==================== mul32_scoreboard
mul32_scoreboard/congestion.png
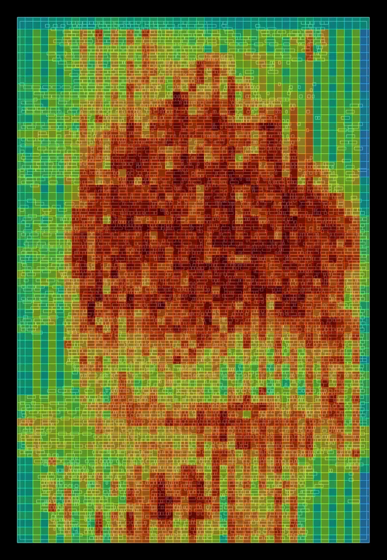
mul32_scoreboard/flops_by_reg.png
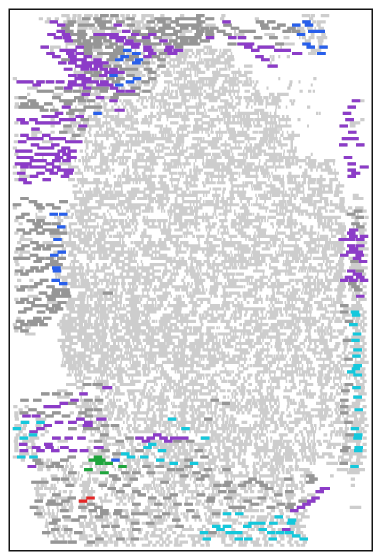
mul32_scoreboard/layer_met2.png
Cells faint in the background.
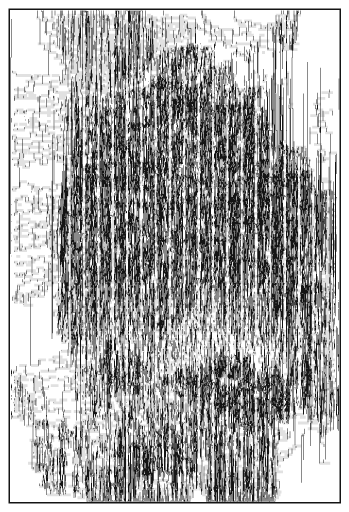
==> src/rtl/mul32_scoreboard.sv <==
`default_nettype none
// +----------------------------------------------------------------------------+
// | mul32_scoreboard: checks pipelined 32x32 multiplier results against a      |
// | reference product, counts vectors/errors and captures the first failure.  |
// | Rev 1.0                                                                    |
// +----------------------------------------------------------------------------+
module mul32_scoreboard #(
  parameter int LAT  = 8,
  parameter int NVEC = 1024
) (
  input  logic        clk,
  input  logic        rst,
  input  logic        start,
  input  logic        in_valid,
  input  logic [31:0] in_a,
  input  logic [31:0] in_b,
  input  logic        in_mode,
  input  logic [63:0] dut_res,
  output logic        busy,
  output logic        done,
  output logic        pass,
  output logic [31:0] vec_count,
  output logic [31:0] err_count,
  output logic        fail_valid,
  output logic [31:0] fail_a,
  output logic [31:0] fail_b,
  output logic        fail_mode,
  output logic [63:0] fail_exp,
  output logic [63:0] fail_got
);

  typedef enum logic [1:0] {
    S_IDLE  = 2'd0,
    S_RUN   = 2'd1,
    S_DRAIN = 2'd2,
    S_DONE  = 2'd3
  } state_t;

  // Every stage except the output one; empty means nothing is left behind the check.
  localparam logic [LAT-1:0] UPSTREAM_MASK = {LAT{1'b1}} >> 1;
  localparam logic [31:0]    LAST_ISSUE    = 32'(NVEC - 1);

  state_t          state_q, state_d;
  logic [LAT-1:0]  vld_q, vld_d;
  logic [LAT-1:0]  mode_q, mode_d;
  logic [31:0]     a_q [LAT];
  logic [31:0]     a_d [LAT];
  logic [31:0]     b_q [LAT];
  logic [31:0]     b_d [LAT];
  logic [31:0]     issue_q, issue_d;
  logic [31:0]     vec_q, vec_d;
  logic [31:0]     err_q, err_d;
  logic            fail_valid_q, fail_valid_d;
  logic [31:0]     fail_a_q, fail_a_d;
  logic [31:0]     fail_b_q, fail_b_d;
  logic            fail_mode_q, fail_mode_d;
  logic [63:0]     fail_exp_q, fail_exp_d;
  logic [63:0]     fail_got_q, fail_got_d;

  logic            accept;
  logic            chk_vld;
  logic            mismatch;
  logic signed [63:0] op_a, op_b, exp_res;

  // Extending both operands to 64 bits makes one signed multiply serve both modes.
  always_comb begin
    op_a    = {{32{mode_q[LAT-1] & a_q[LAT-1][31]}}, a_q[LAT-1]};
    op_b    = {{32{mode_q[LAT-1] & b_q[LAT-1][31]}}, b_q[LAT-1]};
    exp_res = op_a * op_b;
  end

  assign accept   = (state_q == S_RUN) && in_valid;
  assign chk_vld  = vld_q[LAT-1];
  assign mismatch = chk_vld && (exp_res != dut_res);

  always_comb begin
    vld_d[0]  = accept;
    mode_d[0] = in_mode;
    a_d[0]    = in_a;
    b_d[0]    = in_b;
    for (int i = 1; i < LAT; i++) begin
      vld_d[i]  = vld_q[i-1];
      mode_d[i] = mode_q[i-1];
      a_d[i]    = a_q[i-1];
      b_d[i]    = b_q[i-1];
    end
  end

  always_comb begin
    state_d      = state_q;
    issue_d      = issue_q;
    vec_d        = vec_q;
    err_d        = err_q;
    fail_valid_d = fail_valid_q;
    fail_a_d     = fail_a_q;
    fail_b_d     = fail_b_q;
    fail_mode_d  = fail_mode_q;
    fail_exp_d   = fail_exp_q;
    fail_got_d   = fail_got_q;

    if (chk_vld) begin
      vec_d = vec_q + 32'd1;
    end
    if (mismatch) begin
      err_d = (err_q == 32'hFFFF_FFFF) ? err_q : err_q + 32'd1;
      if (!fail_valid_q) begin
        fail_valid_d = 1'b1;
        fail_a_d     = a_q[LAT-1];
        fail_b_d     = b_q[LAT-1];
        fail_mode_d  = mode_q[LAT-1];
        fail_exp_d   = exp_res;
        fail_got_d   = dut_res;
      end
    end

    case (state_q)
      S_IDLE, S_DONE: begin
        if (start) begin
          state_d      = S_RUN;
          issue_d      = '0;
          vec_d        = '0;
          err_d        = '0;
          fail_valid_d = 1'b0;
          fail_a_d     = '0;
          fail_b_d     = '0;
          fail_mode_d  = 1'b0;
          fail_exp_d   = '0;
          fail_got_d   = '0;
        end
      end
      S_RUN: begin
        if (accept) begin
          issue_d = issue_q + 32'd1;
          if (issue_q == LAST_ISSUE) begin
            state_d = S_DRAIN;
          end
        end
      end
      S_DRAIN: begin
        if ((vld_q & UPSTREAM_MASK) == '0) begin
          state_d = S_DONE;
        end
      end
      default: state_d = S_IDLE;
    endcase
  end

  always_ff @(posedge clk) begin
    if (!rst) begin
      state_q      <= S_IDLE;
      vld_q        <= '0;
      issue_q      <= '0;
      vec_q        <= '0;
      err_q        <= '0;
      fail_valid_q <= 1'b0;
      fail_a_q     <= '0;
      fail_b_q     <= '0;
      fail_mode_q  <= 1'b0;
      fail_exp_q   <= '0;
      fail_got_q   <= '0;
    end else begin
      state_q      <= state_d;
      vld_q        <= vld_d;
      issue_q      <= issue_d;
      vec_q        <= vec_d;
      err_q        <= err_d;
      fail_valid_q <= fail_valid_d;
      fail_a_q     <= fail_a_d;
      fail_b_q     <= fail_b_d;
      fail_mode_q  <= fail_mode_d;
      fail_exp_q   <= fail_exp_d;
      fail_got_q   <= fail_got_d;
    end
  end

  // Operand payload is qualified by vld_q, so it needs no reset.
  always_ff @(posedge clk) begin
    mode_q <= mode_d;
    for (int i = 0; i < LAT; i++) begin
      a_q[i] <= a_d[i];
      b_q[i] <= b_d[i];
    end
  end

  assign busy       = (state_q == S_RUN) || (state_q == S_DRAIN);
  assign done       = (state_q == S_DONE);
  assign pass       = (state_q == S_DONE) && (err_q == 32'd0);
  assign vec_count  = vec_q;
  assign err_count  = err_q;
  assign fail_valid = fail_valid_q;
  assign fail_a     = fail_a_q;
  assign fail_b     = fail_b_q;
  assign fail_mode  = fail_mode_q;
  assign fail_exp   = fail_exp_q;
  assign fail_got   = fail_got_q;

endmodule
`default_nettype wire
==> config.mk <==
export PLATFORM = sky130hd
export DESIGN_NAME = mul32_scoreboard
export DESIGN_NICKNAME = d
export VERILOG_FILES = /design/src/rtl/mul32_scoreboard.sv
export SDC_FILE = /design/constraint.sdc
export NUM_CORES = 2
export LEC_CHECK = 0
export CAP_MARGIN = 30
export CELL_PAD_IN_SITES_DETAIL_PLACEMENT = 0
export CELL_PAD_IN_SITES_GLOBAL_PLACEMENT = 1
export CORE_ASPECT_RATIO = 1.5
export CORE_MARGIN = 2
export CORE_UTILIZATION = 44
export DETAILED_ROUTE_END_ITERATION = 7
export GPL_ROUTABILITY_DRIVEN = 0
export GPL_TIMING_DRIVEN = 0
export HOLD_SLACK_MARGIN = 0.03
export PLACE_DENSITY = 0.76
export SLEW_MARGIN = 20
export SYNTH_ARGS = -nofsm -noshare
export SYNTH_HDL_FRONTEND = slang
export SYNTH_SLANG_ARGS = --single-unit
==> constraint.sdc <==
create_clock -name clk -period 9.05 [get_ports clk]
set_input_delay 0.905 -clock clk [delete_from_list [all_inputs] [get_ports clk]]
set_output_delay 0.905 -clock clk [all_outputs]
set_load 0.01 [all_outputs]
==> CHANGELOG.md <==
### Metrics

- Tally of unique sky130hd cells used after synthesis: 92
- Required time of the critical path: 9650 ps
- Count of multi-input gates: 3975
- Number of CTS-inserted buffers: 79
- Critical Path Slowest Stage Cell: sky130_fd_sc_hd__fa_2
- Arrival time worst endpoint: 10490 ps
- Layout clock buffers: 115
- Total routing usage reported by global routing: 0.304
- Top library cells by usage in the layout, fill and taps aside: sky130_fd_sc_hd__fa_1, sky130_fd_sc_hd__inv_1, sky130_fd_sc_hd__dfxtp_1, sky130_fd_sc_hd__and2_1, sky130_fd_sc_hd__nand2_1
- Detailed-route wire length: 222000 µm
- Maximum fanout along the worst path: 10
- Area of the core region: 141000 µm²
- Hold worst-path end: a_q[1][11]$_DFF_P_
- Final Worst Setup Slack: -836 ps
- Register bit count reported by yosys: 820
- Violated checks: setup timing
- Final Net Count: 8112
- Result of the run: finished, violations left
- Final count of negative-setup-slack endpoints: 226
- Actual transition at the worst max-transition pin: 1020 ps
- First element of the critical path: b_q[1][127]$_DFF_P_
- Clock-pin slew on the worst setup and hold paths: 60 ps
- Comb/total area: 0.563
About mul32_scoreboard/congestion.png:
wire length per cell after detailed routing: 25.9 µm
GRT met1 Usage: 0.319
fraction of met2 tracks used by global routing: 0.506

About mul32_scoreboard/flops_by_reg.png:
Key: green = `vld_q` [sequential cells 8, where bottom left]; red = `state_q` [sequential cells 2]; cyan = `fail_got` [sequential cells 64]; purple = `b_q` [sequential cells 256, where all over the die]; blue = `fail_a` [sequential cells 32]
Another 458 sequential cells are not coloured.

About mul32_scoreboard/layer_met2.png:
The wires run mostly vertical. The longest straight run is 188 µm. 7293 nets have wire on it. The layer carries 107 mm of wire.

[metal layers]
layer	track usage	wire length, µm	up-vias
met5	0	30	-
met4	0.280	24700	4
met3	0.0684	17700	877
met2	0.506	107000	2309
met1	0.319	72700	23500
li1	-	-	19700
[through the flow]
| step | hold WS, ps | utilization |
|---|---|---|
| after CTS | 309 | 0.525 |
| after detailed placement | 312 | 0.489 |
| after global placement | 310 | 0.488 |
| final | 313 | 0.535 |
| after global routing | 319 | 0.535 |
| after floorplan | 310 | - |

==================== line_scan_winner
line_scan_winner/layer_met3.png
The bar under the picture is 20 µm long.
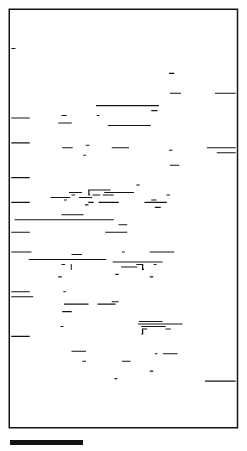
line_scan_winner/layer_met2.png
Cells faint in the background.
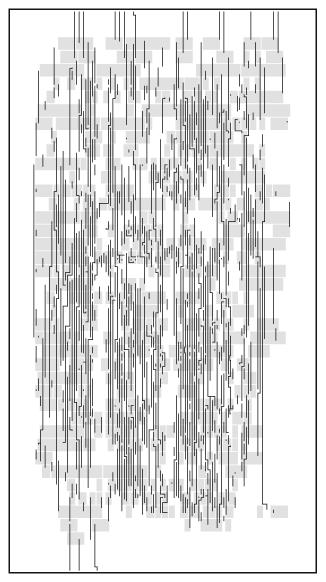
line_scan_winner/flops_by_reg.png
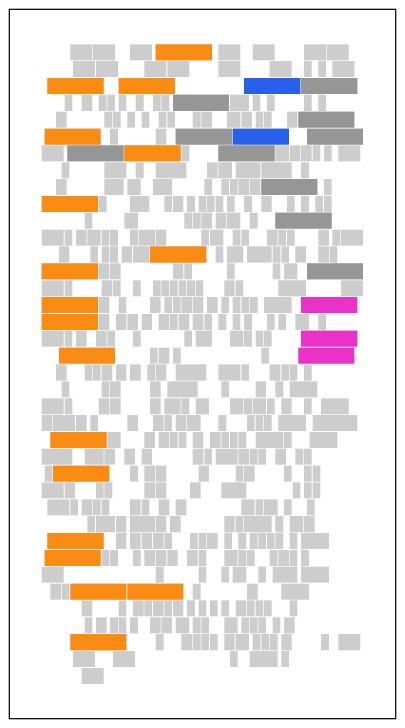
`src/rtl/line_scan_winner.sv`:
```
// Sequential N-in-a-row winner detector: snapshots the board on start and
// evaluates one line per clock (rows, columns, main diagonal, anti-diagonal).
module line_scan_winner #(
    parameter  int N     = 3,
    localparam int LINES = 2*N + 2,
    localparam int LW    = $clog2(LINES)
) (
    input  logic              clk,
    input  logic              rst_n,
    input  logic              start,
    input  logic [2*N*N-1:0]  board,
    output logic              busy,
    output logic              done,
    output logic              win,
    output logic [1:0]        who,
    output logic [LW-1:0]     win_line,
    output logic              draw,
    output logic              conflict
);

    typedef enum logic [1:0] {S_IDLE, S_SCAN, S_DONE} state_t;

    localparam logic [1:0] MARK_X = 2'b01;
    localparam logic [1:0] MARK_O = 2'b10;

    state_t           state_q, state_d;
    logic [LW-1:0]    idx_q, idx_d;
    logic [2*N*N-1:0] snap_q, snap_d;
    logic             busy_q, busy_d;
    logic             done_q, done_d;
    logic             win_q, win_d;
    logic [1:0]       who_q, who_d;
    logic [LW-1:0]    win_line_q, win_line_d;
    logic             draw_q, draw_d;
    logic             conflict_q, conflict_d;

    logic [1:0]       line_mark;
    logic             line_hit;
    logic [1:0]       cell_v;
    logic             board_full;

    // Cell number of the k-th cell along line ln.
    function automatic int line_cell(input int ln, input int k);
        if (ln < N)           return ln*N + k;
        else if (ln < 2*N)    return (ln - N) + k*N;
        else if (ln == 2*N)   return k*(N + 1);
        else                  return (k + 1)*(N - 1);
    endfunction

    // NOTE: every signal written in always_comb gets a default first, so no latches are inferred.
    always_comb begin
        line_mark = 2'(snap_q >> (2*line_cell(int'(idx_q), 0)));
        line_hit  = (line_mark == MARK_X) || (line_mark == MARK_O);
        for (int k = 1; k < N; k++) begin
            if (2'(snap_q >> (2*line_cell(int'(idx_q), k))) != line_mark)
                line_hit = 1'b0;
        end
    end

    // Code 11 counts as empty, so it keeps the board from being full.
    always_comb begin
        cell_v     = 2'b00;
        board_full = 1'b1;
        for (int k = 0; k < N*N; k++) begin
            cell_v = 2'(snap_q >> (2*k));
            if ((cell_v != MARK_X) && (cell_v != MARK_O))
                board_full = 1'b0;
        end
    end

    always_comb begin
        state_d    = state_q;
        idx_d      = idx_q;
        snap_d     = snap_q;
        busy_d     = busy_q;
        done_d     = 1'b0;
        win_d      = win_q;
        who_d      = who_q;
        win_line_d = win_line_q;
        draw_d     = draw_q;
        conflict_d = conflict_q;

        case (state_q)
            S_IDLE: begin
                busy_d = 1'b0;
                if (start) begin
                    snap_d     = board;
                    idx_d      = '0;
                    busy_d     = 1'b1;
                    win_d      = 1'b0;
                    who_d      = 2'b00;
                    win_line_d = '0;
                    draw_d     = 1'b0;
                    conflict_d = 1'b0;
                    state_d    = S_SCAN;
                end
            end
            S_SCAN: begin
                if (line_hit) begin
                    if (!win_q) begin
                        win_d      = 1'b1;
                        who_d      = line_mark;
                        win_line_d = idx_q;
                    end else if (line_mark != who_q) begin
                        conflict_d = 1'b1;
                    end
                end
                idx_d = idx_q + 1'b1;
                if (idx_q == LW'(LINES - 1))
                    state_d = S_DONE;
            end
            S_DONE: begin
                done_d  = 1'b1;
                draw_d  = board_full && !win_q;
                state_d = S_IDLE;
            end
            default: state_d = S_IDLE;
        endcase
    end

    // NOTE: sequential state uses non-blocking assignments only, so every flop sees pre-edge values.
    // NOTE: the snapshot is reset along with the control state so results never depend on power-up contents.
    always_ff @(posedge clk or negedge rst_n) begin
        if (!rst_n) begin
            state_q    <= S_IDLE;
            idx_q      <= '0;
            snap_q     <= '0;
            busy_q     <= 1'b0;
            done_q     <= 1'b0;
            win_q      <= 1'b0;
            who_q      <= 2'b00;
            win_line_q <= '0;
            draw_q     <= 1'b0;
            conflict_q <= 1'b0;
        end else begin
            state_q    <= state_d;
            idx_q      <= idx_d;
            snap_q     <= snap_d;
            busy_q     <= busy_d;
            done_q     <= done_d;
            win_q      <= win_d;
            who_q      <= who_d;
            win_line_q <= win_line_d;
            draw_q     <= draw_d;
            conflict_q <= conflict_d;
        end
    end

    assign busy     = busy_q;
    assign done     = done_q;
    assign win      = win_q;
    assign who      = who_q;
    assign win_line = win_line_q;
    assign draw     = draw_q;
    assign conflict = conflict_q;

endmodule

```
`config.mk`:
```
export PLATFORM = sky130hd
export DESIGN_NAME = line_scan_winner
export DESIGN_NICKNAME = d
export VERILOG_FILES = /design/src/rtl/line_scan_winner.sv
export SDC_FILE = /design/constraint.sdc
export NUM_CORES = 1
export LEC_CHECK = 0
export ABC_AREA = 1
export CORE_ASPECT_RATIO = 2
export CORE_MARGIN = 5
export CORE_UTILIZATION = 50
export DETAILED_ROUTE_END_ITERATION = 16
export PLACE_DENSITY = 0.72
export RECOVER_POWER = 25
export REMOVE_ABC_BUFFERS = 1
export SLEW_MARGIN = 20
export SYNTH_ARGS = -nofsm -noshare
export SYNTH_HDL_FRONTEND = slang
export SYNTH_SLANG_ARGS = --single-unit
```
`constraint.sdc`:
```
create_clock -name clk -period 5.96 [get_ports clk]
set_input_delay 1.192 -clock clk [delete_from_list [all_inputs] [get_ports clk]]
set_output_delay 1.192 -clock clk [all_outputs]
set_load 0.1 [all_outputs]
```
==> CHANGELOG.md <==
### Metrics

- Result of the run: finished, violations left
- Violated checks: capacitance limit, slew limit
- Unrepaired setup endpoints after global routing: false
- Routed wl met3: 321 µm
- OpenROAD warning count: 32
- Register bit count reported by yosys: 33
- Synthesized area per cell: 6.46 µm²
- Via count: 2903
- Shortest period the worst path allows: 3500 ps
- Share of synthesized cell area in full adder, half adder and majority cells: 0.0580
- Clk root buf: sky130_fd_sc_hd__clkbuf_8
- Count of mapped cells out of synthesis: 421
- Global-route wire length before repair: 13000 µm
- Most frequent cells after synthesis: sky130_fd_sc_hd__nand2_1, sky130_fd_sc_hd__nand3_1, sky130_fd_sc_hd__inv_1, sky130_fd_sc_hd__nor2_1, sky130_fd_sc_hd__dfrtp_1
- Largest non-sequential cell family by area: simple AND/OR/NAND/NOR gates
- Flop share of the area: 0.263
- Sum of overflow across all layers after global routing: 0
- Most popular library cell in the synthesized design by count: sky130_fd_sc_hd__nand2_1
- Comb/total area: 0.525
- Post-synth top area share: 0.304
- Max-Cap Viols: 1
- Well tap count: 60
- DP Worst Slack: 2440 ps
- Fraction of met2 tracks used by global routing: 0.420
- Commonest Layout Cell: sky130_fd_sc_hd__nand2_1
- Worst slew margin: -0.269
- Final Max Slew Viols: 34
- Total routing usage reported by global routing: 0.231
- Setup TNS: 0 ps
- Nonclk buf count: 31
Notes on line_scan_winner/layer_met3.png above:
The wires run mostly horizontal. The layer carries 321 µm of wire. The longest straight run is 26.9 µm. 55 nets have wire on it.

Notes on line_scan_winner/layer_met2.png above:
The wires run mostly vertical. The longest straight run is 57.4 µm. The layer holds 54% of the routed length. The layer carries 4250 µm of wire.

Notes on line_scan_winner/flops_by_reg.png above:
Key: orange = `snap_q` [sequential cells 18]; magenta = `idx_q` [sequential cells 3]; blue = `who` [sequential cells 2]
Another 10 sequential cells are not coloured.

## how the worst min path moves through the flow
stage / cells past startpoint / endpoint
2_1_floorplan: 1 / done$_DFF_PN0_
5_1_grt: 2 / win_line[1]$_DFFE_PN0P_
3_3_place_gp: 2 / win_line[1]$_DFFE_PN0P_
6_report: 2 / win_line[1]$_DFFE_PN0P_
3_5_place_dp: 2 / win_line[1]$_DFFE_PN0P_
4_1_cts: 2 / win_line[1]$_DFFE_PN0P_

==================== grey_frame_sequencer
## config.mk

```make
export PLATFORM = sky130hd
export DESIGN_NAME = grey_frame_sequencer
export DESIGN_NICKNAME = d
export VERILOG_FILES = /design/src/rtl/grey_frame_sequencer.sv
export SDC_FILE = /design/constraint.sdc
export NUM_CORES = 1
export LEC_CHECK = 0
export CORE_UTILIZATION = 44
export DETAILED_ROUTE_END_ITERATION = 8
export GPL_ROUTABILITY_DRIVEN = 0
export PLACE_DENSITY_LB_ADDON = 0.3
export SLEW_MARGIN = 20
export SYNTH_ARGS = -nofsm -noshare
export SYNTH_HDL_FRONTEND = slang
export SYNTH_SLANG_ARGS = --single-unit
```

## constraint.sdc

```tcl
create_clock -name clk -period 2.4 [get_ports clk]
set_input_delay 0.6 -clock clk [delete_from_list [all_inputs] [get_ports clk]]
set_output_delay 0.6 -clock clk [all_outputs]
set_load 0.02 [all_outputs]
```

## src/rtl/grey_frame_sequencer.sv

```systemverilog
// Frame sequencer for the RGB-to-grey converter: streams num_pixels source pixels through
// a 3-stage read/convert/write pipeline into the destination RAM at 1 pixel/clk with backpressure.
module grey_frame_sequencer #(
   parameter int unsigned ADDR_W = 14,
   parameter int unsigned PIX_W  = 24
) (
   input  logic              clk,
   input  logic              rst,
   input  logic              start,
   input  logic              abort,
   input  logic [ADDR_W:0]   num_pixels,
   output logic              busy,
   output logic              done,
   output logic              aborted,
   output logic              rd_en,
   output logic [ADDR_W-1:0] rd_addr,
   input  logic [PIX_W-1:0]  rd_data,
   output logic [7:0]        conv_red,
   output logic [7:0]        conv_green,
   output logic [7:0]        conv_blue,
   input  logic [7:0]        conv_grey,
   output logic              wr_en,
   output logic [ADDR_W-1:0] wr_addr,
   output logic [7:0]        wr_data,
   input  logic              wr_ready
);

   localparam int unsigned CNT_W = ADDR_W + 1;
   localparam logic [CNT_W-1:0] MAX_PIX = {1'b1, {ADDR_W{1'b0}}};

   typedef enum logic {IDLE, RUN} stateT;

   stateT             state, stateNext;
   logic [CNT_W-1:0]  numReg;
   logic [CNT_W-1:0]  issued;
   logic [CNT_W-1:0]  numClamped;
   logic [ADDR_W-1:0] s1Addr;
   logic [ADDR_W-1:0] lastAddr;
   logic              s1Valid;
   logic              s2Valid;
   logic              adv;
   logic              issue;
   logic              writeDone;
   logic              frameStart;
   logic              doneNext;
   logic              abortedNext;

   assign numClamped = (num_pixels > MAX_PIX) ? MAX_PIX : num_pixels;
   assign lastAddr   = ADDR_W'(numReg - CNT_W'(1));

   // Whole pipeline advances together unless a pending write is being held off
   assign adv       = !s2Valid || wr_ready;
   assign issue     = (state == RUN) && adv && (issued < numReg);
   assign writeDone = s2Valid && wr_ready && (wr_addr == lastAddr);

   assign busy    = (state == RUN);
   assign rd_en   = issue;
   assign rd_addr = issued[ADDR_W-1:0];
   assign wr_en   = s2Valid;
   assign wr_data = conv_grey;

   always_ff @(posedge clk) begin
      if (rst) state <= IDLE;
      else     state <= stateNext;
   end

   // Abort takes priority over both a new start and a completing write
   always_comb begin
      stateNext   = state;
      doneNext    = 1'b0;
      abortedNext = 1'b0;
      frameStart  = 1'b0;
      case (state)
         IDLE: begin
            if (start && !abort) begin
               if (num_pixels == '0) begin
                  doneNext = 1'b1;
               end else begin
                  stateNext  = RUN;
                  frameStart = 1'b1;
               end
            end
         end
         RUN: begin
            if (abort) begin
               stateNext   = IDLE;
               abortedNext = 1'b1;
            end else if (writeDone) begin
               stateNext = IDLE;
               doneNext  = 1'b1;
            end
         end
         default: stateNext = IDLE;
      endcase
   end

   always_ff @(posedge clk) begin
      if (rst) begin
         done       <= 1'b0;
         aborted    <= 1'b0;
         numReg     <= '0;
         issued     <= '0;
         s1Valid    <= 1'b0;
         s1Addr     <= '0;
         s2Valid    <= 1'b0;
         wr_addr    <= '0;
         conv_red   <= '0;
         conv_green <= '0;
         conv_blue  <= '0;
      end else begin
         done    <= doneNext;
         aborted <= abortedNext;
         if (frameStart) begin
            numReg  <= numClamped;
            issued  <= '0;
            s1Valid <= 1'b0;
            s2Valid <= 1'b0;
         end else if (state == RUN) begin
            if (abort) begin
               s1Valid <= 1'b0;
               s2Valid <= 1'b0;
            end else if (adv) begin
               if (issue) issued <= issued + CNT_W'(1);
               s1Valid    <= issue;
               s1Addr     <= rd_addr;
               s2Valid    <= s1Valid;
               wr_addr    <= s1Addr;
               conv_red   <= rd_data[23:16];
               conv_green <= rd_data[15:8];
               conv_blue  <= rd_data[7:0];
            end
         end
      end
   end

endmodule

```

==> CHANGELOG.md <==
### Metrics

- Final Max Slew Viols: 0
- Number of nets at floorplan: 602
- Antenna-violating nets left: 0
- Layout cells sized above 1: 0.225
- Final Worst Setup Slack: -111 ps
- Cells along the critical path: inv_1 > ha_1 > a21oi_1 > o21ai_1 > a21oi_2 > nor2_2 > a211oi_2 > buf_4
- Result of the run: finished, violations left
- Post-synth top area share: 0.413
- Critical Path Slowest Stage Cell: sky130_fd_sc_hd__dfxtp_2
- Violated checks: setup timing
- Unrepaired setup endpoints after global routing: true
- Final count of negative-setup-slack endpoints: 5
- Capture point of the worst reg-to-reg path: issued[11]$_SDFFE_PP0P_
- Hold slack final: 453 ps
- Register share after synthesis: 0.413
[power groups by stage]
stage	sequential [mW]	clock, mW	combinational (mW)
finish	1.48	1.16	0.444
global route	1.48	1.24	0.477
CTS	1.48	1.18	0.417
detailed placement	1.51	0	0.392
global placement	1.51	0	0.384
floorplan	1.53	0	0.188
[kinds of logic (layout without fill, tap and decap cells)]
group,count (synthesis),in the layout,synth area share
simple gates,214,214,0.233
compound gates,130,131,0.181
flops,87,87,0.413
buf+inv,66,216,0.0804
xor+xnor,17,17,0.0353
fa+ha+maj,16,16,0.0475
mux,4,4,0.00979
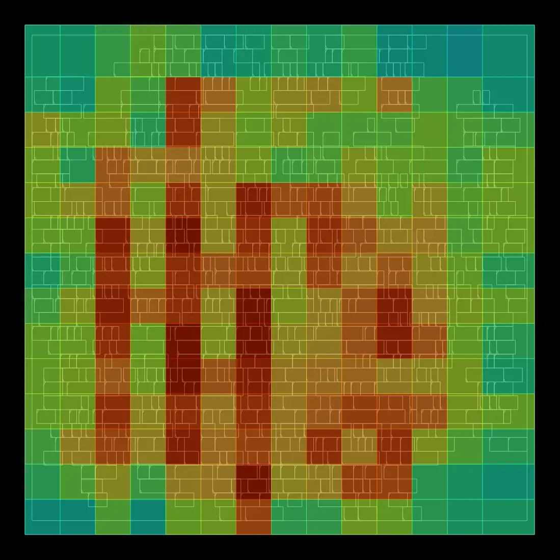
grey_frame_sequencer/congestion.png
most congested layer reported by global routing: met2
met3 usage: 0.0397
wire length per cell after detailed routing: 15.2 µm

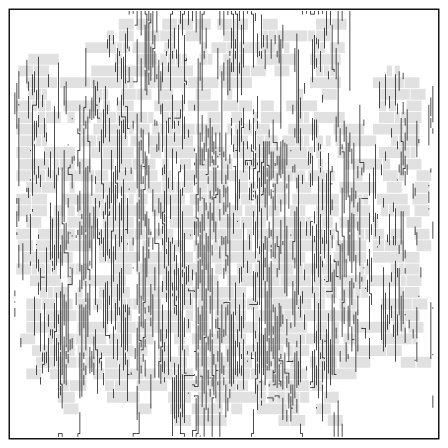
grey_frame_sequencer/layer_met2.png
Cells faint in the background.
646 nets have wire on it. The longest straight run is 51.0 µm. The layer carries 5960 µm of wire. The layer holds 48% of the routed length. The wires run mostly vertical.


==================== seq_shift_add_mult_ctrl
seq_shift_add_mult_ctrl/layer_met2.png
Cells faint in the background.
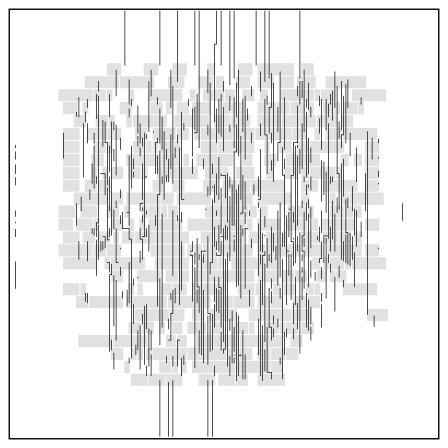
[src/rtl/seq_shift_add_mult_ctrl.sv]
// seq_shift_add_mult_ctrl: iterative unsigned shift-and-add multiplier.
// One add/shift step per cycle with valid/ready handshakes on operands and product.
module seq_shift_add_mult_ctrl #(
    parameter int WIDTH = 8
) (
    input  logic               clk,
    input  logic               rst_n,
    input  logic               start_valid,
    output logic               start_ready,
    input  logic [WIDTH-1:0]   a,
    input  logic [WIDTH-1:0]   b,
    output logic               res_valid,
    input  logic               res_ready,
    output logic [2*WIDTH-1:0] product,
    output logic               busy
);
    localparam int CW = $clog2(WIDTH + 1);
    typedef enum logic [1:0] {IDLE, BUSY, DONE} state_t;
    state_t               r_state, w_next;
    logic [WIDTH-1:0]     r_mcand, r_acc, r_mplr;
    logic [CW-1:0]        r_cnt;
    logic [2*WIDTH-1:0]   r_product, w_shift;
    logic [WIDTH:0]       w_sum;
    logic                 w_last, w_accept;
    assign w_accept = r_state == IDLE && start_valid;
    assign w_last   = r_cnt == CW'(WIDTH - 1);
    assign w_sum    = {1'b0, r_acc} + (r_mplr[0] ? {1'b0, r_mcand} : '0);
    // the sum's carry lands in the top of acc; the consumed multiplier bit falls off the bottom
    assign w_shift  = {w_sum, r_mplr[WIDTH-1:1]};
    always_ff @(posedge clk) begin
        if (!rst_n)
            r_state <= IDLE;
        else
            r_state <= w_next;
    end
    always_comb begin
        w_next = (w_accept)                   ? BUSY :
                 (r_state == BUSY && w_last)   ? DONE :
                 (r_state == DONE && res_ready) ? IDLE : r_state;
    end
    always_comb begin
        start_ready = r_state == IDLE;
        busy        = r_state == BUSY;
        res_valid   = r_state == DONE;
        product     = r_product;
    end
    always_ff @(posedge clk) begin
        if (!rst_n) begin
            r_mcand   <= '0;
            r_acc     <= '0;
            r_mplr    <= '0;
            r_cnt     <= '0;
            r_product <= '0;
        end else if (w_accept) begin
            r_mcand <= a;
            r_mplr  <= b;
            r_acc   <= '0;
            r_cnt   <= '0;
        end else if (r_state == BUSY) begin
            {r_acc, r_mplr} <= w_shift;
            r_cnt           <= r_cnt + CW'(1);
            if (w_last)
                r_product <= w_shift;
        end
    end
endmodule

[config.mk]
export PLATFORM = sky130hd
export DESIGN_NAME = seq_shift_add_mult_ctrl
export DESIGN_NICKNAME = d
export VERILOG_FILES = /design/src/rtl/seq_shift_add_mult_ctrl.sv
export SDC_FILE = /design/constraint.sdc
export NUM_CORES = 1
export LEC_CHECK = 0
export ABC_AREA = 0
export CORE_MARGIN = 10
export CORE_UTILIZATION = 45
export DETAILED_ROUTE_END_ITERATION = 10
export PLACE_DENSITY = 0.74
export SETUP_SLACK_MARGIN = 0.3
export SLEW_MARGIN = 20
export SYNTH_ARGS = -nofsm -noshare
export SYNTH_HDL_FRONTEND = slang
export SYNTH_SLANG_ARGS = --single-unit
[constraint.sdc]
create_clock -name clk -period 1.81 [get_ports clk]
set_input_delay 0.4525 -clock clk [delete_from_list [all_inputs] [get_ports clk]]
set_output_delay 0.4525 -clock clk [all_outputs]
set_load 0.005 [all_outputs]
==> CHANGELOG.md <==
### Metrics

- Worst hold-check path type: reg -> reg
- Worst slew margin: 0.770
- Antenna violations before repair: 0
- Class of the most critical setup path: reg -> reg
- Final Max Slew Viols: 0
- Area growth from synthesis to layout: 41.4%
- Maximum number of pins on one net before global-route repair: 26
- Number of fill cells: 391
- CP delay by family, top: simple AND/OR/NAND/NOR gates
- Result of the run: finished, violations left
- Final count of negative-setup-slack endpoints: 2
- Post-synth top area share: 0.418
- DP Worst Slack: -78.6 ps
- Clk sinks: 46
- Final Worst Setup Slack: -7.58 ps
- Layout clock buffers: 6
- Total routing usage reported by global routing: 0.139
- Number of diodes added for antenna fixing: 0
- Total number of placement rows: 25
- Highest-power group: sequential cells
- Final core utilization: 0.660
- Flop count: 46
- Final Total Pwr: 1.93 mW
- Violated checks: setup timing
## Picture notes: seq_shift_add_mult_ctrl/layer_met2.png
291 nets have wire on it. The wires run mostly vertical. The longest straight run is 38.4 µm.

[timing repair]
action / CTS / global route
setup endpoints to repair: 42 / 33
gates resized: 52 / 18
buffers inserted: 5 / 2
cloned: 0 / 1
pin swaps: 17 / 7
[sequential cells by signal (all words and copies together) (netlist names)]
| register | cells |
|---|---|
| r_mcand | 8 |
| r_mplr | 8 |
| r_cnt | 4 |
| product | 16 |
| r_state | 2 |
| r_acc | 8 |

==================== gcd_requester
$ cat config.mk
export PLATFORM = sky130hd
export DESIGN_NAME = gcd_requester
export DESIGN_NICKNAME = d
export VERILOG_FILES = /design/src/rtl/gcd_pkg.sv /design/src/rtl/gcd_wdog.sv /design/src/rtl/gcd_requester.sv
export SDC_FILE = /design/constraint.sdc
export NUM_CORES = 1
export LEC_CHECK = 0
export CORE_MARGIN = 2
export CORE_UTILIZATION = 28
export CTS_BUF_LIST = sky130_fd_sc_hd__clkbuf_8
export DETAILED_ROUTE_END_ITERATION = 12
export MAX_ROUTING_LAYER = met4
export SLEW_MARGIN = 0
export SYNTH_ARGS = -nofsm -noshare
export SYNTH_HDL_FRONTEND = slang
export SYNTH_SLANG_ARGS = --single-unit
$ cat constraint.sdc
create_clock -name CLK -period 1.6 [get_ports CLK]
set_input_delay 0.24 -clock CLK [delete_from_list [all_inputs] [get_ports CLK]]
set_output_delay 0.24 -clock CLK [all_outputs]
set_load 0.02 [all_outputs]
$ cat src/rtl/gcd_pkg.sv
`default_nettype none
// ============================================================================
// Module      : gcd_pkg
// Description : Shared state encoding and default sizing for the GCD requester.
// Revision    : 1.0 - initial release
// ============================================================================
package gcd_pkg;

   localparam int GCD_W_DEF       = 8;
   localparam int GCD_TIMEOUT_DEF = 1023;

   typedef enum logic [1:0] {
      S_IDLE   = 2'd0,
      S_LAUNCH = 2'd1,
      S_WAIT   = 2'd2,
      S_HOLD   = 2'd3
   } gcd_state_e;

endpackage
`default_nettype wire

$ cat src/rtl/gcd_wdog.sv
`default_nettype none
// ============================================================================
// Module      : gcd_wdog
// Description : Counts enabled cycles; flags expiry on the TIMEOUT-th one.
// Revision    : 1.0 - initial release
// ============================================================================
module gcd_wdog
   import gcd_pkg::*;
#(
   parameter int TIMEOUT = GCD_TIMEOUT_DEF,
   parameter int CW      = $clog2(TIMEOUT + 1)
) (
   input  logic CLK,
   input  logic RESET,
   input  logic clr_i,
   input  logic en_i,
   output logic expired_o
);

   localparam logic [CW-1:0] c_LAST = CW'(TIMEOUT - 1);

   logic [CW-1:0] cnt_q;
   logic [CW-1:0] cnt_d;
   logic          w_at_last;

   assign w_at_last = (cnt_q == c_LAST);

   // Expiry is reported during the last allowed cycle so the owner leaves on
   // the same edge that would otherwise complete the TIMEOUT-th cycle.
   assign expired_o = en_i & ~clr_i & w_at_last;

   always_comb begin
      cnt_d = cnt_q;
      if (clr_i) begin
         cnt_d = '0;
      end else if (en_i && !w_at_last) begin
         cnt_d = cnt_q + 1'b1;
      end
   end

   always_ff @(posedge CLK or posedge RESET) begin
      if (RESET) begin
         cnt_q <= '0;
      end else begin
         cnt_q <= cnt_d;
      end
   end

endmodule
`default_nettype wire

$ cat src/rtl/gcd_requester.sv
`default_nettype none
// ============================================================================
// Module      : gcd_requester
// Description : Issues one operand pair at a time to a GCD unit, short-circuits
//               zero operands and guards the wait with a watchdog.
// Revision    : 1.0 - initial release
// ============================================================================
module gcd_requester
   import gcd_pkg::*;
#(
   parameter int W       = GCD_W_DEF,
   parameter int TIMEOUT = GCD_TIMEOUT_DEF
) (
   input  logic         CLK,
   input  logic         RESET,
   input  logic         in_valid,
   output logic         in_ready,
   input  logic [W-1:0] in_a,
   input  logic [W-1:0] in_b,
   output logic         gcd_go,
   output logic [W-1:0] gcd_x,
   output logic [W-1:0] gcd_y,
   input  logic         gcd_done,
   input  logic [W-1:0] gcd_d,
   output logic         out_valid,
   input  logic         out_ready,
   output logic [W-1:0] out_d,
   output logic         out_err
);

   gcd_state_e   state_q, state_d;
   logic [W-1:0] x_q, x_d;
   logic [W-1:0] y_q, y_d;
   logic [W-1:0] res_q, res_d;
   logic         err_q, err_d;
   logic         go_q, go_d;
   logic         valid_q, valid_d;
   logic         rdy_q, rdy_d;

   logic         w_in_fire;
   logic         w_in_wait;
   logic         w_expired;

   assign w_in_fire = in_valid & rdy_q;
   assign w_in_wait = (state_q == S_WAIT);

   gcd_wdog #(
      .TIMEOUT (TIMEOUT)
   ) u_wdog (
      .CLK       (CLK),
      .RESET     (RESET),
      .clr_i     (~w_in_wait),
      .en_i      (w_in_wait),
      .expired_o (w_expired)
   );

   always_comb begin
      state_d = state_q;
      x_d     = x_q;
      y_d     = y_q;
      res_d   = res_q;
      err_d   = err_q;
      case (state_q)
         S_IDLE: begin
            if (w_in_fire) begin
               if ((in_a != '0) && (in_b != '0)) begin
                  x_d     = in_a;
                  y_d     = in_b;
                  state_d = S_LAUNCH;
               end else begin
                  // gcd(0,b)=b and gcd(a,0)=a; both zero falls out as 0.
                  res_d   = (in_a == '0) ? in_b : in_a;
                  err_d   = 1'b0;
                  state_d = S_HOLD;
               end
            end
         end
         S_LAUNCH: begin
            state_d = S_WAIT;
         end
         S_WAIT: begin
            if (gcd_done) begin
               res_d   = gcd_d;
               err_d   = 1'b0;
               state_d = S_HOLD;
            end else if (w_expired) begin
               res_d   = '0;
               err_d   = 1'b1;
               state_d = S_HOLD;
            end
         end
         S_HOLD: begin
            if (out_ready) begin
               state_d = S_IDLE;
            end
         end
         default: begin
            state_d = S_IDLE;
         end
      endcase

      // Handshake outputs are registered copies of the next state.
      go_d    = (state_d == S_LAUNCH);
      valid_d = (state_d == S_HOLD);
      rdy_d   = (state_d == S_IDLE);
   end

   always_ff @(posedge CLK or posedge RESET) begin
      if (RESET) begin
         state_q <= S_IDLE;
         x_q     <= '0;
         y_q     <= '0;
         res_q   <= '0;
         err_q   <= 1'b0;
         go_q    <= 1'b0;
         valid_q <= 1'b0;
         rdy_q   <= 1'b0;
      end else begin
         state_q <= state_d;
         x_q     <= x_d;
         y_q     <= y_d;
         res_q   <= res_d;
         err_q   <= err_d;
         go_q    <= go_d;
         valid_q <= valid_d;
         rdy_q   <= rdy_d;
      end
   end

   assign in_ready  = rdy_q;
   assign gcd_go    = go_q;
   assign gcd_x     = x_q;
   assign gcd_y     = y_q;
   assign out_valid = valid_q;
   assign out_d     = res_q;
   assign out_err   = err_q;

endmodule
`default_nettype wire

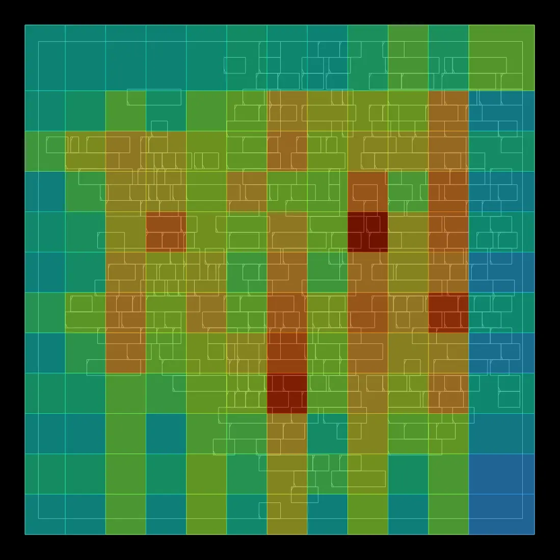
gcd_requester/congestion.png
most congested layer reported by global routing: met2
wire length per cell after detailed routing: 15.3 µm
met3 usage: 0.0370

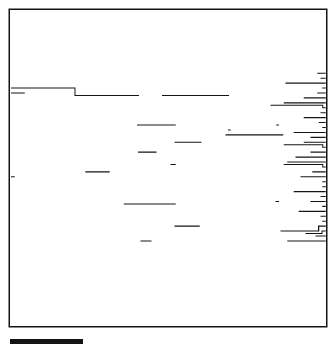
gcd_requester/layer_met3.png
The bar under the picture is 20 µm long.
The layer carries 320 µm of wire. The wires run mostly horizontal. 44 nets have wire on it.

==> CHANGELOG.md <==
### Metrics

- Final count of negative-setup-slack endpoints: 26
- Clock Power Share: 0.149
- Chip area: 7590 µm²
- Clk sinks: 40
- Final Worst Setup Slack: -179 ps
- Post-synth top area share: 0.517
- Violated checks: setup timing
- Total number of placement rows: 30
- Dominant register cell: sky130_fd_sc_hd__dfrtp_1
- Maximum number of pins on one net before global-route repair: 41
- Library cell with the largest summed area after synthesis: sky130_fd_sc_hd__dfrtp_1
- Power of the sequential group: 1.61 mW
- Total routing usage reported by global routing: 0.154
- Hold slack final: 291 ps
- DP Worst Slack: -644 ps
- Port Buffers: 56
- Placed Cells incl. Taps: 333
- Residual DRC: 0
- Count of endpoints failing hold in the final timing report: 0
- Layout clock buffers: 6
- Layout cells sized above 1: 0.386
- Clk. pwr: 0.725 mW
- Placed cell areas: 2910 µm²
- Result of the run: finished, violations left
- Worst-case reg-to-reg path depth: 5
- TritonCTS clock tree: yes
- Slack of the worst reg-to-reg path: -180 ps
## critical path: stages, from the launching register on
cell,delay (ps)
sky130_fd_sc_hd__dfrtp_1,390
sky130_fd_sc_hd__and4bb_2,300
sky130_fd_sc_hd__or3b_4,410
sky130_fd_sc_hd__buf_12,150
sky130_fd_sc_hd__buf_16,140
sky130_fd_sc_hd__mux2_4,290
## per-layer routing
layer / global-route usage / up-vias / wire [µm]
li1: - / 822 / -
met1: 0.192 / 817 / 2450
met2: 0.251 / 53 / 2560
met3: 0.0370 / 11 / 319
met4: 0.0448 / 0 / 74
met5: - / - / 0

==================== onehot_encoder_seq_flat
onehot_encoder_seq_flat/layer_met3.png
The bar under the picture is 10 µm long.
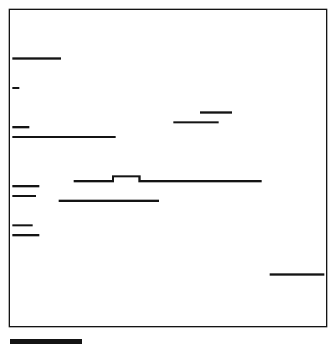
onehot_encoder_seq_flat/logic_types.png
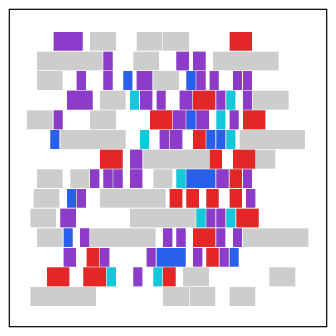
<file path="src/rtl/onehot_encoder_seq_if.sv">
// ----------------------------------------------------------------------------
// onehot_encoder_seq_if : request-vector in / binary-index out handshake bundle
// Rev 1.0 - initial release
// ----------------------------------------------------------------------------
`default_nettype none

interface onehot_encoder_seq_if;
    logic       in_valid;
    logic       in_ready;
    logic [7:0] input_vector;
    logic       out_valid;
    logic       out_ready;
    logic [2:0] N;
    logic       out_last;
    logic       zero_err;

    modport slave (
        input  in_valid, input_vector, out_ready,
        output in_ready, out_valid, N, out_last, zero_err
    );

    modport master (
        output in_valid, input_vector, out_ready,
        input  in_ready, out_valid, N, out_last, zero_err
    );
endinterface

`default_nettype wire

</file>
<file path="src/rtl/onehot_encoder_seq.sv">
// ----------------------------------------------------------------------------
// onehot_encoder_seq : emits the 3-bit index of every set bit of an accepted
//                      8-bit request vector, one index per output handshake
// Rev 1.0 - initial release
// ----------------------------------------------------------------------------
`default_nettype none

module onehot_encoder_seq #(
    parameter bit MSB_FIRST = 1'b0
) (
    input  wire                   clk,
    input  wire                   rst_n,
    onehot_encoder_seq_if.slave   bus
);

    typedef enum logic [0:0] {
        S_IDLE = 1'b0,
        S_EMIT = 1'b1
    } state_t;

    localparam logic [7:0] c_ONE = 8'h01;

    state_t     state_q, state_d;
    logic [7:0] pending_q, pending_d;
    logic       zero_err_q, zero_err_d;

    logic [2:0] w_idx;
    logic       w_last;
    logic       w_accept;
    logic       w_xfer;

    // Index selection looks only at pending_q, so N never depends on inputs.
    if (MSB_FIRST) begin : g_msb_first
        always_comb begin
            w_idx = 3'd0;
            for (int i = 0; i < 8; i++) begin
                if (pending_q[i]) w_idx = i[2:0];
            end
        end
    end else begin : g_lsb_first
        always_comb begin
            w_idx = 3'd0;
            for (int i = 7; i >= 0; i--) begin
                if (pending_q[i]) w_idx = i[2:0];
            end
        end
    end

    assign w_last   = (pending_q != 8'h00) && ((pending_q & (pending_q - c_ONE)) == 8'h00);
    assign w_accept = (state_q == S_IDLE) && bus.in_valid;
    assign w_xfer   = (state_q == S_EMIT) && bus.out_ready;

    always_comb begin
        state_d    = state_q;
        pending_d  = pending_q;
        zero_err_d = 1'b0;
        case (state_q)
            S_IDLE: begin
                if (w_accept) begin
                    if (bus.input_vector != 8'h00) begin
                        pending_d = bus.input_vector;
                        state_d   = S_EMIT;
                    end else begin
                        zero_err_d = 1'b1;
                    end
                end
            end
            S_EMIT: begin
                if (w_xfer) begin
                    pending_d = pending_q & ~(c_ONE << w_idx);
                    if (w_last) state_d = S_IDLE;
                end
            end
            default: state_d = S_IDLE;
        endcase
    end

    always_ff @(posedge clk or negedge rst_n) begin
        if (!rst_n) begin
            state_q    <= S_IDLE;
            pending_q  <= 8'h00;
            zero_err_q <= 1'b0;
        end else begin
            state_q    <= state_d;
            pending_q  <= pending_d;
            zero_err_q <= zero_err_d;
        end
    end

    assign bus.in_ready  = (state_q == S_IDLE);
    assign bus.out_valid = (state_q == S_EMIT);
    assign bus.N         = w_idx;
    assign bus.out_last  = (state_q == S_EMIT) && w_last;
    assign bus.zero_err  = zero_err_q;

endmodule

`default_nettype wire
</file>
<file path="src/flat_wrapper.sv">
// flat-port wrapper written by rule: the top's interface ports become plain ports
module onehot_encoder_seq_flat 
#(
    parameter bit MSB_FIRST = 1'b0
)
  (clk, rst_n, bus_in_valid, bus_input_vector, bus_out_ready, bus_in_ready, bus_out_valid, bus_N, bus_out_last, bus_zero_err);
  onehot_encoder_seq_if bus_i ();
  input  wire clk;
  input  wire rst_n;
  input wire logic [$bits(bus_i.in_valid)-1:0] bus_in_valid;
  input wire logic [$bits(bus_i.input_vector)-1:0] bus_input_vector;
  input wire logic [$bits(bus_i.out_ready)-1:0] bus_out_ready;
  output wire logic [$bits(bus_i.in_ready)-1:0] bus_in_ready;
  output wire logic [$bits(bus_i.out_valid)-1:0] bus_out_valid;
  output wire logic [$bits(bus_i.N)-1:0] bus_N;
  output wire logic [$bits(bus_i.out_last)-1:0] bus_out_last;
  output wire logic [$bits(bus_i.zero_err)-1:0] bus_zero_err;
  assign bus_i.in_valid = bus_in_valid;
  assign bus_i.input_vector = bus_input_vector;
  assign bus_i.out_ready = bus_out_ready;
  assign bus_in_ready = bus_i.in_ready;
  assign bus_out_valid = bus_i.out_valid;
  assign bus_N = bus_i.N;
  assign bus_out_last = bus_i.out_last;
  assign bus_zero_err = bus_i.zero_err;
  onehot_encoder_seq #(.MSB_FIRST(MSB_FIRST)) u_core (.clk(clk), .rst_n(rst_n), .bus(bus_i));
endmodule
</file>
<file path="config.mk">
export PLATFORM = sky130hd
export DESIGN_NAME = onehot_encoder_seq_flat
export DESIGN_NICKNAME = d
export VERILOG_FILES = /design/src/rtl/onehot_encoder_seq_if.sv /design/src/rtl/onehot_encoder_seq.sv /design/src/flat_wrapper.sv
export SDC_FILE = /design/constraint.sdc
export NUM_CORES = 1
export LEC_CHECK = 0
export ABC_AREA = 1
export ABC_CLOCK_PERIOD_IN_PS = 2800
export CORE_MARGIN = 2
export CORE_UTILIZATION = 45
export DETAILED_ROUTE_END_ITERATION = 16
export PLACE_DENSITY_LB_ADDON = 0.05
export REMOVE_ABC_BUFFERS = 1
export SLEW_MARGIN = 15
export SYNTH_ARGS = -nofsm -noshare
export SYNTH_HDL_FRONTEND = slang
export SYNTH_SLANG_ARGS = --single-unit
</file>
<file path="constraint.sdc">
create_clock -name clk -period 2.8 [get_ports clk]
set_input_delay 0.42 -clock clk [delete_from_list [all_inputs] [get_ports clk]]
set_output_delay 0.42 -clock clk [all_outputs]
set_load 0.005 [all_outputs]
</file>
==> CHANGELOG.md <==
### Metrics

- Clk root buf: sky130_fd_sc_hd__clkbuf_4
- Chip area: 1920 µm²
- Boundary Pins: 19
- TritonCTS clock tree: yes
- Die boundary height: 43.8 µm
- Actual transition at the worst max-transition pin: 487 ps
- Starting density of the core: 0.478
- Antenna violations before repair: 0
- First element of the critical path: u_core.pending_q[5]$_DFFE_PN0P_
- Result of the run: complete, no violations
- Register share after synthesis: 0.351
- Post-synth top area share: 0.351
- Placed cell areas: 887 µm²
- EDFF count, synth: 0
- Detailed-route wire length: 1610 µm
- Final Instance Area: 923 µm²
- Comb/total area: 0.432
- Slack of the worst reg-to-reg path: 1480 ps
- Number of flip-flops in the largest register: 8
- Period utilization: 0.819
- Most popular library cell in the synthesized design by count: sky130_fd_sc_hd__nand2_1
- Detailed-routing iteration count for the pre-antenna-repair pass: 4
- Worst slew margin: 0.674
- Async SR Flop Fraction: 1.00
- Ratio of routed vias to standard cells: 5.26
- Shortest period the worst path allows: 2290 ps
- Total routing usage reported by global routing: 0.206
- Global-route wire length before repair: 2830 µm
- Count of multi-input gates: 77
- Worst-case clock buffer depth: 2
- Final core utilization: 0.620
- Final Net Count: 132
- Hold slack final: 475 ps
- AND/OR/NAND/NOR Cells, Area Fraction: 0.367
- Top cell category: multi-input combinational cells
- OpenROAD warning count: 25
- Count of endpoints failing hold in the final timing report: 0
- Termination of the worst setup path: bus_out_last
- Max Clock Skew: 1.36 ps
Notes on onehot_encoder_seq_flat/layer_met3.png above:
The layer holds 5.8% of the routed length. 12 nets have wire on it.

Notes on onehot_encoder_seq_flat/logic_types.png above:
Key: red = inverting AOI/OAI gates [cells 20, most used o21ai_2]; purple = NAND gates [cells 46, most used nand2_1]; cyan = inverters [cells 10, most used inv_1]; blue = NOR gates [cells 11, most used nor2_1]

-- routing by layer --
metal	vias to the layer above	routed length, µm	track usage
met5	-	0	0
met4	0	19	0.0727
met3	2	93	0.0833
met2	18	746	0.312
met1	321	747	0.265
li1	369	-	-
-- where the power goes --
| group | internal [mW] | leakage (nW) | total, mW | switching (mW) |
|---|---|---|---|---|
| Sequential | 0.200 | 0.130 | 0.274 | 0.0739 |
| Combinational | 0.308 | 0.282 | 0.677 | 0.369 |
| Clock | 0.0790 | 0.0210 | 0.134 | 0.0551 |

==================== mul_unit_seq
mul_unit_seq/flops_by_reg.png
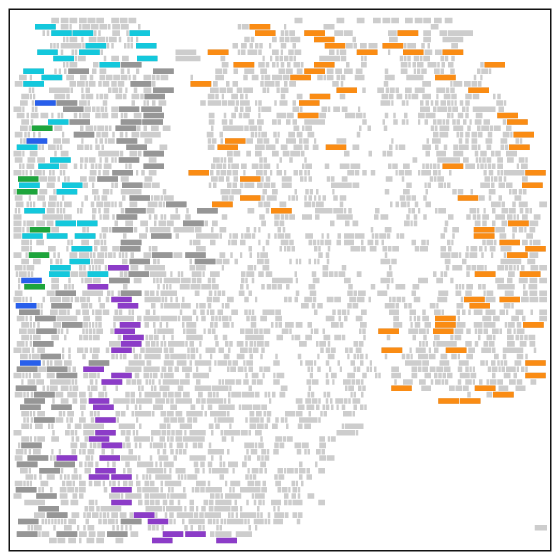
$ cat src/rtl/mul_unit_seq_pkg.sv
// Shared types and constants for the iterative RV32M multiply unit.
// Operation encoding, FSM states and the signedness decode of an op.
package mul_unit_seq_pkg;

  localparam int unsigned MUL_XLEN        = 32;
  localparam int unsigned MUL_BPC         = 4;
  localparam int unsigned MUL_CALC_CYCLES = MUL_XLEN / MUL_BPC;

  typedef enum logic [1:0] {
    MUL_OP_MUL    = 2'b00,
    MUL_OP_MULH   = 2'b01,
    MUL_OP_MULHSU = 2'b10,
    MUL_OP_MULHU  = 2'b11
  } mul_op_t;

  typedef enum logic [1:0] {
    MUL_IDLE = 2'b00,
    MUL_CALC = 2'b01,
    MUL_FIX  = 2'b10,
    MUL_DONE = 2'b11
  } mul_state_t;

  typedef struct packed {
    logic a_sgn;
    logic b_sgn;
  } mul_sgn_t;

  // Which operands are interpreted as signed for a given op.
  function automatic mul_sgn_t mul_decode(input mul_op_t op);
    mul_sgn_t s;
    s.a_sgn = (op == MUL_OP_MULH) || (op == MUL_OP_MULHSU);
    s.b_sgn = (op == MUL_OP_MULH);
    return s;
  endfunction

endpackage

$ cat src/rtl/mul_pp_step.sv
// One radix-2^BPC step: adds mcand * digit, shifted into place, to the
// running double-width accumulator.
module mul_pp_step #(
  parameter int unsigned XLEN = 32,
  parameter int unsigned BPC  = 4,
  parameter int unsigned SH_W = $clog2(2 * XLEN)
) (
  input  logic [2*XLEN-1:0] acc_i,
  input  logic [XLEN-1:0]   mcand_i,
  input  logic [BPC-1:0]    digit_i,
  input  logic [SH_W-1:0]   shift_i,
  output logic [2*XLEN-1:0] acc_next_c_o
);

  localparam int unsigned ACC_W = 2 * XLEN;

  logic [ACC_W-1:0] pp;

  assign pp           = ACC_W'(mcand_i) * ACC_W'(digit_i);
  assign acc_next_c_o = acc_i + (pp << shift_i);

endmodule

$ cat src/rtl/mul_unit_seq.sv
// Iterative RV32M multiplier: magnitude shift-add over XLEN/BPC cycles,
// one sign-fixup cycle, result held until the CDB takes it.
module mul_unit_seq
  import mul_unit_seq_pkg::*;
#(
  parameter int unsigned XLEN  = 32,
  parameter int unsigned BPC   = 4,
  parameter int unsigned TAG_W = 6,
  parameter int unsigned ROB_W = 5
) (
  input  logic             clk,
  input  logic             rst_n,
  input  logic             flush,
  input  logic             issue_valid,
  output logic             issue_ready,
  input  logic [1:0]       issue_op,
  input  logic [XLEN-1:0]  issue_a,
  input  logic [XLEN-1:0]  issue_b,
  input  logic [TAG_W-1:0] issue_pd,
  input  logic [ROB_W-1:0] issue_rob,
  output logic             out_valid,
  input  logic             out_ready,
  output logic [XLEN-1:0]  out_data,
  output logic [TAG_W-1:0] out_pd,
  output logic [ROB_W-1:0] out_rob,
  output logic [XLEN-1:0]  out_rs1_rdata,
  output logic [XLEN-1:0]  out_rs2_rdata,
  output logic             busy
);

  localparam int unsigned ACC_W  = 2 * XLEN;
  localparam int unsigned CYCLES = XLEN / BPC;
  localparam int unsigned CNT_W  = $clog2(CYCLES + 1);
  localparam int unsigned SH_W   = $clog2(ACC_W);

  if (BPC == 0 || (XLEN % BPC) != 0) begin : g_bpc_check
    $error("mul_unit_seq: XLEN must be a non-zero multiple of BPC");
  end

  mul_state_t       state_q, state_d;
  mul_op_t          op_q, op_d;
  logic [TAG_W-1:0] pd_q, pd_d;
  logic [ROB_W-1:0] rob_q, rob_d;
  logic [XLEN-1:0]  a_q, a_d, b_q, b_d;
  logic [XLEN-1:0]  mcand_q, mcand_d, mplier_q, mplier_d;
  logic [ACC_W-1:0] acc_q, acc_d, acc_step;
  logic [CNT_W-1:0] cnt_q, cnt_d;
  logic             neg_q, neg_d;
  logic             accept_c, last_c;
  mul_sgn_t         sgn;

  assign accept_c = issue_valid && issue_ready;
  assign last_c   = (cnt_q == CNT_W'(CYCLES - 1));

  // State register.
  always_ff @(posedge clk or negedge rst_n) begin
    if (!rst_n) state_q <= MUL_IDLE;
    else        state_q <= state_d;
  end

  // Next state; flush overrides everything.
  always_comb begin
    state_d = state_q;
    if (flush) begin
      state_d = MUL_IDLE;
    end else begin
      case (state_q)
        MUL_IDLE: if (accept_c) state_d = MUL_CALC;
        MUL_CALC: if (last_c) state_d = MUL_FIX;
        MUL_FIX:  state_d = MUL_DONE;
        MUL_DONE: if (out_ready) state_d = accept_c ? MUL_CALC : MUL_IDLE;
        default:  state_d = MUL_IDLE;
      endcase
    end
  end

  // Handshake outputs; a DONE result leaving this cycle frees the slot.
  always_comb begin
    issue_ready = 1'b0;
    out_valid   = 1'b0;
    busy        = 1'b0;
    busy        = (state_q != MUL_IDLE);
    out_valid   = (state_q == MUL_DONE);
    issue_ready = !flush && ((state_q == MUL_IDLE) ||
                             ((state_q == MUL_DONE) && out_ready));
  end

  mul_pp_step #(
    .XLEN (XLEN),
    .BPC  (BPC),
    .SH_W (SH_W)
  ) u_pp_step (
    .acc_i        (acc_q),
    .mcand_i      (mcand_q),
    .digit_i      (mplier_q[BPC-1:0]),
    .shift_i      (SH_W'(cnt_q * BPC)),
    .acc_next_c_o (acc_step)
  );

  // Datapath next values: operands become magnitudes, sign applied in FIX.
  always_comb begin
    op_d     = op_q;
    pd_d     = pd_q;
    rob_d    = rob_q;
    a_d      = a_q;
    b_d      = b_q;
    neg_d    = neg_q;
    mcand_d  = mcand_q;
    mplier_d = mplier_q;
    acc_d    = acc_q;
    cnt_d    = cnt_q;
    sgn      = mul_decode(mul_op_t'(issue_op));
    if (accept_c) begin
      op_d     = mul_op_t'(issue_op);
      pd_d     = issue_pd;
      rob_d    = issue_rob;
      a_d      = issue_a;
      b_d      = issue_b;
      neg_d    = (sgn.a_sgn & issue_a[XLEN-1]) ^ (sgn.b_sgn & issue_b[XLEN-1]);
      mcand_d  = (sgn.a_sgn && issue_a[XLEN-1]) ? -issue_a : issue_a;
      mplier_d = (sgn.b_sgn && issue_b[XLEN-1]) ? -issue_b : issue_b;
      acc_d    = '0;
      cnt_d    = '0;
    end else if (state_q == MUL_CALC) begin
      acc_d    = acc_step;
      mplier_d = mplier_q >> BPC;
      cnt_d    = cnt_q + CNT_W'(1);
    end else if (state_q == MUL_FIX) begin
      acc_d    = neg_q ? -acc_q : acc_q;
    end
  end

  always_ff @(posedge clk or negedge rst_n) begin
    if (!rst_n) begin
      op_q     <= MUL_OP_MUL;
      pd_q     <= '0;
      rob_q    <= '0;
      a_q      <= '0;
      b_q      <= '0;
      neg_q    <= 1'b0;
      mcand_q  <= '0;
      mplier_q <= '0;
      acc_q    <= '0;
      cnt_q    <= '0;
    end else begin
      op_q     <= op_d;
      pd_q     <= pd_d;
      rob_q    <= rob_d;
      a_q      <= a_d;
      b_q      <= b_d;
      neg_q    <= neg_d;
      mcand_q  <= mcand_d;
      mplier_q <= mplier_d;
      acc_q    <= acc_d;
      cnt_q    <= cnt_d;
    end
  end

  assign out_data      = (op_q == MUL_OP_MUL) ? acc_q[XLEN-1:0] : acc_q[ACC_W-1:XLEN];
  assign out_pd        = pd_q;
  assign out_rob       = rob_q;
  assign out_rs1_rdata = a_q;
  assign out_rs2_rdata = b_q;

endmodule

$ cat config.mk
export PLATFORM = sky130hd
export DESIGN_NAME = mul_unit_seq
export DESIGN_NICKNAME = d
export VERILOG_FILES = /design/src/rtl/mul_unit_seq_pkg.sv /design/src/rtl/mul_pp_step.sv /design/src/rtl/mul_unit_seq.sv
export SDC_FILE = /design/constraint.sdc
export NUM_CORES = 1
export LEC_CHECK = 0
export CAP_MARGIN = 20
export CORE_UTILIZATION = 40
export DETAILED_ROUTE_END_ITERATION = 10
export PLACE_DENSITY = 0.68
export SLEW_MARGIN = 20
export SYNTH_ARGS = -nofsm -noshare
export SYNTH_HDL_FRONTEND = slang
export SYNTH_SLANG_ARGS = --single-unit
$ cat constraint.sdc
create_clock -name clk -period 10.3 [get_ports clk]
set_clock_uncertainty 0.2 [all_clocks]
set_input_delay 2.06 -clock clk [delete_from_list [all_inputs] [get_ports clk]]
set_output_delay 2.06 -clock clk [all_outputs]
set_load 0.02 [all_outputs]
==> CHANGELOG.md <==
### Metrics

- Share of synthesized cell area in full adder, half adder and majority cells: 0.127
- Arrival time worst endpoint: 9200 ps
- Main area contributors after synthesis: sky130_fd_sc_hd__dfrtp_1, sky130_fd_sc_hd__nand2_1, sky130_fd_sc_hd__ha_1, sky130_fd_sc_hd__fa_1, sky130_fd_sc_hd__xnor2_1
- Synthesized area per cell: 7.76 µm²
- Worst hold-check path type: reg -> reg
- Final count of negative-setup-slack endpoints: 0
- Area of the core region: 51700 µm²
- Register bit count reported by yosys: 211
- Top library cells by usage in the layout, fill and taps aside: sky130_fd_sc_hd__nand2_1, sky130_fd_sc_hd__nor2_1, sky130_fd_sc_hd__dfrtp_1, sky130_fd_sc_hd__o21ai_0, sky130_fd_sc_hd__clkdlybuf4s50_1
- Final Net Count: 3064
- Register share after synthesis: 0.250
- DP Worst Slack: 1430 ps
- Class of the most critical setup path: reg -> reg
- Routed met1 length: 32500 µm
- Source-to-sink clock delay at the later pin of the worst-skew pair: 590 ps
- Max-Cap Viols: 0
- Global-route wire length before repair: 115000 µm
- Final GP Congestion: 0.990
- Final cell count without fillers: 3505
- Unrepaired setup endpoints after global routing: false
- Most popular library cell in the synthesized design by count: sky130_fd_sc_hd__nand2_1
- Min-Delay Startpoint: out_rs1_rdata[14]$_DFFE_PN0P_
- Layout cells sized above 1: 0.0506
- Maximum fanout along the worst path: 33
- Sum of overflow across all layers after global routing: 0
- Type of element capturing the critical path: flop
- Number of fill cells: 5146
- Period utilization: 0.869
- Met3 usage: 0.0413
- Startpoint type of the worst setup path: flop
- Top layer reached by signal wires: met5
- Setup TNS: 0 ps
- Post-Synthesis Cell Area: 21100 µm²
- Starting density of the core: 0.408
- Count of mapped cells out of synthesis: 2718
- Result of the run: complete, no violations
About mul_unit_seq/flops_by_reg.png:
Key: cyan = `out_rs2_rdata` [sequential cells 32]; orange = `acc_q` [sequential cells 64]; purple = `mcand_q` [sequential cells 31]; blue = `out_rob` [sequential cells 5, where left middle]; green = `out_pd` [sequential cells 6]
Another 73 sequential cells are not coloured.

-- registers in the layout, indices dropped and copies added, names as in the netlist, 4 cells and up --
register / count
acc_q: 64
mplier_q: 32
out_rs1_rdata: 32
out_rs2_rdata: 32
mcand_q: 31
out_pd: 6
out_rob: 5
cnt_q: 4
-- final cells by class --
class / count / area share
clock buffer: 39 / 0.0332
sequential: 211 / 0.216
clock inverter: 11 / 0.00507
inverter: 169 / 0.0260
tap: 680 / 0.0349
multi-input combinational: 2187 / 0.599
timing repair buffer: 208 / 0.0854

==================== exe_wb_arbiter
--- src/rtl/wb_pkg.sv ---
// -----------------------------------------------------------------------------
// wb_pkg
// Shared definitions for the execution-unit writeback arbiter.
//   - Default parameter values used by exe_wb_arbiter.
//   - wb_entry_t: the {rd, data} layout of one buffered result at the default
//     widths. Parameterised instances build the same layout with their own
//     widths (rd in the upper bits, data in the lower bits).
//   - idx_w(): index width helper that never returns 0.
// -----------------------------------------------------------------------------
package wb_pkg;

  localparam int WB_N_CH_DEF    = 4;
  localparam int WB_DATA_W_DEF  = 32;
  localparam int WB_RD_W_DEF    = 4;
  localparam int WB_DEPTH_DEF   = 2;
  localparam int WB_RR_MODE_DEF = 0;

  typedef struct packed {
    logic [WB_RD_W_DEF-1:0]   rd;
    logic [WB_DATA_W_DEF-1:0] data;
  } wb_entry_t;

  // Width of an index into n items; a single item still needs one bit.
  function automatic int idx_w(input int n);
    return (n > 1) ? $clog2(n) : 1;
  endfunction

endpackage

--- src/rtl/wb_fifo.sv ---
// -----------------------------------------------------------------------------
// wb_fifo
// Per-channel result buffer of DEPTH entries, W bits each (DEPTH power of 2).
// Ports:
//   clk      in   clock
//   rst      in   asynchronous active-high reset (empties the buffer)
//   push_i   in   write din_i at the tail (ignored when full)
//   din_i    in   W-bit entry to write
//   pop_i    in   drop the head entry (ignored when empty)
//   head_o   out  oldest entry; only meaningful while count_o != 0
//   count_o  out  registered number of valid entries, 0..DEPTH
// -----------------------------------------------------------------------------
module wb_fifo #(
  parameter int DEPTH = 2,
  parameter int W     = 36,
  localparam int PTR_W = $clog2(DEPTH),
  localparam int CNT_W = $clog2(DEPTH + 1)
) (
  input  logic             clk,
  input  logic             rst,
  input  logic             push_i,
  input  logic [W-1:0]     din_i,
  input  logic             pop_i,
  output logic [W-1:0]     head_o,
  output logic [CNT_W-1:0] count_o
);

  logic [W-1:0]     mem_q [DEPTH];
  logic [PTR_W-1:0] wr_ptr_q, wr_ptr_d;
  logic [PTR_W-1:0] rd_ptr_q, rd_ptr_d;
  logic [CNT_W-1:0] count_q, count_d;
  logic             push_ok;
  logic             pop_ok;

  // A full buffer refuses a push even when the head leaves on the same edge;
  // the freed slot becomes visible one cycle later.
  assign push_ok = push_i && (count_q != CNT_W'(DEPTH));
  assign pop_ok  = pop_i && (count_q != '0);

  always_comb begin
    wr_ptr_d = wr_ptr_q;
    rd_ptr_d = rd_ptr_q;
    count_d  = count_q;
    // DEPTH is a power of two, so pointer overflow is the modulo wrap.
    if (push_ok) wr_ptr_d = wr_ptr_q + PTR_W'(1);
    if (pop_ok)  rd_ptr_d = rd_ptr_q + PTR_W'(1);
    case ({push_ok, pop_ok})
      2'b10:   count_d = count_q + CNT_W'(1);
      2'b01:   count_d = count_q - CNT_W'(1);
      default: count_d = count_q;
    endcase
  end

  always_ff @(posedge clk or posedge rst) begin
    if (rst) begin
      wr_ptr_q <= '0;
      rd_ptr_q <= '0;
      count_q  <= '0;
    end else begin
      wr_ptr_q <= wr_ptr_d;
      rd_ptr_q <= rd_ptr_d;
      count_q  <= count_d;
    end
  end

  // Storage needs no reset: an empty buffer never exposes its contents.
  always_ff @(posedge clk) begin
    if (push_ok) mem_q[wr_ptr_q] <= din_i;
  end

  assign head_o  = mem_q[rd_ptr_q];
  assign count_o = count_q;

endmodule

--- src/rtl/exe_wb_arbiter.sv ---
// -----------------------------------------------------------------------------
// exe_wb_arbiter
// Collects results from N_CH execution-unit channels into per-channel buffers
// and writes back one result per cycle to the register file.
// Ports:
//   clk        in   clock
//   rst        in   asynchronous active-high reset
//   in_valid   in   [N_CH]          channel i offers a result
//   in_ready   out  [N_CH]          channel i buffer has space (registered)
//   in_rd      in   [N_CH*RD_W]     destination register, channel i at slice i
//   in_data    in   [N_CH*DATA_W]   result value, channel i at slice i
//   wb_valid   out                  register-file write enable (registered)
//   wb_rd      out  [RD_W]          write destination (registered)
//   wb_data    out  [DATA_W]        write data (registered)
//   wb_ch      out  [clog2(N_CH)]   channel that produced the write
//   occupancy  out  [N_CH*clog2(DEPTH+1)]  per-channel entry count
// RR_MODE = 0 grants the lowest-index non-empty channel; RR_MODE = 1 searches
// from a rotating pointer that moves just past each granted channel.
// -----------------------------------------------------------------------------
module exe_wb_arbiter
  import wb_pkg::*;
#(
  parameter int N_CH    = WB_N_CH_DEF,
  parameter int DATA_W  = WB_DATA_W_DEF,
  parameter int RD_W    = WB_RD_W_DEF,
  parameter int DEPTH   = WB_DEPTH_DEF,
  parameter int RR_MODE = WB_RR_MODE_DEF,
  localparam int CH_W  = idx_w(N_CH),
  localparam int CNT_W = $clog2(DEPTH + 1)
) (
  input  logic                   clk,
  input  logic                   rst,
  input  logic [N_CH-1:0]        in_valid,
  output logic [N_CH-1:0]        in_ready,
  input  logic [N_CH*RD_W-1:0]   in_rd,
  input  logic [N_CH*DATA_W-1:0] in_data,
  output logic                   wb_valid,
  output logic [RD_W-1:0]        wb_rd,
  output logic [DATA_W-1:0]      wb_data,
  output logic [CH_W-1:0]        wb_ch,
  output logic [N_CH*CNT_W-1:0]  occupancy
);

  localparam int ENT_W = RD_W + DATA_W;

  // Same field order as wb_pkg::wb_entry_t, sized by this instance.
  typedef struct packed {
    logic [RD_W-1:0]   rd;
    logic [DATA_W-1:0] data;
  } entry_t;

  entry_t           head   [N_CH];
  logic [CNT_W-1:0] count  [N_CH];
  logic [N_CH-1:0]  nonempty;
  logic [N_CH-1:0]  pop;

  logic             grant_vld;
  logic [CH_W-1:0]  grant_idx;
  entry_t           grant_head;

  logic             wb_valid_q, wb_valid_d;
  logic [RD_W-1:0]  wb_rd_q,    wb_rd_d;
  logic [DATA_W-1:0] wb_data_q, wb_data_d;
  logic [CH_W-1:0]  wb_ch_q,    wb_ch_d;
  logic [CH_W-1:0]  rr_ptr_q,   rr_ptr_d;

  for (genvar i = 0; i < N_CH; i++) begin : g_ch
    entry_t din;

    assign din.rd   = in_rd[i*RD_W +: RD_W];
    assign din.data = in_data[i*DATA_W +: DATA_W];

    // Ready depends only on the registered count, never on valid or grant.
    assign in_ready[i] = (count[i] != CNT_W'(DEPTH));
    assign nonempty[i] = (count[i] != '0);
    assign occupancy[i*CNT_W +: CNT_W] = count[i];

    wb_fifo #(
      .DEPTH (DEPTH),
      .W     (ENT_W)
    ) u_fifo (
      .clk     (clk),
      .rst     (rst),
      .push_i  (in_valid[i] & in_ready[i]),
      .din_i   (din),
      .pop_i   (pop[i]),
      .head_o  (head[i]),
      .count_o (count[i])
    );
  end

  // Priority search. In round-robin mode the scan starts at rr_ptr_q and
  // wraps; in fixed mode it always starts at channel 0.
  always_comb begin
    int c;
    c         = 0;
    grant_vld = 1'b0;
    grant_idx = '0;
    for (int k = 0; k < N_CH; k++) begin
      c = (RR_MODE != 0) ? ((int'(rr_ptr_q) + k) % N_CH) : k;
      if (!grant_vld && nonempty[c]) begin
        grant_vld = 1'b1;
        grant_idx = CH_W'(c);
      end
    end
  end

  always_comb begin
    pop = '0;
    if (grant_vld) pop[grant_idx] = 1'b1;
  end

  assign grant_head = head[grant_idx];

  // Without a grant the data fields hold so the register file sees stable
  // values; only the enable drops.
  always_comb begin
    wb_valid_d = grant_vld;
    wb_rd_d    = wb_rd_q;
    wb_data_d  = wb_data_q;
    wb_ch_d    = wb_ch_q;
    rr_ptr_d   = rr_ptr_q;
    if (grant_vld) begin
      wb_rd_d   = grant_head.rd;
      wb_data_d = grant_head.data;
      wb_ch_d   = grant_idx;
      rr_ptr_d  = CH_W'((int'(grant_idx) + 1) % N_CH);
    end
  end

  always_ff @(posedge clk or posedge rst) begin
    if (rst) begin
      wb_valid_q <= 1'b0;
      wb_rd_q    <= '0;
      wb_data_q  <= '0;
      wb_ch_q    <= '0;
      rr_ptr_q   <= '0;
    end else begin
      wb_valid_q <= wb_valid_d;
      wb_rd_q    <= wb_rd_d;
      wb_data_q  <= wb_data_d;
      wb_ch_q    <= wb_ch_d;
      rr_ptr_q   <= rr_ptr_d;
    end
  end

  assign wb_valid = wb_valid_q;
  assign wb_rd    = wb_rd_q;
  assign wb_data  = wb_data_q;
  assign wb_ch    = wb_ch_q;

endmodule

--- config.mk ---
export PLATFORM = sky130hd
export DESIGN_NAME = exe_wb_arbiter
export DESIGN_NICKNAME = d
export VERILOG_FILES = /design/src/rtl/wb_pkg.sv /design/src/rtl/wb_fifo.sv /design/src/rtl/exe_wb_arbiter.sv
export SDC_FILE = /design/constraint.sdc
export NUM_CORES = 1
export LEC_CHECK = 0
export CELL_PAD_IN_SITES_DETAIL_PLACEMENT = 0
export CELL_PAD_IN_SITES_GLOBAL_PLACEMENT = 1
export CORE_ASPECT_RATIO = 2
export CORE_MARGIN = 2
export CORE_UTILIZATION = 45
export DETAILED_ROUTE_END_ITERATION = 10
export PLACE_DENSITY_LB_ADDON = 0.1
export SLEW_MARGIN = 10
export SYNTH_ARGS = -nofsm -noshare
export SYNTH_HDL_FRONTEND = slang
export SYNTH_SLANG_ARGS = --single-unit
--- constraint.sdc ---
create_clock -name clk -period 2.9 [get_ports clk]
set_input_delay 0.87 -clock clk [delete_from_list [all_inputs] [get_ports clk]]
set_output_delay 0.87 -clock clk [all_outputs]
set_load 0.005 [all_outputs]
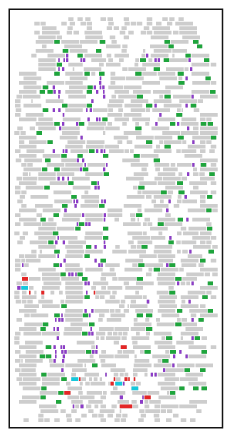
exe_wb_arbiter/logic_types.png
Key: cyan = adder and majority cells [cells 4, most used ha_1]; purple = NAND gates [cells 153, most used nand3_1, where all over the die]; red = NOR gates [cells 14, most used nor2_1]; green = multiplexers [cells 144, most used mux2i_1, where all over the die]

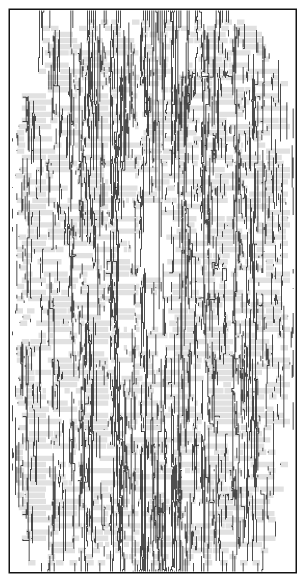
exe_wb_arbiter/layer_met2.png
Cells faint in the background.
The longest straight run is 87.2 µm. The layer carries 16000 µm of wire. The layer holds 52% of the routed length. 973 nets have wire on it. The wires run mostly vertical.

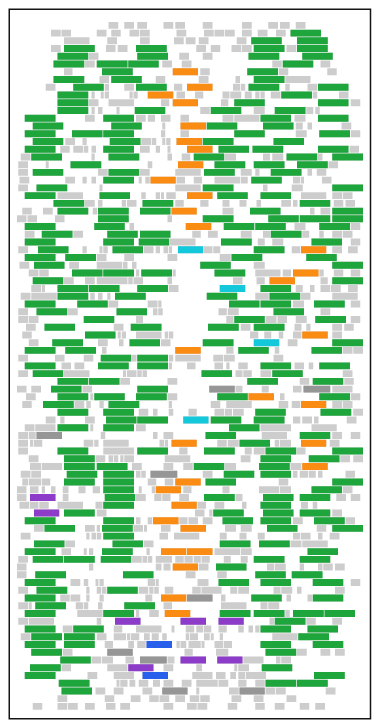
exe_wb_arbiter/flops_by_reg.png
Key: purple = `g_ch.u_fifo.count_o` [sequential cells 8]; green = `g_ch.u_fifo.mem_q` [sequential cells 288, where all over the die]; cyan = `wb_rd` [sequential cells 4, where middle]; orange = `wb_data` [sequential cells 32]; blue = `wb_ch` [sequential cells 2]
Another 9 sequential cells are not coloured.

==> CHANGELOG.md <==
### Metrics

- Resized Gates After CTS: 0
- Max-Cap Viols: 0
- Mux share: 0.110
- Power of the sequential group: 7.52 mW
- Relative area of non-clock buffer cells in the final design: 0.136
- Final Instance Area: 17000 µm²
- Layout clock buffers: 39
- Share of synthesized cell area in full adder, half adder and majority cells: 0.00371
- Nonclk buf count: 225
- Result of the run: complete, no violations
- Port Buffers: 200
- Antenna violations before repair: 1
- Commonest Layout Cell: sky130_fd_sc_hd__edfxtp_1
- Number of fill cells: 2359
- Post-synth top area share: 0.641
- AND/OR/NAND/NOR Cells, Area Fraction: 0.0627
- Area of the core region: 29500 µm²
- Clock Power Share: 0.233
- Worst slew margin: 0.495
- Final Worst Setup Slack: 225 ps
- Highest attainable clock frequency: 0.374 GHz
- Maximum number of pins on one net before global-route repair: 56
- Non-Clock Inverter Count: 2
- Max Clock Skew: 18.2 ps
- Die boundary height: 249 µm
- Flop count: 343
- Final GP Congestion: 0.789
- Type of element capturing the critical path: output pin
- Top layer reached by signal wires: met4
- Number of nets at floorplan: 971
- Register bit count reported by yosys: 343
- Total routing usage reported by global routing: 0.195
- Number of cells in Yosys stat: 817
- Hold Path Stages: 1
- Maximum fanout along the worst path: 6
- Shortest period the worst path allows: 2680 ps
- Startpoint type of the worst setup path: flop
- Setup TNS: 0 ps
- GRT met1 Usage: 0.258
- Placed cell areas: 16000 µm²
- Arrival time worst endpoint: 1810 ps
- Total area of multi-input combinational cells: 3220 µm²
- TritonCTS clock tree: yes
- Worst-case reg-to-reg path depth: 4
[sequential cells by signal (all words and copies together) (netlist names)]
signal                cells
g_ch.u_fifo.mem_q       288
wb_data                  32
g_ch.u_fifo.count_o       8
g_ch.u_fifo.rd_ptr_q      4
g_ch.u_fifo.wr_ptr_q      4
wb_rd                     4
wb_ch                     2
wb_valid                  1
[worst max-delay path: cells and delay by family, from the launching register on]
kind / cells / cell delay, ps
buffers and inverters: 1 / 520
DFF: 1 / 520
and+or+nand+nor: 1 / 200

==================== div32_seq_ctrl_flat
div32_seq_ctrl_flat/layer_met2.png
Cells faint in the background.
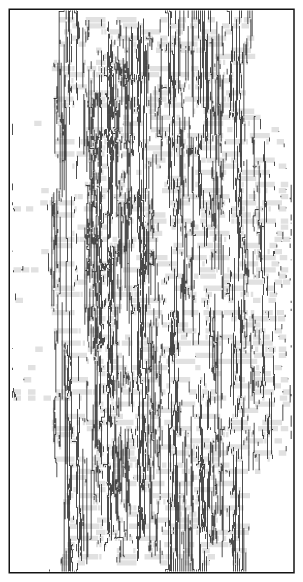
<file path="config.mk">
export PLATFORM = sky130hd
export DESIGN_NAME = div32_seq_ctrl_flat
export DESIGN_NICKNAME = d
export VERILOG_FILES = /design/src/rtl/div32_seq_ctrl_pkg.sv /design/src/rtl/div32_seq_ctrl_if.sv /design/src/rtl/div32_seq_ctrl_sub32_unit.sv /design/src/rtl/div32_seq_ctrl.sv /design/src/flat_wrapper.sv
export SDC_FILE = /design/constraint.sdc
export NUM_CORES = 1
export LEC_CHECK = 0
export CORE_ASPECT_RATIO = 2
export CORE_UTILIZATION = 30
export CTS_CLUSTER_DIAMETER = 40
export DETAILED_ROUTE_END_ITERATION = 12
export MAX_ROUTING_LAYER = met4
export PLACE_DENSITY = 0.5
export SYNTH_ARGS = -nofsm -noshare
export SYNTH_HDL_FRONTEND = slang
export SYNTH_SLANG_ARGS = --single-unit
</file>
<file path="constraint.sdc">
create_clock -name clk -period 3.65 [get_ports clk]
set_clock_uncertainty 0.05 [all_clocks]
set_input_delay 0.365 -clock clk [delete_from_list [all_inputs] [get_ports clk]]
set_output_delay 0.365 -clock clk [all_outputs]
set_load 0.03 [all_outputs]
</file>
<file path="src/rtl/div32_seq_ctrl_pkg.sv">
// Shared definitions for the sequential 32-bit unsigned divider:
// operand/counter widths, iteration count, the divide-by-zero quotient,
// the FSM state encoding and the result payload struct.
package div32_seq_ctrl_pkg;

    localparam int unsigned DIV_W     = 32;
    localparam int unsigned DIV_CNT_W = 6;
    localparam int unsigned DIV_ITERS = 32;

    localparam logic [DIV_W-1:0] DIV0_QUOT = 32'hFFFF_FFFF;

    // 2'b11 is unused; the FSM recovers from it to ST_IDLE.
    typedef enum logic [1:0] {
        ST_IDLE = 2'b00,
        ST_RUN  = 2'b01,
        ST_DONE = 2'b10
    } div_state_e;

    typedef struct packed {
        logic [DIV_W-1:0] quotient;
        logic [DIV_W-1:0] remainder;
        logic             div_by_zero;
    } div_rsp_t;

endpackage

</file>
<file path="src/rtl/div32_seq_ctrl_if.sv">
// Request/response bundle of the divider.
// master: operand producer / result consumer. slave: the divider.
//   in_valid/in_ready + dividend/divisor : request handshake
//   out_valid/out_ready + quotient/remainder/div_by_zero : result handshake
//   busy : divider not idle
interface div32_seq_ctrl_if;
    import div32_seq_ctrl_pkg::*;

    logic             in_valid;
    logic             in_ready;
    logic [DIV_W-1:0] dividend;
    logic [DIV_W-1:0] divisor;
    logic             out_valid;
    logic             out_ready;
    logic [DIV_W-1:0] quotient;
    logic [DIV_W-1:0] remainder;
    logic             div_by_zero;
    logic             busy;

    modport master (
        output in_valid, dividend, divisor, out_ready,
        input  in_ready, out_valid, quotient, remainder, div_by_zero, busy
    );

    modport slave (
        input  in_valid, dividend, divisor, out_ready,
        output in_ready, out_valid, quotient, remainder, div_by_zero, busy
    );

endinterface

</file>
<file path="src/rtl/div32_seq_ctrl_sub32_unit.sv">
// Purely combinational 32-bit subtractor: {cout, diff} = a + ~b + 1.
// cout=1 means a >= b (no borrow).
//   a, b : operands
//   diff : a - b modulo 2^32
//   cout : carry out of the adder
module sub32_unit
    import div32_seq_ctrl_pkg::*;
(
    input  logic [DIV_W-1:0] a,
    input  logic [DIV_W-1:0] b,
    output logic [DIV_W-1:0] diff,
    output logic             cout
);

    logic [DIV_W-1:0] b_n;

    assign b_n = ~b;

    // Adder with carry-in of one completes the two's-complement negate.
    assign {cout, diff} = {1'b0, a} + {1'b0, b_n} + (DIV_W+1)'(1);

endmodule

</file>
<file path="src/rtl/div32_seq_ctrl.sv">
// Sequential 32-bit unsigned restoring divider: one quotient bit per cycle
// through a shared subtractor, valid/ready on request and result.
//   clk, rst_n : clock, asynchronous active-low reset
//   bus        : request/response bundle (slave side)
module div32_seq_ctrl
    import div32_seq_ctrl_pkg::*;
#(
    parameter int unsigned WIDTH = DIV_W,
    parameter int unsigned CNT_W = DIV_CNT_W
) (
    input  logic             clk,
    input  logic             rst_n,
    div32_seq_ctrl_if.slave  bus
);

    if (WIDTH != DIV_W) begin : g_bad_width
        $error("div32_seq_ctrl: only WIDTH=32 is supported");
    end
    if ((2 ** CNT_W) <= WIDTH) begin : g_bad_cnt_w
        $error("div32_seq_ctrl: CNT_W too small to count WIDTH iterations");
    end

    div_state_e       state_q, state_d;
    logic [WIDTH-1:0] q_q, q_d;
    logic [WIDTH-1:0] r_q, r_d;
    logic [WIDTH-1:0] d_q, d_d;
    logic [CNT_W-1:0] cnt_q, cnt_d;
    div_rsp_t         rsp_q, rsp_d;
    logic             in_ready_q, in_ready_d;
    logic             out_valid_q, out_valid_d;
    logic             busy_q, busy_d;

    logic [WIDTH:0]   s;
    logic [WIDTH-1:0] diff;
    logic             cout;
    logic             take;

    // Shifted partial remainder; its top bit forces a take because S >= 2^32 > D.
    assign s    = {r_q, q_q[WIDTH-1]};
    assign take = s[WIDTH] | cout;

    sub32_unit u_sub (
        .a    (s[WIDTH-1:0]),
        .b    (d_q),
        .diff (diff),
        .cout (cout)
    );

    // State register and datapath registers.
    always_ff @(posedge clk or negedge rst_n) begin
        if (!rst_n) begin
            state_q     <= ST_IDLE;
            q_q         <= '0;
            r_q         <= '0;
            d_q         <= '0;
            cnt_q       <= '0;
            rsp_q       <= '0;
            in_ready_q  <= 1'b1;
            out_valid_q <= 1'b0;
            busy_q      <= 1'b0;
        end else begin
            state_q     <= state_d;
            q_q         <= q_d;
            r_q         <= r_d;
            d_q         <= d_d;
            cnt_q       <= cnt_d;
            rsp_q       <= rsp_d;
            in_ready_q  <= in_ready_d;
            out_valid_q <= out_valid_d;
            busy_q      <= busy_d;
        end
    end

    // Next-state, datapath and registered-output logic.
    always_comb begin
        state_d = state_q;
        q_d     = q_q;
        r_d     = r_q;
        d_d     = d_q;
        cnt_d   = cnt_q;
        rsp_d   = rsp_q;

        case (state_q)
            ST_IDLE: begin
                if (bus.in_valid) begin
                    d_d   = bus.divisor;
                    q_d   = bus.dividend;
                    r_d   = '0;
                    cnt_d = '0;
                    if (bus.divisor == '0) begin
                        state_d           = ST_DONE;
                        rsp_d.quotient    = DIV0_QUOT;
                        rsp_d.remainder   = bus.dividend;
                        rsp_d.div_by_zero = 1'b1;
                    end else begin
                        state_d           = ST_RUN;
                        rsp_d.div_by_zero = 1'b0;
                    end
                end
            end
            ST_RUN: begin
                if (take) begin
                    r_d = diff;
                    q_d = {q_q[WIDTH-2:0], 1'b1};
                end else begin
                    r_d = s[WIDTH-1:0];
                    q_d = {q_q[WIDTH-2:0], 1'b0};
                end
                cnt_d = CNT_W'(cnt_q + CNT_W'(1));
                if (cnt_q == CNT_W'(DIV_ITERS - 1)) begin
                    state_d         = ST_DONE;
                    rsp_d.quotient  = q_d;
                    rsp_d.remainder = r_d;
                end
            end
            ST_DONE: begin
                if (bus.out_ready) begin
                    state_d = ST_IDLE;
                end
            end
            default: begin
                state_d = ST_IDLE;
            end
        endcase

        in_ready_d  = (state_d == ST_IDLE);
        out_valid_d = (state_d == ST_DONE);
        busy_d      = (state_d != ST_IDLE);
    end

    assign bus.in_ready    = in_ready_q;
    assign bus.out_valid   = out_valid_q;
    assign bus.busy        = busy_q;
    assign bus.quotient    = rsp_q.quotient;
    assign bus.remainder   = rsp_q.remainder;
    assign bus.div_by_zero = rsp_q.div_by_zero;

endmodule

</file>
<file path="src/flat_wrapper.sv">
// flat-port wrapper written by rule: the top's interface ports become plain ports
module div32_seq_ctrl_flat import div32_seq_ctrl_pkg::*;
#(
    parameter int unsigned WIDTH = DIV_W,
    parameter int unsigned CNT_W = DIV_CNT_W
)
  (clk, rst_n, bus_in_valid, bus_dividend, bus_divisor, bus_out_ready, bus_in_ready, bus_out_valid, bus_quotient, bus_remainder, bus_div_by_zero, bus_busy);
  div32_seq_ctrl_if bus_i ();
  input  logic clk;
  input  logic rst_n;
  input wire logic [$bits(bus_i.in_valid)-1:0] bus_in_valid;
  input wire logic [$bits(bus_i.dividend)-1:0] bus_dividend;
  input wire logic [$bits(bus_i.divisor)-1:0] bus_divisor;
  input wire logic [$bits(bus_i.out_ready)-1:0] bus_out_ready;
  output wire logic [$bits(bus_i.in_ready)-1:0] bus_in_ready;
  output wire logic [$bits(bus_i.out_valid)-1:0] bus_out_valid;
  output wire logic [$bits(bus_i.quotient)-1:0] bus_quotient;
  output wire logic [$bits(bus_i.remainder)-1:0] bus_remainder;
  output wire logic [$bits(bus_i.div_by_zero)-1:0] bus_div_by_zero;
  output wire logic [$bits(bus_i.busy)-1:0] bus_busy;
  assign bus_i.in_valid = bus_in_valid;
  assign bus_i.dividend = bus_dividend;
  assign bus_i.divisor = bus_divisor;
  assign bus_i.out_ready = bus_out_ready;
  assign bus_in_ready = bus_i.in_ready;
  assign bus_out_valid = bus_i.out_valid;
  assign bus_quotient = bus_i.quotient;
  assign bus_remainder = bus_i.remainder;
  assign bus_div_by_zero = bus_i.div_by_zero;
  assign bus_busy = bus_i.busy;
  div32_seq_ctrl #(.WIDTH(WIDTH), .CNT_W(CNT_W)) u_core (.clk(clk), .rst_n(rst_n), .bus(bus_i));
endmodule
</file>
==> CHANGELOG.md <==
### Metrics

- Arrival time worst endpoint: 3520 ps
- Library cell with the largest summed area after synthesis: sky130_fd_sc_hd__dfrtp_1
- Clk sinks: 172
- Post-synthesis xor/xnor area fraction: 0.0170
- Register share after synthesis: 0.465
- Ratio of routed vias to standard cells: 5.13
- Cells along the critical path: ha_1 > fa_1 > nand2b_1 > a21o_1 > a211oi_4 > o2111ai_1 > a211oi_1 > o21ai_0 > a31oi_1 > o21ai_0
- Yosys synthesis warning count: 0
- Hold slack final: 447 ps
- Final core utilization: 0.387
- Hold worst-path end: u_core.r_q[6]$_DFFE_PN0P_
- CP delay by family, top: AND-OR/OR-AND gates
- Most frequent cells after synthesis: sky130_fd_sc_hd__nand2_1, sky130_fd_sc_hd__dfrtp_1, sky130_fd_sc_hd__nor2_1, sky130_fd_sc_hd__a21oi_1, sky130_fd_sc_hd__o21ai_0
- Number of fill cells: 3052
- Async SR Flop Fraction: 1.00
- Total of hold buffers inserted after clock tree synthesis: 1
- Top library cells by usage in the layout, fill and taps aside: sky130_fd_sc_hd__nand2_1, sky130_fd_sc_hd__dfrtp_1, sky130_fd_sc_hd__clkdlybuf4s50_1, sky130_fd_sc_hd__nor2_1, sky130_fd_sc_hd__a21oi_1
- Starting density of the core: 0.306
- Source-to-sink clock delay at the later pin of the worst-skew pair: 450 ps
- Number of nets at floorplan: 1183
- Power of the sequential group: 3.39 mW
- Worst-case reg-to-reg path depth: 10
- Slack of the worst reg-to-reg path: 390 ps
- Largest non-sequential cell family by area: AND-OR/OR-AND gates
- Final Total Pwr: 13.3 mW
- Setup TNS: 0 ps
- Worst hold-check path type: reg -> reg
- Placed Cells incl. Taps: 1548
- Number of diodes added for antenna fixing: 0
- Chip area: 31600 µm²
- Commonest Layout Cell: sky130_fd_sc_hd__nand2_1
- Detailed-route wire length: 28700 µm
- Result of the run: complete, no violations
- Global-route wire length before repair: 46300 µm
- Post-Synthesis Cell Area: 9260 µm²
- HPWL reported at the end of detailed placement: 21700 µm
- Period utilization: 0.894
- First element of the critical path: u_core.d_q[0]$_DFFE_PN0P_
- Area growth from synthesis to layout: 26.7%
- Residual DRC: 0
- Clk. pwr: 1.88 mW
- Main area contributors after synthesis: sky130_fd_sc_hd__dfrtp_1, sky130_fd_sc_hd__nand2_1, sky130_fd_sc_hd__ha_1, sky130_fd_sc_hd__nor2_1, sky130_fd_sc_hd__a21oi_1
- Final count of negative-setup-slack endpoints: 0
- Shortest period the worst path allows: 3260 ps
- Worst-case clock buffer depth: 2
About div32_seq_ctrl_flat/layer_met2.png:
1028 nets have wire on it. The longest straight run is 81.6 µm. The layer holds 52% of the routed length. The wires run mostly vertical.

## area by class of cell
| cell class | count | area, µm² | area share |
|---|---|---|---|
| repair buffers | 163 | 1630 | 0.139 |
| flip-flops and latches | 172 | 4310 | 0.367 |
| multi-input cells | 802 | 4580 | 0.390 |
| clock inverters | 14 | 163 | 0.0139 |
| clock buffers | 18 | 439 | 0.0374 |
| inverters | 44 | 165 | 0.0141 |
| well taps | 368 | 460 | 0.0392 |
## per-layer routing
metal  share of wire  track usage
met5               0            -
met3           0.026       0.0286
met2            0.52        0.339
met4           0.032       0.0812
met1            0.42        0.226

==================== vga_display_adapter
<file path="src/rtl/vga_display_adapter.sv">
// VGA scan-out: 640x480@60 timing, 2x2-doubled frame-buffer addressing, 16-colour palette.
// Counter state reaches the pins three gpu_clk later, with colour and sync kept in step.
module vga_display_adapter #(
  parameter int unsigned CLK_DIV  = 2,
  parameter int unsigned H_ACTIVE = 640,
  parameter int unsigned H_FP     = 16,
  parameter int unsigned H_SYNC   = 96,
  parameter int unsigned H_BP     = 48,
  parameter int unsigned V_ACTIVE = 480,
  parameter int unsigned V_FP     = 10,
  parameter int unsigned V_SYNC   = 2,
  parameter int unsigned V_BP     = 33
) (
  input  logic        gpu_clk,
  input  logic        gpu_rst_n,
  output logic [16:0] vga_pixel_addr,
  input  logic [3:0]  vga_pixel_data,
  output logic        vga_hsync,
  output logic        vga_vsync,
  output logic [3:0]  vga_r,
  output logic [3:0]  vga_g,
  output logic [3:0]  vga_b,
  output logic        vga_vblank,
  output logic        vga_frame_start
);

  localparam int unsigned H_TOTAL  = H_ACTIVE + H_FP + H_SYNC + H_BP;
  localparam int unsigned V_TOTAL  = V_ACTIVE + V_FP + V_SYNC + V_BP;
  localparam int unsigned FB_WIDTH = H_ACTIVE >> 1;
  localparam int unsigned H_W      = $clog2(H_TOTAL);
  localparam int unsigned V_W      = $clog2(V_TOTAL);
  localparam int unsigned DIV_W    = (CLK_DIV > 1) ? $clog2(CLK_DIV) : 1;
  localparam int unsigned ADDR_W   = 17;

  logic [DIV_W-1:0]  div;
  logic [H_W-1:0]    h_cnt;
  logic [V_W-1:0]    v_cnt;
  logic              pix_ce;
  logic              h_last;
  logic              v_last;

  logic              active_c;
  logic              hs_c;
  logic              vs_c;
  logic [ADDR_W-1:0] v_half;
  logic [ADDR_W-1:0] h_half;
  logic [ADDR_W-1:0] row_base;
  logic [ADDR_W-1:0] addr_c;
  logic [11:0]       rgb_c;

  logic              active_s1, hs_s1, vs_s1;
  logic              active_s2, hs_s2, vs_s2;

  assign pix_ce = (div == DIV_W'(CLK_DIV - 1));
  assign h_last = (h_cnt == H_W'(H_TOTAL - 1));
  assign v_last = (v_cnt == V_W'(V_TOTAL - 1));

  // Pixel-rate divider and raster counters
  always_ff @(posedge gpu_clk or negedge gpu_rst_n) begin
    if (!gpu_rst_n) begin
      div             <= '0;
      h_cnt           <= '0;
      v_cnt           <= '0;
      vga_frame_start <= 1'b0;
    end else begin
      vga_frame_start <= pix_ce && h_last && v_last;
      if (pix_ce) begin
        div <= '0;
        if (h_last) begin
          h_cnt <= '0;
          v_cnt <= v_last ? '0 : v_cnt + V_W'(1);
        end else begin
          h_cnt <= h_cnt + H_W'(1);
        end
      end else begin
        div <= div + DIV_W'(1);
      end
    end
  end

  assign vga_vblank = (v_cnt >= V_W'(V_ACTIVE));

  assign active_c = (h_cnt < H_W'(H_ACTIVE)) && (v_cnt < V_W'(V_ACTIVE));
  assign hs_c = !((h_cnt >= H_W'(H_ACTIVE + H_FP)) &&
                  (h_cnt <= H_W'(H_ACTIVE + H_FP + H_SYNC - 1)));
  assign vs_c = !((v_cnt >= V_W'(V_ACTIVE + V_FP)) &&
                  (v_cnt <= V_W'(V_ACTIVE + V_FP + V_SYNC - 1)));

  assign v_half = ADDR_W'(v_cnt >> 1);
  assign h_half = ADDR_W'(h_cnt >> 1);

  // Row base: 320 = 256 + 64, so the full-size raster needs only two shifts and an add
  always_comb begin
    row_base = '0;
    if (FB_WIDTH == 320) begin
      row_base = (v_half << 8) + (v_half << 6);
    end else begin
      row_base = v_half * ADDR_W'(FB_WIDTH);
    end
  end

  assign addr_c = active_c ? (row_base + h_half) : '0;

  // Fixed IRGB palette: intensity lifts both the on level (A->F) and the off level (0->5)
  function automatic logic [3:0] pal_chan(input logic on, input logic intense);
    if (on) return intense ? 4'hF : 4'hA;
    else    return intense ? 4'h5 : 4'h0;
  endfunction

  assign rgb_c = {pal_chan(vga_pixel_data[2], vga_pixel_data[3]),
                  pal_chan(vga_pixel_data[1], vga_pixel_data[3]),
                  pal_chan(vga_pixel_data[0], vga_pixel_data[3])};

  // Stage 1 issues the address; stage 2 waits out the frame-buffer read; stage 3 drives pins
  always_ff @(posedge gpu_clk or negedge gpu_rst_n) begin
    if (!gpu_rst_n) begin
      vga_pixel_addr <= '0;
      active_s1      <= 1'b0;
      hs_s1          <= 1'b1;
      vs_s1          <= 1'b1;
      active_s2      <= 1'b0;
      hs_s2          <= 1'b1;
      vs_s2          <= 1'b1;
      vga_hsync      <= 1'b1;
      vga_vsync      <= 1'b1;
      vga_r          <= '0;
      vga_g          <= '0;
      vga_b          <= '0;
    end else begin
      vga_pixel_addr <= addr_c;
      active_s1      <= active_c;
      hs_s1          <= hs_c;
      vs_s1          <= vs_c;
      active_s2      <= active_s1;
      hs_s2          <= hs_s1;
      vs_s2          <= vs_s1;
      vga_hsync      <= hs_s2;
      vga_vsync      <= vs_s2;
      {vga_r, vga_g, vga_b} <= active_s2 ? rgb_c : 12'h000;
    end
  end

endmodule
</file>
<file path="config.mk">
export PLATFORM = sky130hd
export DESIGN_NAME = vga_display_adapter
export DESIGN_NICKNAME = d
export VERILOG_FILES = /design/src/rtl/vga_display_adapter.sv
export SDC_FILE = /design/constraint.sdc
export NUM_CORES = 1
export LEC_CHECK = 0
export CAP_MARGIN = 20
export CORE_MARGIN = 2
export CORE_UTILIZATION = 33
export DETAILED_ROUTE_END_ITERATION = 10
export PLACE_DENSITY_LB_ADDON = 0.12
export REMOVE_ABC_BUFFERS = 1
export SLEW_MARGIN = 20
export SYNTH_ARGS = -nofsm -noshare
export SYNTH_HDL_FRONTEND = slang
export SYNTH_SLANG_ARGS = --single-unit
</file>
<file path="constraint.sdc">
create_clock -name gpu_clk -period 4.3 [get_ports gpu_clk]
set_clock_uncertainty 0.2 [all_clocks]
set_input_delay 0.43 -clock gpu_clk [delete_from_list [all_inputs] [get_ports gpu_clk]]
set_output_delay 0.43 -clock gpu_clk [all_outputs]
set_load 0.1 [all_outputs]
</file>
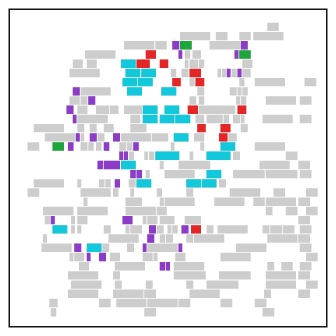
vga_display_adapter/logic_types.png
Key: cyan = adder and majority cells [cells 23, most used ha_1]; red = AND-OR and OR-AND gates [cells 12, where top middle]; purple = NAND gates [cells 35, most used nand2_1]; green = multiplexers [cells 3, most used mux2i_1]

==> CHANGELOG.md <==
### Metrics

- Count of buffers added by post-CTS timing repair for setup: 0
- Final GP Congestion: 0.820
- Die boundary height: 93.4 µm
- Area of the core region: 7730 µm²
- Flop share of the area: 0.408
- Relative area of non-clock buffer cells in the final design: 0.122
- GRT met1 Usage: 0.179
- Top cell category: flip-flops and latches
- Most congested layer reported by global routing: met2
- Chip area: 8720 µm²
- Comb/total area: 0.379
- Final core utilization: 0.408
- Register cell area after layout: 1280 µm²
- Post-synthesis xor/xnor area fraction: 0.0432
- Class of the most critical setup path: reg -> out
- Resized Gates After CTS: 0
- Mux share: 0.0114
- Tally of unique sky130hd cells used after synthesis: 48
- Number of CTS-inserted buffers: 5
- Compound-cell area share of the yosys netlist: 0.0977
- Result of the run: complete, no violations
- Final Max Slew Viols: 0
- Commonest Layout Cell: sky130_fd_sc_hd__dfrtp_1
registers in the layout (all words and copies together), names as in the netlist, 2 cells and up:
register,cells
vga_b,2
v_cnt,10
vga_pixel_addr,17
h_cnt,10
power by group through the flow:
stage	Sequential, mW	Clock (mW)	Combinational, mW
4_1_cts	0.483	0.354	0.0709
2_1_floorplan	0.535	0	0.00127
3_5_place_dp	0.492	0	0.0708
3_3_place_gp	0.492	0	0.0706
5_1_grt	0.483	0.369	0.0734
6_report	0.483	0.337	0.0696
through the flow:
stage,instances,setup WS [ps]
floorplan,227,-191
global placement,368,1550
detailed placement,368,1500
CTS,376,1280
global route,376,1150
finish,376,1250

==================== riscv_wb_arb
riscv_wb_arb/logic_types.png
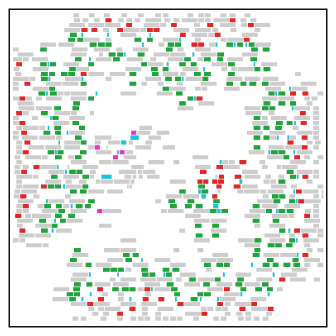
riscv_wb_arb/congestion.png
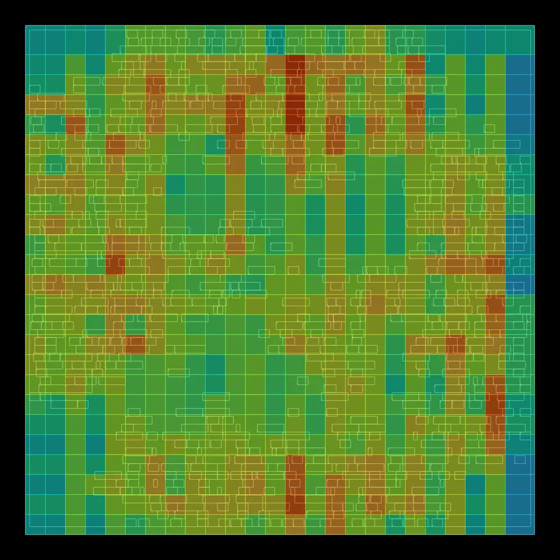
--- config.mk ---
export PLATFORM = sky130hd
export DESIGN_NAME = riscv_wb_arb
export DESIGN_NICKNAME = d
export VERILOG_FILES = /design/src/rtl/riscv_wb_pkg.sv /design/src/rtl/riscv_wb_fifo.sv /design/src/rtl/riscv_wb_arb.sv
export SDC_FILE = /design/constraint.sdc
export NUM_CORES = 1
export LEC_CHECK = 0
export CAP_MARGIN = 20
export CORE_UTILIZATION = 30
export CTS_CLUSTER_DIAMETER = 200
export CTS_CLUSTER_SIZE = 30
export DETAILED_ROUTE_END_ITERATION = 10
export MAX_ROUTING_LAYER = met4
export PLACE_DENSITY = 0.59
export SLEW_MARGIN = 20
export SYNTH_ARGS = -nofsm -noshare
export SYNTH_HDL_FRONTEND = slang
export SYNTH_SLANG_ARGS = --single-unit
--- constraint.sdc ---
create_clock -name clk -period 2.3 [get_ports clk]
set_input_delay 0.46 -clock clk [delete_from_list [all_inputs] [get_ports clk]]
set_output_delay 0.46 -clock clk [all_outputs]
set_load 0.01 [all_outputs]
--- src/rtl/riscv_wb_pkg.sv ---
// Shared definitions for the RISC-V writeback arbiter.
// Grant encoding and LSU buffer depth.
package riscv_wb_pkg;

    localparam int WB_FIFO_DEPTH = 2;

    typedef enum logic {
        GNT_ALU = 1'b0,
        GNT_LSU = 1'b1
    } wb_gnt_e;

endpackage

--- src/rtl/riscv_wb_fifo.sv ---
// Two-entry in-order buffer for LSU writeback results.
// Push and pop in the same cycle leave the count unchanged.
module riscv_wb_fifo
    import riscv_wb_pkg::*;
#(
    parameter int WIDTH = 8
) (
    input  logic             clk,
    input  logic             rst_n,
    input  logic             push_i,
    input  logic [WIDTH-1:0] data_i,
    input  logic             pop_i,
    output logic [WIDTH-1:0] data_o,
    output logic [1:0]       count_o
);

    logic [WIDTH-1:0] mem_q [WB_FIFO_DEPTH];
    logic             wr_ptr_q;
    logic             rd_ptr_q;
    logic [1:0]       count_q;
    logic [1:0]       count_d;

    always_comb begin
        count_d = count_q;
        if (push_i && !pop_i) begin
            count_d = count_q + 2'd1;
        end else if (pop_i && !push_i) begin
            count_d = count_q - 2'd1;
        end
    end

    always_ff @(posedge clk or negedge rst_n) begin
        if (!rst_n) begin
            wr_ptr_q <= 1'b0;
            rd_ptr_q <= 1'b0;
            count_q  <= 2'd0;
            for (int i = 0; i < WB_FIFO_DEPTH; i++) begin
                mem_q[i] <= '0;
            end
        end else begin
            if (push_i) begin
                mem_q[wr_ptr_q] <= data_i;
                wr_ptr_q        <= ~wr_ptr_q;
            end
            if (pop_i) begin
                rd_ptr_q <= ~rd_ptr_q;
            end
            count_q <= count_d;
        end
    end

    assign data_o  = mem_q[rd_ptr_q];
    assign count_o = count_q;

endmodule

--- src/rtl/riscv_wb_arb.sv ---
// Writeback arbiter: round-robin ALU vs buffered LSU onto one RF port.
// Define RISCV_WB_SCOREBOARD_EN to build the busy-register scoreboard.
module riscv_wb_arb
    import riscv_wb_pkg::*;
#(
    parameter int DATA_WIDTH = 64,
    parameter int ADDR_WIDTH = 5
) (
    input  logic                  clk,
    input  logic                  rst_n,
    input  logic                  alu_valid,
    output logic                  alu_ready,
    input  logic [ADDR_WIDTH-1:0] alu_rd,
    input  logic [DATA_WIDTH-1:0] alu_data,
    input  logic                  lsu_valid,
    output logic                  lsu_ready,
    input  logic [ADDR_WIDTH-1:0] lsu_rd,
    input  logic [DATA_WIDTH-1:0] lsu_data,
    output logic                  wr_en,
    output logic [ADDR_WIDTH-1:0] wr_addr,
    output logic [DATA_WIDTH-1:0] wr_data,
    input  logic                  iss_valid,
    input  logic [ADDR_WIDTH-1:0] iss_rd,
    input  logic [ADDR_WIDTH-1:0] chk_addr1,
    input  logic [ADDR_WIDTH-1:0] chk_addr2,
    output logic                  chk_busy1,
    output logic                  chk_busy2
);

    localparam int         EW      = ADDR_WIDTH + DATA_WIDTH;
    localparam logic [1:0] DEPTH_C = 2'(WB_FIFO_DEPTH);

    logic [1:0]            fifo_cnt;
    logic [EW-1:0]         fifo_head;
    logic [ADDR_WIDTH-1:0] head_rd;
    logic [DATA_WIDTH-1:0] head_data;
    logic                  fifo_empty;
    logic                  lsu_push;

    wb_gnt_e               last_q;
    wb_gnt_e               last_d;
    logic                  gnt_alu;
    logic                  gnt_lsu;
    logic [ADDR_WIDTH-1:0] sel_rd;
    logic [DATA_WIDTH-1:0] sel_data;

    logic                  wr_en_q;
    logic                  wr_en_d;
    logic [ADDR_WIDTH-1:0] wr_addr_q;
    logic [DATA_WIDTH-1:0] wr_data_q;

    assign lsu_ready  = fifo_cnt < DEPTH_C;
    assign lsu_push   = lsu_valid && lsu_ready;
    assign fifo_empty = fifo_cnt == 2'd0;

    riscv_wb_fifo #(
        .WIDTH (EW)
    ) u_fifo (
        .clk     (clk),
        .rst_n   (rst_n),
        .push_i  (lsu_push),
        .data_i  ({lsu_rd, lsu_data}),
        .pop_i   (gnt_lsu),
        .data_o  (fifo_head),
        .count_o (fifo_cnt)
    );

    assign {head_rd, head_data} = fifo_head;

    // ALU may only go when the LSU is idle or had the previous turn.
    assign alu_ready = fifo_empty || (last_q == GNT_LSU);
    assign gnt_alu   = alu_valid && alu_ready;
    assign gnt_lsu   = !fifo_empty && !gnt_alu;

    always_comb begin
        sel_rd   = head_rd;
        sel_data = head_data;
        last_d   = last_q;
        unique case (1'b1)
            gnt_alu: begin
                sel_rd   = alu_rd;
                sel_data = alu_data;
                last_d   = GNT_ALU;
            end
            gnt_lsu: begin
                last_d   = GNT_LSU;
            end
            default: ;
        endcase
    end

    // x0 results are consumed but never written.
    assign wr_en_d = (gnt_alu || gnt_lsu) && (sel_rd != '0);

    always_ff @(posedge clk or negedge rst_n) begin
        if (!rst_n) begin
            last_q    <= GNT_ALU;
            wr_en_q   <= 1'b0;
            wr_addr_q <= '0;
            wr_data_q <= '0;
        end else begin
            last_q  <= last_d;
            wr_en_q <= wr_en_d;
            if (gnt_alu || gnt_lsu) begin
                wr_addr_q <= sel_rd;
                wr_data_q <= sel_data;
            end
        end
    end

    assign wr_en   = wr_en_q;
    assign wr_addr = wr_addr_q;
    assign wr_data = wr_data_q;

`ifdef RISCV_WB_SCOREBOARD_EN
    localparam int NREG = 1 << ADDR_WIDTH;

    logic [NREG-1:0] busy_q;
    logic [NREG-1:0] busy_d;

    // Clear first so a same-edge issue to the same register wins.
    always_comb begin
        busy_d = busy_q;
        if (wr_en_d) begin
            busy_d[sel_rd] = 1'b0;
        end
        if (iss_valid && (iss_rd != '0)) begin
            busy_d[iss_rd] = 1'b1;
        end
    end

    always_ff @(posedge clk or negedge rst_n) begin
        if (!rst_n) begin
            busy_q <= '0;
        end else begin
            busy_q <= busy_d;
        end
    end

    assign chk_busy1 = busy_q[chk_addr1] && (chk_addr1 != '0);
    assign chk_busy2 = busy_q[chk_addr2] && (chk_addr2 != '0);
`else
    logic unused_sb;

    assign unused_sb = ^{iss_valid, iss_rd, chk_addr1, chk_addr2};
    assign chk_busy1 = 1'b0;
    assign chk_busy2 = 1'b0;
`endif

endmodule

==> CHANGELOG.md <==
### Metrics

- Top layer reached by signal wires: met4
- Relative area of non-clock buffer cells in the final design: 0.206
- Commonest Layout Cell: sky130_fd_sc_hd__clkdlybuf4s50_1
- Final Worst Setup Slack: 178 ps
- Resized Gates After CTS: 1
- Top library cells by usage in the layout, fill and taps aside: sky130_fd_sc_hd__clkdlybuf4s50_1, sky130_fd_sc_hd__dfrtp_1, sky130_fd_sc_hd__mux2_2, sky130_fd_sc_hd__nor2_1
- Non-Clock Inverter Count: 2
- OpenROAD warning count: 42
- Final Max Slew Viols: 0
- Area growth from synthesis to layout: 33.8%
- Global-route wire length before repair: 35500 µm
- Worst hold-check path type: reg -> reg
- Number of cells in Yosys stat: 635
- Area of the core region: 29600 µm²
- Required time of the critical path: 1840 ps
- Layout clock buffers: 12
- Routed met1 length: 10500 µm
- Register share after synthesis: 0.589
- Result of the run: complete, no violations
- Startpoint type of the worst setup path: flop
- Cells along the critical path: inv_1 > clkdlybuf4s50_1
- Clock-pin slew on the worst setup and hold paths: 120 ps
- Post-synthesis xor/xnor area fraction: 0.00484
- Placed Cells incl. Taps: 1213
- Power per cell area: 1350 nW/µm²
- Shortest period the worst path allows: 2120 ps
## Picture notes: riscv_wb_arb/logic_types.png
Key: cyan = NOR gates [cells 74, most used nor2_1, where all over the die]; magenta = XOR/XNOR gates [cells 5, most used xnor2_1]; red = AND-OR and OR-AND gates [cells 76, most used a221o_1, where all over the die]; green = multiplexers [cells 207, most used mux2_2, where all over the die]

## Picture notes: riscv_wb_arb/congestion.png
GRT met1 Usage: 0.204
final core utilization: 0.408

[report_power, final]
part | switching [mW] | internal, mW
clock network | 1.25 | 0.904
registers | 1.17 | 5.68
logic | 3.00 | 4.35
[metal layers]
layer,up-vias,GRT usage
met4,0,0.0232
met2,141,0.232
met1,3047,0.204
met3,14,0.0303
li1,2735,-
met5,-,-
[registers in the layout (all words and copies together) (netlist names)]
register and count:
u_fifo.count_o 2, wr_en 1, wr_addr 5, wr_data 64, last_q 1, u_fifo.wr_ptr_q 1, u_fifo.rd_ptr_q 1, u_fifo.mem_q 138

==================== branch_resolve
## src/rtl/branch_resolve.sv

```systemverilog
// branch_resolve: queues fetch-stage branch predictions in program order and
// resolves the oldest one against the execute outcome. Drives the predictor
// update, a one-cycle redirect on mispredict, and saturating statistics.
module branch_resolve #(
    parameter int unsigned DEPTH = 4,
    parameter int unsigned PC_W  = 32
) (
    input  logic            clk,
    input  logic            rst_n,
    input  logic            pred_valid,
    output logic            pred_ready,
    input  logic [PC_W-1:0] pred_pc,
    input  logic            pred_taken,
    input  logic [PC_W-1:0] pred_target,
    input  logic            res_valid,
    input  logic            res_taken,
    input  logic [PC_W-1:0] res_target,
    input  logic            flush,
    output logic            upd_valid,
    output logic            upd_taken,
    output logic [PC_W-1:0] upd_pc,
    output logic            redirect,
    output logic [PC_W-1:0] redirect_pc,
    output logic            empty,
    output logic            underflow,
    output logic [15:0]     br_cnt,
    output logic [15:0]     miss_cnt
);

    localparam int unsigned PTR_W = $clog2(DEPTH);
    localparam int unsigned CNT_W = PTR_W + 1;
    localparam int unsigned STAT_W = 16;

    typedef struct packed {
        logic [PC_W-1:0] pc;
        logic            taken;
        logic [PC_W-1:0] target;
    } pred_t;

    pred_t              mem_q [DEPTH];
    logic [PTR_W-1:0]   head_q, tail_q;
    logic [CNT_W-1:0]   count_q;

    pred_t              head_c;
    logic               pop_c, mispred_c, push_c, clear_c, underflow_set_c;
    logic [PC_W-1:0]    correct_pc_c;

    assign empty      = (count_q == '0);
    assign pred_ready = (count_q != CNT_W'(DEPTH));

    // Pop/push decisions and mispredict detection for this cycle
    always_comb begin
        head_c          = mem_q[head_q];
        pop_c           = 1'b0;
        mispred_c       = 1'b0;
        push_c          = 1'b0;
        clear_c         = 1'b0;
        underflow_set_c = 1'b0;
        correct_pc_c    = res_taken ? res_target : head_c.pc + PC_W'(4);

        if (flush) begin
            clear_c = 1'b1;
        end else begin
            pop_c           = res_valid && !empty;
            underflow_set_c = res_valid && empty;
            mispred_c       = pop_c && ((head_c.taken != res_taken) ||
                                        (res_taken && head_c.target != res_target));
            clear_c         = mispred_c;
            push_c          = pred_valid && pred_ready && !mispred_c;
        end
    end

    // Queue storage; written only on an accepted push
    always_ff @(posedge clk) begin
        if (push_c) begin
            mem_q[tail_q] <= '{pc: pred_pc, taken: pred_taken, target: pred_target};
        end
    end

    // Queue pointers and occupancy; mispredict and flush empty the queue
    always_ff @(posedge clk or negedge rst_n) begin
        if (!rst_n) begin
            head_q  <= '0;
            tail_q  <= '0;
            count_q <= '0;
        end else if (clear_c) begin
            head_q  <= '0;
            tail_q  <= '0;
            count_q <= '0;
        end else begin
            if (pop_c)  head_q <= head_q + PTR_W'(1);
            if (push_c) tail_q <= tail_q + PTR_W'(1);
            count_q <= count_q + CNT_W'(push_c) - CNT_W'(pop_c);
        end
    end

    // Registered predictor update, redirect and statistics
    always_ff @(posedge clk or negedge rst_n) begin
        if (!rst_n) begin
            upd_valid   <= 1'b0;
            upd_taken   <= 1'b0;
            upd_pc      <= '0;
            redirect    <= 1'b0;
            redirect_pc <= '0;
            underflow   <= 1'b0;
            br_cnt      <= '0;
            miss_cnt    <= '0;
        end else begin
            upd_valid <= pop_c;
            redirect  <= mispred_c;
            if (pop_c) begin
                upd_taken <= res_taken;
                upd_pc    <= head_c.pc;
                if (br_cnt != {STAT_W{1'b1}}) br_cnt <= br_cnt + STAT_W'(1);
            end
            if (mispred_c) begin
                redirect_pc <= correct_pc_c;
                if (miss_cnt != {STAT_W{1'b1}}) miss_cnt <= miss_cnt + STAT_W'(1);
            end
            if (underflow_set_c) underflow <= 1'b1;
        end
    end

endmodule

```

## config.mk

```make
export PLATFORM = sky130hd
export DESIGN_NAME = branch_resolve
export DESIGN_NICKNAME = d
export VERILOG_FILES = /design/src/rtl/branch_resolve.sv
export SDC_FILE = /design/constraint.sdc
export NUM_CORES = 1
export LEC_CHECK = 0
export CORE_ASPECT_RATIO = 1.75
export CORE_MARGIN = 2
export CORE_UTILIZATION = 57
export CTS_BUF_LIST = sky130_fd_sc_hd__clkbuf_4
export CTS_CLUSTER_DIAMETER = 200
export DETAILED_ROUTE_END_ITERATION = 8
export PLACE_DENSITY = 0.9
export SKIP_LAST_GASP = 1
export SLEW_MARGIN = 20
export SYNTH_ARGS = -nofsm -noshare
export SYNTH_HDL_FRONTEND = slang
export SYNTH_SLANG_ARGS = --single-unit
```

## constraint.sdc

```tcl
create_clock -name clk -period 4.8 [get_ports clk]
set_input_delay 0.72 -clock clk [delete_from_list [all_inputs] [get_ports clk]]
set_output_delay 0.72 -clock clk [all_outputs]
set_load 0.01 [all_outputs]
```

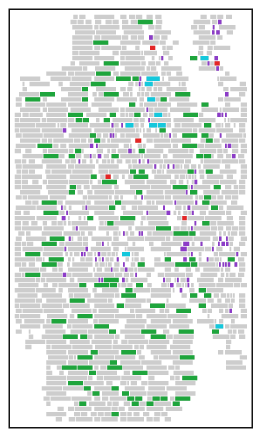
branch_resolve/logic_types.png
Key: purple = NAND gates [cells 103, most used nand2_1]; cyan = adder and majority cells [cells 10, most used ha_1]; red = AND-OR and OR-AND gates [cells 5]; green = multiplexers [cells 130, most used mux4_2]

==> CHANGELOG.md <==
### Metrics

- Result of the run: finished, violations left
- Via count: 9246
- AND/OR/NAND/NOR Cells, Area Fraction: 0.0655
- Number of nets at floorplan: 1035
- Final core utilization: 0.711
- Top layer reached by signal wires: met4
- Capture point of the worst reg-to-reg path: count_q[2]$_DFF_PN0_
- Hold slack final: -14.5 ps
- Worst supply voltage drop on vdd: 300 µV
- Required time of the critical path: 5450 ps
- Routed met1 length: 12200 µm
- EDFF count, synth: 260
- Maximum fanout along the worst path: 19
- Highest attainable clock frequency: 0.225 GHz
- Violated checks: hold timing
- Library cell with the largest summed area after synthesis: sky130_fd_sc_hd__edfxtp_1
- Wire length per cell after detailed routing: 23.0 µm
- Chip area: 28000 µm²
- Count of endpoints failing hold in the final timing report: 9
- TritonCTS clock tree: yes
- Placed cell areas: 17600 µm²
- Post-synthesis chip area from yosys: 15200 µm²
- Final Instance Area: 18800 µm²
- Post-synthesis xor/xnor area fraction: 0.0496
- Total of hold buffers inserted after clock tree synthesis: 0
- Number of cells in Yosys stat: 922
- Fraction of met2 tracks used by global routing: 0.457
- Registers with the most flip-flops: mem_q: 260 flops, redirect_pc: 32 flops, upd_pc: 32 flops
- Most congested layer reported by global routing: met2
- Total combinational power: 2.55 mW
- Clk sinks: 367
- Starting density of the core: 0.575
- Clk root buf: sky130_fd_sc_hd__clkbuf_4
- Number of CTS-inserted buffers: 81
- Shortest period the worst path allows: 4440 ps
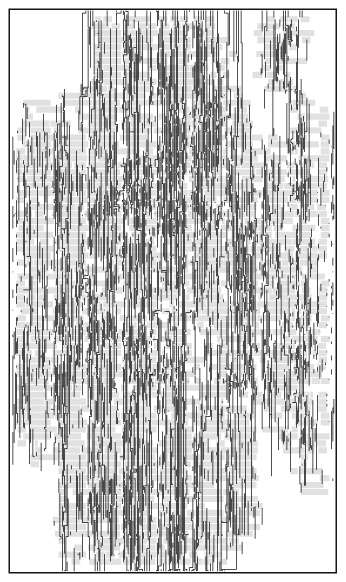
branch_resolve/layer_met2.png
Cells faint in the background.
1202 nets have wire on it. The layer holds 53% of the routed length. The layer carries 19400 µm of wire.

==> timing repair <==
item                       4_1_cts  5_1_grt
gates resized                    0        1
setup buffers                    0        2
setup endpoints to repair        0        1
hold endpoints to repair         0        0
==> final cells by class <==
class,count,area [µm²]
tap,324,405
timing repair buffer,226,2280
clock buffer,127,953
clock inverter,19,155
fill,1628,7620
inverter,12,45.0
multi-input combinational,505,4430
sequential,367,10500
antenna,4,10.0

==================== estagio_ex_alu_controle
estagio_ex_alu_controle/layer_met2.png
Cells faint in the background.
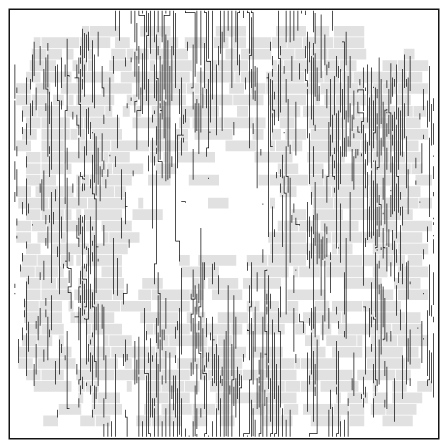
estagio_ex_alu_controle/logic_types.png
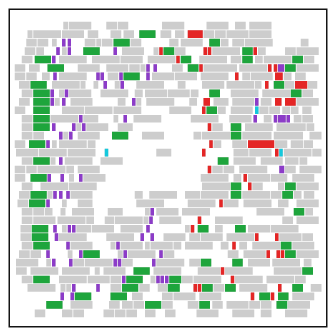
--- config.mk ---
export PLATFORM = sky130hd
export DESIGN_NAME = estagio_ex_alu_controle
export DESIGN_NICKNAME = d
export VERILOG_FILES = /design/src/rtl/alu_pkg.sv /design/src/rtl/alu_controle.sv /design/src/rtl/estagio_ex_alu_controle.sv
export SDC_FILE = /design/constraint.sdc
export NUM_CORES = 1
export LEC_CHECK = 0
export CORE_UTILIZATION = 35
export CTS_CLUSTER_SIZE = 28
export DETAILED_ROUTE_END_ITERATION = 16
export PLACE_DENSITY = 0.72
export SLEW_MARGIN = 10
export SYNTH_ARGS = -nofsm -noshare
export SYNTH_HDL_FRONTEND = slang
export SYNTH_SLANG_ARGS = --single-unit
export TNS_END_PERCENT = 20
--- constraint.sdc ---
create_clock -name clock -period 0.85 [get_ports clock]
set_input_delay 0.17 -clock clock [delete_from_list [all_inputs] [get_ports clock]]
set_output_delay 0.17 -clock clock [all_outputs]
set_load 0.05 [all_outputs]
--- src/rtl/alu_pkg.sv ---
// rtl/alu_pkg.sv - shared ALU operation, ALUOp class and funct code constants
package alu_pkg;

    // ALU operation codes, identical to the result mux select codes downstream
    localparam logic [3:0] ALU_AND = 4'b0000;
    localparam logic [3:0] ALU_OR  = 4'b0001;
    localparam logic [3:0] ALU_ADD = 4'b0010;
    localparam logic [3:0] ALU_SUB = 4'b0110;
    localparam logic [3:0] ALU_SLT = 4'b0111;
    localparam logic [3:0] ALU_NOR = 4'b1100;

    // Main-control ALU classes
    localparam logic [1:0] ALUOP_ADD   = 2'b00;
    localparam logic [1:0] ALUOP_SUB   = 2'b01;
    localparam logic [1:0] ALUOP_RTYPE = 2'b10;
    localparam logic [1:0] ALUOP_SLTI  = 2'b11;

    // Supported R-type funct fields
    localparam logic [5:0] FUNCT_ADD = 6'b100000;
    localparam logic [5:0] FUNCT_SUB = 6'b100010;
    localparam logic [5:0] FUNCT_AND = 6'b100100;
    localparam logic [5:0] FUNCT_OR  = 6'b100101;
    localparam logic [5:0] FUNCT_SLT = 6'b101010;
    localparam logic [5:0] FUNCT_NOR = 6'b100111;

endpackage

--- src/rtl/alu_controle.sv ---
// rtl/alu_controle.sv - combinational ALU control decode (aluop, funct) -> (seletor, ilegal)
//
// Ports:
//   aluop   in  2  main-control ALU class
//   funct   in  6  instruction funct field
//   seletor out 4  ALU operation code (always one of the six legal codes)
//   ilegal  out 1  aluop is R-type and funct is not supported
module alu_controle
    import alu_pkg::*;
(
    input  logic [1:0] aluop,
    input  logic [5:0] funct,
    output logic [3:0] seletor,
    output logic       ilegal
);

    always_comb begin
        seletor = ALU_ADD;
        ilegal  = 1'b0;
        unique case (aluop)
            ALUOP_ADD:  seletor = ALU_ADD;
            ALUOP_SUB:  seletor = ALU_SUB;
            ALUOP_SLTI: seletor = ALU_SLT;
            ALUOP_RTYPE: begin
                case (funct)
                    FUNCT_ADD: seletor = ALU_ADD;
                    FUNCT_SUB: seletor = ALU_SUB;
                    FUNCT_AND: seletor = ALU_AND;
                    FUNCT_OR:  seletor = ALU_OR;
                    FUNCT_SLT: seletor = ALU_SLT;
                    FUNCT_NOR: seletor = ALU_NOR;
                    default: begin
                        // Unsupported funct falls back to add so the mux never sees an undefined code
                        seletor = ALU_ADD;
                        ilegal  = 1'b1;
                    end
                endcase
            end
            default: seletor = ALU_ADD;
        endcase
    end

endmodule

--- src/rtl/estagio_ex_alu_controle.sv ---
// rtl/estagio_ex_alu_controle.sv - ID/EX stage registers with ALU selector decode, stall and flush
//
// Ports:
//   clock        in   1        rising-edge clock
//   reset        in   1        asynchronous active-low reset
//   valido_in    in   1        decode presents a valid instruction
//   stall        in   1        hold all stage registers
//   flush        in   1        write a bubble (wins over stall)
//   aluop        in   2        main-control ALU class
//   funct        in   6        instruction funct field
//   alusrc       in   1        1 = operand B from imediato, 0 = from reg_b
//   reg_a        in   LARGURA  register read data A
//   reg_b        in   LARGURA  register read data B
//   imediato     in   LARGURA  sign-extended immediate
//   valido_out   out  1        stage holds a valid instruction
//   seletor      out  4        registered ALU operation code
//   operando_a   out  LARGURA  registered operand A
//   operando_b   out  LARGURA  registered operand B
//   funct_ilegal out  1        registered unsupported-funct flag
module estagio_ex_alu_controle
    import alu_pkg::*;
#(
    parameter int LARGURA = 32
) (
    input  logic               clock,
    input  logic               reset,
    input  logic               valido_in,
    input  logic               stall,
    input  logic               flush,
    input  logic [1:0]         aluop,
    input  logic [5:0]         funct,
    input  logic               alusrc,
    input  logic [LARGURA-1:0] reg_a,
    input  logic [LARGURA-1:0] reg_b,
    input  logic [LARGURA-1:0] imediato,
    output logic               valido_out,
    output logic [3:0]         seletor,
    output logic [LARGURA-1:0] operando_a,
    output logic [LARGURA-1:0] operando_b,
    output logic               funct_ilegal
);

    logic [3:0]         seletor_dec;
    logic               ilegal_dec;
    logic [LARGURA-1:0] operando_b_dec;

    alu_controle u_alu_controle (
        .aluop   (aluop),
        .funct   (funct),
        .seletor (seletor_dec),
        .ilegal  (ilegal_dec)
    );

    assign operando_b_dec = alusrc ? imediato : reg_b;

    always_ff @(posedge clock or negedge reset) begin
        if (!reset) begin
            valido_out   <= 1'b0;
            seletor      <= ALU_ADD;
            operando_a   <= '0;
            operando_b   <= '0;
            funct_ilegal <= 1'b0;
        end else if (flush) begin
            // Bubble is indistinguishable from the reset state
            valido_out   <= 1'b0;
            seletor      <= ALU_ADD;
            operando_a   <= '0;
            operando_b   <= '0;
            funct_ilegal <= 1'b0;
        end else if (!stall) begin
            // Data registers load even for invalid slots; consumers qualify with valido_out
            valido_out   <= valido_in;
            seletor      <= seletor_dec;
            operando_a   <= reg_a;
            operando_b   <= operando_b_dec;
            funct_ilegal <= ilegal_dec & valido_in;
        end
    end

endmodule

==> CHANGELOG.md <==
### Metrics

- Post-synthesis chip area from yosys: 3470 µm²
- Max Clock Skew: 0 ps
- Tally of unique sky130hd cells used after synthesis: 30
- Critical path's largest stage delay: 580 ps
- Worst supply voltage drop on vdd: 788 µV
- Maximum fanout along the worst path: 2
- Total area of multi-input combinational cells: 1560 µm²
- Top layer reached by signal wires: met4
- Nonclk buf count: 219
- Largest non-sequential cell family by area: multiplexers
- Number of global-route vias before repair: 3312
- Final Worst Setup Slack: -379 ps
- Type of element capturing the critical path: output pin
- H-tree levels: 3
- Count of buffers added by post-CTS timing repair for setup: 5
- Port Buffers: 179
- Capture point of the worst reg-to-reg path: seletor[0]$_DFFE_PN0P_
- Mux share: 0.234
- Final core utilization: 0.695
- Violated checks: setup timing
- Yosys synthesis warning count: 0
- Buffering stage count on the worst path with inverters included: 1
- Critical Path Slowest Stage Cell: sky130_fd_sc_hd__dfstp_2
- Relative area of non-clock buffer cells in the final design: 0.435
- Actual transition at the worst max-transition pin: 276 ps
- Share of synthesized cell area in full adder, half adder and majority cells: 0
- Iter 0 DRT Violations: 115
- Routed wl met3: 659 µm
- Result of the run: finished, violations left
- Flop share of the area: 0.268
- Source-to-sink clock delay at the later pin of the worst-skew pair: 340 ps
- Final count of negative-setup-slack endpoints: 78
- Wire length per cell after detailed routing: 15.7 µm
- LEAKAGE: 3.03 nW
- Non-Clock Inverter Count: 3
- Cells along the critical path: buf_12
- Register cell area after layout: 1750 µm²
- Clk sinks: 70
## Picture notes: estagio_ex_alu_controle/layer_met2.png
The layer holds 55% of the routed length. The layer carries 5620 µm of wire. The longest straight run is 45.9 µm. 549 nets have wire on it.

## Picture notes: estagio_ex_alu_controle/logic_types.png
Key: green = multiplexers [cells 66, most used mux2i_1, where all over the die]; cyan = inverters [cells 3, most used inv_1]; purple = NAND gates [cells 71, most used nand2_1]; red = NOR gates [cells 41, most used nor2_1]

-- per-layer routing --
metal	up-vias	global-route usage
met2	111	0.386
met5	-	0
li1	1469	-
met4	0	0.0591
met3	14	0.0690
met1	1503	0.220
-- where the power goes --
part           switching [mW]  internal (mW)  leakage, nW
Clock                    1.23           1.52        0.106
Combinational            1.33           1.61         2.00
Sequential              0.208           3.51        0.928
Total                    2.77           6.64         3.03
-- state kept, by name, indices dropped and copies added, names as in the netlist --
name,cells
funct_ilegal,1
operando_a,32
operando_b,32
seletor,4
valido_out,1

==================== ondra_rom_loader
ondra_rom_loader/logic_types.png
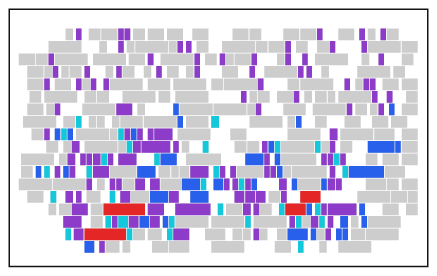
ondra_rom_loader/layer_met3.png
The bar under the picture is 20 µm long.
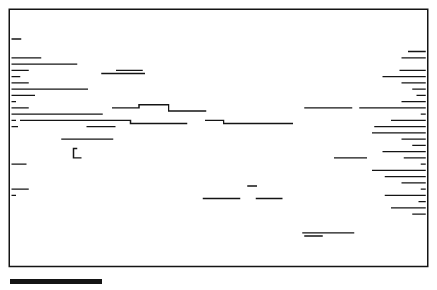
--- src/rtl/ondra_pkg.sv ---
// Shared types and defaults for the Ondra ROM loader: FSM states, slot geometry
// and the ioctl index that maps to the first ROM slot.
package ondra_pkg;

  localparam int ROM_AW_DEFAULT         = 14;
  localparam int SLOTS_DEFAULT          = 3;
  localparam int HOLD_CYCLES_DEFAULT    = 16;
  localparam int ROM_INDEX_BASE_DEFAULT = 1;

  localparam logic [1:0] SLOT_VILI  = 2'd0;
  localparam logic [1:0] SLOT_TESLA = 2'd1;
  localparam logic [1:0] SLOT_TEST  = 2'd2;

  typedef enum logic [1:0] {
    IDLE = 2'd0,
    LOAD = 2'd1,
    HOLD = 2'd2
  } state_e;

  // OSD encodings above the last populated slot fall back to the last slot.
  function automatic logic [1:0] clamp_sel(input logic [1:0] sel, input int slots);
    logic [1:0] last;
    last = 2'(slots - 1);
    return (sel > last) ? last : sel;
  endfunction

endpackage

--- src/rtl/ondra_reset_stretch.sv ---
// Loadable down-counter that keeps the core in reset for a fixed number of
// cycles and flags the final counting cycle with done_o.
module ondra_reset_stretch #(
  parameter int HOLD_CYCLES = 16
) (
  input  logic clk_i,
  input  logic load_i,
  input  logic en_i,
  output logic done_o
);

  localparam int CW = $clog2(HOLD_CYCLES + 1);

  logic [CW-1:0] cnt_q;

  always_ff @(posedge clk_i) begin
    if (load_i) begin
      cnt_q <= CW'(HOLD_CYCLES);
    end else if (en_i && (cnt_q != '0)) begin
      cnt_q <= cnt_q - CW'(1);
    end
  end

  // Done fires on the edge that takes the counter to zero; a reload wins.
  assign done_o = en_i && !load_i && (cnt_q <= CW'(1));

endmodule

--- src/rtl/ondra_rom_loader.sv ---
// Steers HPS ioctl ROM downloads into the multi-slot ROM RAM and owns the Ondra
// core reset, so bank changes only ever happen while the core is held in reset.
module ondra_rom_loader
  import ondra_pkg::*;
#(
  parameter int ROM_AW         = ROM_AW_DEFAULT,
  parameter int SLOTS          = SLOTS_DEFAULT,
  parameter int HOLD_CYCLES    = HOLD_CYCLES_DEFAULT,
  parameter int ROM_INDEX_BASE = ROM_INDEX_BASE_DEFAULT
) (
  input  logic              clk_sys,
  input  logic              reset,
  input  logic              ioctl_download,
  input  logic              ioctl_wr,
  input  logic [24:0]       ioctl_addr,
  input  logic [7:0]        ioctl_data,
  input  logic [7:0]        ioctl_index,
  input  logic [1:0]        rom_sel,
  input  logic              user_reset,
  output logic              rom_we,
  output logic [ROM_AW+1:0] rom_waddr,
  output logic [7:0]        rom_wdata,
  output logic [1:0]        rom_bank,
  output logic              core_reset,
  output logic [SLOTS-1:0]  slot_valid,
  output logic              overflow,
  output logic              busy_led
);

  state_e             state_q, state_d;
  logic [1:0]         slot_q, slot_d;
  logic [1:0]         rom_bank_q, rom_bank_d;
  logic [1:0]         sel_clamped, idx_slot;
  logic [7:0]         idx_off;
  logic               idx_hit, start_load, addr_ok, wr_accept;
  logic               hold_load, hold_done, written_q;
  logic               rom_we_q, core_reset_q, overflow_q;
  logic [ROM_AW+1:0]  rom_waddr_q;
  logic [7:0]         rom_wdata_q;
  logic [SLOTS-1:0]   slot_valid_q, clr_mask, set_mask;

  assign idx_off     = ioctl_index - 8'(ROM_INDEX_BASE);
  assign idx_hit     = (ioctl_index >= 8'(ROM_INDEX_BASE)) && (idx_off < 8'(SLOTS));
  assign idx_slot    = idx_off[1:0];
  assign start_load  = ioctl_download && idx_hit;
  assign addr_ok     = (ioctl_addr[24:ROM_AW] == '0);
  assign wr_accept   = (state_q == LOAD) && ioctl_wr && addr_ok;
  assign sel_clamped = clamp_sel(rom_sel, SLOTS);
  assign clr_mask    = SLOTS'(1) << slot_d;
  assign set_mask    = SLOTS'(1) << slot_q;

  ondra_reset_stretch #(
    .HOLD_CYCLES(HOLD_CYCLES)
  ) u_stretch (
    .clk_i (clk_sys),
    .load_i(reset || hold_load),
    .en_i  (state_q == HOLD),
    .done_o(hold_done)
  );

  // A new download always wins; otherwise HOLD waits for the stretch counter.
  always_comb begin
    state_d    = state_q;
    slot_d     = slot_q;
    rom_bank_d = rom_bank_q;
    hold_load  = 1'b0;
    unique case (state_q)
      IDLE: begin
        if (start_load) begin
          state_d = LOAD;
          slot_d  = idx_slot;
        end else if (user_reset || (sel_clamped != rom_bank_q)) begin
          state_d   = HOLD;
          hold_load = 1'b1;
        end
      end
      LOAD: begin
        if (!ioctl_download) begin
          state_d   = HOLD;
          hold_load = 1'b1;
        end
      end
      HOLD: begin
        if (start_load) begin
          state_d = LOAD;
          slot_d  = idx_slot;
        end else if (user_reset) begin
          hold_load = 1'b1;
        end else if (hold_done) begin
          state_d    = IDLE;
          rom_bank_d = sel_clamped;
        end
      end
      default: begin
        state_d   = HOLD;
        hold_load = 1'b1;
      end
    endcase
  end

  always_ff @(posedge clk_sys) begin
    if (reset) begin
      state_q      <= HOLD;
      slot_q       <= SLOT_VILI;
      rom_bank_q   <= SLOT_VILI;
      rom_we_q     <= 1'b0;
      rom_waddr_q  <= '0;
      rom_wdata_q  <= '0;
      core_reset_q <= 1'b1;
      slot_valid_q <= '0;
      overflow_q   <= 1'b0;
      written_q    <= 1'b0;
    end else begin
      state_q      <= state_d;
      slot_q       <= slot_d;
      rom_bank_q   <= rom_bank_d;
      // Released only once IDLE is stable, one cycle after the bank update.
      core_reset_q <= !((state_q == IDLE) && (state_d == IDLE));
      rom_we_q     <= wr_accept;
      if (wr_accept) begin
        rom_waddr_q <= {slot_q, ioctl_addr[ROM_AW-1:0]};
        rom_wdata_q <= ioctl_data;
      end
      if ((state_q == LOAD) && ioctl_wr && !addr_ok) begin
        overflow_q <= 1'b1;
      end
      if ((state_q != LOAD) && (state_d == LOAD)) begin
        slot_valid_q <= slot_valid_q & ~clr_mask;
        written_q    <= 1'b0;
      end else if ((state_q == LOAD) && (state_d == HOLD)) begin
        if (written_q || wr_accept) begin
          slot_valid_q <= slot_valid_q | set_mask;
        end
      end else if (wr_accept) begin
        written_q <= 1'b1;
      end
    end
  end

  assign rom_we     = rom_we_q;
  assign rom_waddr  = rom_waddr_q;
  assign rom_wdata  = rom_wdata_q;
  assign rom_bank   = rom_bank_q;
  assign core_reset = core_reset_q;
  assign slot_valid = slot_valid_q;
  assign overflow   = overflow_q;
  assign busy_led   = (state_q == LOAD);

endmodule

--- config.mk ---
export PLATFORM = sky130hd
export DESIGN_NAME = ondra_rom_loader
export DESIGN_NICKNAME = d
export VERILOG_FILES = /design/src/rtl/ondra_pkg.sv /design/src/rtl/ondra_reset_stretch.sv /design/src/rtl/ondra_rom_loader.sv
export SDC_FILE = /design/constraint.sdc
export NUM_CORES = 1
export LEC_CHECK = 0
export ABC_AREA = 1
export CAP_MARGIN = 10
export CORE_ASPECT_RATIO = 0.6
export CORE_MARGIN = 1.5
export CORE_UTILIZATION = 43
export DETAILED_ROUTE_END_ITERATION = 8
export GPL_ROUTABILITY_DRIVEN = 0
export PLACE_DENSITY = 0.79
export SETUP_SLACK_MARGIN = 0.3
export SYNTH_ARGS = -nofsm -noshare
export SYNTH_HDL_FRONTEND = slang
export SYNTH_SLANG_ARGS = --single-unit
--- constraint.sdc ---
create_clock -name clk_sys -period 2.04 [get_ports clk_sys]
set_input_delay 0.408 -clock clk_sys [delete_from_list [all_inputs] [get_ports clk_sys]]
set_output_delay 0.408 -clock clk_sys [all_outputs]
set_load 0.1 [all_outputs]
==> CHANGELOG.md <==
### Metrics

- Result of the run: complete, no violations
- Worst-case reg-to-reg path depth: 9
- Number of fill cells: 331
- Antenna-violating nets left: 0
- Highest-power group: sequential cells
- CP delay by family, top: simple AND/OR/NAND/NOR gates
- Type of element capturing the critical path: flop
- Total routing usage reported by global routing: 0.206
- Synthesized area per cell: 6.99 µm²
- Setup TNS: 0 ps
- H-tree levels: 2
- EDFF count, synth: 0
- LEAKAGE: 1.40 nW
- Library cell with the largest summed area after synthesis: sky130_fd_sc_hd__dfxtp_1
- Layout clock buffers: 5
- Worst-case clock buffer depth: 2
- Shortest period the worst path allows: 1660 ps
- Die boundary height: 55.6 µm
- Capture point of the worst reg-to-reg path: rom_waddr[14]$_SDFFE_PP0P_
- Area of the core region: 4260 µm²
- Clock-pin slew on the worst setup and hold paths: 80 ps
- Dominant register cell: sky130_fd_sc_hd__dfxtp_1
- Mux share: 0
- Layout cells sized above 1: 0.283
- Worst supply voltage drop on vdd: 409 µV
- Number of stages on the worst setup path: 11
- Cells along the critical path: clkdlybuf4s50_1 > inv_2 > nand3_2 > nor2_2 > nand2_2 > nor2_4 > nand3_4 > o21ai_4 > nand3_2 > nand2_1 > nand2_1
- Number of CTS-inserted buffers: 5
- Clock Power Share: 0.310
- Final Worst Setup Slack: 379 ps
- Count of buffers added by post-CTS timing repair for setup: 1
- Clk sinks: 42
- Clk. pwr: 0.504 mW
- Detailed-route wire length: 5380 µm
- Met2 WL post-DR: 2390 µm
- Well tap count: 60
- Clk tree area frac: 0.0251
- Arrival time worst endpoint: 1850 ps
- Register cell area after layout: 845 µm²
- Flop share of the area: 0.268
- TritonCTS clock tree: yes
- Startpoint type of the worst setup path: primary input
Notes on ondra_rom_loader/logic_types.png above:
Key: purple = NAND gates [cells 114, most used nand2_1, where all over the die]; cyan = inverters [cells 32, most used inv_1]; red = adder and majority cells [cells 4]; blue = NOR gates [cells 36, most used nor2_1]

Notes on ondra_rom_loader/layer_met3.png above:
55 nets have wire on it. The longest straight run is 23.9 µm. The layer holds 7.4% of the routed length. The layer carries 396 µm of wire.

-- synthesized netlist by cell type, types with 3 or more instances --
master	n
sky130_fd_sc_hd__a21oi_1	31
sky130_fd_sc_hd__clkbuf_1	6
sky130_fd_sc_hd__dfxtp_1	42
sky130_fd_sc_hd__ha_1	4
sky130_fd_sc_hd__inv_1	27
sky130_fd_sc_hd__inv_2	4
sky130_fd_sc_hd__nand2_1	91
sky130_fd_sc_hd__nand3_1	16
sky130_fd_sc_hd__nand4_1	4
sky130_fd_sc_hd__nor2_1	26
sky130_fd_sc_hd__nor2_2	3
sky130_fd_sc_hd__o21ai_0	9

==================== vga_pixel_fetch
==> src/rtl/vga_pixel_fetch_pkg.sv <==
// Shared constants, colour type and intensity-to-colour helpers for the VGA pixel fetch path.
// Reset colours and offset are what the shadow registers hold until the first VS rising edge.
package vga_pixel_fetch_pkg;

    localparam int unsigned SRC_W_DEF   = 512;
    localparam int unsigned SRC_H_DEF   = 256;
    localparam int unsigned ADDR_W_DEF  = 17;
    localparam int unsigned MEM_LAT_DEF = 2;

    typedef logic [23:0] colour_t;

    localparam logic [11:0] RST_Y_OFFSET = 12'd44;
    localparam colour_t     RST_FG       = 24'hFF_FF_FF;
    localparam colour_t     RST_BORDER   = 24'h00_00_00;

    function automatic logic [7:0] chan_r(colour_t c);
        return c[23:16];
    endfunction

    function automatic logic [7:0] chan_g(colour_t c);
        return c[15:8];
    endfunction

    function automatic logic [7:0] chan_b(colour_t c);
        return c[7:0];
    endfunction

    // Full intensity passes the channel through untouched; otherwise c * {i,i} / 256.
    function automatic logic [7:0] scale_chan(logic [7:0] c, logic [3:0] i);
        if (i == 4'hF) begin
            return c;
        end
        return 8'((16'(c) * 16'({i, i})) >> 8);
    endfunction

    function automatic colour_t scale_colour(colour_t c, logic [3:0] i);
        return {scale_chan(chan_r(c), i), scale_chan(chan_g(c), i), scale_chan(chan_b(c), i)};
    endfunction

endpackage

==> src/rtl/vga_sync_delay.sv <==
// Single-bit shift register used to carry syncs and per-pixel tags alongside the memory read.
// Synchronous active-high reset loads every stage with RST_VAL.
module vga_sync_delay #(
    parameter int unsigned DEPTH   = 2,
    parameter logic        RST_VAL = 1'b0
) (
    input  logic clk,
    input  logic rst,
    input  logic d,
    output logic q
);

    logic [DEPTH-1:0] sr;

    always_ff @(posedge clk) begin
        if (rst) begin
            sr <= {DEPTH{RST_VAL}};
        end else begin
            sr[0] <= d;
            for (int i = 1; i < DEPTH; i++) begin
                sr[i] <= sr[i-1];
            end
        end
    end

    assign q = sr[DEPTH-1];

endmodule

==> src/rtl/vga_pixel_fetch.sv <==
// Fetches 2x-scaled intensity pixels from frame memory and emits RGB with syncs delayed to match.
// Fixed MEM_LAT+2 pipeline: stage 0 (address), MEM_LAT tag stages, colour stage.
module vga_pixel_fetch
    import vga_pixel_fetch_pkg::*;
#(
    parameter int unsigned SRC_W   = SRC_W_DEF,
    parameter int unsigned SRC_H   = SRC_H_DEF,
    parameter int unsigned ADDR_W  = ADDR_W_DEF,
    parameter int unsigned MEM_LAT = MEM_LAT_DEF
) (
    input  logic              VIDEO_CLK,
    input  logic              RESET,
    input  logic              ENABLE,
    input  logic [11:0]       VGA_X_I,
    input  logic [11:0]       VGA_Y_I,
    input  logic              VGA_VISIBLE_I,
    input  logic              VGA_HS_I,
    input  logic              VGA_VS_I,
    input  logic [11:0]       CFG_Y_OFFSET,
    input  logic [23:0]       CFG_FG,
    input  logic [23:0]       CFG_BORDER,
    output logic [ADDR_W-1:0] MEM_ADDR,
    output logic              MEM_RD_EN,
    input  logic [3:0]        MEM_DATA,
    output logic [7:0]        RGB_R,
    output logic [7:0]        RGB_G,
    output logic [7:0]        RGB_B,
    output logic              HS_O,
    output logic              VS_O,
    output logic              DE_O,
    output logic              FRAME_DONE
);

    localparam int unsigned XW = $clog2(SRC_W);
    localparam int unsigned YW = ADDR_W - XW;
    localparam logic [12:0] IMG_W = 13'(2 * SRC_W);
    localparam logic [12:0] IMG_H = 13'(2 * SRC_H);

    // Shadow configuration, only updated on the VS rising edge.
    logic        vs_prev;
    logic [11:0] off;
    colour_t     fg;
    colour_t     border;

    always_ff @(posedge VIDEO_CLK) begin
        if (RESET) begin
            vs_prev <= 1'b0;
            off     <= RST_Y_OFFSET;
            fg      <= RST_FG;
            border  <= RST_BORDER;
        end else begin
            vs_prev <= VGA_VS_I;
            if (VGA_VS_I && !vs_prev) begin
                off    <= CFG_Y_OFFSET;
                fg     <= CFG_FG;
                border <= CFG_BORDER;
            end
        end
    end

    // 13-bit arithmetic keeps off + IMG_H from wrapping.
    logic [12:0] x13;
    logic [12:0] y13;
    logic [12:0] off13;
    logic [12:0] img_end;
    logic [12:0] ydiff;
    logic        de_in;
    logic        in_img;
    logic        last_px;

    always_comb begin
        x13     = {1'b0, VGA_X_I};
        y13     = {1'b0, VGA_Y_I};
        off13   = {1'b0, off};
        img_end = off13 + IMG_H;
        ydiff   = y13 - off13;
        de_in   = VGA_VISIBLE_I & ENABLE;
        in_img  = de_in && (x13 < IMG_W) && (y13 >= off13) && (y13 < img_end);
        last_px = in_img && (x13 == IMG_W - 13'd1) && (y13 == img_end - 13'd1);
    end

    // Only the scaled row/column bits form the address; the rest is deliberately dropped.
    logic [12:0] unused_ydiff;
    assign unused_ydiff = ydiff;

    always_ff @(posedge VIDEO_CLK) begin
        if (RESET) begin
            MEM_ADDR  <= '0;
            MEM_RD_EN <= 1'b0;
        end else begin
            MEM_RD_EN <= in_img;
            if (in_img) begin
                MEM_ADDR <= {ydiff[YW:1], VGA_X_I[XW:1]};
            end
        end
    end

    logic de_tag;
    logic img_tag;
    logic last_tag;

    vga_sync_delay #(.DEPTH(MEM_LAT + 1), .RST_VAL(1'b0)) u_de_dly (
        .clk (VIDEO_CLK),
        .rst (RESET),
        .d   (de_in),
        .q   (de_tag)
    );

    vga_sync_delay #(.DEPTH(MEM_LAT + 1), .RST_VAL(1'b0)) u_img_dly (
        .clk (VIDEO_CLK),
        .rst (RESET),
        .d   (in_img),
        .q   (img_tag)
    );

    vga_sync_delay #(.DEPTH(MEM_LAT + 1), .RST_VAL(1'b0)) u_last_dly (
        .clk (VIDEO_CLK),
        .rst (RESET),
        .d   (last_px),
        .q   (last_tag)
    );

    // Syncs skip the colour stage, so they take the whole MEM_LAT+2 in one shift register.
    vga_sync_delay #(.DEPTH(MEM_LAT + 2), .RST_VAL(1'b1)) u_hs_dly (
        .clk (VIDEO_CLK),
        .rst (RESET),
        .d   (VGA_HS_I),
        .q   (HS_O)
    );

    vga_sync_delay #(.DEPTH(MEM_LAT + 2), .RST_VAL(1'b0)) u_vs_dly (
        .clk (VIDEO_CLK),
        .rst (RESET),
        .d   (VGA_VS_I),
        .q   (VS_O)
    );

    colour_t rgb;

    always_ff @(posedge VIDEO_CLK) begin
        if (RESET) begin
            rgb        <= '0;
            DE_O       <= 1'b0;
            FRAME_DONE <= 1'b0;
        end else begin
            DE_O       <= de_tag;
            FRAME_DONE <= last_tag;
            if (!de_tag) begin
                rgb <= '0;
            end else if (!img_tag) begin
                rgb <= border;
            end else begin
                rgb <= scale_colour(fg, MEM_DATA);
            end
        end
    end

    assign RGB_R = chan_r(rgb);
    assign RGB_G = chan_g(rgb);
    assign RGB_B = chan_b(rgb);

endmodule

==> config.mk <==
export PLATFORM = sky130hd
export DESIGN_NAME = vga_pixel_fetch
export DESIGN_NICKNAME = d
export VERILOG_FILES = /design/src/rtl/vga_pixel_fetch_pkg.sv /design/src/rtl/vga_sync_delay.sv /design/src/rtl/vga_pixel_fetch.sv
export SDC_FILE = /design/constraint.sdc
export NUM_CORES = 1
export LEC_CHECK = 0
export ABC_AREA = 1
export ABC_CLOCK_PERIOD_IN_PS = 4900
export CAP_MARGIN = 5
export CORE_MARGIN = 2
export CORE_UTILIZATION = 52
export DETAILED_ROUTE_END_ITERATION = 10
export PLACE_DENSITY = 0.79
export SYNTH_ARGS = -nofsm -noshare
export SYNTH_HDL_FRONTEND = slang
export SYNTH_SLANG_ARGS = --single-unit
==> constraint.sdc <==
create_clock -name VIDEO_CLK -period 4.9 [get_ports VIDEO_CLK]
set_clock_uncertainty 0.1 [all_clocks]
set_input_delay 0.98 -clock VIDEO_CLK [delete_from_list [all_inputs] [get_ports VIDEO_CLK]]
set_output_delay 0.98 -clock VIDEO_CLK [all_outputs]
set_load 0.01 [all_outputs]
==> CHANGELOG.md <==
### Metrics

- Result of the run: complete, no violations
- Final cell count without fillers: 2061
- Design internal power: 4.44 mW
- TritonCTS clock tree: yes
- Worst-case clock buffer depth: 2
- Flop count: 120
- Actual transition at the worst max-transition pin: 979 ps
- Post-Synthesis Cell Area: 11100 µm²
- Sum of overflow across all layers after global routing: 0
- Register cell area after layout: 2400 µm²
- Resized Gates After CTS: 42
- Capture point of the worst reg-to-reg path: rgb[23]$_SDFF_PP0_
- Wire length per cell after detailed routing: 15.1 µm
- Antenna-violating nets left: 0
- Min-Delay Startpoint: u_de_dly.sr[0]$_SDFF_PP0_
- Post-synthesis chip area from yosys: 11100 µm²
- Clk root buf: sky130_fd_sc_hd__clkbuf_16
- Post-synthesis xor/xnor area fraction: 0.0228
- Placed cell areas: 13600 µm²
- GRT met1 Usage: 0.367
- Highest-power group: combinational cells
- Post-synth top area share: 0.216
- Non-Clock Inverter Count: 337
- H-tree levels: 4
- Final count of negative-setup-slack endpoints: 0
- Most popular library cell in the synthesized design by count: sky130_fd_sc_hd__inv_1
- Synthesized area per cell: 7.25 µm²
- Port Buffers: 139
- Main area contributors after synthesis: sky130_fd_sc_hd__dfxtp_1, sky130_fd_sc_hd__fa_1, sky130_fd_sc_hd__ha_1, sky130_fd_sc_hd__inv_1, sky130_fd_sc_hd__nand2_1
- Placed Cells incl. Taps: 2019
- Number of global-route vias before repair: 10900
- Critical path's largest stage delay: 490 ps
- Boundary Pins: 140
- Antenna violations before repair: 0
- Number of nets at floorplan: 1854
- Number of diodes added for antenna fixing: 0
- DIE WIDTH: 150 µm
- Relative area of non-clock buffer cells in the final design: 0.166
- Class of the most critical setup path: in -> reg
- Power of the sequential group: 1.07 mW
- Clk sinks: 120
- Clock Power Share: 0.152
- Critical Path Slowest Stage Cell: sky130_fd_sc_hd__fa_1
- Hold slack final: 301 ps
==> metal layers <==
| metal | vias up | wire (µm) |
|---|---|---|
| met2 | 382 | 15100 |
| met4 | 0 | 742 |
| met3 | 65 | 2040 |
| li1 | 5198 | - |
| met1 | 4980 | 13200 |
| met5 | - | 0 |
==> state kept, by name, summed over array words and instances, names as in the netlist <==
signal / flops
off: 12
DE_O: 1
rgb: 24
u_de_dly.sr: 3
u_last_dly.sr: 3
fg: 24
MEM_ADDR: 17
FRAME_DONE: 1
border: 24
u_vs_dly.sr: 4
u_img_dly.sr: 3
u_hs_dly.sr: 4
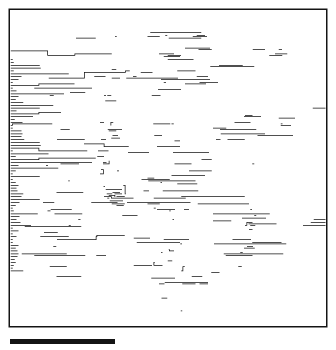
vga_pixel_fetch/layer_met3.png
The bar under the picture is 50 µm long.
191 nets have wire on it. The wires run mostly horizontal.

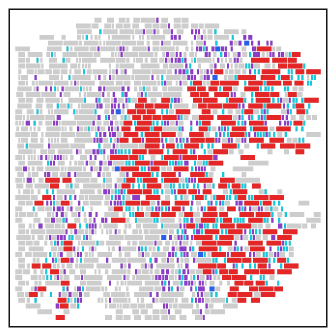
vga_pixel_fetch/logic_types.png
Key: purple = NAND gates [cells 397, most used nand2_1]; blue = AND-OR and OR-AND gates [cells 8, most used a21o_1]; red = adder and majority cells [cells 223, most used ha_1]; cyan = inverters [cells 337, most used inv_1]


==================== pipelined_rca_adder
pipelined_rca_adder/clk_routes.png
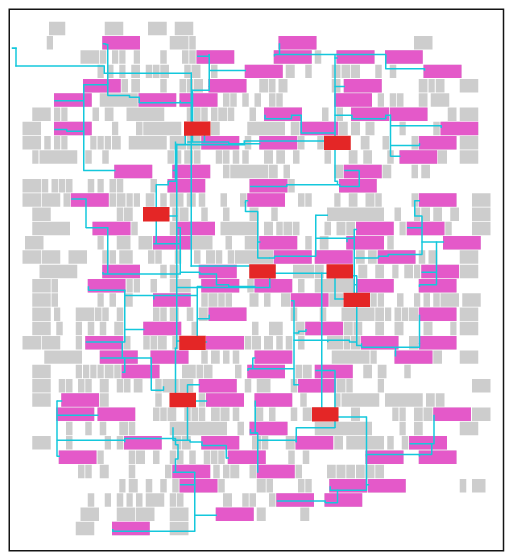
pipelined_rca_adder/logic_types.png
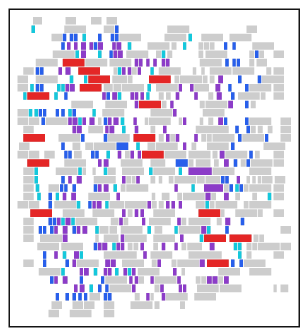
$ cat src/rtl/adder_pkg.sv
// rtl/adder_pkg.sv - shared constants, stage control record and depth helper for the pipelined ripple-carry adder
package adder_pkg;

    localparam int ADDER_DEFAULT_WIDTH = 16;
    localparam int ADDER_DEFAULT_SEG   = 4;

    // Control half of a pipeline stage record; the data half (partial sum,
    // remaining operands) is width-dependent and is wrapped around this in the top.
    typedef struct packed {
        logic valid;
        logic carry;
    } stage_ctl_t;

    function automatic int stage_count(input int width, input int seg);
        return width / seg;
    endfunction

endpackage

$ cat src/rtl/adder_seg_cell.sv
// rtl/adder_seg_cell.sv - combinational SEG-bit ripple segment built from 1-bit full-adder slices
module adder_seg_cell
    import adder_pkg::*;
#(
    parameter int SEG = ADDER_DEFAULT_SEG
) (
    input  logic [SEG-1:0] x,
    input  logic [SEG-1:0] y,
    input  logic           ci,
    output logic [SEG-1:0] s,
    output logic           co
);

    logic [SEG:0] c;

    assign c[0] = ci;

    for (genvar i = 0; i < SEG; i++) begin : g_fa
        assign s[i]   = x[i] ^ y[i] ^ c[i];
        assign c[i+1] = (x[i] & y[i]) | ((x[i] ^ y[i]) & c[i]);
    end

    assign co = c[SEG];

endmodule

$ cat src/rtl/pipelined_rca_adder.sv
// rtl/pipelined_rca_adder.sv - pipelined ripple-carry adder, one SEG-bit segment per stage; signed overflow flag under OVERFLOW_FLAG_EN
module pipelined_rca_adder
    import adder_pkg::*;
#(
    parameter int WIDTH = ADDER_DEFAULT_WIDTH,
    parameter int SEG   = ADDER_DEFAULT_SEG
) (
    input  logic             clk,
    input  logic             rst,
    input  logic             in_valid,
    output logic             in_ready,
    input  logic [WIDTH-1:0] a,
    input  logic [WIDTH-1:0] b,
    input  logic             cin,
    output logic             out_valid,
    input  logic             out_ready,
    output logic [WIDTH-1:0] sum,
    output logic             cout,
    output logic             ovf
);

    localparam int STAGES = stage_count(WIDTH, SEG);

    typedef struct packed {
        stage_ctl_t       ctl;
        logic [WIDTH-1:0] sum;
        logic [WIDTH-1:0] a;
        logic [WIDTH-1:0] b;
    } stage_t;

    stage_t st_q [STAGES];
    stage_t st_d [STAGES];

    logic [STAGES-1:0][WIDTH-1:0] a_in;
    logic [STAGES-1:0][WIDTH-1:0] b_in;
    logic [STAGES-1:0][WIDTH-1:0] sum_in;
    logic [STAGES-1:0]            c_in;
    logic [STAGES-1:0]            v_in;
    logic [STAGES-1:0][SEG-1:0]   seg_s;
    logic [STAGES-1:0]            seg_co;
    logic [STAGES:0]              ld;

    for (genvar k = 0; k < STAGES; k++) begin : g_stage
        if (k == 0) begin : g_head
            assign a_in[k]   = a;
            assign b_in[k]   = b;
            assign c_in[k]   = cin;
            assign v_in[k]   = in_valid;
            assign sum_in[k] = '0;
        end else begin : g_body
            assign a_in[k]   = st_q[k-1].a;
            assign b_in[k]   = st_q[k-1].b;
            assign c_in[k]   = st_q[k-1].ctl.carry;
            assign v_in[k]   = st_q[k-1].ctl.valid;
            assign sum_in[k] = st_q[k-1].sum;
        end

        adder_seg_cell #(
            .SEG(SEG)
        ) u_cell (
            .x (a_in[k][SEG*k +: SEG]),
            .y (b_in[k][SEG*k +: SEG]),
            .ci(c_in[k]),
            .s (seg_s[k]),
            .co(seg_co[k])
        );
    end

    // Backward load chain: a stage may load when empty or when its successor
    // is loading, so bubbles collapse while the output is stalled.
    always_comb begin
        ld         = '0;
        ld[STAGES] = out_ready;
        for (int k = STAGES - 1; k >= 0; k--) begin
            ld[k] = !st_q[k].ctl.valid || ld[k+1];
        end
    end

    always_comb begin
        for (int k = 0; k < STAGES; k++) begin
            st_d[k] = st_q[k];
            if (ld[k]) begin
                st_d[k].ctl.valid          = v_in[k];
                st_d[k].ctl.carry          = seg_co[k];
                st_d[k].sum                = sum_in[k];
                st_d[k].sum[SEG*k +: SEG]  = seg_s[k];
                st_d[k].a                  = a_in[k];
                st_d[k].b                  = b_in[k];
            end
        end
    end

    always_ff @(posedge clk) begin
        if (rst) begin
            for (int k = 0; k < STAGES; k++) begin
                st_q[k] <= '0;
            end
        end else begin
            for (int k = 0; k < STAGES; k++) begin
                st_q[k] <= st_d[k];
            end
        end
    end

`ifdef OVERFLOW_FLAG_EN
    logic ovf_q;
    logic ovf_d;

    // Carry into the MSB is recovered as a ^ b ^ s at that bit.
    always_comb begin
        ovf_d = ovf_q;
        if (ld[STAGES-1]) begin
            ovf_d = a_in[STAGES-1][WIDTH-1] ^ b_in[STAGES-1][WIDTH-1]
                  ^ seg_s[STAGES-1][SEG-1] ^ seg_co[STAGES-1];
        end
    end

    always_ff @(posedge clk) begin
        if (rst) begin
            ovf_q <= 1'b0;
        end else begin
            ovf_q <= ovf_d;
        end
    end

    assign ovf = ovf_q;
`else
    assign ovf = 1'b0;
`endif

    assign in_ready  = ld[0];
    assign out_valid = st_q[STAGES-1].ctl.valid;
    assign sum       = st_q[STAGES-1].sum;
    assign cout      = st_q[STAGES-1].ctl.carry;

endmodule

$ cat config.mk
export PLATFORM = sky130hd
export DESIGN_NAME = pipelined_rca_adder
export DESIGN_NICKNAME = d
export VERILOG_FILES = /design/src/rtl/adder_pkg.sv /design/src/rtl/adder_seg_cell.sv /design/src/rtl/pipelined_rca_adder.sv
export SDC_FILE = /design/constraint.sdc
export NUM_CORES = 1
export LEC_CHECK = 0
export ABC_AREA = 1
export CAP_MARGIN = 10
export CORE_ASPECT_RATIO = 1.1
export CORE_MARGIN = 2
export CORE_UTILIZATION = 45
export DETAILED_ROUTE_END_ITERATION = 12
export GPL_TIMING_DRIVEN = 0
export PLACE_DENSITY_LB_ADDON = 0.15
export SYNTH_ARGS = -nofsm -noshare
export SYNTH_HDL_FRONTEND = slang
export SYNTH_SLANG_ARGS = --single-unit
$ cat constraint.sdc
create_clock -name clk -period 2.9 [get_ports clk]
set_clock_uncertainty 0.2 [all_clocks]
set_input_delay 0.58 -clock clk [delete_from_list [all_inputs] [get_ports clk]]
set_output_delay 0.58 -clock clk [all_outputs]
set_load 0.02 [all_outputs]
==> CHANGELOG.md <==
### Metrics

- TritonCTS clock tree: yes
- Slack of the worst reg-to-reg path: 540 ps
- Buffering stage count on the worst path with inverters included: 5
- Flop count: 96
- Main area contributors after synthesis: sky130_fd_sc_hd__dfxtp_1, sky130_fd_sc_hd__nand2_1, sky130_fd_sc_hd__nor2_1, sky130_fd_sc_hd__fa_1, sky130_fd_sc_hd__a21oi_1
- Top library cells by usage in the layout, fill and taps aside: sky130_fd_sc_hd__nand2_1, sky130_fd_sc_hd__dfxtp_1, sky130_fd_sc_hd__nor2_1, sky130_fd_sc_hd__inv_1, sky130_fd_sc_hd__clkdlybuf4s50_1
- Actual transition at the worst max-transition pin: 597 ps
- Resized Gates After CTS: 3
- Port Buffers: 54
- Post-synth top area share: 0.481
- Detailed-routing iteration count for the pre-antenna-repair pass: 4
- Critical path's largest stage delay: 420 ps
- Unrepaired setup endpoints after global routing: false
- Nonclk buf count: 88
- HPWL reported at the end of detailed placement: 6140 µm
- OpenROAD warning count: 26
- Residual DRC: 0
- Worst-case reg-to-reg path depth: 10
- Wire length per cell after detailed routing: 11.8 µm
- Result of the run: complete, no violations
- Termination of the worst setup path: in_ready
- Iter 0 DRT Violations: 123
- Most frequent cells after synthesis: sky130_fd_sc_hd__dfxtp_1, sky130_fd_sc_hd__nand2_1, sky130_fd_sc_hd__nor2_1, sky130_fd_sc_hd__inv_1, sky130_fd_sc_hd__a21oi_1
- Top cell category: flip-flops and latches
- Yosys synthesis warning count: 0
- Total of hold buffers inserted after clock tree synthesis: 0
- Async SR Flop Fraction: 0
- Post-synthesis chip area from yosys: 3990 µm²
- Non-Clock Inverter Count: 63
- Largest register by flop count: st_q
- Worst-case clock buffer depth: 2
- GRT met1 Usage: 0.236
- Tally of unique sky130hd cells used after synthesis: 18
About pipelined_rca_adder/clk_routes.png:
Key: cyan = clock wires [length 1110 µm]; red = clock drivers [count 9]; magenta = flip-flops [count 96]
There are 10 routed clock nets.

About pipelined_rca_adder/logic_types.png:
Key: cyan = inverters [cells 63, most used inv_1]; red = adder and majority cells [cells 16, most used fa_1]; purple = NAND gates [cells 143, most used nand2_1]; blue = NOR gates [cells 92, most used nor2_1, where all over the die]

report_power, final:
part           total, mW  leakage [nW]  internal (mW)  switching, mW
clock network       1.07         0.121          0.582          0.488
registers           1.42         0.790           1.39         0.0360
logic              0.270          1.10          0.130          0.141
total               2.76          2.01           2.10          0.664
per-stage QoR:
stage	instances	setup TNS [ps]	power, mW
CTS	702	0	2.79
global route	702	0	2.88
floorplan	517	0	1.61
finish	702	0	2.76
detailed placement	685	-324	1.72
global placement	685	-292	1.72
logic make-up after synthesis:
group,share of synthesized area
flops,0.481
compound gates,0.0915
simple gates,0.245
other cells,0.000939
fa+ha+maj,0.0802
buf+inv,0.101

==================== fetch_stage
$ cat config.mk
export PLATFORM = sky130hd
export DESIGN_NAME = fetch_stage
export DESIGN_NICKNAME = d
export VERILOG_FILES = /design/src/rtl/fetch_stage_pkg.sv /design/src/rtl/fetch_stage_if_id_reg.sv /design/src/rtl/fetch_stage.sv
export SDC_FILE = /design/constraint.sdc
export NUM_CORES = 1
export LEC_CHECK = 0
export CELL_PAD_IN_SITES_DETAIL_PLACEMENT = 0
export CELL_PAD_IN_SITES_GLOBAL_PLACEMENT = 1
export CORE_MARGIN = 1.5
export CORE_UTILIZATION = 39
export CTS_BUF_LIST = sky130_fd_sc_hd__clkbuf_4
export DETAILED_ROUTE_END_ITERATION = 6
export PLACE_DENSITY_LB_ADDON = 0.1
export SYNTH_ARGS = -nofsm -noshare
export SYNTH_HDL_FRONTEND = slang
export SYNTH_HIERARCHICAL = 1
export SYNTH_SLANG_ARGS = --single-unit
$ cat constraint.sdc
create_clock -name clk -period 10.2 [get_ports clk]
set_input_delay 3.06 -clock clk [delete_from_list [all_inputs] [get_ports clk]]
set_output_delay 3.06 -clock clk [all_outputs]
set_load 0.005 [all_outputs]
$ cat src/rtl/fetch_stage_pkg.sv
// Shared definitions for the fetch stage and the IF/ID pipeline register.
// The decode stage reuses the IF/ID field widths and record layout.
package fetch_stage_pkg;

  localparam int unsigned INSTR_W = 32;
  localparam int unsigned PC_W    = 32;

  localparam logic [PC_W-1:0]    PC_STEP          = 32'd4;
  localparam logic [INSTR_W-1:0] NOP_WORD_DEFAULT = 32'h0000_0000;
  localparam logic [PC_W-1:0]    RESET_PC_DEFAULT = 32'h0000_0000;

  typedef struct packed {
    logic [INSTR_W-1:0] instr;
    logic [PC_W-1:0]    pc;
    logic [PC_W-1:0]    pc_plus4;
    logic               valid;
  } if_id_t;

endpackage

$ cat src/rtl/fetch_stage_if_id_reg.sv
// IF/ID pipeline register: loads a fetched record, holds it, or is flushed
// to a bubble. Flush and reset produce the same bubble record.
module fetch_stage_if_id_reg
  import fetch_stage_pkg::*;
#(
  parameter logic [INSTR_W-1:0] NOP_WORD = NOP_WORD_DEFAULT
) (
  input  logic   clk,
  input  logic   rst,
  input  logic   i_load,
  input  logic   i_flush,
  input  if_id_t i_d,
  output if_id_t o_q
);

  localparam if_id_t BUBBLE = '{instr: NOP_WORD, pc: '0, pc_plus4: '0, valid: 1'b0};

  if_id_t r_q;

  always_ff @(posedge clk) begin
    if (rst || i_flush) begin
      r_q <= BUBBLE;
    end else if (i_load) begin
      r_q <= i_d;
    end
  end

  assign o_q = r_q;

endmodule

$ cat src/rtl/fetch_stage.sv
// Instruction-fetch stage: program counter, next-PC selection, fetch fault
// detection and the count of instructions delivered into IF/ID.
module fetch_stage
  import fetch_stage_pkg::*;
#(
  parameter logic [PC_W-1:0]    RESET_PC   = RESET_PC_DEFAULT,
  parameter int unsigned        IMEM_BYTES = 400,
  parameter logic [INSTR_W-1:0] NOP_WORD   = NOP_WORD_DEFAULT
) (
  input  logic               clk,
  input  logic               rst,
  input  logic               stall,
  input  logic               redirect_en,
  input  logic [PC_W-1:0]    redirect_pc,
  output logic [PC_W-1:0]    imem_addr,
  input  logic [INSTR_W-1:0] imem_data,
  output logic [INSTR_W-1:0] if_id_instr,
  output logic [PC_W-1:0]    if_id_pc,
  output logic [PC_W-1:0]    if_id_pc_plus4,
  output logic               if_id_valid,
  output logic               fetch_fault,
  output logic [31:0]        fetch_count
);

  logic [PC_W-1:0] r_pc;
  logic            r_fault;
  logic [31:0]     r_count;

  logic            w_pc_bad;
  logic            w_faulted;
  logic            w_load;
  logic            w_flush;
  logic [PC_W-1:0] w_pc_plus4;
  logic [PC_W-1:0] w_pc_next;
  if_id_t          w_if_id_d;
  if_id_t          w_if_id_q;

  // Range test in 33 bits so pc near 2^32 cannot wrap into the legal window.
  assign w_pc_bad   = (r_pc[1:0] != 2'b00) ||
                      (({1'b0, r_pc} + {1'b0, PC_STEP}) > 33'(IMEM_BYTES));
  assign w_faulted  = r_fault || w_pc_bad;
  assign w_pc_plus4 = r_pc + PC_STEP;

  always_comb begin
    w_load    = 1'b0;
    w_flush   = 1'b0;
    w_pc_next = r_pc;
    if (redirect_en) begin
      w_flush   = 1'b1;
      w_pc_next = redirect_pc;
    end else if (w_faulted) begin
      w_flush   = 1'b1;
    end else if (!stall) begin
      w_load    = 1'b1;
      w_pc_next = w_pc_plus4;
    end
  end

  assign w_if_id_d = '{instr: imem_data, pc: r_pc, pc_plus4: w_pc_plus4, valid: 1'b1};

  always_ff @(posedge clk) begin
    if (rst) begin
      r_pc    <= RESET_PC;
      r_fault <= 1'b0;
      r_count <= '0;
    end else begin
      r_pc <= w_pc_next;
      if (redirect_en) begin
        r_fault <= 1'b0;
      end else if (w_pc_bad) begin
        r_fault <= 1'b1;
      end
      if (w_load) begin
        r_count <= r_count + 32'd1;
      end
    end
  end

  fetch_stage_if_id_reg #(
    .NOP_WORD (NOP_WORD)
  ) u_if_id (
    .clk     (clk),
    .rst     (rst),
    .i_load  (w_load),
    .i_flush (w_flush),
    .i_d     (w_if_id_d),
    .o_q     (w_if_id_q)
  );

  assign imem_addr      = r_pc;
  assign if_id_instr    = w_if_id_q.instr;
  assign if_id_pc       = w_if_id_q.pc;
  assign if_id_pc_plus4 = w_if_id_q.pc_plus4;
  assign if_id_valid    = w_if_id_q.valid;
  assign fetch_fault    = r_fault;
  assign fetch_count    = r_count;

endmodule

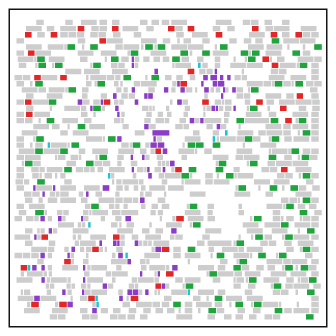
fetch_stage/logic_types.png
Key: red = AND-OR and OR-AND gates [cells 42, most used a22o_1, where all over the die]; green = multiplexers [cells 102, most used mux2i_1, where all over the die]; cyan = inverters [cells 11, most used inv_1]; purple = NAND gates [cells 91, most used nand2_1]

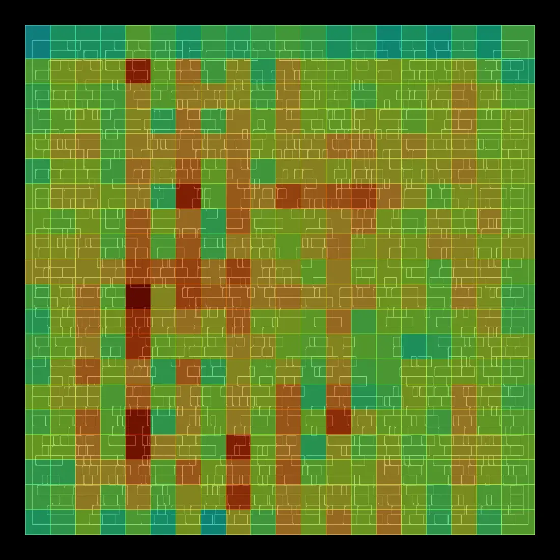
fetch_stage/congestion.png
fraction of met2 tracks used by global routing: 0.307
most congested layer reported by global routing: met2
met3 usage: 0.0561
wire length per cell after detailed routing: 17.1 µm
GRT met1 Usage: 0.306

==> CHANGELOG.md <==
### Metrics

- Result of the run: complete, no violations
- Placed cell areas: 9650 µm²
- Final Net Count: 1047
- Main area contributors after synthesis: sky130_fd_sc_hd__dfxtp_1, sky130_fd_sc_hd__mux2i_1, sky130_fd_sc_hd__nor2_1, sky130_fd_sc_hd__xnor2_1, sky130_fd_sc_hd__a22o_1
- Flop pwr share: 0.581
- Number of diodes added for antenna fixing: 1
- Most popular library cell in the synthesized design by count: sky130_fd_sc_hd__dfxtp_1
- Ratio of routed vias to standard cells: 5.23
- LEAKAGE: 3.17 nW
- Nonclk buf count: 235
- Layout clock buffers: 17
- HPWL reported at the end of detailed placement: 14400 µm
- Cells along the critical path: clkdlybuf4s50_1 > or4_1 > or3_4 > nor2_4 > buf_12 > mux2i_1 > nor2_1
- Sum of overflow across all layers after global routing: 0
- Post-Synthesis Cell Area: 7340 µm²
- Unrepaired setup endpoints after global routing: false
- H-tree levels: 4
- Antenna violations before repair: 1
- Maximum number of pins on one net before global-route repair: 89
- Sw frac: 0.262
- Clk. pwr: 0.388 mW
- Detailed-routing iteration count for the pre-antenna-repair pass: 4
- Max Clock Skew: 25.1 ps
- Source-to-sink clock delay at the later pin of the worst-skew pair: 560 ps
- Synthesized area per cell: 9.32 µm²
- Final GP Congestion: 0.792
- Boundary Pins: 230
- Relative area of non-clock buffer cells in the final design: 0.237
- Worst hold-check path type: reg -> reg
- Total area of multi-input combinational cells: 3730 µm²
- TritonCTS clock tree: yes
==> worst max-delay path: cells and delay by family <==
family / cells / cell delay (ps)
buf+inv: 2 / 960
simple gates: 4 / 1690
mux: 1 / 260
==> sequential cells by signal, summed over array words and instances (netlist names) <==
| name | cells |
|---|---|
| fetch_count | 32 |
| fetch_fault | 1 |
| imem_addr | 32 |
| u_if_id/o_q | 97 |

==================== fetch_ctrl
fetch_ctrl/congestion.png
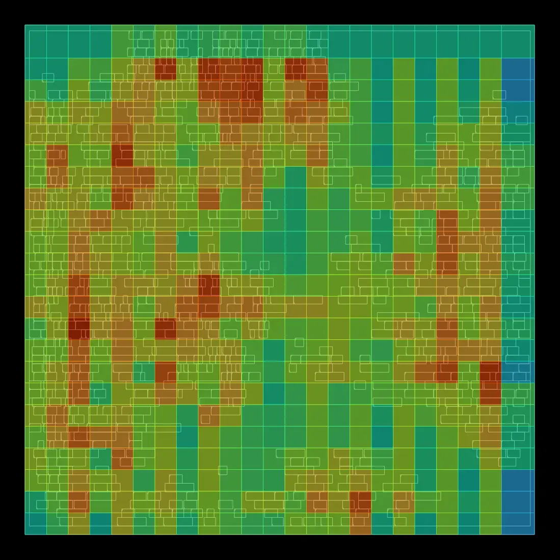
fetch_ctrl/layer_met2.png
Cells faint in the background.
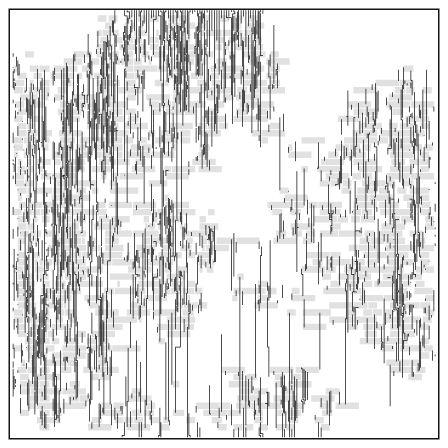
fetch_ctrl/layer_met3.png
The bar under the picture is 50 µm long.
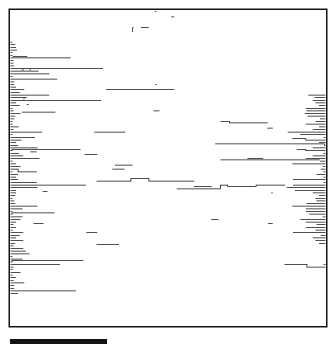
## config.mk

```make
export PLATFORM = sky130hd
export DESIGN_NAME = fetch_ctrl
export DESIGN_NICKNAME = d
export VERILOG_FILES = /design/src/rtl/fetch_pkg.sv /design/src/rtl/fetch_queue.sv /design/src/rtl/fetch_ctrl.sv
export SDC_FILE = /design/constraint.sdc
export NUM_CORES = 1
export LEC_CHECK = 0
export CAP_MARGIN = 0
export CORE_MARGIN = 1
export CORE_UTILIZATION = 30
export CTS_CLUSTER_DIAMETER = 100
export DETAILED_ROUTE_END_ITERATION = 16
export GPL_ROUTABILITY_DRIVEN = 0
export PLACE_DENSITY = 0.67
export SLEW_MARGIN = 10
export SYNTH_ARGS = -nofsm -noshare
export SYNTH_HDL_FRONTEND = slang
export SYNTH_HIERARCHICAL = 1
export SYNTH_SLANG_ARGS = --single-unit
```

## constraint.sdc

```tcl
create_clock -name clock -period 3.45 [get_ports clock]
set_clock_uncertainty 0.15 [all_clocks]
set_input_delay 0.69 -clock clock [delete_from_list [all_inputs] [get_ports clock]]
set_output_delay 0.69 -clock clock [all_outputs]
set_load 0.005 [all_outputs]
```

## src/rtl/fetch_pkg.sv

```systemverilog
// Shared types for the instruction-fetch front end: widths, FSM encoding and
// the fetch-queue entry layout.
package fetch_pkg;

    localparam int XLEN    = 32;
    localparam int ILEN    = 32;
    localparam int PC_STEP = 4;

    typedef enum logic {
        BOOT = 1'b0,
        RUN  = 1'b1
    } fetch_state_e;

    typedef struct packed {
        logic [XLEN-1:0] pc;
        logic [ILEN-1:0] inst;
        logic            filled;
    } fq_entry_t;

endpackage

```

## src/rtl/fetch_queue.sv

```systemverilog
// In-order circular buffer of fetches: entries are allocated at issue, filled
// by responses in request order, and popped from the head by decode.
module fetch_queue
    import fetch_pkg::*;
#(
    parameter int DEPTH = 2,
    parameter int AW    = $clog2(DEPTH)
) (
    input  logic            clock,
    input  logic            reset_n,
    input  logic            clear,
    input  logic            alloc,
    input  logic [XLEN-1:0] alloc_pc,
    input  logic            fill,
    input  logic [ILEN-1:0] fill_data,
    input  logic            pop,
    output fq_entry_t       head,
    output logic [AW:0]     count,
    output logic [AW:0]     unfilled
);

    localparam logic [AW:0] PTR_ONE = (AW+1)'(1);

    fq_entry_t [DEPTH-1:0] mem;
    logic [AW:0]           head_ptr, tail_ptr, fill_ptr;
    logic                  do_fill;

    // Extra pointer bit distinguishes full from empty.
    assign count    = tail_ptr - head_ptr;
    assign unfilled = tail_ptr - fill_ptr;
    assign do_fill  = fill && (unfilled != '0);
    assign head     = mem[head_ptr[AW-1:0]];

    always_ff @(posedge clock or negedge reset_n) begin
        if (!reset_n) begin
            head_ptr <= '0;
            tail_ptr <= '0;
            fill_ptr <= '0;
            mem      <= '0;
        end else if (clear) begin
            head_ptr <= '0;
            tail_ptr <= '0;
            fill_ptr <= '0;
            for (int i = 0; i < DEPTH; i++) mem[i].filled <= 1'b0;
        end else begin
            if (alloc) begin
                mem[tail_ptr[AW-1:0]].pc     <= alloc_pc;
                mem[tail_ptr[AW-1:0]].filled <= 1'b0;
                tail_ptr                     <= tail_ptr + PTR_ONE;
            end
            if (do_fill) begin
                mem[fill_ptr[AW-1:0]].inst   <= fill_data;
                mem[fill_ptr[AW-1:0]].filled <= 1'b1;
                fill_ptr                     <= fill_ptr + PTR_ONE;
            end
            if (pop) head_ptr <= head_ptr + PTR_ONE;
        end
    end

endmodule

```

## src/rtl/fetch_ctrl.sv

```systemverilog
// Fetch sequencer: steps the pc register, issues imem requests, presents
// returned instructions to decode and drops stale fetches after a redirect.
module fetch_ctrl
    import fetch_pkg::*;
#(
    parameter int DEPTH = 2
) (
    input  logic            clock,
    input  logic            reset_n,
    input  logic [XLEN-1:0] pc,
    output logic            pc_pause,
    output logic [XLEN-1:0] pc_npc,
    input  logic            redirect,
    input  logic [XLEN-1:0] redirect_pc,
    output logic            imem_req_valid,
    input  logic            imem_req_ready,
    output logic [XLEN-1:0] imem_req_addr,
    input  logic            imem_rsp_valid,
    input  logic [ILEN-1:0] imem_rsp_data,
    output logic            if_valid,
    output logic [XLEN-1:0] if_pc,
    output logic [ILEN-1:0] if_inst,
    input  logic            if_ready,
    output logic            flush
);

    localparam int          AW      = $clog2(DEPTH);
    localparam logic [AW:0] CNT_ONE = (AW+1)'(1);

    fetch_state_e  state;
    fq_entry_t     head;
    logic [AW:0]   drop_cnt, drop_sum, q_count, q_unfilled;
    logic [AW+1:0] occ;
    logic          run, kill, fire, pop, fill;

    assign run  = (state == RUN);
    assign kill = run && redirect;

    // occ uses only registered counts, so if_ready never reaches req_valid.
    assign occ            = {1'b0, q_count} + {1'b0, drop_cnt};
    assign imem_req_valid = run && !redirect && (occ < (AW+2)'(DEPTH));
    assign imem_req_addr  = pc;
    assign fire           = imem_req_valid && imem_req_ready;

    assign flush    = kill;
    assign pc_pause = !(kill || fire);

    always_comb begin
        pc_npc = pc;
        if (kill)      pc_npc = redirect_pc;
        else if (fire) pc_npc = pc + XLEN'(PC_STEP);
    end

    assign if_valid = run && !redirect && head.filled && (q_count != '0);
    assign if_pc    = head.pc;
    assign if_inst  = head.inst;
    assign pop      = if_valid && if_ready;
    assign fill     = run && !redirect && imem_rsp_valid && (drop_cnt == '0);

    // Every fetch still in flight at a redirect must be swallowed later,
    // except one whose beat arrives in the redirect cycle itself.
    assign drop_sum = drop_cnt + q_unfilled;

    always_ff @(posedge clock or negedge reset_n) begin
        if (!reset_n) begin
            state    <= BOOT;
            drop_cnt <= '0;
        end else begin
            state <= RUN;
            if (kill) begin
                if (imem_rsp_valid && drop_sum != '0) drop_cnt <= drop_sum - CNT_ONE;
                else                                  drop_cnt <= drop_sum;
            end else if (run && imem_rsp_valid && drop_cnt != '0) begin
                drop_cnt <= drop_cnt - CNT_ONE;
            end
        end
    end

    fetch_queue #(.DEPTH(DEPTH)) u_queue (
        .clock     (clock),
        .reset_n   (reset_n),
        .clear     (kill),
        .alloc     (fire),
        .alloc_pc  (pc),
        .fill      (fill),
        .fill_data (imem_rsp_data),
        .pop       (pop),
        .head      (head),
        .count     (q_count),
        .unfilled  (q_unfilled)
    );

endmodule

```

==> CHANGELOG.md <==
### Metrics

- Total number of placement rows: 58
- Final Worst Setup Slack: -676 ps
- Routed wl met3: 1580 µm
- Capture point of the worst reg-to-reg path: u_queue/mem[37]$_DFFE_PN0P_
- Post-synthesis chip area from yosys: 7710 µm²
- Routed met1 length: 9350 µm
- Sum of overflow across all layers after global routing: 0
- Met2 WL post-DR: 10200 µm
- H-tree levels: 4
- Worst supply voltage drop on vdd: 344 µV
- Violated checks: setup timing
- Flop pwr share: 0.349
- Async SR Flop Fraction: 1.00
- Antenna violations before repair: 0
- Type of element capturing the critical path: output pin
- Result of the run: finished, violations left
- Post-synthesis xor/xnor area fraction: 0.0464
- Largest non-sequential cell family by area: multiplexers
- Share of synthesized cell area in full adder, half adder and majority cells: 0.0123
- Post-synth top area share: 0.451
- Detailed-route wire length: 21400 µm
- Area of the core region: 25200 µm²
- Final count of negative-setup-slack endpoints: 32
- Maximum number of pins on one net before global-route repair: 71
- Total of hold buffers inserted after clock tree synthesis: 0
- Unrepaired setup endpoints after global routing: true
- Library cell with the largest summed area after synthesis: sky130_fd_sc_hd__dfrtp_1
- Worst-case clock buffer depth: 2
- Clk sinks: 139
- Placed Cells incl. Taps: 1199
- HPWL reported at the end of detailed placement: 15100 µm
- EDFF count, synth: 0
- Top library cells by usage in the layout, fill and taps aside: sky130_fd_sc_hd__clkdlybuf4s50_1, sky130_fd_sc_hd__mux2_2, sky130_fd_sc_hd__dfrtp_1, sky130_fd_sc_hd__buf_4, sky130_fd_sc_hd__nand2_1
Notes on fetch_ctrl/congestion.png above:
wire length per cell after detailed routing: 17.3 µm
final core utilization: 0.462
met3 usage: 0.0502

Notes on fetch_ctrl/layer_met2.png above:
918 nets have wire on it. The layer carries 10200 µm of wire. The longest straight run is 54.1 µm. The layer holds 47% of the routed length.

Notes on fetch_ctrl/layer_met3.png above:
The layer carries 1580 µm of wire. 170 nets have wire on it. The wires run mostly horizontal.

-- cell type report --
cell class	instances	area, µm²
clock inverters	10	163
repair buffers	322	3060
multi-input cells	407	4000
clock buffers	22	474
inverters	9	33.8
fillers	2291	13600
flip-flops and latches	139	3480
well taps	330	413
-- power groups by stage --
stage          Clock, mW  Combinational [mW]  Sequential (mW)
2_1_floorplan          0                1.21             2.32
5_1_grt             2.13                2.64             2.44
6_report            1.99                2.44             2.37
3_5_place_dp           0                2.44             2.40
4_1_cts             2.06                2.46             2.37
3_3_place_gp           0                2.41             2.37

==================== bin2bcd_seq
[src/rtl/bin2bcd_seq.sv]
// bin2bcd_seq: serial binary-to-packed-BCD converter (shift-and-add-3).
// Ports: clk, rst (async high), start, bin_in -> busy, done, bcd_out, overflow.
// Optional: define AUTO_SAMPLE_EN to trigger conversions every SAMPLE_PERIOD clocks.
module bin2bcd_seq #(
  parameter int BIN_W         = 14,
  parameter int DIGITS        = 4,
  parameter int SAMPLE_PERIOD = 100000
) (
  input  logic                  clk,
  input  logic                  rst,
  input  logic                  start,
  input  logic [BIN_W-1:0]      bin_in,
  output logic                  busy,
  output logic                  done,
  output logic [4*DIGITS-1:0]   bcd_out,
  output logic                  overflow
);

  localparam int OW = 4 * DIGITS;
  localparam int AW = OW + 4;
  localparam int CW = $clog2(BIN_W + 1);

  function automatic logic [63:0] pow10(input int n);
    logic [63:0] p;
    p = 64'd1;
    for (int i = 0; i < n; i++) p = p * 64'd10;
    return p;
  endfunction

  localparam logic [63:0] MAX_VAL = pow10(DIGITS) - 64'd1;

  typedef enum logic [1:0] {
    S_IDLE,
    S_SHIFT,
    S_LOAD
  } state_t;

  state_t           state_q, state_d;
  logic [BIN_W-1:0] shreg_q, shreg_d;
  logic [AW-1:0]    acc_q, acc_d;
  logic [AW-1:0]    acc_adj;
  logic [CW-1:0]    cnt_q, cnt_d;
  logic             sat_q, sat_d;
  logic [OW-1:0]    bcd_q, bcd_d;
  logic             ovf_q, ovf_d;
  logic             done_q, done_d;
  logic             go;

`ifdef AUTO_SAMPLE_EN
  localparam int SW = $clog2(SAMPLE_PERIOD);

  logic [SW-1:0] smp_q, smp_d;
  logic          tick;
  logic          unused_start;

  assign unused_start = start;
  assign tick = (smp_q == SW'(SAMPLE_PERIOD - 1));
  assign smp_d = tick ? '0 : smp_q + SW'(1);
  assign go = tick;

  always_ff @(posedge clk or posedge rst) begin
    if (rst) smp_q <= '0;
    else     smp_q <= smp_d;
  end
`else
  assign go = start;
`endif

  // Nibbles >= 5 get +3 so the following left shift carries into the next digit.
  always_comb begin
    acc_adj = acc_q;
    for (int i = 0; i < AW / 4; i++) begin
      if (acc_q[4*i +: 4] >= 4'd5)
        acc_adj[4*i +: 4] = acc_q[4*i +: 4] + 4'd3;
    end
  end

  always_comb begin
    state_d = state_q;
    shreg_d = shreg_q;
    acc_d   = acc_q;
    cnt_d   = cnt_q;
    sat_d   = sat_q;
    bcd_d   = bcd_q;
    ovf_d   = ovf_q;
    done_d  = 1'b0;
    unique case (state_q)
      S_IDLE: begin
        if (go) begin
          shreg_d = bin_in;
          acc_d   = '0;
          cnt_d   = '0;
          sat_d   = (64'(bin_in) > MAX_VAL);
          state_d = S_SHIFT;
        end
      end
      S_SHIFT: begin
        acc_d   = {acc_adj[AW-2:0], shreg_q[BIN_W-1]};
        shreg_d = {shreg_q[BIN_W-2:0], 1'b0};
        cnt_d   = cnt_q + CW'(1);
        if (cnt_q == CW'(BIN_W - 1))
          state_d = S_LOAD;
      end
      S_LOAD: begin
        // Out-of-range values saturate to all nines instead of wrapping.
        bcd_d   = sat_q ? {DIGITS{4'h9}} : acc_q[OW-1:0];
        ovf_d   = sat_q;
        done_d  = 1'b1;
        state_d = S_IDLE;
      end
      default: state_d = S_IDLE;
    endcase
  end

  always_ff @(posedge clk or posedge rst) begin
    if (rst) begin
      state_q <= S_IDLE;
      shreg_q <= '0;
      acc_q   <= '0;
      cnt_q   <= '0;
      sat_q   <= 1'b0;
      bcd_q   <= '0;
      ovf_q   <= 1'b0;
      done_q  <= 1'b0;
    end else begin
      state_q <= state_d;
      shreg_q <= shreg_d;
      acc_q   <= acc_d;
      cnt_q   <= cnt_d;
      sat_q   <= sat_d;
      bcd_q   <= bcd_d;
      ovf_q   <= ovf_d;
      done_q  <= done_d;
    end
  end

  // The done cycle still reports busy so done never appears with busy low.
  assign busy     = (state_q != S_IDLE) | done_q;
  assign done     = done_q;
  assign bcd_out  = bcd_q;
  assign overflow = ovf_q;

endmodule

[config.mk]
export PLATFORM = sky130hd
export DESIGN_NAME = bin2bcd_seq
export DESIGN_NICKNAME = d
export VERILOG_FILES = /design/src/rtl/bin2bcd_seq.sv
export SDC_FILE = /design/constraint.sdc
export NUM_CORES = 1
export LEC_CHECK = 0
export CORE_MARGIN = 4
export CORE_UTILIZATION = 50
export DETAILED_ROUTE_END_ITERATION = 10
export GPL_TIMING_DRIVEN = 0
export PLACE_DENSITY = 0.74
export SYNTH_ARGS = -nofsm -noshare
export SYNTH_HDL_FRONTEND = slang
export SYNTH_SLANG_ARGS = --single-unit
[constraint.sdc]
create_clock -name clk -period 1.87 [get_ports clk]
set_input_delay 0.374 -clock clk [delete_from_list [all_inputs] [get_ports clk]]
set_output_delay 0.374 -clock clk [all_outputs]
set_load 0.005 [all_outputs]
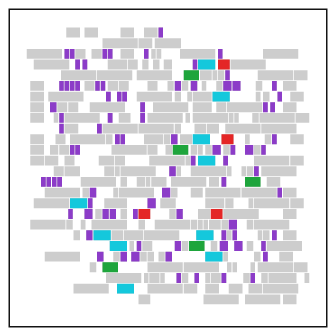
bin2bcd_seq/logic_types.png
Key: cyan = adder and majority cells [cells 10, most used ha_1]; purple = NAND gates [cells 84, most used nand2_1]; green = multiplexers [cells 5, most used mux2_2]; red = AND-OR and OR-AND gates [cells 4, most used a22o_1]

==> CHANGELOG.md <==
### Metrics

- Result of the run: complete, no violations
- Final GP Congestion: 0.846
- Chip area: 6490 µm²
- Total combinational power: 2.05 mW
- Global-route wire length before repair: 9600 µm
- Share of total power in combinational logic: 0.430
- Final Net Count: 346
- Cells along the critical path: buf_6 > or3_1 > clkbuf_2
- Antenna-violating nets left: 0
- Max Clock Skew: 7.15 ps
- DIE WIDTH: 80.5 µm
- Post-synthesis xor/xnor area fraction: 0.0200
- Startpoint type of the worst setup path: flop
- Clock-pin slew on the worst setup and hold paths: 100 ps
- Number of stages on the worst setup path: 3
- Type of element capturing the critical path: output pin
- Die boundary height: 80.5 µm
- Final Max Slew Viols: 0
- Relative area of non-clock buffer cells in the final design: 0.146
- Most popular library cell in the synthesized design by count: sky130_fd_sc_hd__nand2_1
- Post-synth top area share: 0.523
- Dominant register cell: sky130_fd_sc_hd__dfrtp_1
- Clk root buf: sky130_fd_sc_hd__clkbuf_8
- Port Buffers: 35
- LEAKAGE: 1.45 nW
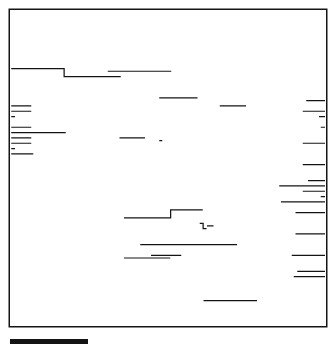
bin2bcd_seq/layer_met3.png
The bar under the picture is 20 µm long.
The longest straight run is 24.4 µm. The wires run mostly horizontal. The layer carries 287 µm of wire. The layer holds 5.2% of the routed length. 34 nets have wire on it.

==> stage by stage <==
stage | power (mW) | setup WS, ps
floorplan | 3.38 | 153
global placement | 4.01 | -859
detailed placement | 4.11 | -68.1
CTS | 4.78 | 14.7
global route | 5.24 | 33.7
finish | 4.76 | 130
==> flip-flops by register name, summed over array words and instances, names as in the netlist <==
signal	cells
acc_q	16
state_q	2
cnt_q	4
overflow	1
bcd_out	16
sat_q	1
done	1
shreg_q	14
==> metal layers <==
metal / part of all wire / global-route usage
met4: 0.0097 / 0.0524
met5: 0 / 0
met2: 0.48 / 0.310
met1: 0.45 / 0.261
met3: 0.052 / 0.0381

==================== cam_frame_writer
cam_frame_writer/flops_by_reg.png
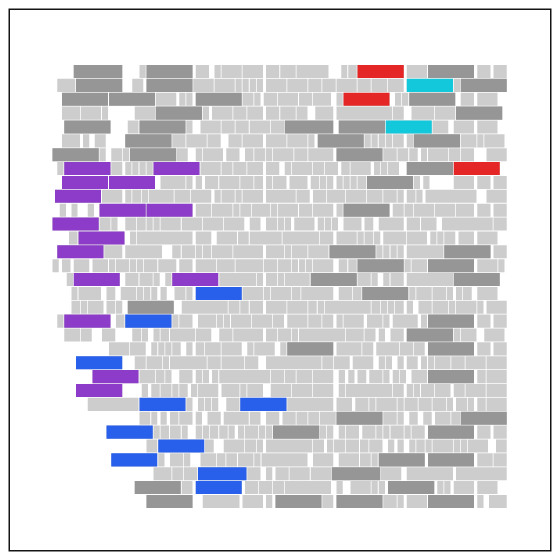
**src/rtl/vga_cam_pkg.sv**
```systemverilog
// Shared definitions for the camera-to-VGA frame buffer path.
// Covers RGB111 colours, capture FSM states and RGB565 channel MSB positions.
package vga_cam_pkg;

  localparam logic [2:0] RED_VGA   = 3'b100;
  localparam logic [2:0] GREEN_VGA = 3'b010;
  localparam logic [2:0] BLUE_VGA  = 3'b001;

  // Channel MSBs: R and the upper half of G arrive in the hi byte, B in the lo byte.
  localparam int unsigned HI_R_MSB = 7;
  localparam int unsigned HI_G_MSB = 2;
  localparam int unsigned LO_B_MSB = 4;

  typedef enum logic [2:0] {
    IDLE,
    WAIT_VS,
    BYTE_HI,
    BYTE_LO,
    DONE
  } cam_state_t;

  function automatic logic [2:0] rgb565_to_rgb111(input logic [7:0] hi, input logic [7:0] lo);
    return {hi[HI_R_MSB], hi[HI_G_MSB], lo[LO_B_MSB]};
  endfunction

endpackage

```
**src/rtl/cam_sync_edge.sv**
```systemverilog
// Two-flop synchroniser for an asynchronous camera signal, with one-clk rise/fall pulses.
module cam_sync_edge (
  input  logic clk,
  input  logic rst,
  input  logic d,
  output logic q,
  output logic rise,
  output logic fall
);

  logic [2:0] sr;

  always_ff @(posedge clk or negedge rst) begin
    if (!rst) sr <= '0;
    else      sr <= {sr[1:0], d};
  end

  assign q    = sr[1];
  assign rise = sr[1] & ~sr[2];
  assign fall = ~sr[1] & sr[2];

endmodule

```
**src/rtl/cam_frame_writer.sv**
```systemverilog
// Camera write side of the VGA frame buffer: RGB565 byte pairs -> RGB111 RAM writes.
// Optional macro CAM_DECIM_EN enables 2:1 decimation in X and Y.
module cam_frame_writer #(
  parameter int AW    = 15,
  parameter int DW    = 3,
  parameter int CAM_W = 160,
  parameter int CAM_H = 120
) (
  input  logic          clk,
  input  logic          rst,
  input  logic          enable,
  input  logic          cam_pclk,
  input  logic          cam_href,
  input  logic          cam_vsync,
  input  logic [7:0]    cam_data,
  output logic [AW-1:0] addr_in,
  output logic [DW-1:0] data_in,
  output logic          regwrite,
  output logic          frame_done,
  output logic          busy
);
  import vga_cam_pkg::*;

  localparam logic [AW-1:0] W_A = AW'(CAM_W);
  localparam logic [AW-1:0] H_A = AW'(CAM_H);
`ifdef CAM_DECIM_EN
  localparam logic [AW-1:0] LINE_STEP = AW'(CAM_W / 2);
`else
  localparam logic [AW-1:0] LINE_STEP = AW'(CAM_W);
`endif

  logic pclk_q, pclk_rise, pclk_fall;
  logic href_q, href_rise, href_fall;
  logic vs_q, vs_rise, vs_fall;
  logic unused_sync;

  cam_sync_edge u_sync_pclk (.clk(clk), .rst(rst), .d(cam_pclk),  .q(pclk_q), .rise(pclk_rise), .fall(pclk_fall));
  cam_sync_edge u_sync_href (.clk(clk), .rst(rst), .d(cam_href),  .q(href_q), .rise(href_rise), .fall(href_fall));
  cam_sync_edge u_sync_vs   (.clk(clk), .rst(rst), .d(cam_vsync), .q(vs_q),   .rise(vs_rise),   .fall(vs_fall));

  assign unused_sync = ^{pclk_q, pclk_fall, href_rise, vs_q};

  // Data takes the same two-stage path as pclk so it lines up with pclk_rise.
  logic [7:0] data_d1, data_d2;

  always_ff @(posedge clk or negedge rst) begin
    if (!rst) begin
      data_d1 <= '0;
      data_d2 <= '0;
    end else begin
      data_d1 <= cam_data;
      data_d2 <= data_d1;
    end
  end

  cam_state_t    state;
  logic [AW-1:0] x, y, line_base, x_off;
  logic [7:0]    hi_byte;
  logic          keep_px, step_line;

  always_comb begin
`ifdef CAM_DECIM_EN
    keep_px   = (x < W_A) && (y < H_A) && !x[0] && !y[0];
    x_off     = x >> 1;
    step_line = !y[0];
`else
    keep_px   = (x < W_A) && (y < H_A);
    x_off     = x;
    step_line = 1'b1;
`endif
  end

  always_ff @(posedge clk or negedge rst) begin
    if (!rst) begin
      state      <= IDLE;
      addr_in    <= '0;
      data_in    <= '0;
      regwrite   <= 1'b0;
      frame_done <= 1'b0;
      busy       <= 1'b0;
      x          <= '0;
      y          <= '0;
      line_base  <= '0;
      hi_byte    <= '0;
    end else begin
      regwrite   <= 1'b0;
      frame_done <= 1'b0;
      case (state)
        IDLE: if (enable) begin
          state <= WAIT_VS;
          busy  <= 1'b1;
        end
        WAIT_VS: begin
          if (!enable) begin
            state <= IDLE;
            busy  <= 1'b0;
          end else if (vs_fall) begin
            x         <= '0;
            y         <= '0;
            line_base <= '0;
            state     <= BYTE_HI;
          end
        end
        BYTE_HI, BYTE_LO: begin
          // Frame end wins over line end, which wins over a pixel byte.
          if (vs_rise) begin
            state      <= DONE;
            frame_done <= 1'b1;
          end else if (href_fall) begin
            x <= '0;
            if (y < H_A) y <= y + 1'b1;
            if (step_line) line_base <= line_base + LINE_STEP;
            state <= BYTE_HI;
          end else if (pclk_rise && href_q) begin
            if (state == BYTE_HI) begin
              hi_byte <= data_d2;
              state   <= BYTE_LO;
            end else begin
              if (keep_px) begin
                regwrite <= 1'b1;
                addr_in  <= line_base + x_off;
                data_in  <= DW'(rgb565_to_rgb111(hi_byte, data_d2));
              end
              if (x < W_A) x <= x + 1'b1;
              state <= BYTE_HI;
            end
          end
        end
        DONE: begin
          if (enable) begin
            state <= WAIT_VS;
          end else begin
            state <= IDLE;
            busy  <= 1'b0;
          end
        end
        default: begin
          state <= IDLE;
          busy  <= 1'b0;
        end
      endcase
    end
  end

endmodule
```
**config.mk**
```make
export PLATFORM = sky130hd
export DESIGN_NAME = cam_frame_writer
export DESIGN_NICKNAME = d
export VERILOG_FILES = /design/src/rtl/vga_cam_pkg.sv /design/src/rtl/cam_sync_edge.sv /design/src/rtl/cam_frame_writer.sv
export SDC_FILE = /design/constraint.sdc
export NUM_CORES = 1
export LEC_CHECK = 0
export ABC_AREA = 1
export CORE_MARGIN = 8
export CORE_UTILIZATION = 52
export DETAILED_ROUTE_END_ITERATION = 16
export PLACE_DENSITY_LB_ADDON = 0.3
export SETUP_SLACK_MARGIN = 0.5
export SYNTH_ARGS = -nofsm -noshare
export SYNTH_HDL_FRONTEND = slang
export SYNTH_SLANG_ARGS = --single-unit
```
**constraint.sdc**
```tcl
create_clock -name clk -period 1.4 [get_ports clk]
set_input_delay 0.28 -clock clk [delete_from_list [all_inputs] [get_ports clk]]
set_output_delay 0.28 -clock clk [all_outputs]
set_load 0.02 [all_outputs]
```
==> CHANGELOG.md <==
### Metrics

- Dominant register cell: sky130_fd_sc_hd__dfrtp_1
- Flop share of the area: 0.297
- Number of stages on the worst setup path: 10
- Largest non-sequential cell family by area: simple AND/OR/NAND/NOR gates
- Source-to-sink clock delay at the later pin of the worst-skew pair: 380 ps
- Cells along the critical path: nand2_4 > buf_6 > nor2_4 > nor2_4 > buf_4 > nand3_2 > nor2_4 > buf_6 > nand3_2 > nand2_1
- Maximum number of pins on one net before global-route repair: 82
- AND/OR/NAND/NOR Cells, Area Fraction: 0.277
- Final count of negative-setup-slack endpoints: 63
- Type of element capturing the critical path: flop
- EDFF count, synth: 0
- Detailed-route wire length: 19600 µm
- Number of diodes added for antenna fixing: 0
- Hold worst-path end: u_sync_vs.sr[0]$_DFF_PN0_
- Power per cell area: 1660 nW/µm²
- Detailed-routing iteration count for the pre-antenna-repair pass: 9
- Post-synthesis chip area from yosys: 4200 µm²
- Sw frac: 0.414
- Violated checks: setup timing
- Share of synthesized cell area in full adder, half adder and majority cells: 0.0387
- Clock Power Share: 0.192
- Max-Cap Viols: 0
- Actual transition at the worst max-transition pin: 531 ps
- Total combinational power: 6.05 mW
- Design internal power: 6.66 mW
- Final Total Pwr: 11.4 mW
- Library cell with the largest summed area after synthesis: sky130_fd_sc_hd__dfrtp_1
- Shortest period the worst path allows: 1940 ps
- Result of the run: finished, violations left
- DIE WIDTH: 106 µm
- Total number of placement rows: 32
- Startpoint type of the worst setup path: flop
- Post-synthesis xor/xnor area fraction: 0.0292
- Final Worst Setup Slack: -540 ps
- Cell seen most often among critical-path stages: sky130_fd_sc_hd__nor2_4
- Global-route wire length before repair: 21800 µm
## Picture notes: cam_frame_writer/flops_by_reg.png
Key: cyan = `hi_byte` [sequential cells 2]; red = `data_d2` [sequential cells 3]; purple = `y` [sequential cells 15]; blue = `line_base` [sequential cells 10]
Another 51 sequential cells are not coloured.

-- worst reg2reg max path, cell delays in order (launching register included) --
cell and delay [ps]:
sky130_fd_sc_hd__dfrtp_1 460, sky130_fd_sc_hd__nand2_4 150, sky130_fd_sc_hd__buf_6 130, sky130_fd_sc_hd__nor2_4 50, sky130_fd_sc_hd__nor2_4 130, sky130_fd_sc_hd__buf_4 140, sky130_fd_sc_hd__nand3_2 170, sky130_fd_sc_hd__nor2_4 160
sky130_fd_sc_hd__buf_6 180, sky130_fd_sc_hd__nand3_2 80, sky130_fd_sc_hd__nand2_1 200

==================== fetch_queue
<file path="src/rtl/fetch_queue_pkg.sv">
// Shared types for the fetch -> issue instruction buffer.
//   IFQ_DEPTH : default queue depth used at the top level
//   pipe_in_t : packet handed from fetch to issue (pc, instruction, prediction)
package fetch_queue_pkg;

  localparam int IFQ_DEPTH = 8;

  typedef struct packed {
    logic [31:0] pc;
    logic [31:0] instr;
    logic        pred_taken;
    logic [31:0] pred_target;
  } pipe_in_t;

endpackage

</file>
<file path="src/rtl/fetch_queue.sv">
// fetch_queue: DEPTH-entry circular FIFO between fetch and issue.
// Lets fetch run ahead while issue stalls; flush squashes every entry in
// one cycle.
// Ports:
//   clk          rising-edge clock
//   reset        asynchronous, active-low reset
//   flush        squash all entries (wins over enqueue and dequeue)
//   enq_valid    fetch presents enq_data
//   enq_data     packet to store
//   enq_ready    queue not full (registered state only)
//   deq_valid    head entry valid
//   deq_data     head packet (flop-array read on registered head)
//   deq_yumi     issue consumes head this cycle
//   count        occupancy
//   almost_full  count >= ALMOST_FULL
//   empty        count == 0
module fetch_queue
  import fetch_queue_pkg::*;
#(
  parameter int DEPTH       = IFQ_DEPTH,
  parameter int ALMOST_FULL = DEPTH - 1
) (
  input  logic                       clk,
  input  logic                       reset,
  input  logic                       flush,
  input  logic                       enq_valid,
  input  pipe_in_t                   enq_data,
  output logic                       enq_ready,
  output logic                       deq_valid,
  output pipe_in_t                   deq_data,
  input  logic                       deq_yumi,
  output logic [$clog2(DEPTH+1)-1:0] count,
  output logic                       almost_full,
  output logic                       empty
);

  localparam int PW = $clog2(DEPTH);
  localparam int CW = $clog2(DEPTH + 1);

  pipe_in_t        mem_q [DEPTH];
  logic [PW-1:0]   head_q, head_d;
  logic [PW-1:0]   tail_q, tail_d;
  logic [CW-1:0]   count_q, count_d;
  logic            enq_fire, deq_fire;

  // Status is derived from count_q alone; no path from deq_yumi/flush to
  // enq_ready, and a full queue never accepts even if it drains this cycle.
  assign enq_ready   = (count_q != CW'(DEPTH));
  assign deq_valid   = (count_q != '0);
  assign empty       = (count_q == '0);
  assign almost_full = (count_q >= CW'(ALMOST_FULL));
  assign count       = count_q;
  assign deq_data    = mem_q[head_q];

  // A yumi without deq_valid is ignored rather than trusted.
  assign enq_fire = enq_valid & enq_ready & ~flush;
  assign deq_fire = deq_yumi  & deq_valid & ~flush;

  always_comb begin
    head_d  = head_q;
    tail_d  = tail_q;
    count_d = count_q;
    if (flush) begin
      head_d  = '0;
      tail_d  = '0;
      count_d = '0;
    end else begin
      // Pointers are power-of-two wide, so +1 wraps for free.
      if (enq_fire) tail_d = tail_q + PW'(1);
      if (deq_fire) head_d = head_q + PW'(1);
      count_d = count_q + CW'(enq_fire) - CW'(deq_fire);
    end
  end

  always_ff @(posedge clk or negedge reset) begin
    if (!reset) begin
      head_q  <= '0;
      tail_q  <= '0;
      count_q <= '0;
    end else begin
      head_q  <= head_d;
      tail_q  <= tail_d;
      count_q <= count_d;
    end
  end

  // Storage is intentionally not reset; deq_valid qualifies it.
  always_ff @(posedge clk) begin
    if (enq_fire) mem_q[tail_q] <= enq_data;
  end

endmodule

</file>
<file path="config.mk">
export PLATFORM = sky130hd
export DESIGN_NAME = fetch_queue
export DESIGN_NICKNAME = d
export VERILOG_FILES = /design/src/rtl/fetch_queue_pkg.sv /design/src/rtl/fetch_queue.sv
export SDC_FILE = /design/constraint.sdc
export NUM_CORES = 1
export LEC_CHECK = 0
export CORE_MARGIN = 5
export CORE_UTILIZATION = 45
export CTS_CLUSTER_DIAMETER = 80
export DETAILED_ROUTE_END_ITERATION = 8
export PLACE_DENSITY = 0.67
export SLEW_MARGIN = 20
export SYNTH_ARGS = -nofsm -noshare
export SYNTH_HDL_FRONTEND = slang
export SYNTH_SLANG_ARGS = --single-unit
</file>
<file path="constraint.sdc">
create_clock -name clk -period 8.85 [get_ports clk]
set_clock_uncertainty 0.15 [all_clocks]
set_input_delay 2.2125 -clock clk [delete_from_list [all_inputs] [get_ports clk]]
set_output_delay 2.2125 -clock clk [all_outputs]
set_load 0.02 [all_outputs]
</file>
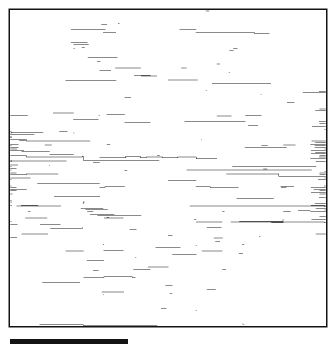
fetch_queue/layer_met3.png
The bar under the picture is 100 µm long.
The wires run mostly horizontal. The longest straight run is 114 µm.

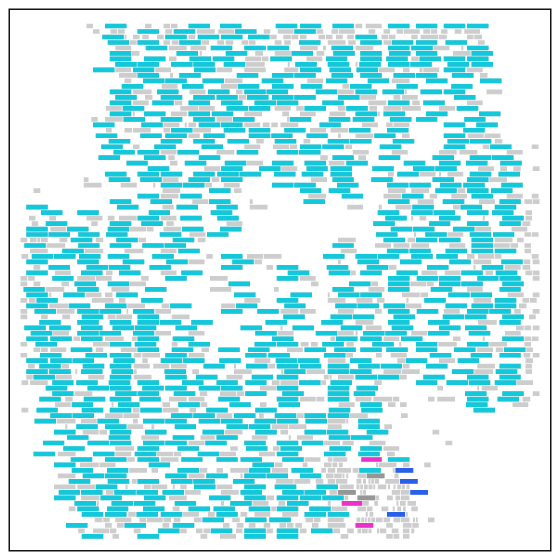
fetch_queue/flops_by_reg.png
Key: blue = `count` [sequential cells 4, where bottom right]; cyan = `mem_q` [sequential cells 776, where all over the die]; magenta = `head_q` [sequential cells 3]

==> CHANGELOG.md <==
### Metrics

- Result of the run: complete, no violations
- Startpoint of the lowest-slack register-to-register path: count[2]$_DFF_PN0_
- Placed cell areas: 33000 µm²
- First element of the critical path: head_q[0]$_DFFE_PN0P_
- Clk tree area frac: 0.0695
- Arrival time worst endpoint: 3880 ps
- Number of global-route vias before repair: 14300
- Async SR Flop Fraction: 0.0127
- AND/OR/NAND/NOR Cells, Area Fraction: 0.00666
- Detailed-routing iteration count for the pre-antenna-repair pass: 4
- Worst supply voltage drop on vdd: 190 µV
- Worst slew margin: 0.269
- Capture point of the worst reg-to-reg path: mem_q[4][28]$_DFFE_PP_
- Chip area: 71700 µm²
- Antenna-violating nets left: 0
- Sum of overflow across all layers after global routing: 0
- Nonclk buf count: 226
- Global-route wire length before repair: 91300 µm
- Well tap count: 864
- Top cell category: flip-flops and latches
- Layout cells sized above 1: 0.273
- Final GP Congestion: 0.705
- Top layer reached by signal wires: met5
- Yosys synthesis warning count: 0
- Number of flip-flops in the largest register: 776
- Number of CTS-inserted buffers: 80
- Power per cell area: 266 nW/µm²
- OpenROAD warning count: 31
- Post-synth top area share: 0.780
- Type of element capturing the critical path: output pin
- Final core utilization: 0.538
- HPWL reported at the end of detailed placement: 31900 µm
- Library cell with the largest summed area after synthesis: sky130_fd_sc_hd__edfxtp_1
- Commonest Layout Cell: sky130_fd_sc_hd__edfxtp_1
- Design internal power: 7.05 mW
- Register bit count reported by yosys: 786
- EDFF count, synth: 776
- Top library cells by usage in the layout, fill and taps aside: sky130_fd_sc_hd__edfxtp_1, sky130_fd_sc_hd__clkdlybuf4s50_1, sky130_fd_sc_hd__mux4_2, sky130_fd_sc_hd__mux2_2, sky130_fd_sc_hd__clkbuf_16
- Highest-power group: sequential cells
- Clock-pin slew on the worst setup and hold paths: 60 ps
- Area of the core region: 65900 µm²
[critical path: stages, from the launching register on]
cell and delay (ps):
sky130_fd_sc_hd__dfrtp_4 950, sky130_fd_sc_hd__buf_12 610, sky130_fd_sc_hd__mux4_2 610, sky130_fd_sc_hd__mux2_2 300, sky130_fd_sc_hd__clkdlybuf4s50_1 580
[routing by layer]
| metal | GRT usage | vias up |
|---|---|---|
| met3 | 0.0356 | 73 |
| met5 | 0 | - |
| met1 | 0.234 | 7086 |
| met2 | 0.281 | 280 |
| met4 | 0.0499 | 4 |
| li1 | - | 5675 |

==================== comb_multiplier_8
comb_multiplier_8/layer_met3.png
The bar under the picture is 20 µm long.
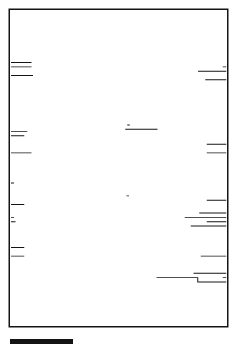
comb_multiplier_8/congestion.png
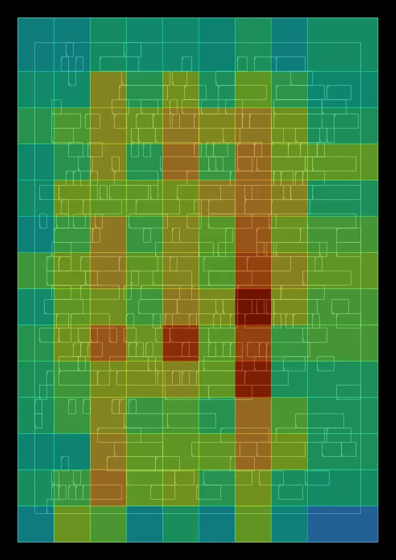
comb_multiplier_8/clk_routes.png
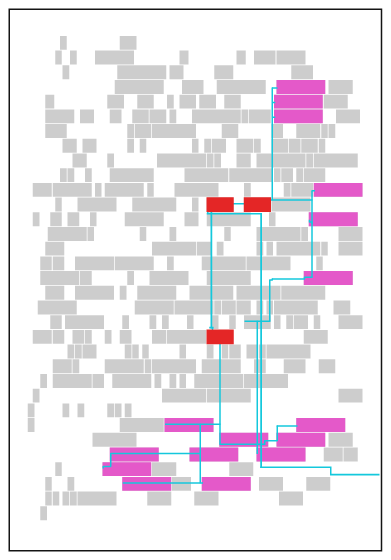
File: src/rtl/full_adder.sv
// One-bit full adder, the cell replicated across the multiplier's reduction array.
module full_adder (
    input  logic a,
    input  logic b,
    input  logic cin,
    output logic s,
    output logic cout
);

    assign s    = a ^ b ^ cin;
    assign cout = (a & b) | (a & cin) | (b & cin);

endmodule

File: src/rtl/comb_multiplier_8.sv
// Unsigned 8x8 array multiplier: AND partial products, carry-save rows, final ripple add,
// product zero-extended to 32 bits and registered once.
module comb_multiplier_8 (
    input  logic        clk,
    input  logic        reset_n,
    input  logic [7:0]  lop,
    input  logic [7:0]  rop,
    output logic [31:0] oval
);

    localparam int OP_W   = 8;
    localparam int PROD_W = 2 * OP_W;
    localparam int RES_W  = 32;

    logic [PROD_W-1:0] ppRow [OP_W];
    logic [PROD_W-1:0] product;

    // Row i holds lop gated by rop[i], already shifted into its weight position.
    always_comb begin
        for (int i = 0; i < OP_W; i++) begin
            ppRow[i] = PROD_W'({OP_W{rop[i]}} & lop) << i;
        end
    end

    // Carry-save accumulation: each row folds one partial product into a (sum, carry) pair.
    // The top bit never needs a carry out because the true product fits in 16 bits.
    for (genvar i = 0; i < OP_W; i++) begin : row
        logic [PROD_W-1:0] s;
        logic [PROD_W-1:0] c;
        if (i == 0) begin : g_first
            assign s = ppRow[0];
            assign c = '0;
        end else begin : g_csa
            logic [PROD_W-2:0] co;
            for (genvar b = 0; b < PROD_W - 1; b++) begin : bitc
                full_adder u_fa (
                    .a   (row[i-1].s[b]),
                    .b   (row[i-1].c[b]),
                    .cin (ppRow[i][b]),
                    .s   (s[b]),
                    .cout(co[b])
                );
            end
            assign s[PROD_W-1] = row[i-1].s[PROD_W-1] ^ row[i-1].c[PROD_W-1] ^ ppRow[i][PROD_W-1];
            assign c = {co, 1'b0};
        end
    end

    // Final carry-propagate adder resolves the last sum/carry pair into the product.
    for (genvar b = 0; b < PROD_W - 1; b++) begin : rip
        logic ci;
        logic co;
        if (b == 0) begin : g_cin0
            assign ci = 1'b0;
        end else begin : g_cin
            assign ci = rip[b-1].co;
        end
        full_adder u_fa (
            .a   (row[OP_W-1].s[b]),
            .b   (row[OP_W-1].c[b]),
            .cin (ci),
            .s   (product[b]),
            .cout(co)
        );
    end

    assign product[PROD_W-1] = row[OP_W-1].s[PROD_W-1] ^ row[OP_W-1].c[PROD_W-1]
                             ^ rip[PROD_W-2].co;

    always_ff @(posedge clk or negedge reset_n) begin
        if (!reset_n) begin
            oval <= '0;
        end else begin
            oval <= {{(RES_W - PROD_W){1'b0}}, product};
        end
    end

endmodule

File: config.mk
export PLATFORM = sky130hd
export DESIGN_NAME = comb_multiplier_8
export DESIGN_NICKNAME = d
export VERILOG_FILES = /design/src/rtl/full_adder.sv /design/src/rtl/comb_multiplier_8.sv
export SDC_FILE = /design/constraint.sdc
export NUM_CORES = 1
export LEC_CHECK = 0
export CAP_MARGIN = 20
export CORE_ASPECT_RATIO = 1.5
export CORE_MARGIN = 3
export CORE_UTILIZATION = 35
export DETAILED_ROUTE_END_ITERATION = 6
export PLACE_DENSITY_LB_ADDON = 0.05
export SYNTH_ARGS = -nofsm -noshare
export SYNTH_HDL_FRONTEND = slang
export SYNTH_SLANG_ARGS = --single-unit
File: constraint.sdc
create_clock -name clk -period 1.5 [get_ports clk]
set_clock_uncertainty 0.15 [all_clocks]
set_input_delay 0.15 -clock clk [delete_from_list [all_inputs] [get_ports clk]]
set_output_delay 0.15 -clock clk [all_outputs]
set_load 0.02 [all_outputs]
==> CHANGELOG.md <==
### Metrics

- Period utilization: 3.99
- Post-synthesis xor/xnor area fraction: 0
- Chip area: 6860 µm²
- Count of mapped cells out of synthesis: 195
- Die boundary height: 99.9 µm
- Critical path's largest stage delay: 540 ps
- Violated checks: setup timing
- Design internal power: 1.90 mW
- Total combinational power: 2.17 mW
- Buffering stage count on the worst path with inverters included: 3
- Worst-case clock buffer depth: 2
- Number of fill cells: 545
- Final Worst Setup Slack: -4480 ps
- Final Max Slew Viols: 0
- Sum of overflow across all layers after global routing: 0
- Most congested layer reported by global routing: met2
- Residual DRC: 0
- Clk. pwr: 0.389 mW
- Result of the run: finished, violations left
- Final count of negative-setup-slack endpoints: 14
- Share of synthesized cell area in full adder, half adder and majority cells: 0.516
- Arrival time worst endpoint: 5960 ps
- Met3 usage: 0.0134
- Detailed-route wire length: 4060 µm
Notes on comb_multiplier_8/layer_met3.png above:
The layer carries 172 µm of wire. The layer holds 4.2% of the routed length. 27 nets have wire on it. The longest straight run is 12.9 µm.

Notes on comb_multiplier_8/congestion.png above:
total routing usage reported by global routing: 0.133
fraction of met2 tracks used by global routing: 0.256
final core utilization: 0.514
wire length per cell after detailed routing: 12.6 µm

Notes on comb_multiplier_8/clk_routes.png above:
Key: magenta = flip-flops [count 16]; red = clock drivers [count 3]; cyan = clock wires [length 302 µm]
There are 4 routed clock nets.

==> worst paths after layout <==
| path | startpoint | endpoint | cells after the start |
|---|---|---|---|
| max in group asynchronous | reset_n | oval[6]$_DFF_PN0_ | 2 |
| min in group clk | rop[0] | oval[0]$_DFF_PN0_ | 4 |
| max | lop[6] | oval[14]$_DFF_PN0_ | 18 |
| min | reset_n | oval[9]$_DFF_PN0_ | 2 |
==> cell type report <==
type,instances,share of cell area
Multi-Input combinational cell,136,0.565
Timing Repair Buffer,54,0.190
Sequential cell,16,0.140
Inverter,42,0.0550
Tap cell,70,0.0306
Clock buffer,4,0.0192

==================== mem_burst_ctrl
**src/rtl/mem_burst_pkg.sv**
```systemverilog
// Shared types and default widths for the mem_burst_ctrl SRAM burst sequencer.
package mem_burst_pkg;

  localparam int DEF_DATA_WIDTH    = 16;
  localparam int DEF_ADDR_WIDTH    = 10;
  localparam int DEF_LEN_WIDTH     = 8;
  localparam int DEF_RD_FIFO_DEPTH = 4;

  typedef enum logic [2:0] {
    ST_IDLE,
    ST_WRITE,
    ST_READ,
    ST_DRAIN,
    ST_TURN
  } state_t;

  typedef struct packed {
    logic                      write;
    logic [DEF_ADDR_WIDTH-1:0] addr;
    logic [DEF_LEN_WIDTH-1:0]  len;
  } cmd_t;

endpackage

```
**src/rtl/mem_burst_rd_fifo.sv**
```systemverilog
// First-word-fall-through read-return buffer; push and pop together on a full FIFO is legal.
module mem_burst_rd_fifo #(
  parameter int DATA_WIDTH    = 16,
  parameter int RD_FIFO_DEPTH = 4
) (
  input  logic                             clk,
  input  logic                             rst_n,
  input  logic                             push,
  input  logic [DATA_WIDTH-1:0]            push_data,
  input  logic                             pop,
  output logic [DATA_WIDTH-1:0]            pop_data,
  output logic                             full,
  output logic                             empty,
  output logic [$clog2(RD_FIFO_DEPTH):0]   count
);

  localparam int AW = $clog2(RD_FIFO_DEPTH);

  logic [DATA_WIDTH-1:0] store [RD_FIFO_DEPTH];
  logic [AW-1:0]         wr_ptr;
  logic [AW-1:0]         rd_ptr;
  logic [AW:0]           cnt;
  logic                  do_push;
  logic                  do_pop;

  assign empty    = (cnt == '0);
  assign full     = (cnt == (AW+1)'(RD_FIFO_DEPTH));
  assign count    = cnt;
  assign pop_data = store[rd_ptr];
  assign do_pop   = pop && !empty;
  assign do_push  = push && (!full || do_pop);

  always_ff @(posedge clk or negedge rst_n) begin
    if (!rst_n) begin
      wr_ptr <= '0;
      rd_ptr <= '0;
      cnt    <= '0;
    end else begin
      if (do_push) wr_ptr <= wr_ptr + 1'b1;
      if (do_pop)  rd_ptr <= rd_ptr + 1'b1;
      cnt <= cnt + (AW+1)'(do_push) - (AW+1)'(do_pop);
    end
  end

  // Storage needs no reset: occupancy alone defines what is valid.
  always_ff @(posedge clk) begin
    if (do_push) store[wr_ptr] <= push_data;
  end

endmodule

```
**src/rtl/mem_burst_ctrl.sv**
```systemverilog
// Burst sequencer in front of a single-port synchronous SRAM; all mem_* outputs are flopped.
// Define MEM_BURST_CTRL_PERF_EN to add saturating beat/stall performance counters.
module mem_burst_ctrl
  import mem_burst_pkg::*;
#(
  parameter int DATA_WIDTH    = DEF_DATA_WIDTH,
  parameter int ADDR_WIDTH    = DEF_ADDR_WIDTH,
  parameter int LEN_WIDTH     = DEF_LEN_WIDTH,
  parameter int RD_FIFO_DEPTH = DEF_RD_FIFO_DEPTH
) (
  input  logic                  clk,
  input  logic                  rst_n,
  // Handshakes: a transfer happens on the rising edge where valid && ready are both
  // high; the source holds its payload stable while valid is high and ready is low.
  input  logic                  cmd_valid,
  output logic                  cmd_ready,
  input  logic                  cmd_write,
  input  logic [ADDR_WIDTH-1:0] cmd_addr,
  input  logic [LEN_WIDTH-1:0]  cmd_len,
  input  logic                  wr_valid,
  output logic                  wr_ready,
  input  logic [DATA_WIDTH-1:0] wr_data,
  output logic                  rd_valid,
  input  logic                  rd_ready,
  output logic [DATA_WIDTH-1:0] rd_data,
  output logic                  mem_cs,
  output logic                  mem_we,
  output logic                  mem_oe,
  output logic [ADDR_WIDTH-1:0] mem_addr,
  output logic [DATA_WIDTH-1:0] mem_data_o,
  output logic                  mem_data_oe,
  input  logic [DATA_WIDTH-1:0] mem_data_i,
  output logic                  busy
`ifdef MEM_BURST_CTRL_PERF_EN
  ,
  output logic [31:0]           perf_wr_beats,
  output logic [31:0]           perf_rd_beats,
  output logic [31:0]           perf_stall_cycles
`endif
);

  localparam int CW = $clog2(RD_FIFO_DEPTH) + 1;

  state_t                state;
  state_t                state_nxt;
  logic [ADDR_WIDTH-1:0] addr_q, addr_nxt;
  logic [LEN_WIDTH-1:0]  rem_q, rem_nxt;
  logic                  run_q;
  logic                  beat_p1, beat_p2;
  logic                  cs_nxt, we_nxt, oe_nxt, doe_nxt;
  logic [ADDR_WIDTH-1:0] maddr_nxt;
  logic [DATA_WIDTH-1:0] mdata_nxt;
  logic                  wr_beat, rd_issue;
  logic                  fifo_full, fifo_empty;
  logic [CW-1:0]         fifo_count;
  logic [CW:0]           outstanding;
  logic                  can_issue;

  // run_q keeps cmd_ready low while reset is asserted even though state is IDLE.
  assign cmd_ready = run_q && (state == ST_IDLE);
  assign wr_ready  = (state == ST_WRITE);
  assign busy      = (state != ST_IDLE);
  assign rd_valid  = !fifo_empty;

  // Beats in the SRAM pipeline already own a FIFO slot, so the FIFO cannot overflow.
  assign outstanding = {1'b0, fifo_count} + (CW+1)'(beat_p1) + (CW+1)'(beat_p2);
  assign can_issue   = !fifo_full && (outstanding < (CW+1)'(RD_FIFO_DEPTH));

  always_comb begin
    state_nxt = state;
    addr_nxt  = addr_q;
    rem_nxt   = rem_q;
    cs_nxt    = 1'b0;
    we_nxt    = 1'b0;
    oe_nxt    = 1'b0;
    doe_nxt   = 1'b0;
    maddr_nxt = mem_addr;
    mdata_nxt = mem_data_o;
    wr_beat   = 1'b0;
    rd_issue  = 1'b0;
    case (state)
      ST_IDLE: begin
        if (cmd_valid && cmd_ready) begin
          addr_nxt  = cmd_addr;
          rem_nxt   = cmd_len;
          state_nxt = cmd_write ? ST_WRITE : ST_READ;
        end
      end
      ST_WRITE: begin
        if (wr_valid) begin
          wr_beat   = 1'b1;
          cs_nxt    = 1'b1;
          we_nxt    = 1'b1;
          doe_nxt   = 1'b1;
          maddr_nxt = addr_q;
          mdata_nxt = wr_data;
          addr_nxt  = addr_q + 1'b1;
          rem_nxt   = rem_q - 1'b1;
          if (rem_q == '0) state_nxt = ST_TURN;
        end
      end
      ST_READ: begin
        if (can_issue) begin
          rd_issue  = 1'b1;
          cs_nxt    = 1'b1;
          oe_nxt    = 1'b1;
          maddr_nxt = addr_q;
          addr_nxt  = addr_q + 1'b1;
          rem_nxt   = rem_q - 1'b1;
          if (rem_q == '0) state_nxt = ST_DRAIN;
        end else if (beat_p1) begin
          // The SRAM returns the beat on the bus during this next cycle: keep it read-enabled.
          cs_nxt = 1'b1;
          oe_nxt = 1'b1;
        end
      end
      ST_DRAIN: begin
        cs_nxt    = 1'b1;
        oe_nxt    = 1'b1;
        state_nxt = ST_TURN;
      end
      ST_TURN:  state_nxt = ST_IDLE;
      default:  state_nxt = ST_IDLE;
    endcase
  end

  always_ff @(posedge clk or negedge rst_n) begin
    if (!rst_n) begin
      state       <= ST_IDLE;
      addr_q      <= '0;
      rem_q       <= '0;
      run_q       <= 1'b0;
      beat_p1     <= 1'b0;
      beat_p2     <= 1'b0;
      mem_cs      <= 1'b0;
      mem_we      <= 1'b0;
      mem_oe      <= 1'b0;
      mem_data_oe <= 1'b0;
      mem_addr    <= '0;
      mem_data_o  <= '0;
    end else begin
      state       <= state_nxt;
      addr_q      <= addr_nxt;
      rem_q       <= rem_nxt;
      run_q       <= 1'b1;
      beat_p1     <= rd_issue;
      beat_p2     <= beat_p1;
      mem_cs      <= cs_nxt;
      mem_we      <= we_nxt;
      mem_oe      <= oe_nxt;
      mem_data_oe <= doe_nxt;
      mem_addr    <= maddr_nxt;
      mem_data_o  <= mdata_nxt;
    end
  end

  // beat_p2 marks the cycle in which the registered SRAM data for an issued beat is on mem_data_i.
  mem_burst_rd_fifo #(
    .DATA_WIDTH    (DATA_WIDTH),
    .RD_FIFO_DEPTH (RD_FIFO_DEPTH)
  ) u_rd_fifo (
    .clk       (clk),
    .rst_n     (rst_n),
    .push      (beat_p2),
    .push_data (mem_data_i),
    .pop       (rd_ready),
    .pop_data  (rd_data),
    .full      (fifo_full),
    .empty     (fifo_empty),
    .count     (fifo_count)
  );

`ifdef MEM_BURST_CTRL_PERF_EN
  logic stall;
  assign stall = ((state == ST_WRITE) && !wr_beat) || ((state == ST_READ) && !rd_issue);

  always_ff @(posedge clk or negedge rst_n) begin
    if (!rst_n) begin
      perf_wr_beats     <= '0;
      perf_rd_beats     <= '0;
      perf_stall_cycles <= '0;
    end else begin
      if (wr_beat && (perf_wr_beats != '1))     perf_wr_beats     <= perf_wr_beats + 1'b1;
      if (rd_issue && (perf_rd_beats != '1))    perf_rd_beats     <= perf_rd_beats + 1'b1;
      if (stall && (perf_stall_cycles != '1))   perf_stall_cycles <= perf_stall_cycles + 1'b1;
    end
  end
`endif

endmodule

```
**config.mk**
```make
export PLATFORM = sky130hd
export DESIGN_NAME = mem_burst_ctrl
export DESIGN_NICKNAME = d
export VERILOG_FILES = /design/src/rtl/mem_burst_pkg.sv /design/src/rtl/mem_burst_rd_fifo.sv /design/src/rtl/mem_burst_ctrl.sv
export SDC_FILE = /design/constraint.sdc
export NUM_CORES = 1
export LEC_CHECK = 0
export CAP_MARGIN = 40
export CORE_ASPECT_RATIO = 1.25
export CORE_MARGIN = 8
export CORE_UTILIZATION = 46
export CTS_CLUSTER_DIAMETER = 100
export DETAILED_ROUTE_END_ITERATION = 16
export PLACE_DENSITY = 0.76
export RECOVER_POWER = 50
export SKIP_LAST_GASP = 1
export SLEW_MARGIN = 20
export SYNTH_ARGS = -nofsm -noshare
export SYNTH_HDL_FRONTEND = slang
export SYNTH_SLANG_ARGS = --single-unit
```
**constraint.sdc**
```tcl
create_clock -name clk -period 2.3 [get_ports clk]
set_input_delay 0.69 -clock clk [delete_from_list [all_inputs] [get_ports clk]]
set_output_delay 0.69 -clock clk [all_outputs]
set_load 0.01 [all_outputs]
```
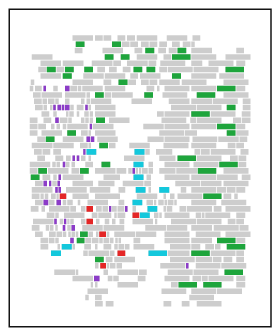
mem_burst_ctrl/logic_types.png
Key: green = multiplexers [cells 45, most used mux2_2, where all over the die]; purple = NAND gates [cells 33, most used nand2_1, where left middle]; red = AND-OR and OR-AND gates [cells 7, most used a22o_1]; cyan = adder and majority cells [cells 12, most used ha_1]

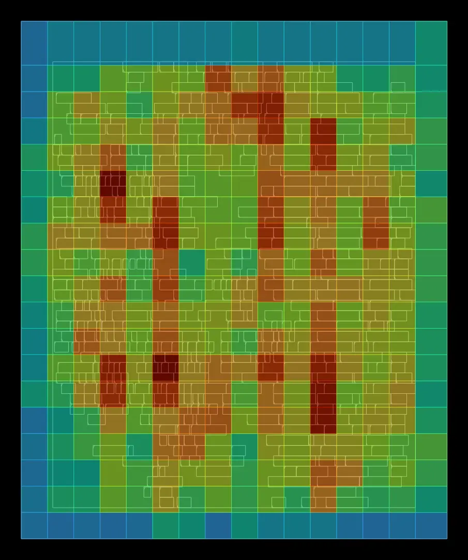
mem_burst_ctrl/congestion.png
most congested layer reported by global routing: met2
total routing usage reported by global routing: 0.164
GRT met1 Usage: 0.179

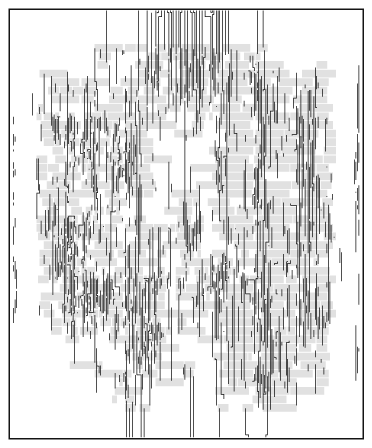
mem_burst_ctrl/layer_met2.png
Cells faint in the background.
518 nets have wire on it. The longest straight run is 69.7 µm. The layer carries 6300 µm of wire.

==> CHANGELOG.md <==
### Metrics

- Detailed-routing iteration count for the pre-antenna-repair pass: 4
- Required time of the critical path: 1610 ps
- CP delay by family, top: multiplexers
- Placed cell areas: 6690 µm²
- Flop pwr share: 0.307
- Capture point of the worst reg-to-reg path: mem_addr[8]$_DFFE_PN0P_
- Max-Cap Viols: 1
- Cell seen most often among critical-path stages: sky130_fd_sc_hd__buf_6
- Count of endpoints failing hold in the final timing report: 0
- Via count: 3556
- Max Clock Skew: 11.1 ps
- Violated checks: capacitance limit, slew limit, setup timing
- Area growth from synthesis to layout: 39.8%
- Final Max Slew Viols: 61
- Result of the run: finished, violations left
- Mux share: 0.130
- Buffering stage count on the worst path with inverters included: 3
- Top library cells by usage in the layout, fill and taps aside: sky130_fd_sc_hd__clkdlybuf4s50_1, sky130_fd_sc_hd__edfxtp_1, sky130_fd_sc_hd__dfrtp_1, sky130_fd_sc_hd__mux2_2, sky130_fd_sc_hd__a21oi_1
- Die boundary height: 136 µm
- Met3 usage: 0.0607
- Min-Delay Startpoint: beat_p1$_DFF_PN0_
- Final Net Count: 570
- Resized Gates After CTS: 78
- Final Total Pwr: 11.1 mW
- Register bit count reported by yosys: 124
- Unrepaired setup endpoints after global routing: true
- Ratio of routed vias to standard cells: 5.47
- Worst hold-check path type: reg -> reg
- Final count of negative-setup-slack endpoints: 15
- Cells along the critical path: buf_6 > buf_8 > mux4_2 > buf_6
- Final Worst Setup Slack: -106 ps
## metrics by stage
step	worst slack (ps)	TNS, ps
2_1_floorplan	64.9	0
3_3_place_gp	-107	-316
3_5_place_dp	-159	-487
4_1_cts	-234	-2260
5_1_grt	-153	-3100
6_report	-106	-1200
## cell type report
class,instances,area [µm²]
clock buffer,19,443
clock inverter,13,166
fill,783,3760
inverter,14,52.6
multi-input combinational,206,1700
sequential,124,3420
tap,135,169
timing repair buffer,139,1420

==================== trap_controller
trap_controller/layer_met2.png
Cells faint in the background.
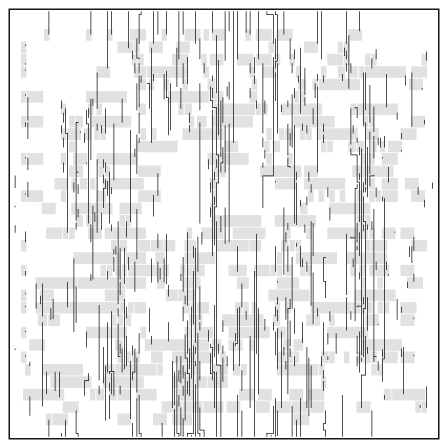
trap_controller/flops_by_reg.png
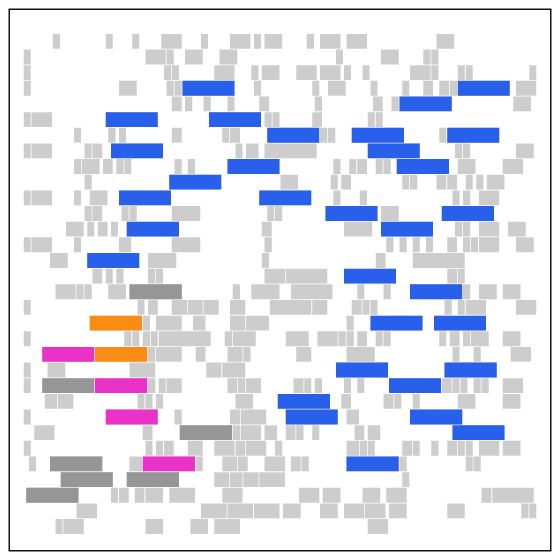
==> config.mk <==
export PLATFORM = sky130hd
export DESIGN_NAME = trap_controller
export DESIGN_NICKNAME = d
export VERILOG_FILES = /design/src/rtl/trap_controller_pkg.sv /design/src/rtl/trap_controller_irq_sync.sv /design/src/rtl/trap_controller.sv
export SDC_FILE = /design/constraint.sdc
export NUM_CORES = 1
export LEC_CHECK = 0
export ABC_AREA = 1
export ABC_CLOCK_PERIOD_IN_PS = 1600
export CELL_PAD_IN_SITES_DETAIL_PLACEMENT = 0
export CELL_PAD_IN_SITES_GLOBAL_PLACEMENT = 1
export CORE_MARGIN = 2
export CORE_UTILIZATION = 29
export DETAILED_ROUTE_END_ITERATION = 16
export GPL_ROUTABILITY_DRIVEN = 0
export PLACE_DENSITY_LB_ADDON = 0.08
export SYNTH_ARGS = -nofsm -noshare
export SYNTH_HDL_FRONTEND = slang
export SYNTH_SLANG_ARGS = --single-unit
==> constraint.sdc <==
create_clock -name clk -period 1.6 [get_ports clk]
set_input_delay 0.48 -clock clk [delete_from_list [all_inputs] [get_ports clk]]
set_output_delay 0.48 -clock clk [all_outputs]
set_load 0.02 [all_outputs]
==> src/rtl/trap_controller_pkg.sv <==
// Shared definitions for the trap sequencer: FSM encodings, trap cause codes,
// and the mie bit positions that the CSR file also uses.
package trap_controller_pkg;

   typedef enum logic [1:0] {
      ST_IDLE    = 2'd0,
      ST_ENTER   = 2'd1,
      ST_HANDLER = 2'd2,
      ST_RETURN  = 2'd3
   } trap_state_t;

   localparam logic [31:0] CAUSE_ECALL = 32'h0000_000B;
   localparam logic [31:0] CAUSE_EXT   = 32'h8000_000B;
   localparam logic [31:0] CAUSE_SW    = 32'h8000_0003;
   localparam logic [31:0] CAUSE_TMR   = 32'h8000_0007;

   localparam int MIE_GLB = 3;
   localparam int MIE_EXT = 2;
   localparam int MIE_SW  = 1;
   localparam int MIE_TMR = 0;

   // Handler address: base + 4*code, wrapping modulo 2^32.
   function automatic logic [31:0] vec_addr(input logic [31:0] base, input logic [3:0] code);
      return base + {26'd0, code, 2'b00};
   endfunction

endpackage

==> src/rtl/trap_controller_irq_sync.sv <==
// Metastability synchronizer for the external IRQ pin, followed by a
// rising-edge detector on the synchronized level.
module irq_sync #(
   parameter int SYNC_STAGES = 2
) (
   input  logic clk,
   input  logic rst,
   input  logic ext_irq,
   output logic rise
);

   logic [SYNC_STAGES-1:0] sync_reg;
   logic                   prev_reg;

   always_ff @(posedge clk or negedge rst) begin
      if (!rst) begin
         sync_reg <= '0;
         prev_reg <= 1'b0;
      end else begin
         sync_reg <= {sync_reg[SYNC_STAGES-2:0], ext_irq};
         prev_reg <= sync_reg[SYNC_STAGES-1];
      end
   end

   assign rise = sync_reg[SYNC_STAGES-1] & ~prev_reg;

endmodule

==> src/rtl/trap_controller.sv <==
// Trap sequencer: picks the highest-priority eligible source at an instruction
// boundary, pulses the CSR capture and PC redirect, and handles MRET return.
module trap_controller
   import trap_controller_pkg::*;
#(
   parameter logic [31:0] VEC_BASE    = 32'h0000_0100,
   parameter int          SYNC_STAGES = 2
) (
   input  logic        clk,
   input  logic        rst,
   input  logic        comp,
   input  logic [3:0]  mie,
   input  logic [31:0] mepc,
   input  logic        ext_irq,
   input  logic        sw_irq,
   input  logic        ecall,
   input  logic        mret,
   input  logic        instr_valid,
   output logic        interrupt,
   output logic        pc_load,
   output logic [31:0] new_pc,
   output logic [31:0] mcause,
   output logic        in_handler
);

   trap_state_t state_reg, state_next;
   logic        interrupt_reg, interrupt_next;
   logic        pc_load_reg, pc_load_next;
   logic [31:0] new_pc_reg, new_pc_next;
   logic [31:0] mcause_reg, mcause_next;
   logic        in_handler_reg, in_handler_next;
   logic        ext_pend_reg, ext_pend_next;

   logic        ext_rise;
   logic        ext_ok, sw_ok, tmr_ok, trap_any;
   logic [31:0] cause_sel;

   irq_sync #(.SYNC_STAGES(SYNC_STAGES)) u_irq_sync (
      .clk     (clk),
      .rst     (rst),
      .ext_irq (ext_irq),
      .rise    (ext_rise)
   );

   assign ext_ok   = ext_pend_reg & mie[MIE_EXT] & mie[MIE_GLB];
   assign sw_ok    = sw_irq & mie[MIE_SW] & mie[MIE_GLB];
   assign tmr_ok   = comp & mie[MIE_TMR] & mie[MIE_GLB];
   assign trap_any = ecall | ext_ok | sw_ok | tmr_ok;

   always_comb begin
      cause_sel = CAUSE_TMR;
      if (ecall)       cause_sel = CAUSE_ECALL;
      else if (ext_ok) cause_sel = CAUSE_EXT;
      else if (sw_ok)  cause_sel = CAUSE_SW;
   end

   always_comb begin
      state_next      = state_reg;
      interrupt_next  = 1'b0;
      pc_load_next    = 1'b0;
      new_pc_next     = new_pc_reg;
      mcause_next     = mcause_reg;
      in_handler_next = in_handler_reg;
      ext_pend_next   = ext_pend_reg;
      case (state_reg)
         ST_IDLE: begin
            if (instr_valid && trap_any) begin
               state_next      = ST_ENTER;
               mcause_next     = cause_sel;
               interrupt_next  = 1'b1;
               pc_load_next    = 1'b1;
               new_pc_next     = vec_addr(VEC_BASE, cause_sel[3:0]);
               in_handler_next = 1'b1;
            end
         end
         ST_ENTER: begin
            state_next = ST_HANDLER;
            if (mcause_reg == CAUSE_EXT) ext_pend_next = 1'b0;
         end
         ST_HANDLER: begin
            if (mret && instr_valid) begin
               state_next      = ST_RETURN;
               pc_load_next    = 1'b1;
               new_pc_next     = mepc;
               in_handler_next = 1'b0;
            end
         end
         ST_RETURN: state_next = ST_IDLE;
         default:   state_next = ST_IDLE;
      endcase
      // A fresh edge always wins over the clear so it is never lost.
      if (ext_rise) ext_pend_next = 1'b1;
   end

   always_ff @(posedge clk or negedge rst) begin
      if (!rst) begin
         state_reg      <= ST_IDLE;
         interrupt_reg  <= 1'b0;
         pc_load_reg    <= 1'b0;
         new_pc_reg     <= 32'd0;
         mcause_reg     <= 32'd0;
         in_handler_reg <= 1'b0;
         ext_pend_reg   <= 1'b0;
      end else begin
         state_reg      <= state_next;
         interrupt_reg  <= interrupt_next;
         pc_load_reg    <= pc_load_next;
         new_pc_reg     <= new_pc_next;
         mcause_reg     <= mcause_next;
         in_handler_reg <= in_handler_next;
         ext_pend_reg   <= ext_pend_next;
      end
   end

   assign interrupt  = interrupt_reg;
   assign pc_load    = pc_load_reg;
   assign new_pc     = new_pc_reg;
   assign mcause     = mcause_reg;
   assign in_handler = in_handler_reg;

endmodule

==> CHANGELOG.md <==
### Metrics

- Result of the run: complete, no violations
- LEAKAGE: 2.08 nW
- Post-synth top area share: 0.481
- AND/OR/NAND/NOR Cells, Area Fraction: 0.297
- Flop pwr share: 0.298
- Most popular library cell in the synthesized design by count: sky130_fd_sc_hd__nand2_1
- Highest-power group: combinational cells
- Routed met1 length: 2650 µm
- Top library cells by usage in the layout, fill and taps aside: sky130_fd_sc_hd__nand2_1, sky130_fd_sc_hd__dfrtp_1, sky130_fd_sc_hd__nand3_1, sky130_fd_sc_hd__dlygate4sd2_1, sky130_fd_sc_hd__clkdlybuf4s50_1
- Final core utilization: 0.442
- Termination of the worst setup path: new_pc[30]$_DFFE_PN0P_
- Number of diodes added for antenna fixing: 0
- Dominant register cell: sky130_fd_sc_hd__dfrtp_1
- Layout cells sized above 1: 0.121
- DP Worst Slack: -303 ps
- Register bit count reported by yosys: 45
- Wire length per cell after detailed routing: 12.0 µm
- Worst supply voltage drop on vdd: 765 µV
About trap_controller/layer_met2.png:
The wires run mostly vertical. 335 nets have wire on it.

About trap_controller/flops_by_reg.png:
Key: orange = `state_reg` [sequential cells 2]; magenta = `mcause` [sequential cells 4, where bottom left]; blue = `new_pc` [sequential cells 32]

==> what timing repair did <==
| item | 4_1_cts | 5_1_grt |
|---|---|---|
| setup endpoints to repair | 40 | 36 |
| pin swaps | 0 | 7 |
| gates cloned | 0 | 2 |
| buffers inserted | 0 | 3 |
| gates resized | 40 | 19 |
| hold buffers | 0 | 0 |
==> routing by layer <==
layer  global-route usage  up-vias
met5                    0        -
met2                0.214       61
li1                     -     1026
met3               0.0393        5
met4               0.0362        0
met1                0.173      938

==================== add_round_key_stage
[config.mk]
export PLATFORM = sky130hd
export DESIGN_NAME = add_round_key_stage
export DESIGN_NICKNAME = d
export VERILOG_FILES = /design/src/rtl/add_round_key_stage_pkg.sv /design/src/rtl/Sbox.sv /design/src/rtl/key_sched_step.sv /design/src/rtl/add_round_key_stage.sv
export SDC_FILE = /design/constraint.sdc
export NUM_CORES = 2
export LEC_CHECK = 0
export ABC_CLOCK_PERIOD_IN_PS = 4600
export CORE_UTILIZATION = 45
export CTS_BUF_LIST = sky130_fd_sc_hd__clkbuf_2
export DETAILED_ROUTE_END_ITERATION = 16
export GPL_TIMING_DRIVEN = 1
export HOLD_SLACK_MARGIN = 0.05
export PLACE_DENSITY_LB_ADDON = 0.05
export RECOVER_POWER = 100
export SLEW_MARGIN = 40
export SYNTH_ARGS = -nofsm -noshare
export SYNTH_HDL_FRONTEND = slang
export SYNTH_SLANG_ARGS = --single-unit
[constraint.sdc]
create_clock -name clk -period 4.6 [get_ports clk]
set_input_delay 0.46 -clock clk [delete_from_list [all_inputs] [get_ports clk]]
set_output_delay 0.46 -clock clk [all_outputs]
set_load 0.01 [all_outputs]
[src/rtl/add_round_key_stage_pkg.sv]
// add_round_key_stage_pkg
// Shared constants and helpers for the AES-128 AddRoundKey stage and its
// on-the-fly key schedule.
//   AES_STATE_W   : width of an AES state / round key (128)
//   AES_ROUND_W   : width of a round index (4)
//   AES128_ROUNDS : last round index for AES-128 (10)
//   RCON          : round constants, entry n is used to derive rk[n+1]
//   rcon_for()    : bounded Rcon lookup, returns 0 outside the table
package add_round_key_stage_pkg;

  localparam int AES_STATE_W   = 128;
  localparam int AES_ROUND_W   = 4;
  localparam int AES128_ROUNDS = 10;

  localparam logic [7:0] RCON [AES128_ROUNDS] = '{
    8'h01, 8'h02, 8'h04, 8'h08, 8'h10,
    8'h20, 8'h40, 8'h80, 8'h1b, 8'h36
  };

  // Deriving rk[r+1] from rk[r] uses RCON[r]. Round 10 never feeds the
  // schedule (the key reloads instead), so out-of-range rounds return 0.
  function automatic logic [7:0] rcon_for(input logic [AES_ROUND_W-1:0] round);
    rcon_for = 8'h00;
    if (round < AES_ROUND_W'(AES128_ROUNDS)) begin
      rcon_for = RCON[round];
    end
  endfunction

endpackage

[src/rtl/Sbox.sv]
// Sbox
// AES forward substitution box, purely combinational.
//   in_byte  : input byte
//   out_byte : S-box(in_byte)
module Sbox (
  input  logic [7:0] in_byte,
  output logic [7:0] out_byte
);

  // Entry 0 sits in the top byte, so entry a lives at bit offset (255-a)*8,
  // and 255-a is simply the bitwise inverse of a.
  localparam logic [2047:0] SBOX_TABLE = {
    128'h637c777bf26b6fc53001672bfed7ab76,
    128'hca82c97dfa5947f0add4a2af9ca472c0,
    128'hb7fd9326363ff7cc34a5e5f171d83115,
    128'h04c723c31896059a071280e2eb27b275,
    128'h09832c1a1b6e5aa0523bd6b329e32f84,
    128'h53d100ed20fcb15b6acbbe394a4c58cf,
    128'hd0efaafb434d338545f9027f503c9fa8,
    128'h51a3408f929d38f5bcb6da2110fff3d2,
    128'hcd0c13ec5f974417c4a77e3d645d1973,
    128'h60814fdc222a908846eeb814de5e0bdb,
    128'he0323a0a4906245cc2d3ac629195e479,
    128'he7c8376d8dd54ea96c56f4ea657aae08,
    128'hba78252e1ca6b4c6e8dd741f4bbd8b8a,
    128'h703eb5664803f60e613557b986c11d9e,
    128'he1f8981169d98e949b1e87e9ce5528df,
    128'h8ca1890dbfe6426841992d0fb054bb16
  };

  assign out_byte = SBOX_TABLE[{~in_byte, 3'b000} +: 8];

endmodule

[src/rtl/key_sched_step.sv]
// key_sched_step
// One step of the AES-128 key expansion: computes rk[r+1] from rk[r].
//   rk_in  : current round key rk[r], word w0 in [127:96]
//   round  : current round index r (selects Rcon[r+1])
//   rk_out : next round key rk[r+1]
module key_sched_step
  import add_round_key_stage_pkg::*;
(
  input  logic [AES_STATE_W-1:0] rk_in,
  input  logic [AES_ROUND_W-1:0] round,
  output logic [AES_STATE_W-1:0] rk_out
);

  logic [31:0] w0, w1, w2, w3;
  logic [31:0] rot_word;
  logic [31:0] sub_word;
  logic [31:0] temp_word;
  logic [31:0] n0, n1, n2, n3;

  assign w0 = rk_in[127:96];
  assign w1 = rk_in[95:64];
  assign w2 = rk_in[63:32];
  assign w3 = rk_in[31:0];

  // RotWord moves the most significant byte of w3 to the bottom.
  assign rot_word = {w3[23:0], w3[31:24]};

  // SubWord: one S-box per byte of the rotated word.
  for (genvar i = 0; i < 4; i++) begin : g_sbox
    Sbox u_sbox (
      .in_byte  (rot_word[8*i +: 8]),
      .out_byte (sub_word[8*i +: 8])
    );
  end

  // Rcon only touches the most significant byte of the word.
  assign temp_word = sub_word ^ {rcon_for(round), 24'h000000};

  // Each new word chains off the previous new word.
  assign n0 = w0 ^ temp_word;
  assign n1 = w1 ^ n0;
  assign n2 = w2 ^ n1;
  assign n3 = w3 ^ n2;

  assign rk_out = {n0, n1, n2, n3};

endmodule

[src/rtl/add_round_key_stage.sv]
// add_round_key_stage
// AES-128 AddRoundKey pipeline stage with an on-the-fly key schedule.
// Each accepted state is XORed with the current round key; the round
// counter then advances and the next round key is derived in place.
// After the last round the counter wraps and the key reloads from the
// stored cipher key.
//   clk, rst           : clock, synchronous active-high reset
//   key_load, key_in   : one-cycle strobe capturing a new cipher key
//   in_valid, in_ready : input handshake for state_in
//   state_in           : AES state, byte 0 in [127:120]
//   out_valid, out_ready : output handshake toward SubBytes
//   state_out          : state_in XOR round key, registered
//   round_out          : round index of the key applied to state_out
//   last_out           : high with out_valid on the final round
//   rkey_out           : round key applied to state_out (only when
//                        AES_RKEY_OUT_EN is defined)
// Only NUM_ROUNDS = 10 (AES-128) is supported.
module add_round_key_stage
  import add_round_key_stage_pkg::*;
#(
  parameter int NUM_ROUNDS = AES128_ROUNDS
) (
  input  logic                   clk,
  input  logic                   rst,
  input  logic                   key_load,
  input  logic [AES_STATE_W-1:0] key_in,
  input  logic                   in_valid,
  output logic                   in_ready,
  input  logic [AES_STATE_W-1:0] state_in,
  output logic                   out_valid,
  input  logic                   out_ready,
  output logic [AES_STATE_W-1:0] state_out,
  output logic [AES_ROUND_W-1:0] round_out,
  output logic                   last_out
`ifdef AES_RKEY_OUT_EN
  ,
  output logic [AES_STATE_W-1:0] rkey_out
`endif
);

  localparam logic [AES_ROUND_W-1:0] LAST_ROUND = AES_ROUND_W'(NUM_ROUNDS);

  logic [AES_STATE_W-1:0] cipher_key;
  logic [AES_STATE_W-1:0] round_key;
  logic [AES_STATE_W-1:0] next_round_key;
  logic [AES_ROUND_W-1:0] round_cnt;
  logic                   in_xfer;
  logic                   out_xfer;

  // A new key blocks input for its cycle so a state is never combined with
  // a key that is about to be replaced.
  assign in_ready = (!out_valid || out_ready) && !key_load;
  assign in_xfer  = in_valid && in_ready;
  assign out_xfer = out_valid && out_ready;

  key_sched_step u_key_sched_step (
    .rk_in  (round_key),
    .round  (round_cnt),
    .rk_out (next_round_key)
  );

  // Main datapath and key/round bookkeeping. Reset beats key_load, which
  // beats an input transfer (in_ready already excludes key_load cycles).
  // last_out is cleared together with out_valid so it is only ever seen
  // alongside valid data.
  always_ff @(posedge clk) begin
    if (rst) begin
      out_valid  <= 1'b0;
      state_out  <= '0;
      round_out  <= '0;
      last_out   <= 1'b0;
      round_cnt  <= '0;
      round_key  <= '0;
      cipher_key <= '0;
    end else if (key_load) begin
      cipher_key <= key_in;
      round_key  <= key_in;
      round_cnt  <= '0;
      out_valid  <= 1'b0;
      last_out   <= 1'b0;
    end else if (in_xfer) begin
      state_out <= state_in ^ round_key;
      round_out <= round_cnt;
      last_out  <= (round_cnt == LAST_ROUND);
      out_valid <= 1'b1;
      if (round_cnt == LAST_ROUND) begin
        round_cnt <= '0;
        round_key <= cipher_key;
      end else begin
        round_cnt <= round_cnt + 1'b1;
        round_key <= next_round_key;
      end
    end else if (out_xfer) begin
      out_valid <= 1'b0;
      last_out  <= 1'b0;
    end
  end

`ifdef AES_RKEY_OUT_EN
  // Debug copy of the key that produced state_out, captured on the same
  // transfer so the two always belong together.
  always_ff @(posedge clk) begin
    if (rst) begin
      rkey_out <= '0;
    end else if (!key_load && in_xfer) begin
      rkey_out <= round_key;
    end
  end
`endif

endmodule

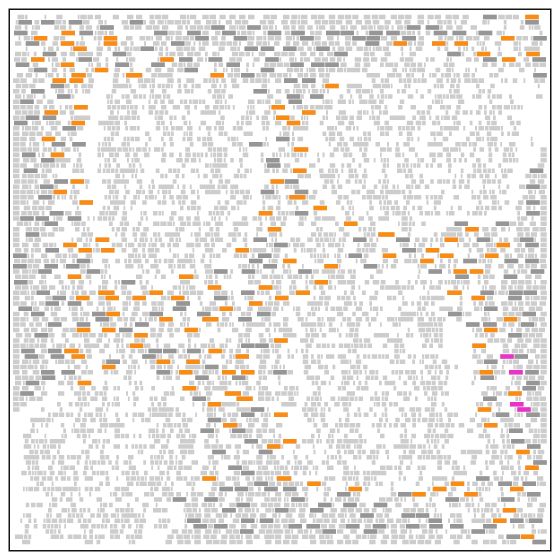
add_round_key_stage/flops_by_reg.png
Key: magenta = `round_out` [sequential cells 4]; orange = `round_key` [sequential cells 128, where all over the die]

==> CHANGELOG.md <==
### Metrics

- Result of the run: finished, violations left
- Violated checks: capacitance limit, slew limit
- TritonCTS clock tree: yes
- Worst-case clock buffer depth: 3
- Compound-cell area share of the yosys netlist: 0.306
- Commonest Layout Cell: sky130_fd_sc_hd__nor2_1
- Final Max Slew Viols: 439
- HPWL reported at the end of detailed placement: 113000 µm
- Most popular library cell in the synthesized design by count: sky130_fd_sc_hd__nor2_1
- Net switching power figure: 14.7 mW
- Max-Cap Viols: 6
- Critical path's largest stage delay: 590 ps
- Placed Cells incl. Taps: 5471
- Most congested layer reported by global routing: met2
- Maximum fanout along the worst path: 10
- Type of element capturing the critical path: flop
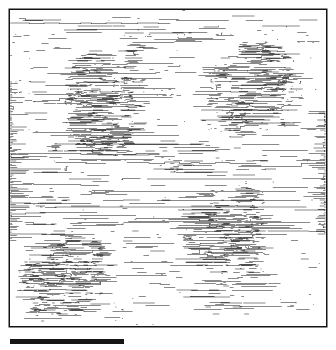
add_round_key_stage/layer_met3.png
The bar under the picture is 100 µm long.
The wires run mostly horizontal. 877 nets have wire on it. The longest straight run is 220 µm.

==> layout make-up <==
type | instances | area share
clock inverter | 30 | 0.00395
clock buffer | 158 | 0.0188
multi-input combinational | 3478 | 0.561
timing repair buffer | 844 | 0.194
inverter | 57 | 0.00508
antenna | 8 | 0.000476
sequential | 394 | 0.188
tap | 969 | 0.0288
==> kinds of logic after synthesis <==
family	after synthesis
flip-flops	394
AND-OR/OR-AND	1473
multiplexers	225
buffers and inverters	545
XOR/XNOR	281
AND/OR/NAND/NOR	1434
adder cells (fa/ha/maj)	65


==> gallery <==
Sequential cells grouped by signal name.
image #1
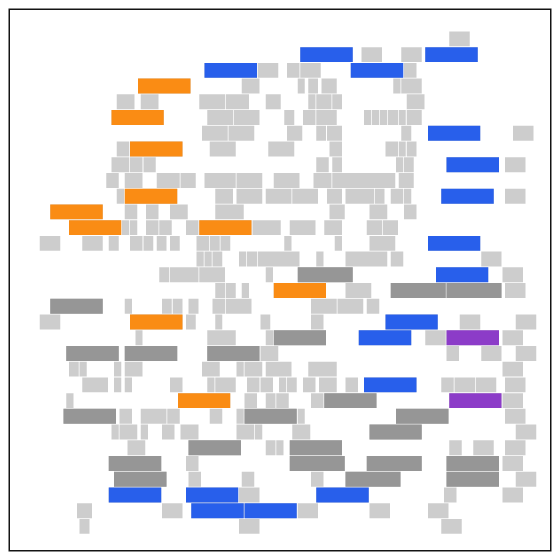
image #2
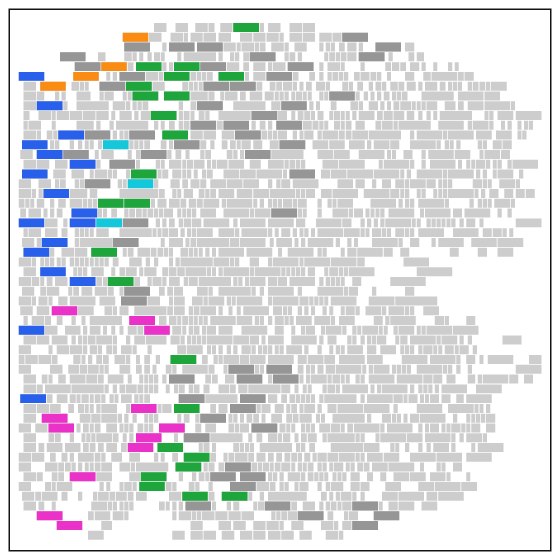
image #3
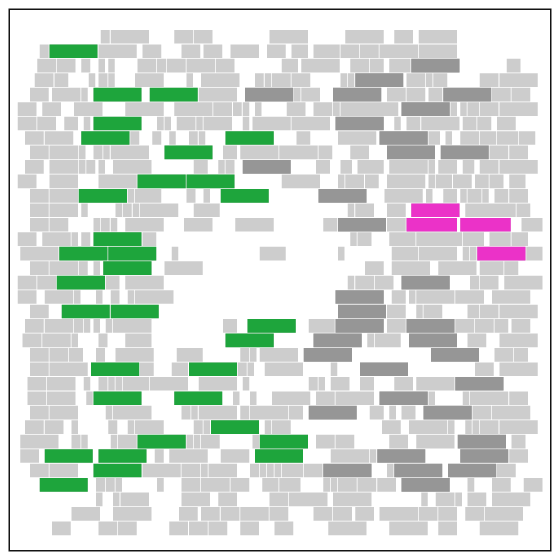
image #4
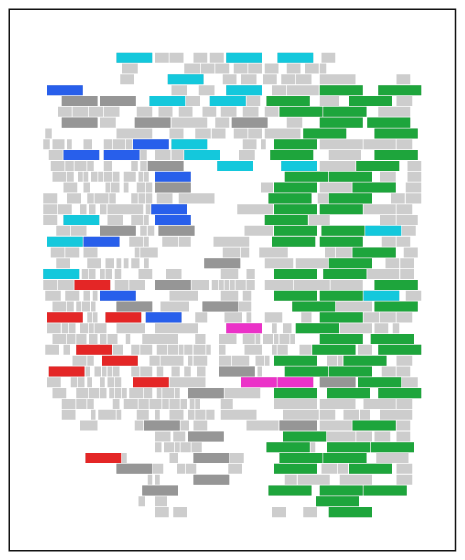
image #5
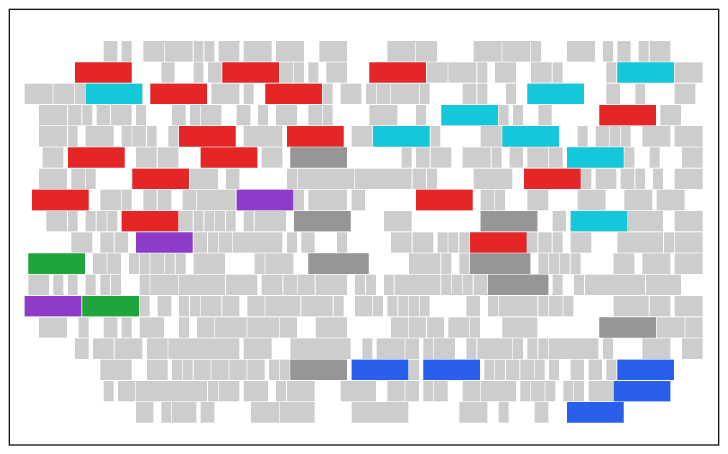
image #6
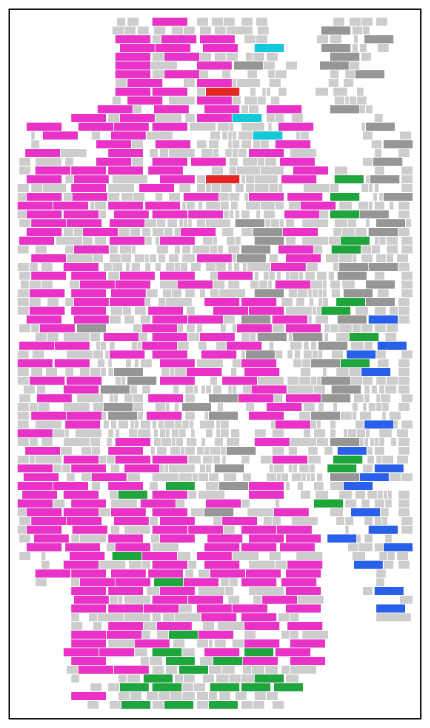
Of these, fewest cells: image #1
Of these, fewest sequential cells: image #5
| picture | from |
|---|---|
| image #3 | estagio_ex_alu_controle |
| image #5 | ondra_rom_loader |
| image #4 | mem_burst_ctrl |
| image #1 | vga_display_adapter |
| image #6 | branch_resolve |
| image #2 | vga_pixel_fetch |

Key to image #3:
Key: green = `operando_b` [sequential cells 32]; magenta = `seletor` [sequential cells 4, where right middle]
Another 34 sequential cells are not coloured.


==> screenshots <==
The metal 2 layer.
Cells faint in the background.
(a)
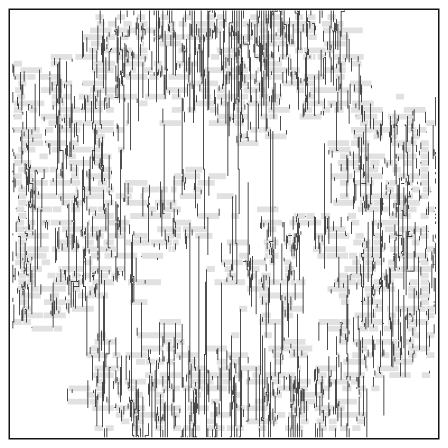
(b)
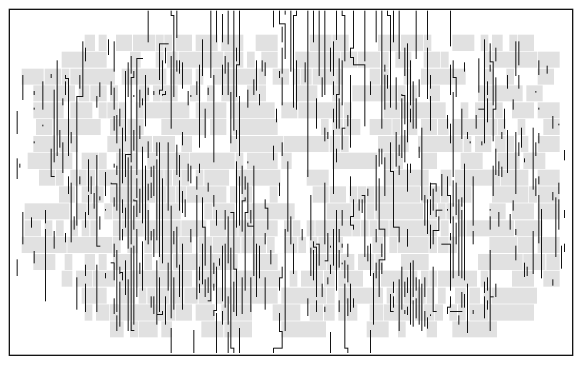
(c)
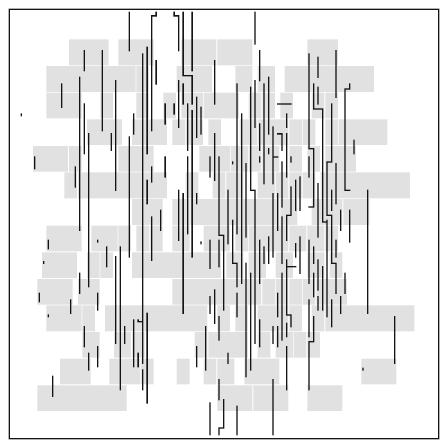
(d)
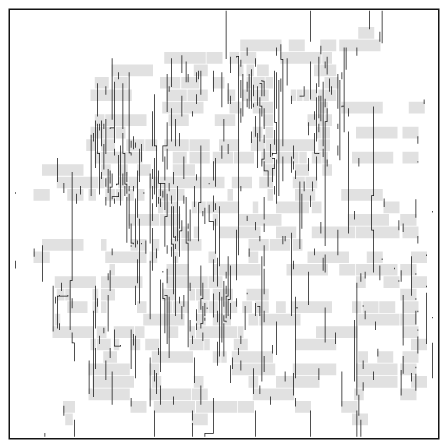
(e)
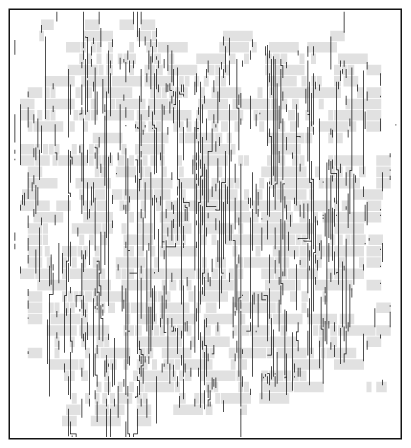
(f)
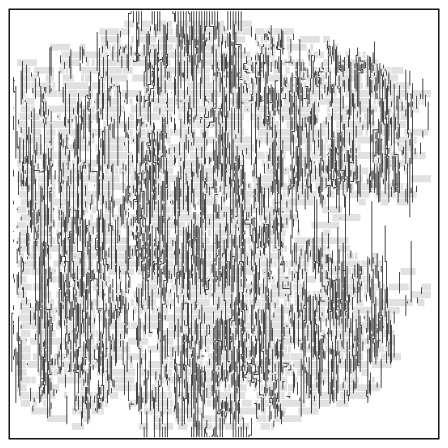
(f) is vga_pixel_fetch.
(a) is riscv_wb_arb.
(b) is ondra_rom_loader.
(c) is onehot_encoder_seq_flat.
(d) is vga_display_adapter.
(e) is pipelined_rca_adder.

Power is estimated from default activity; no workload was simulated.
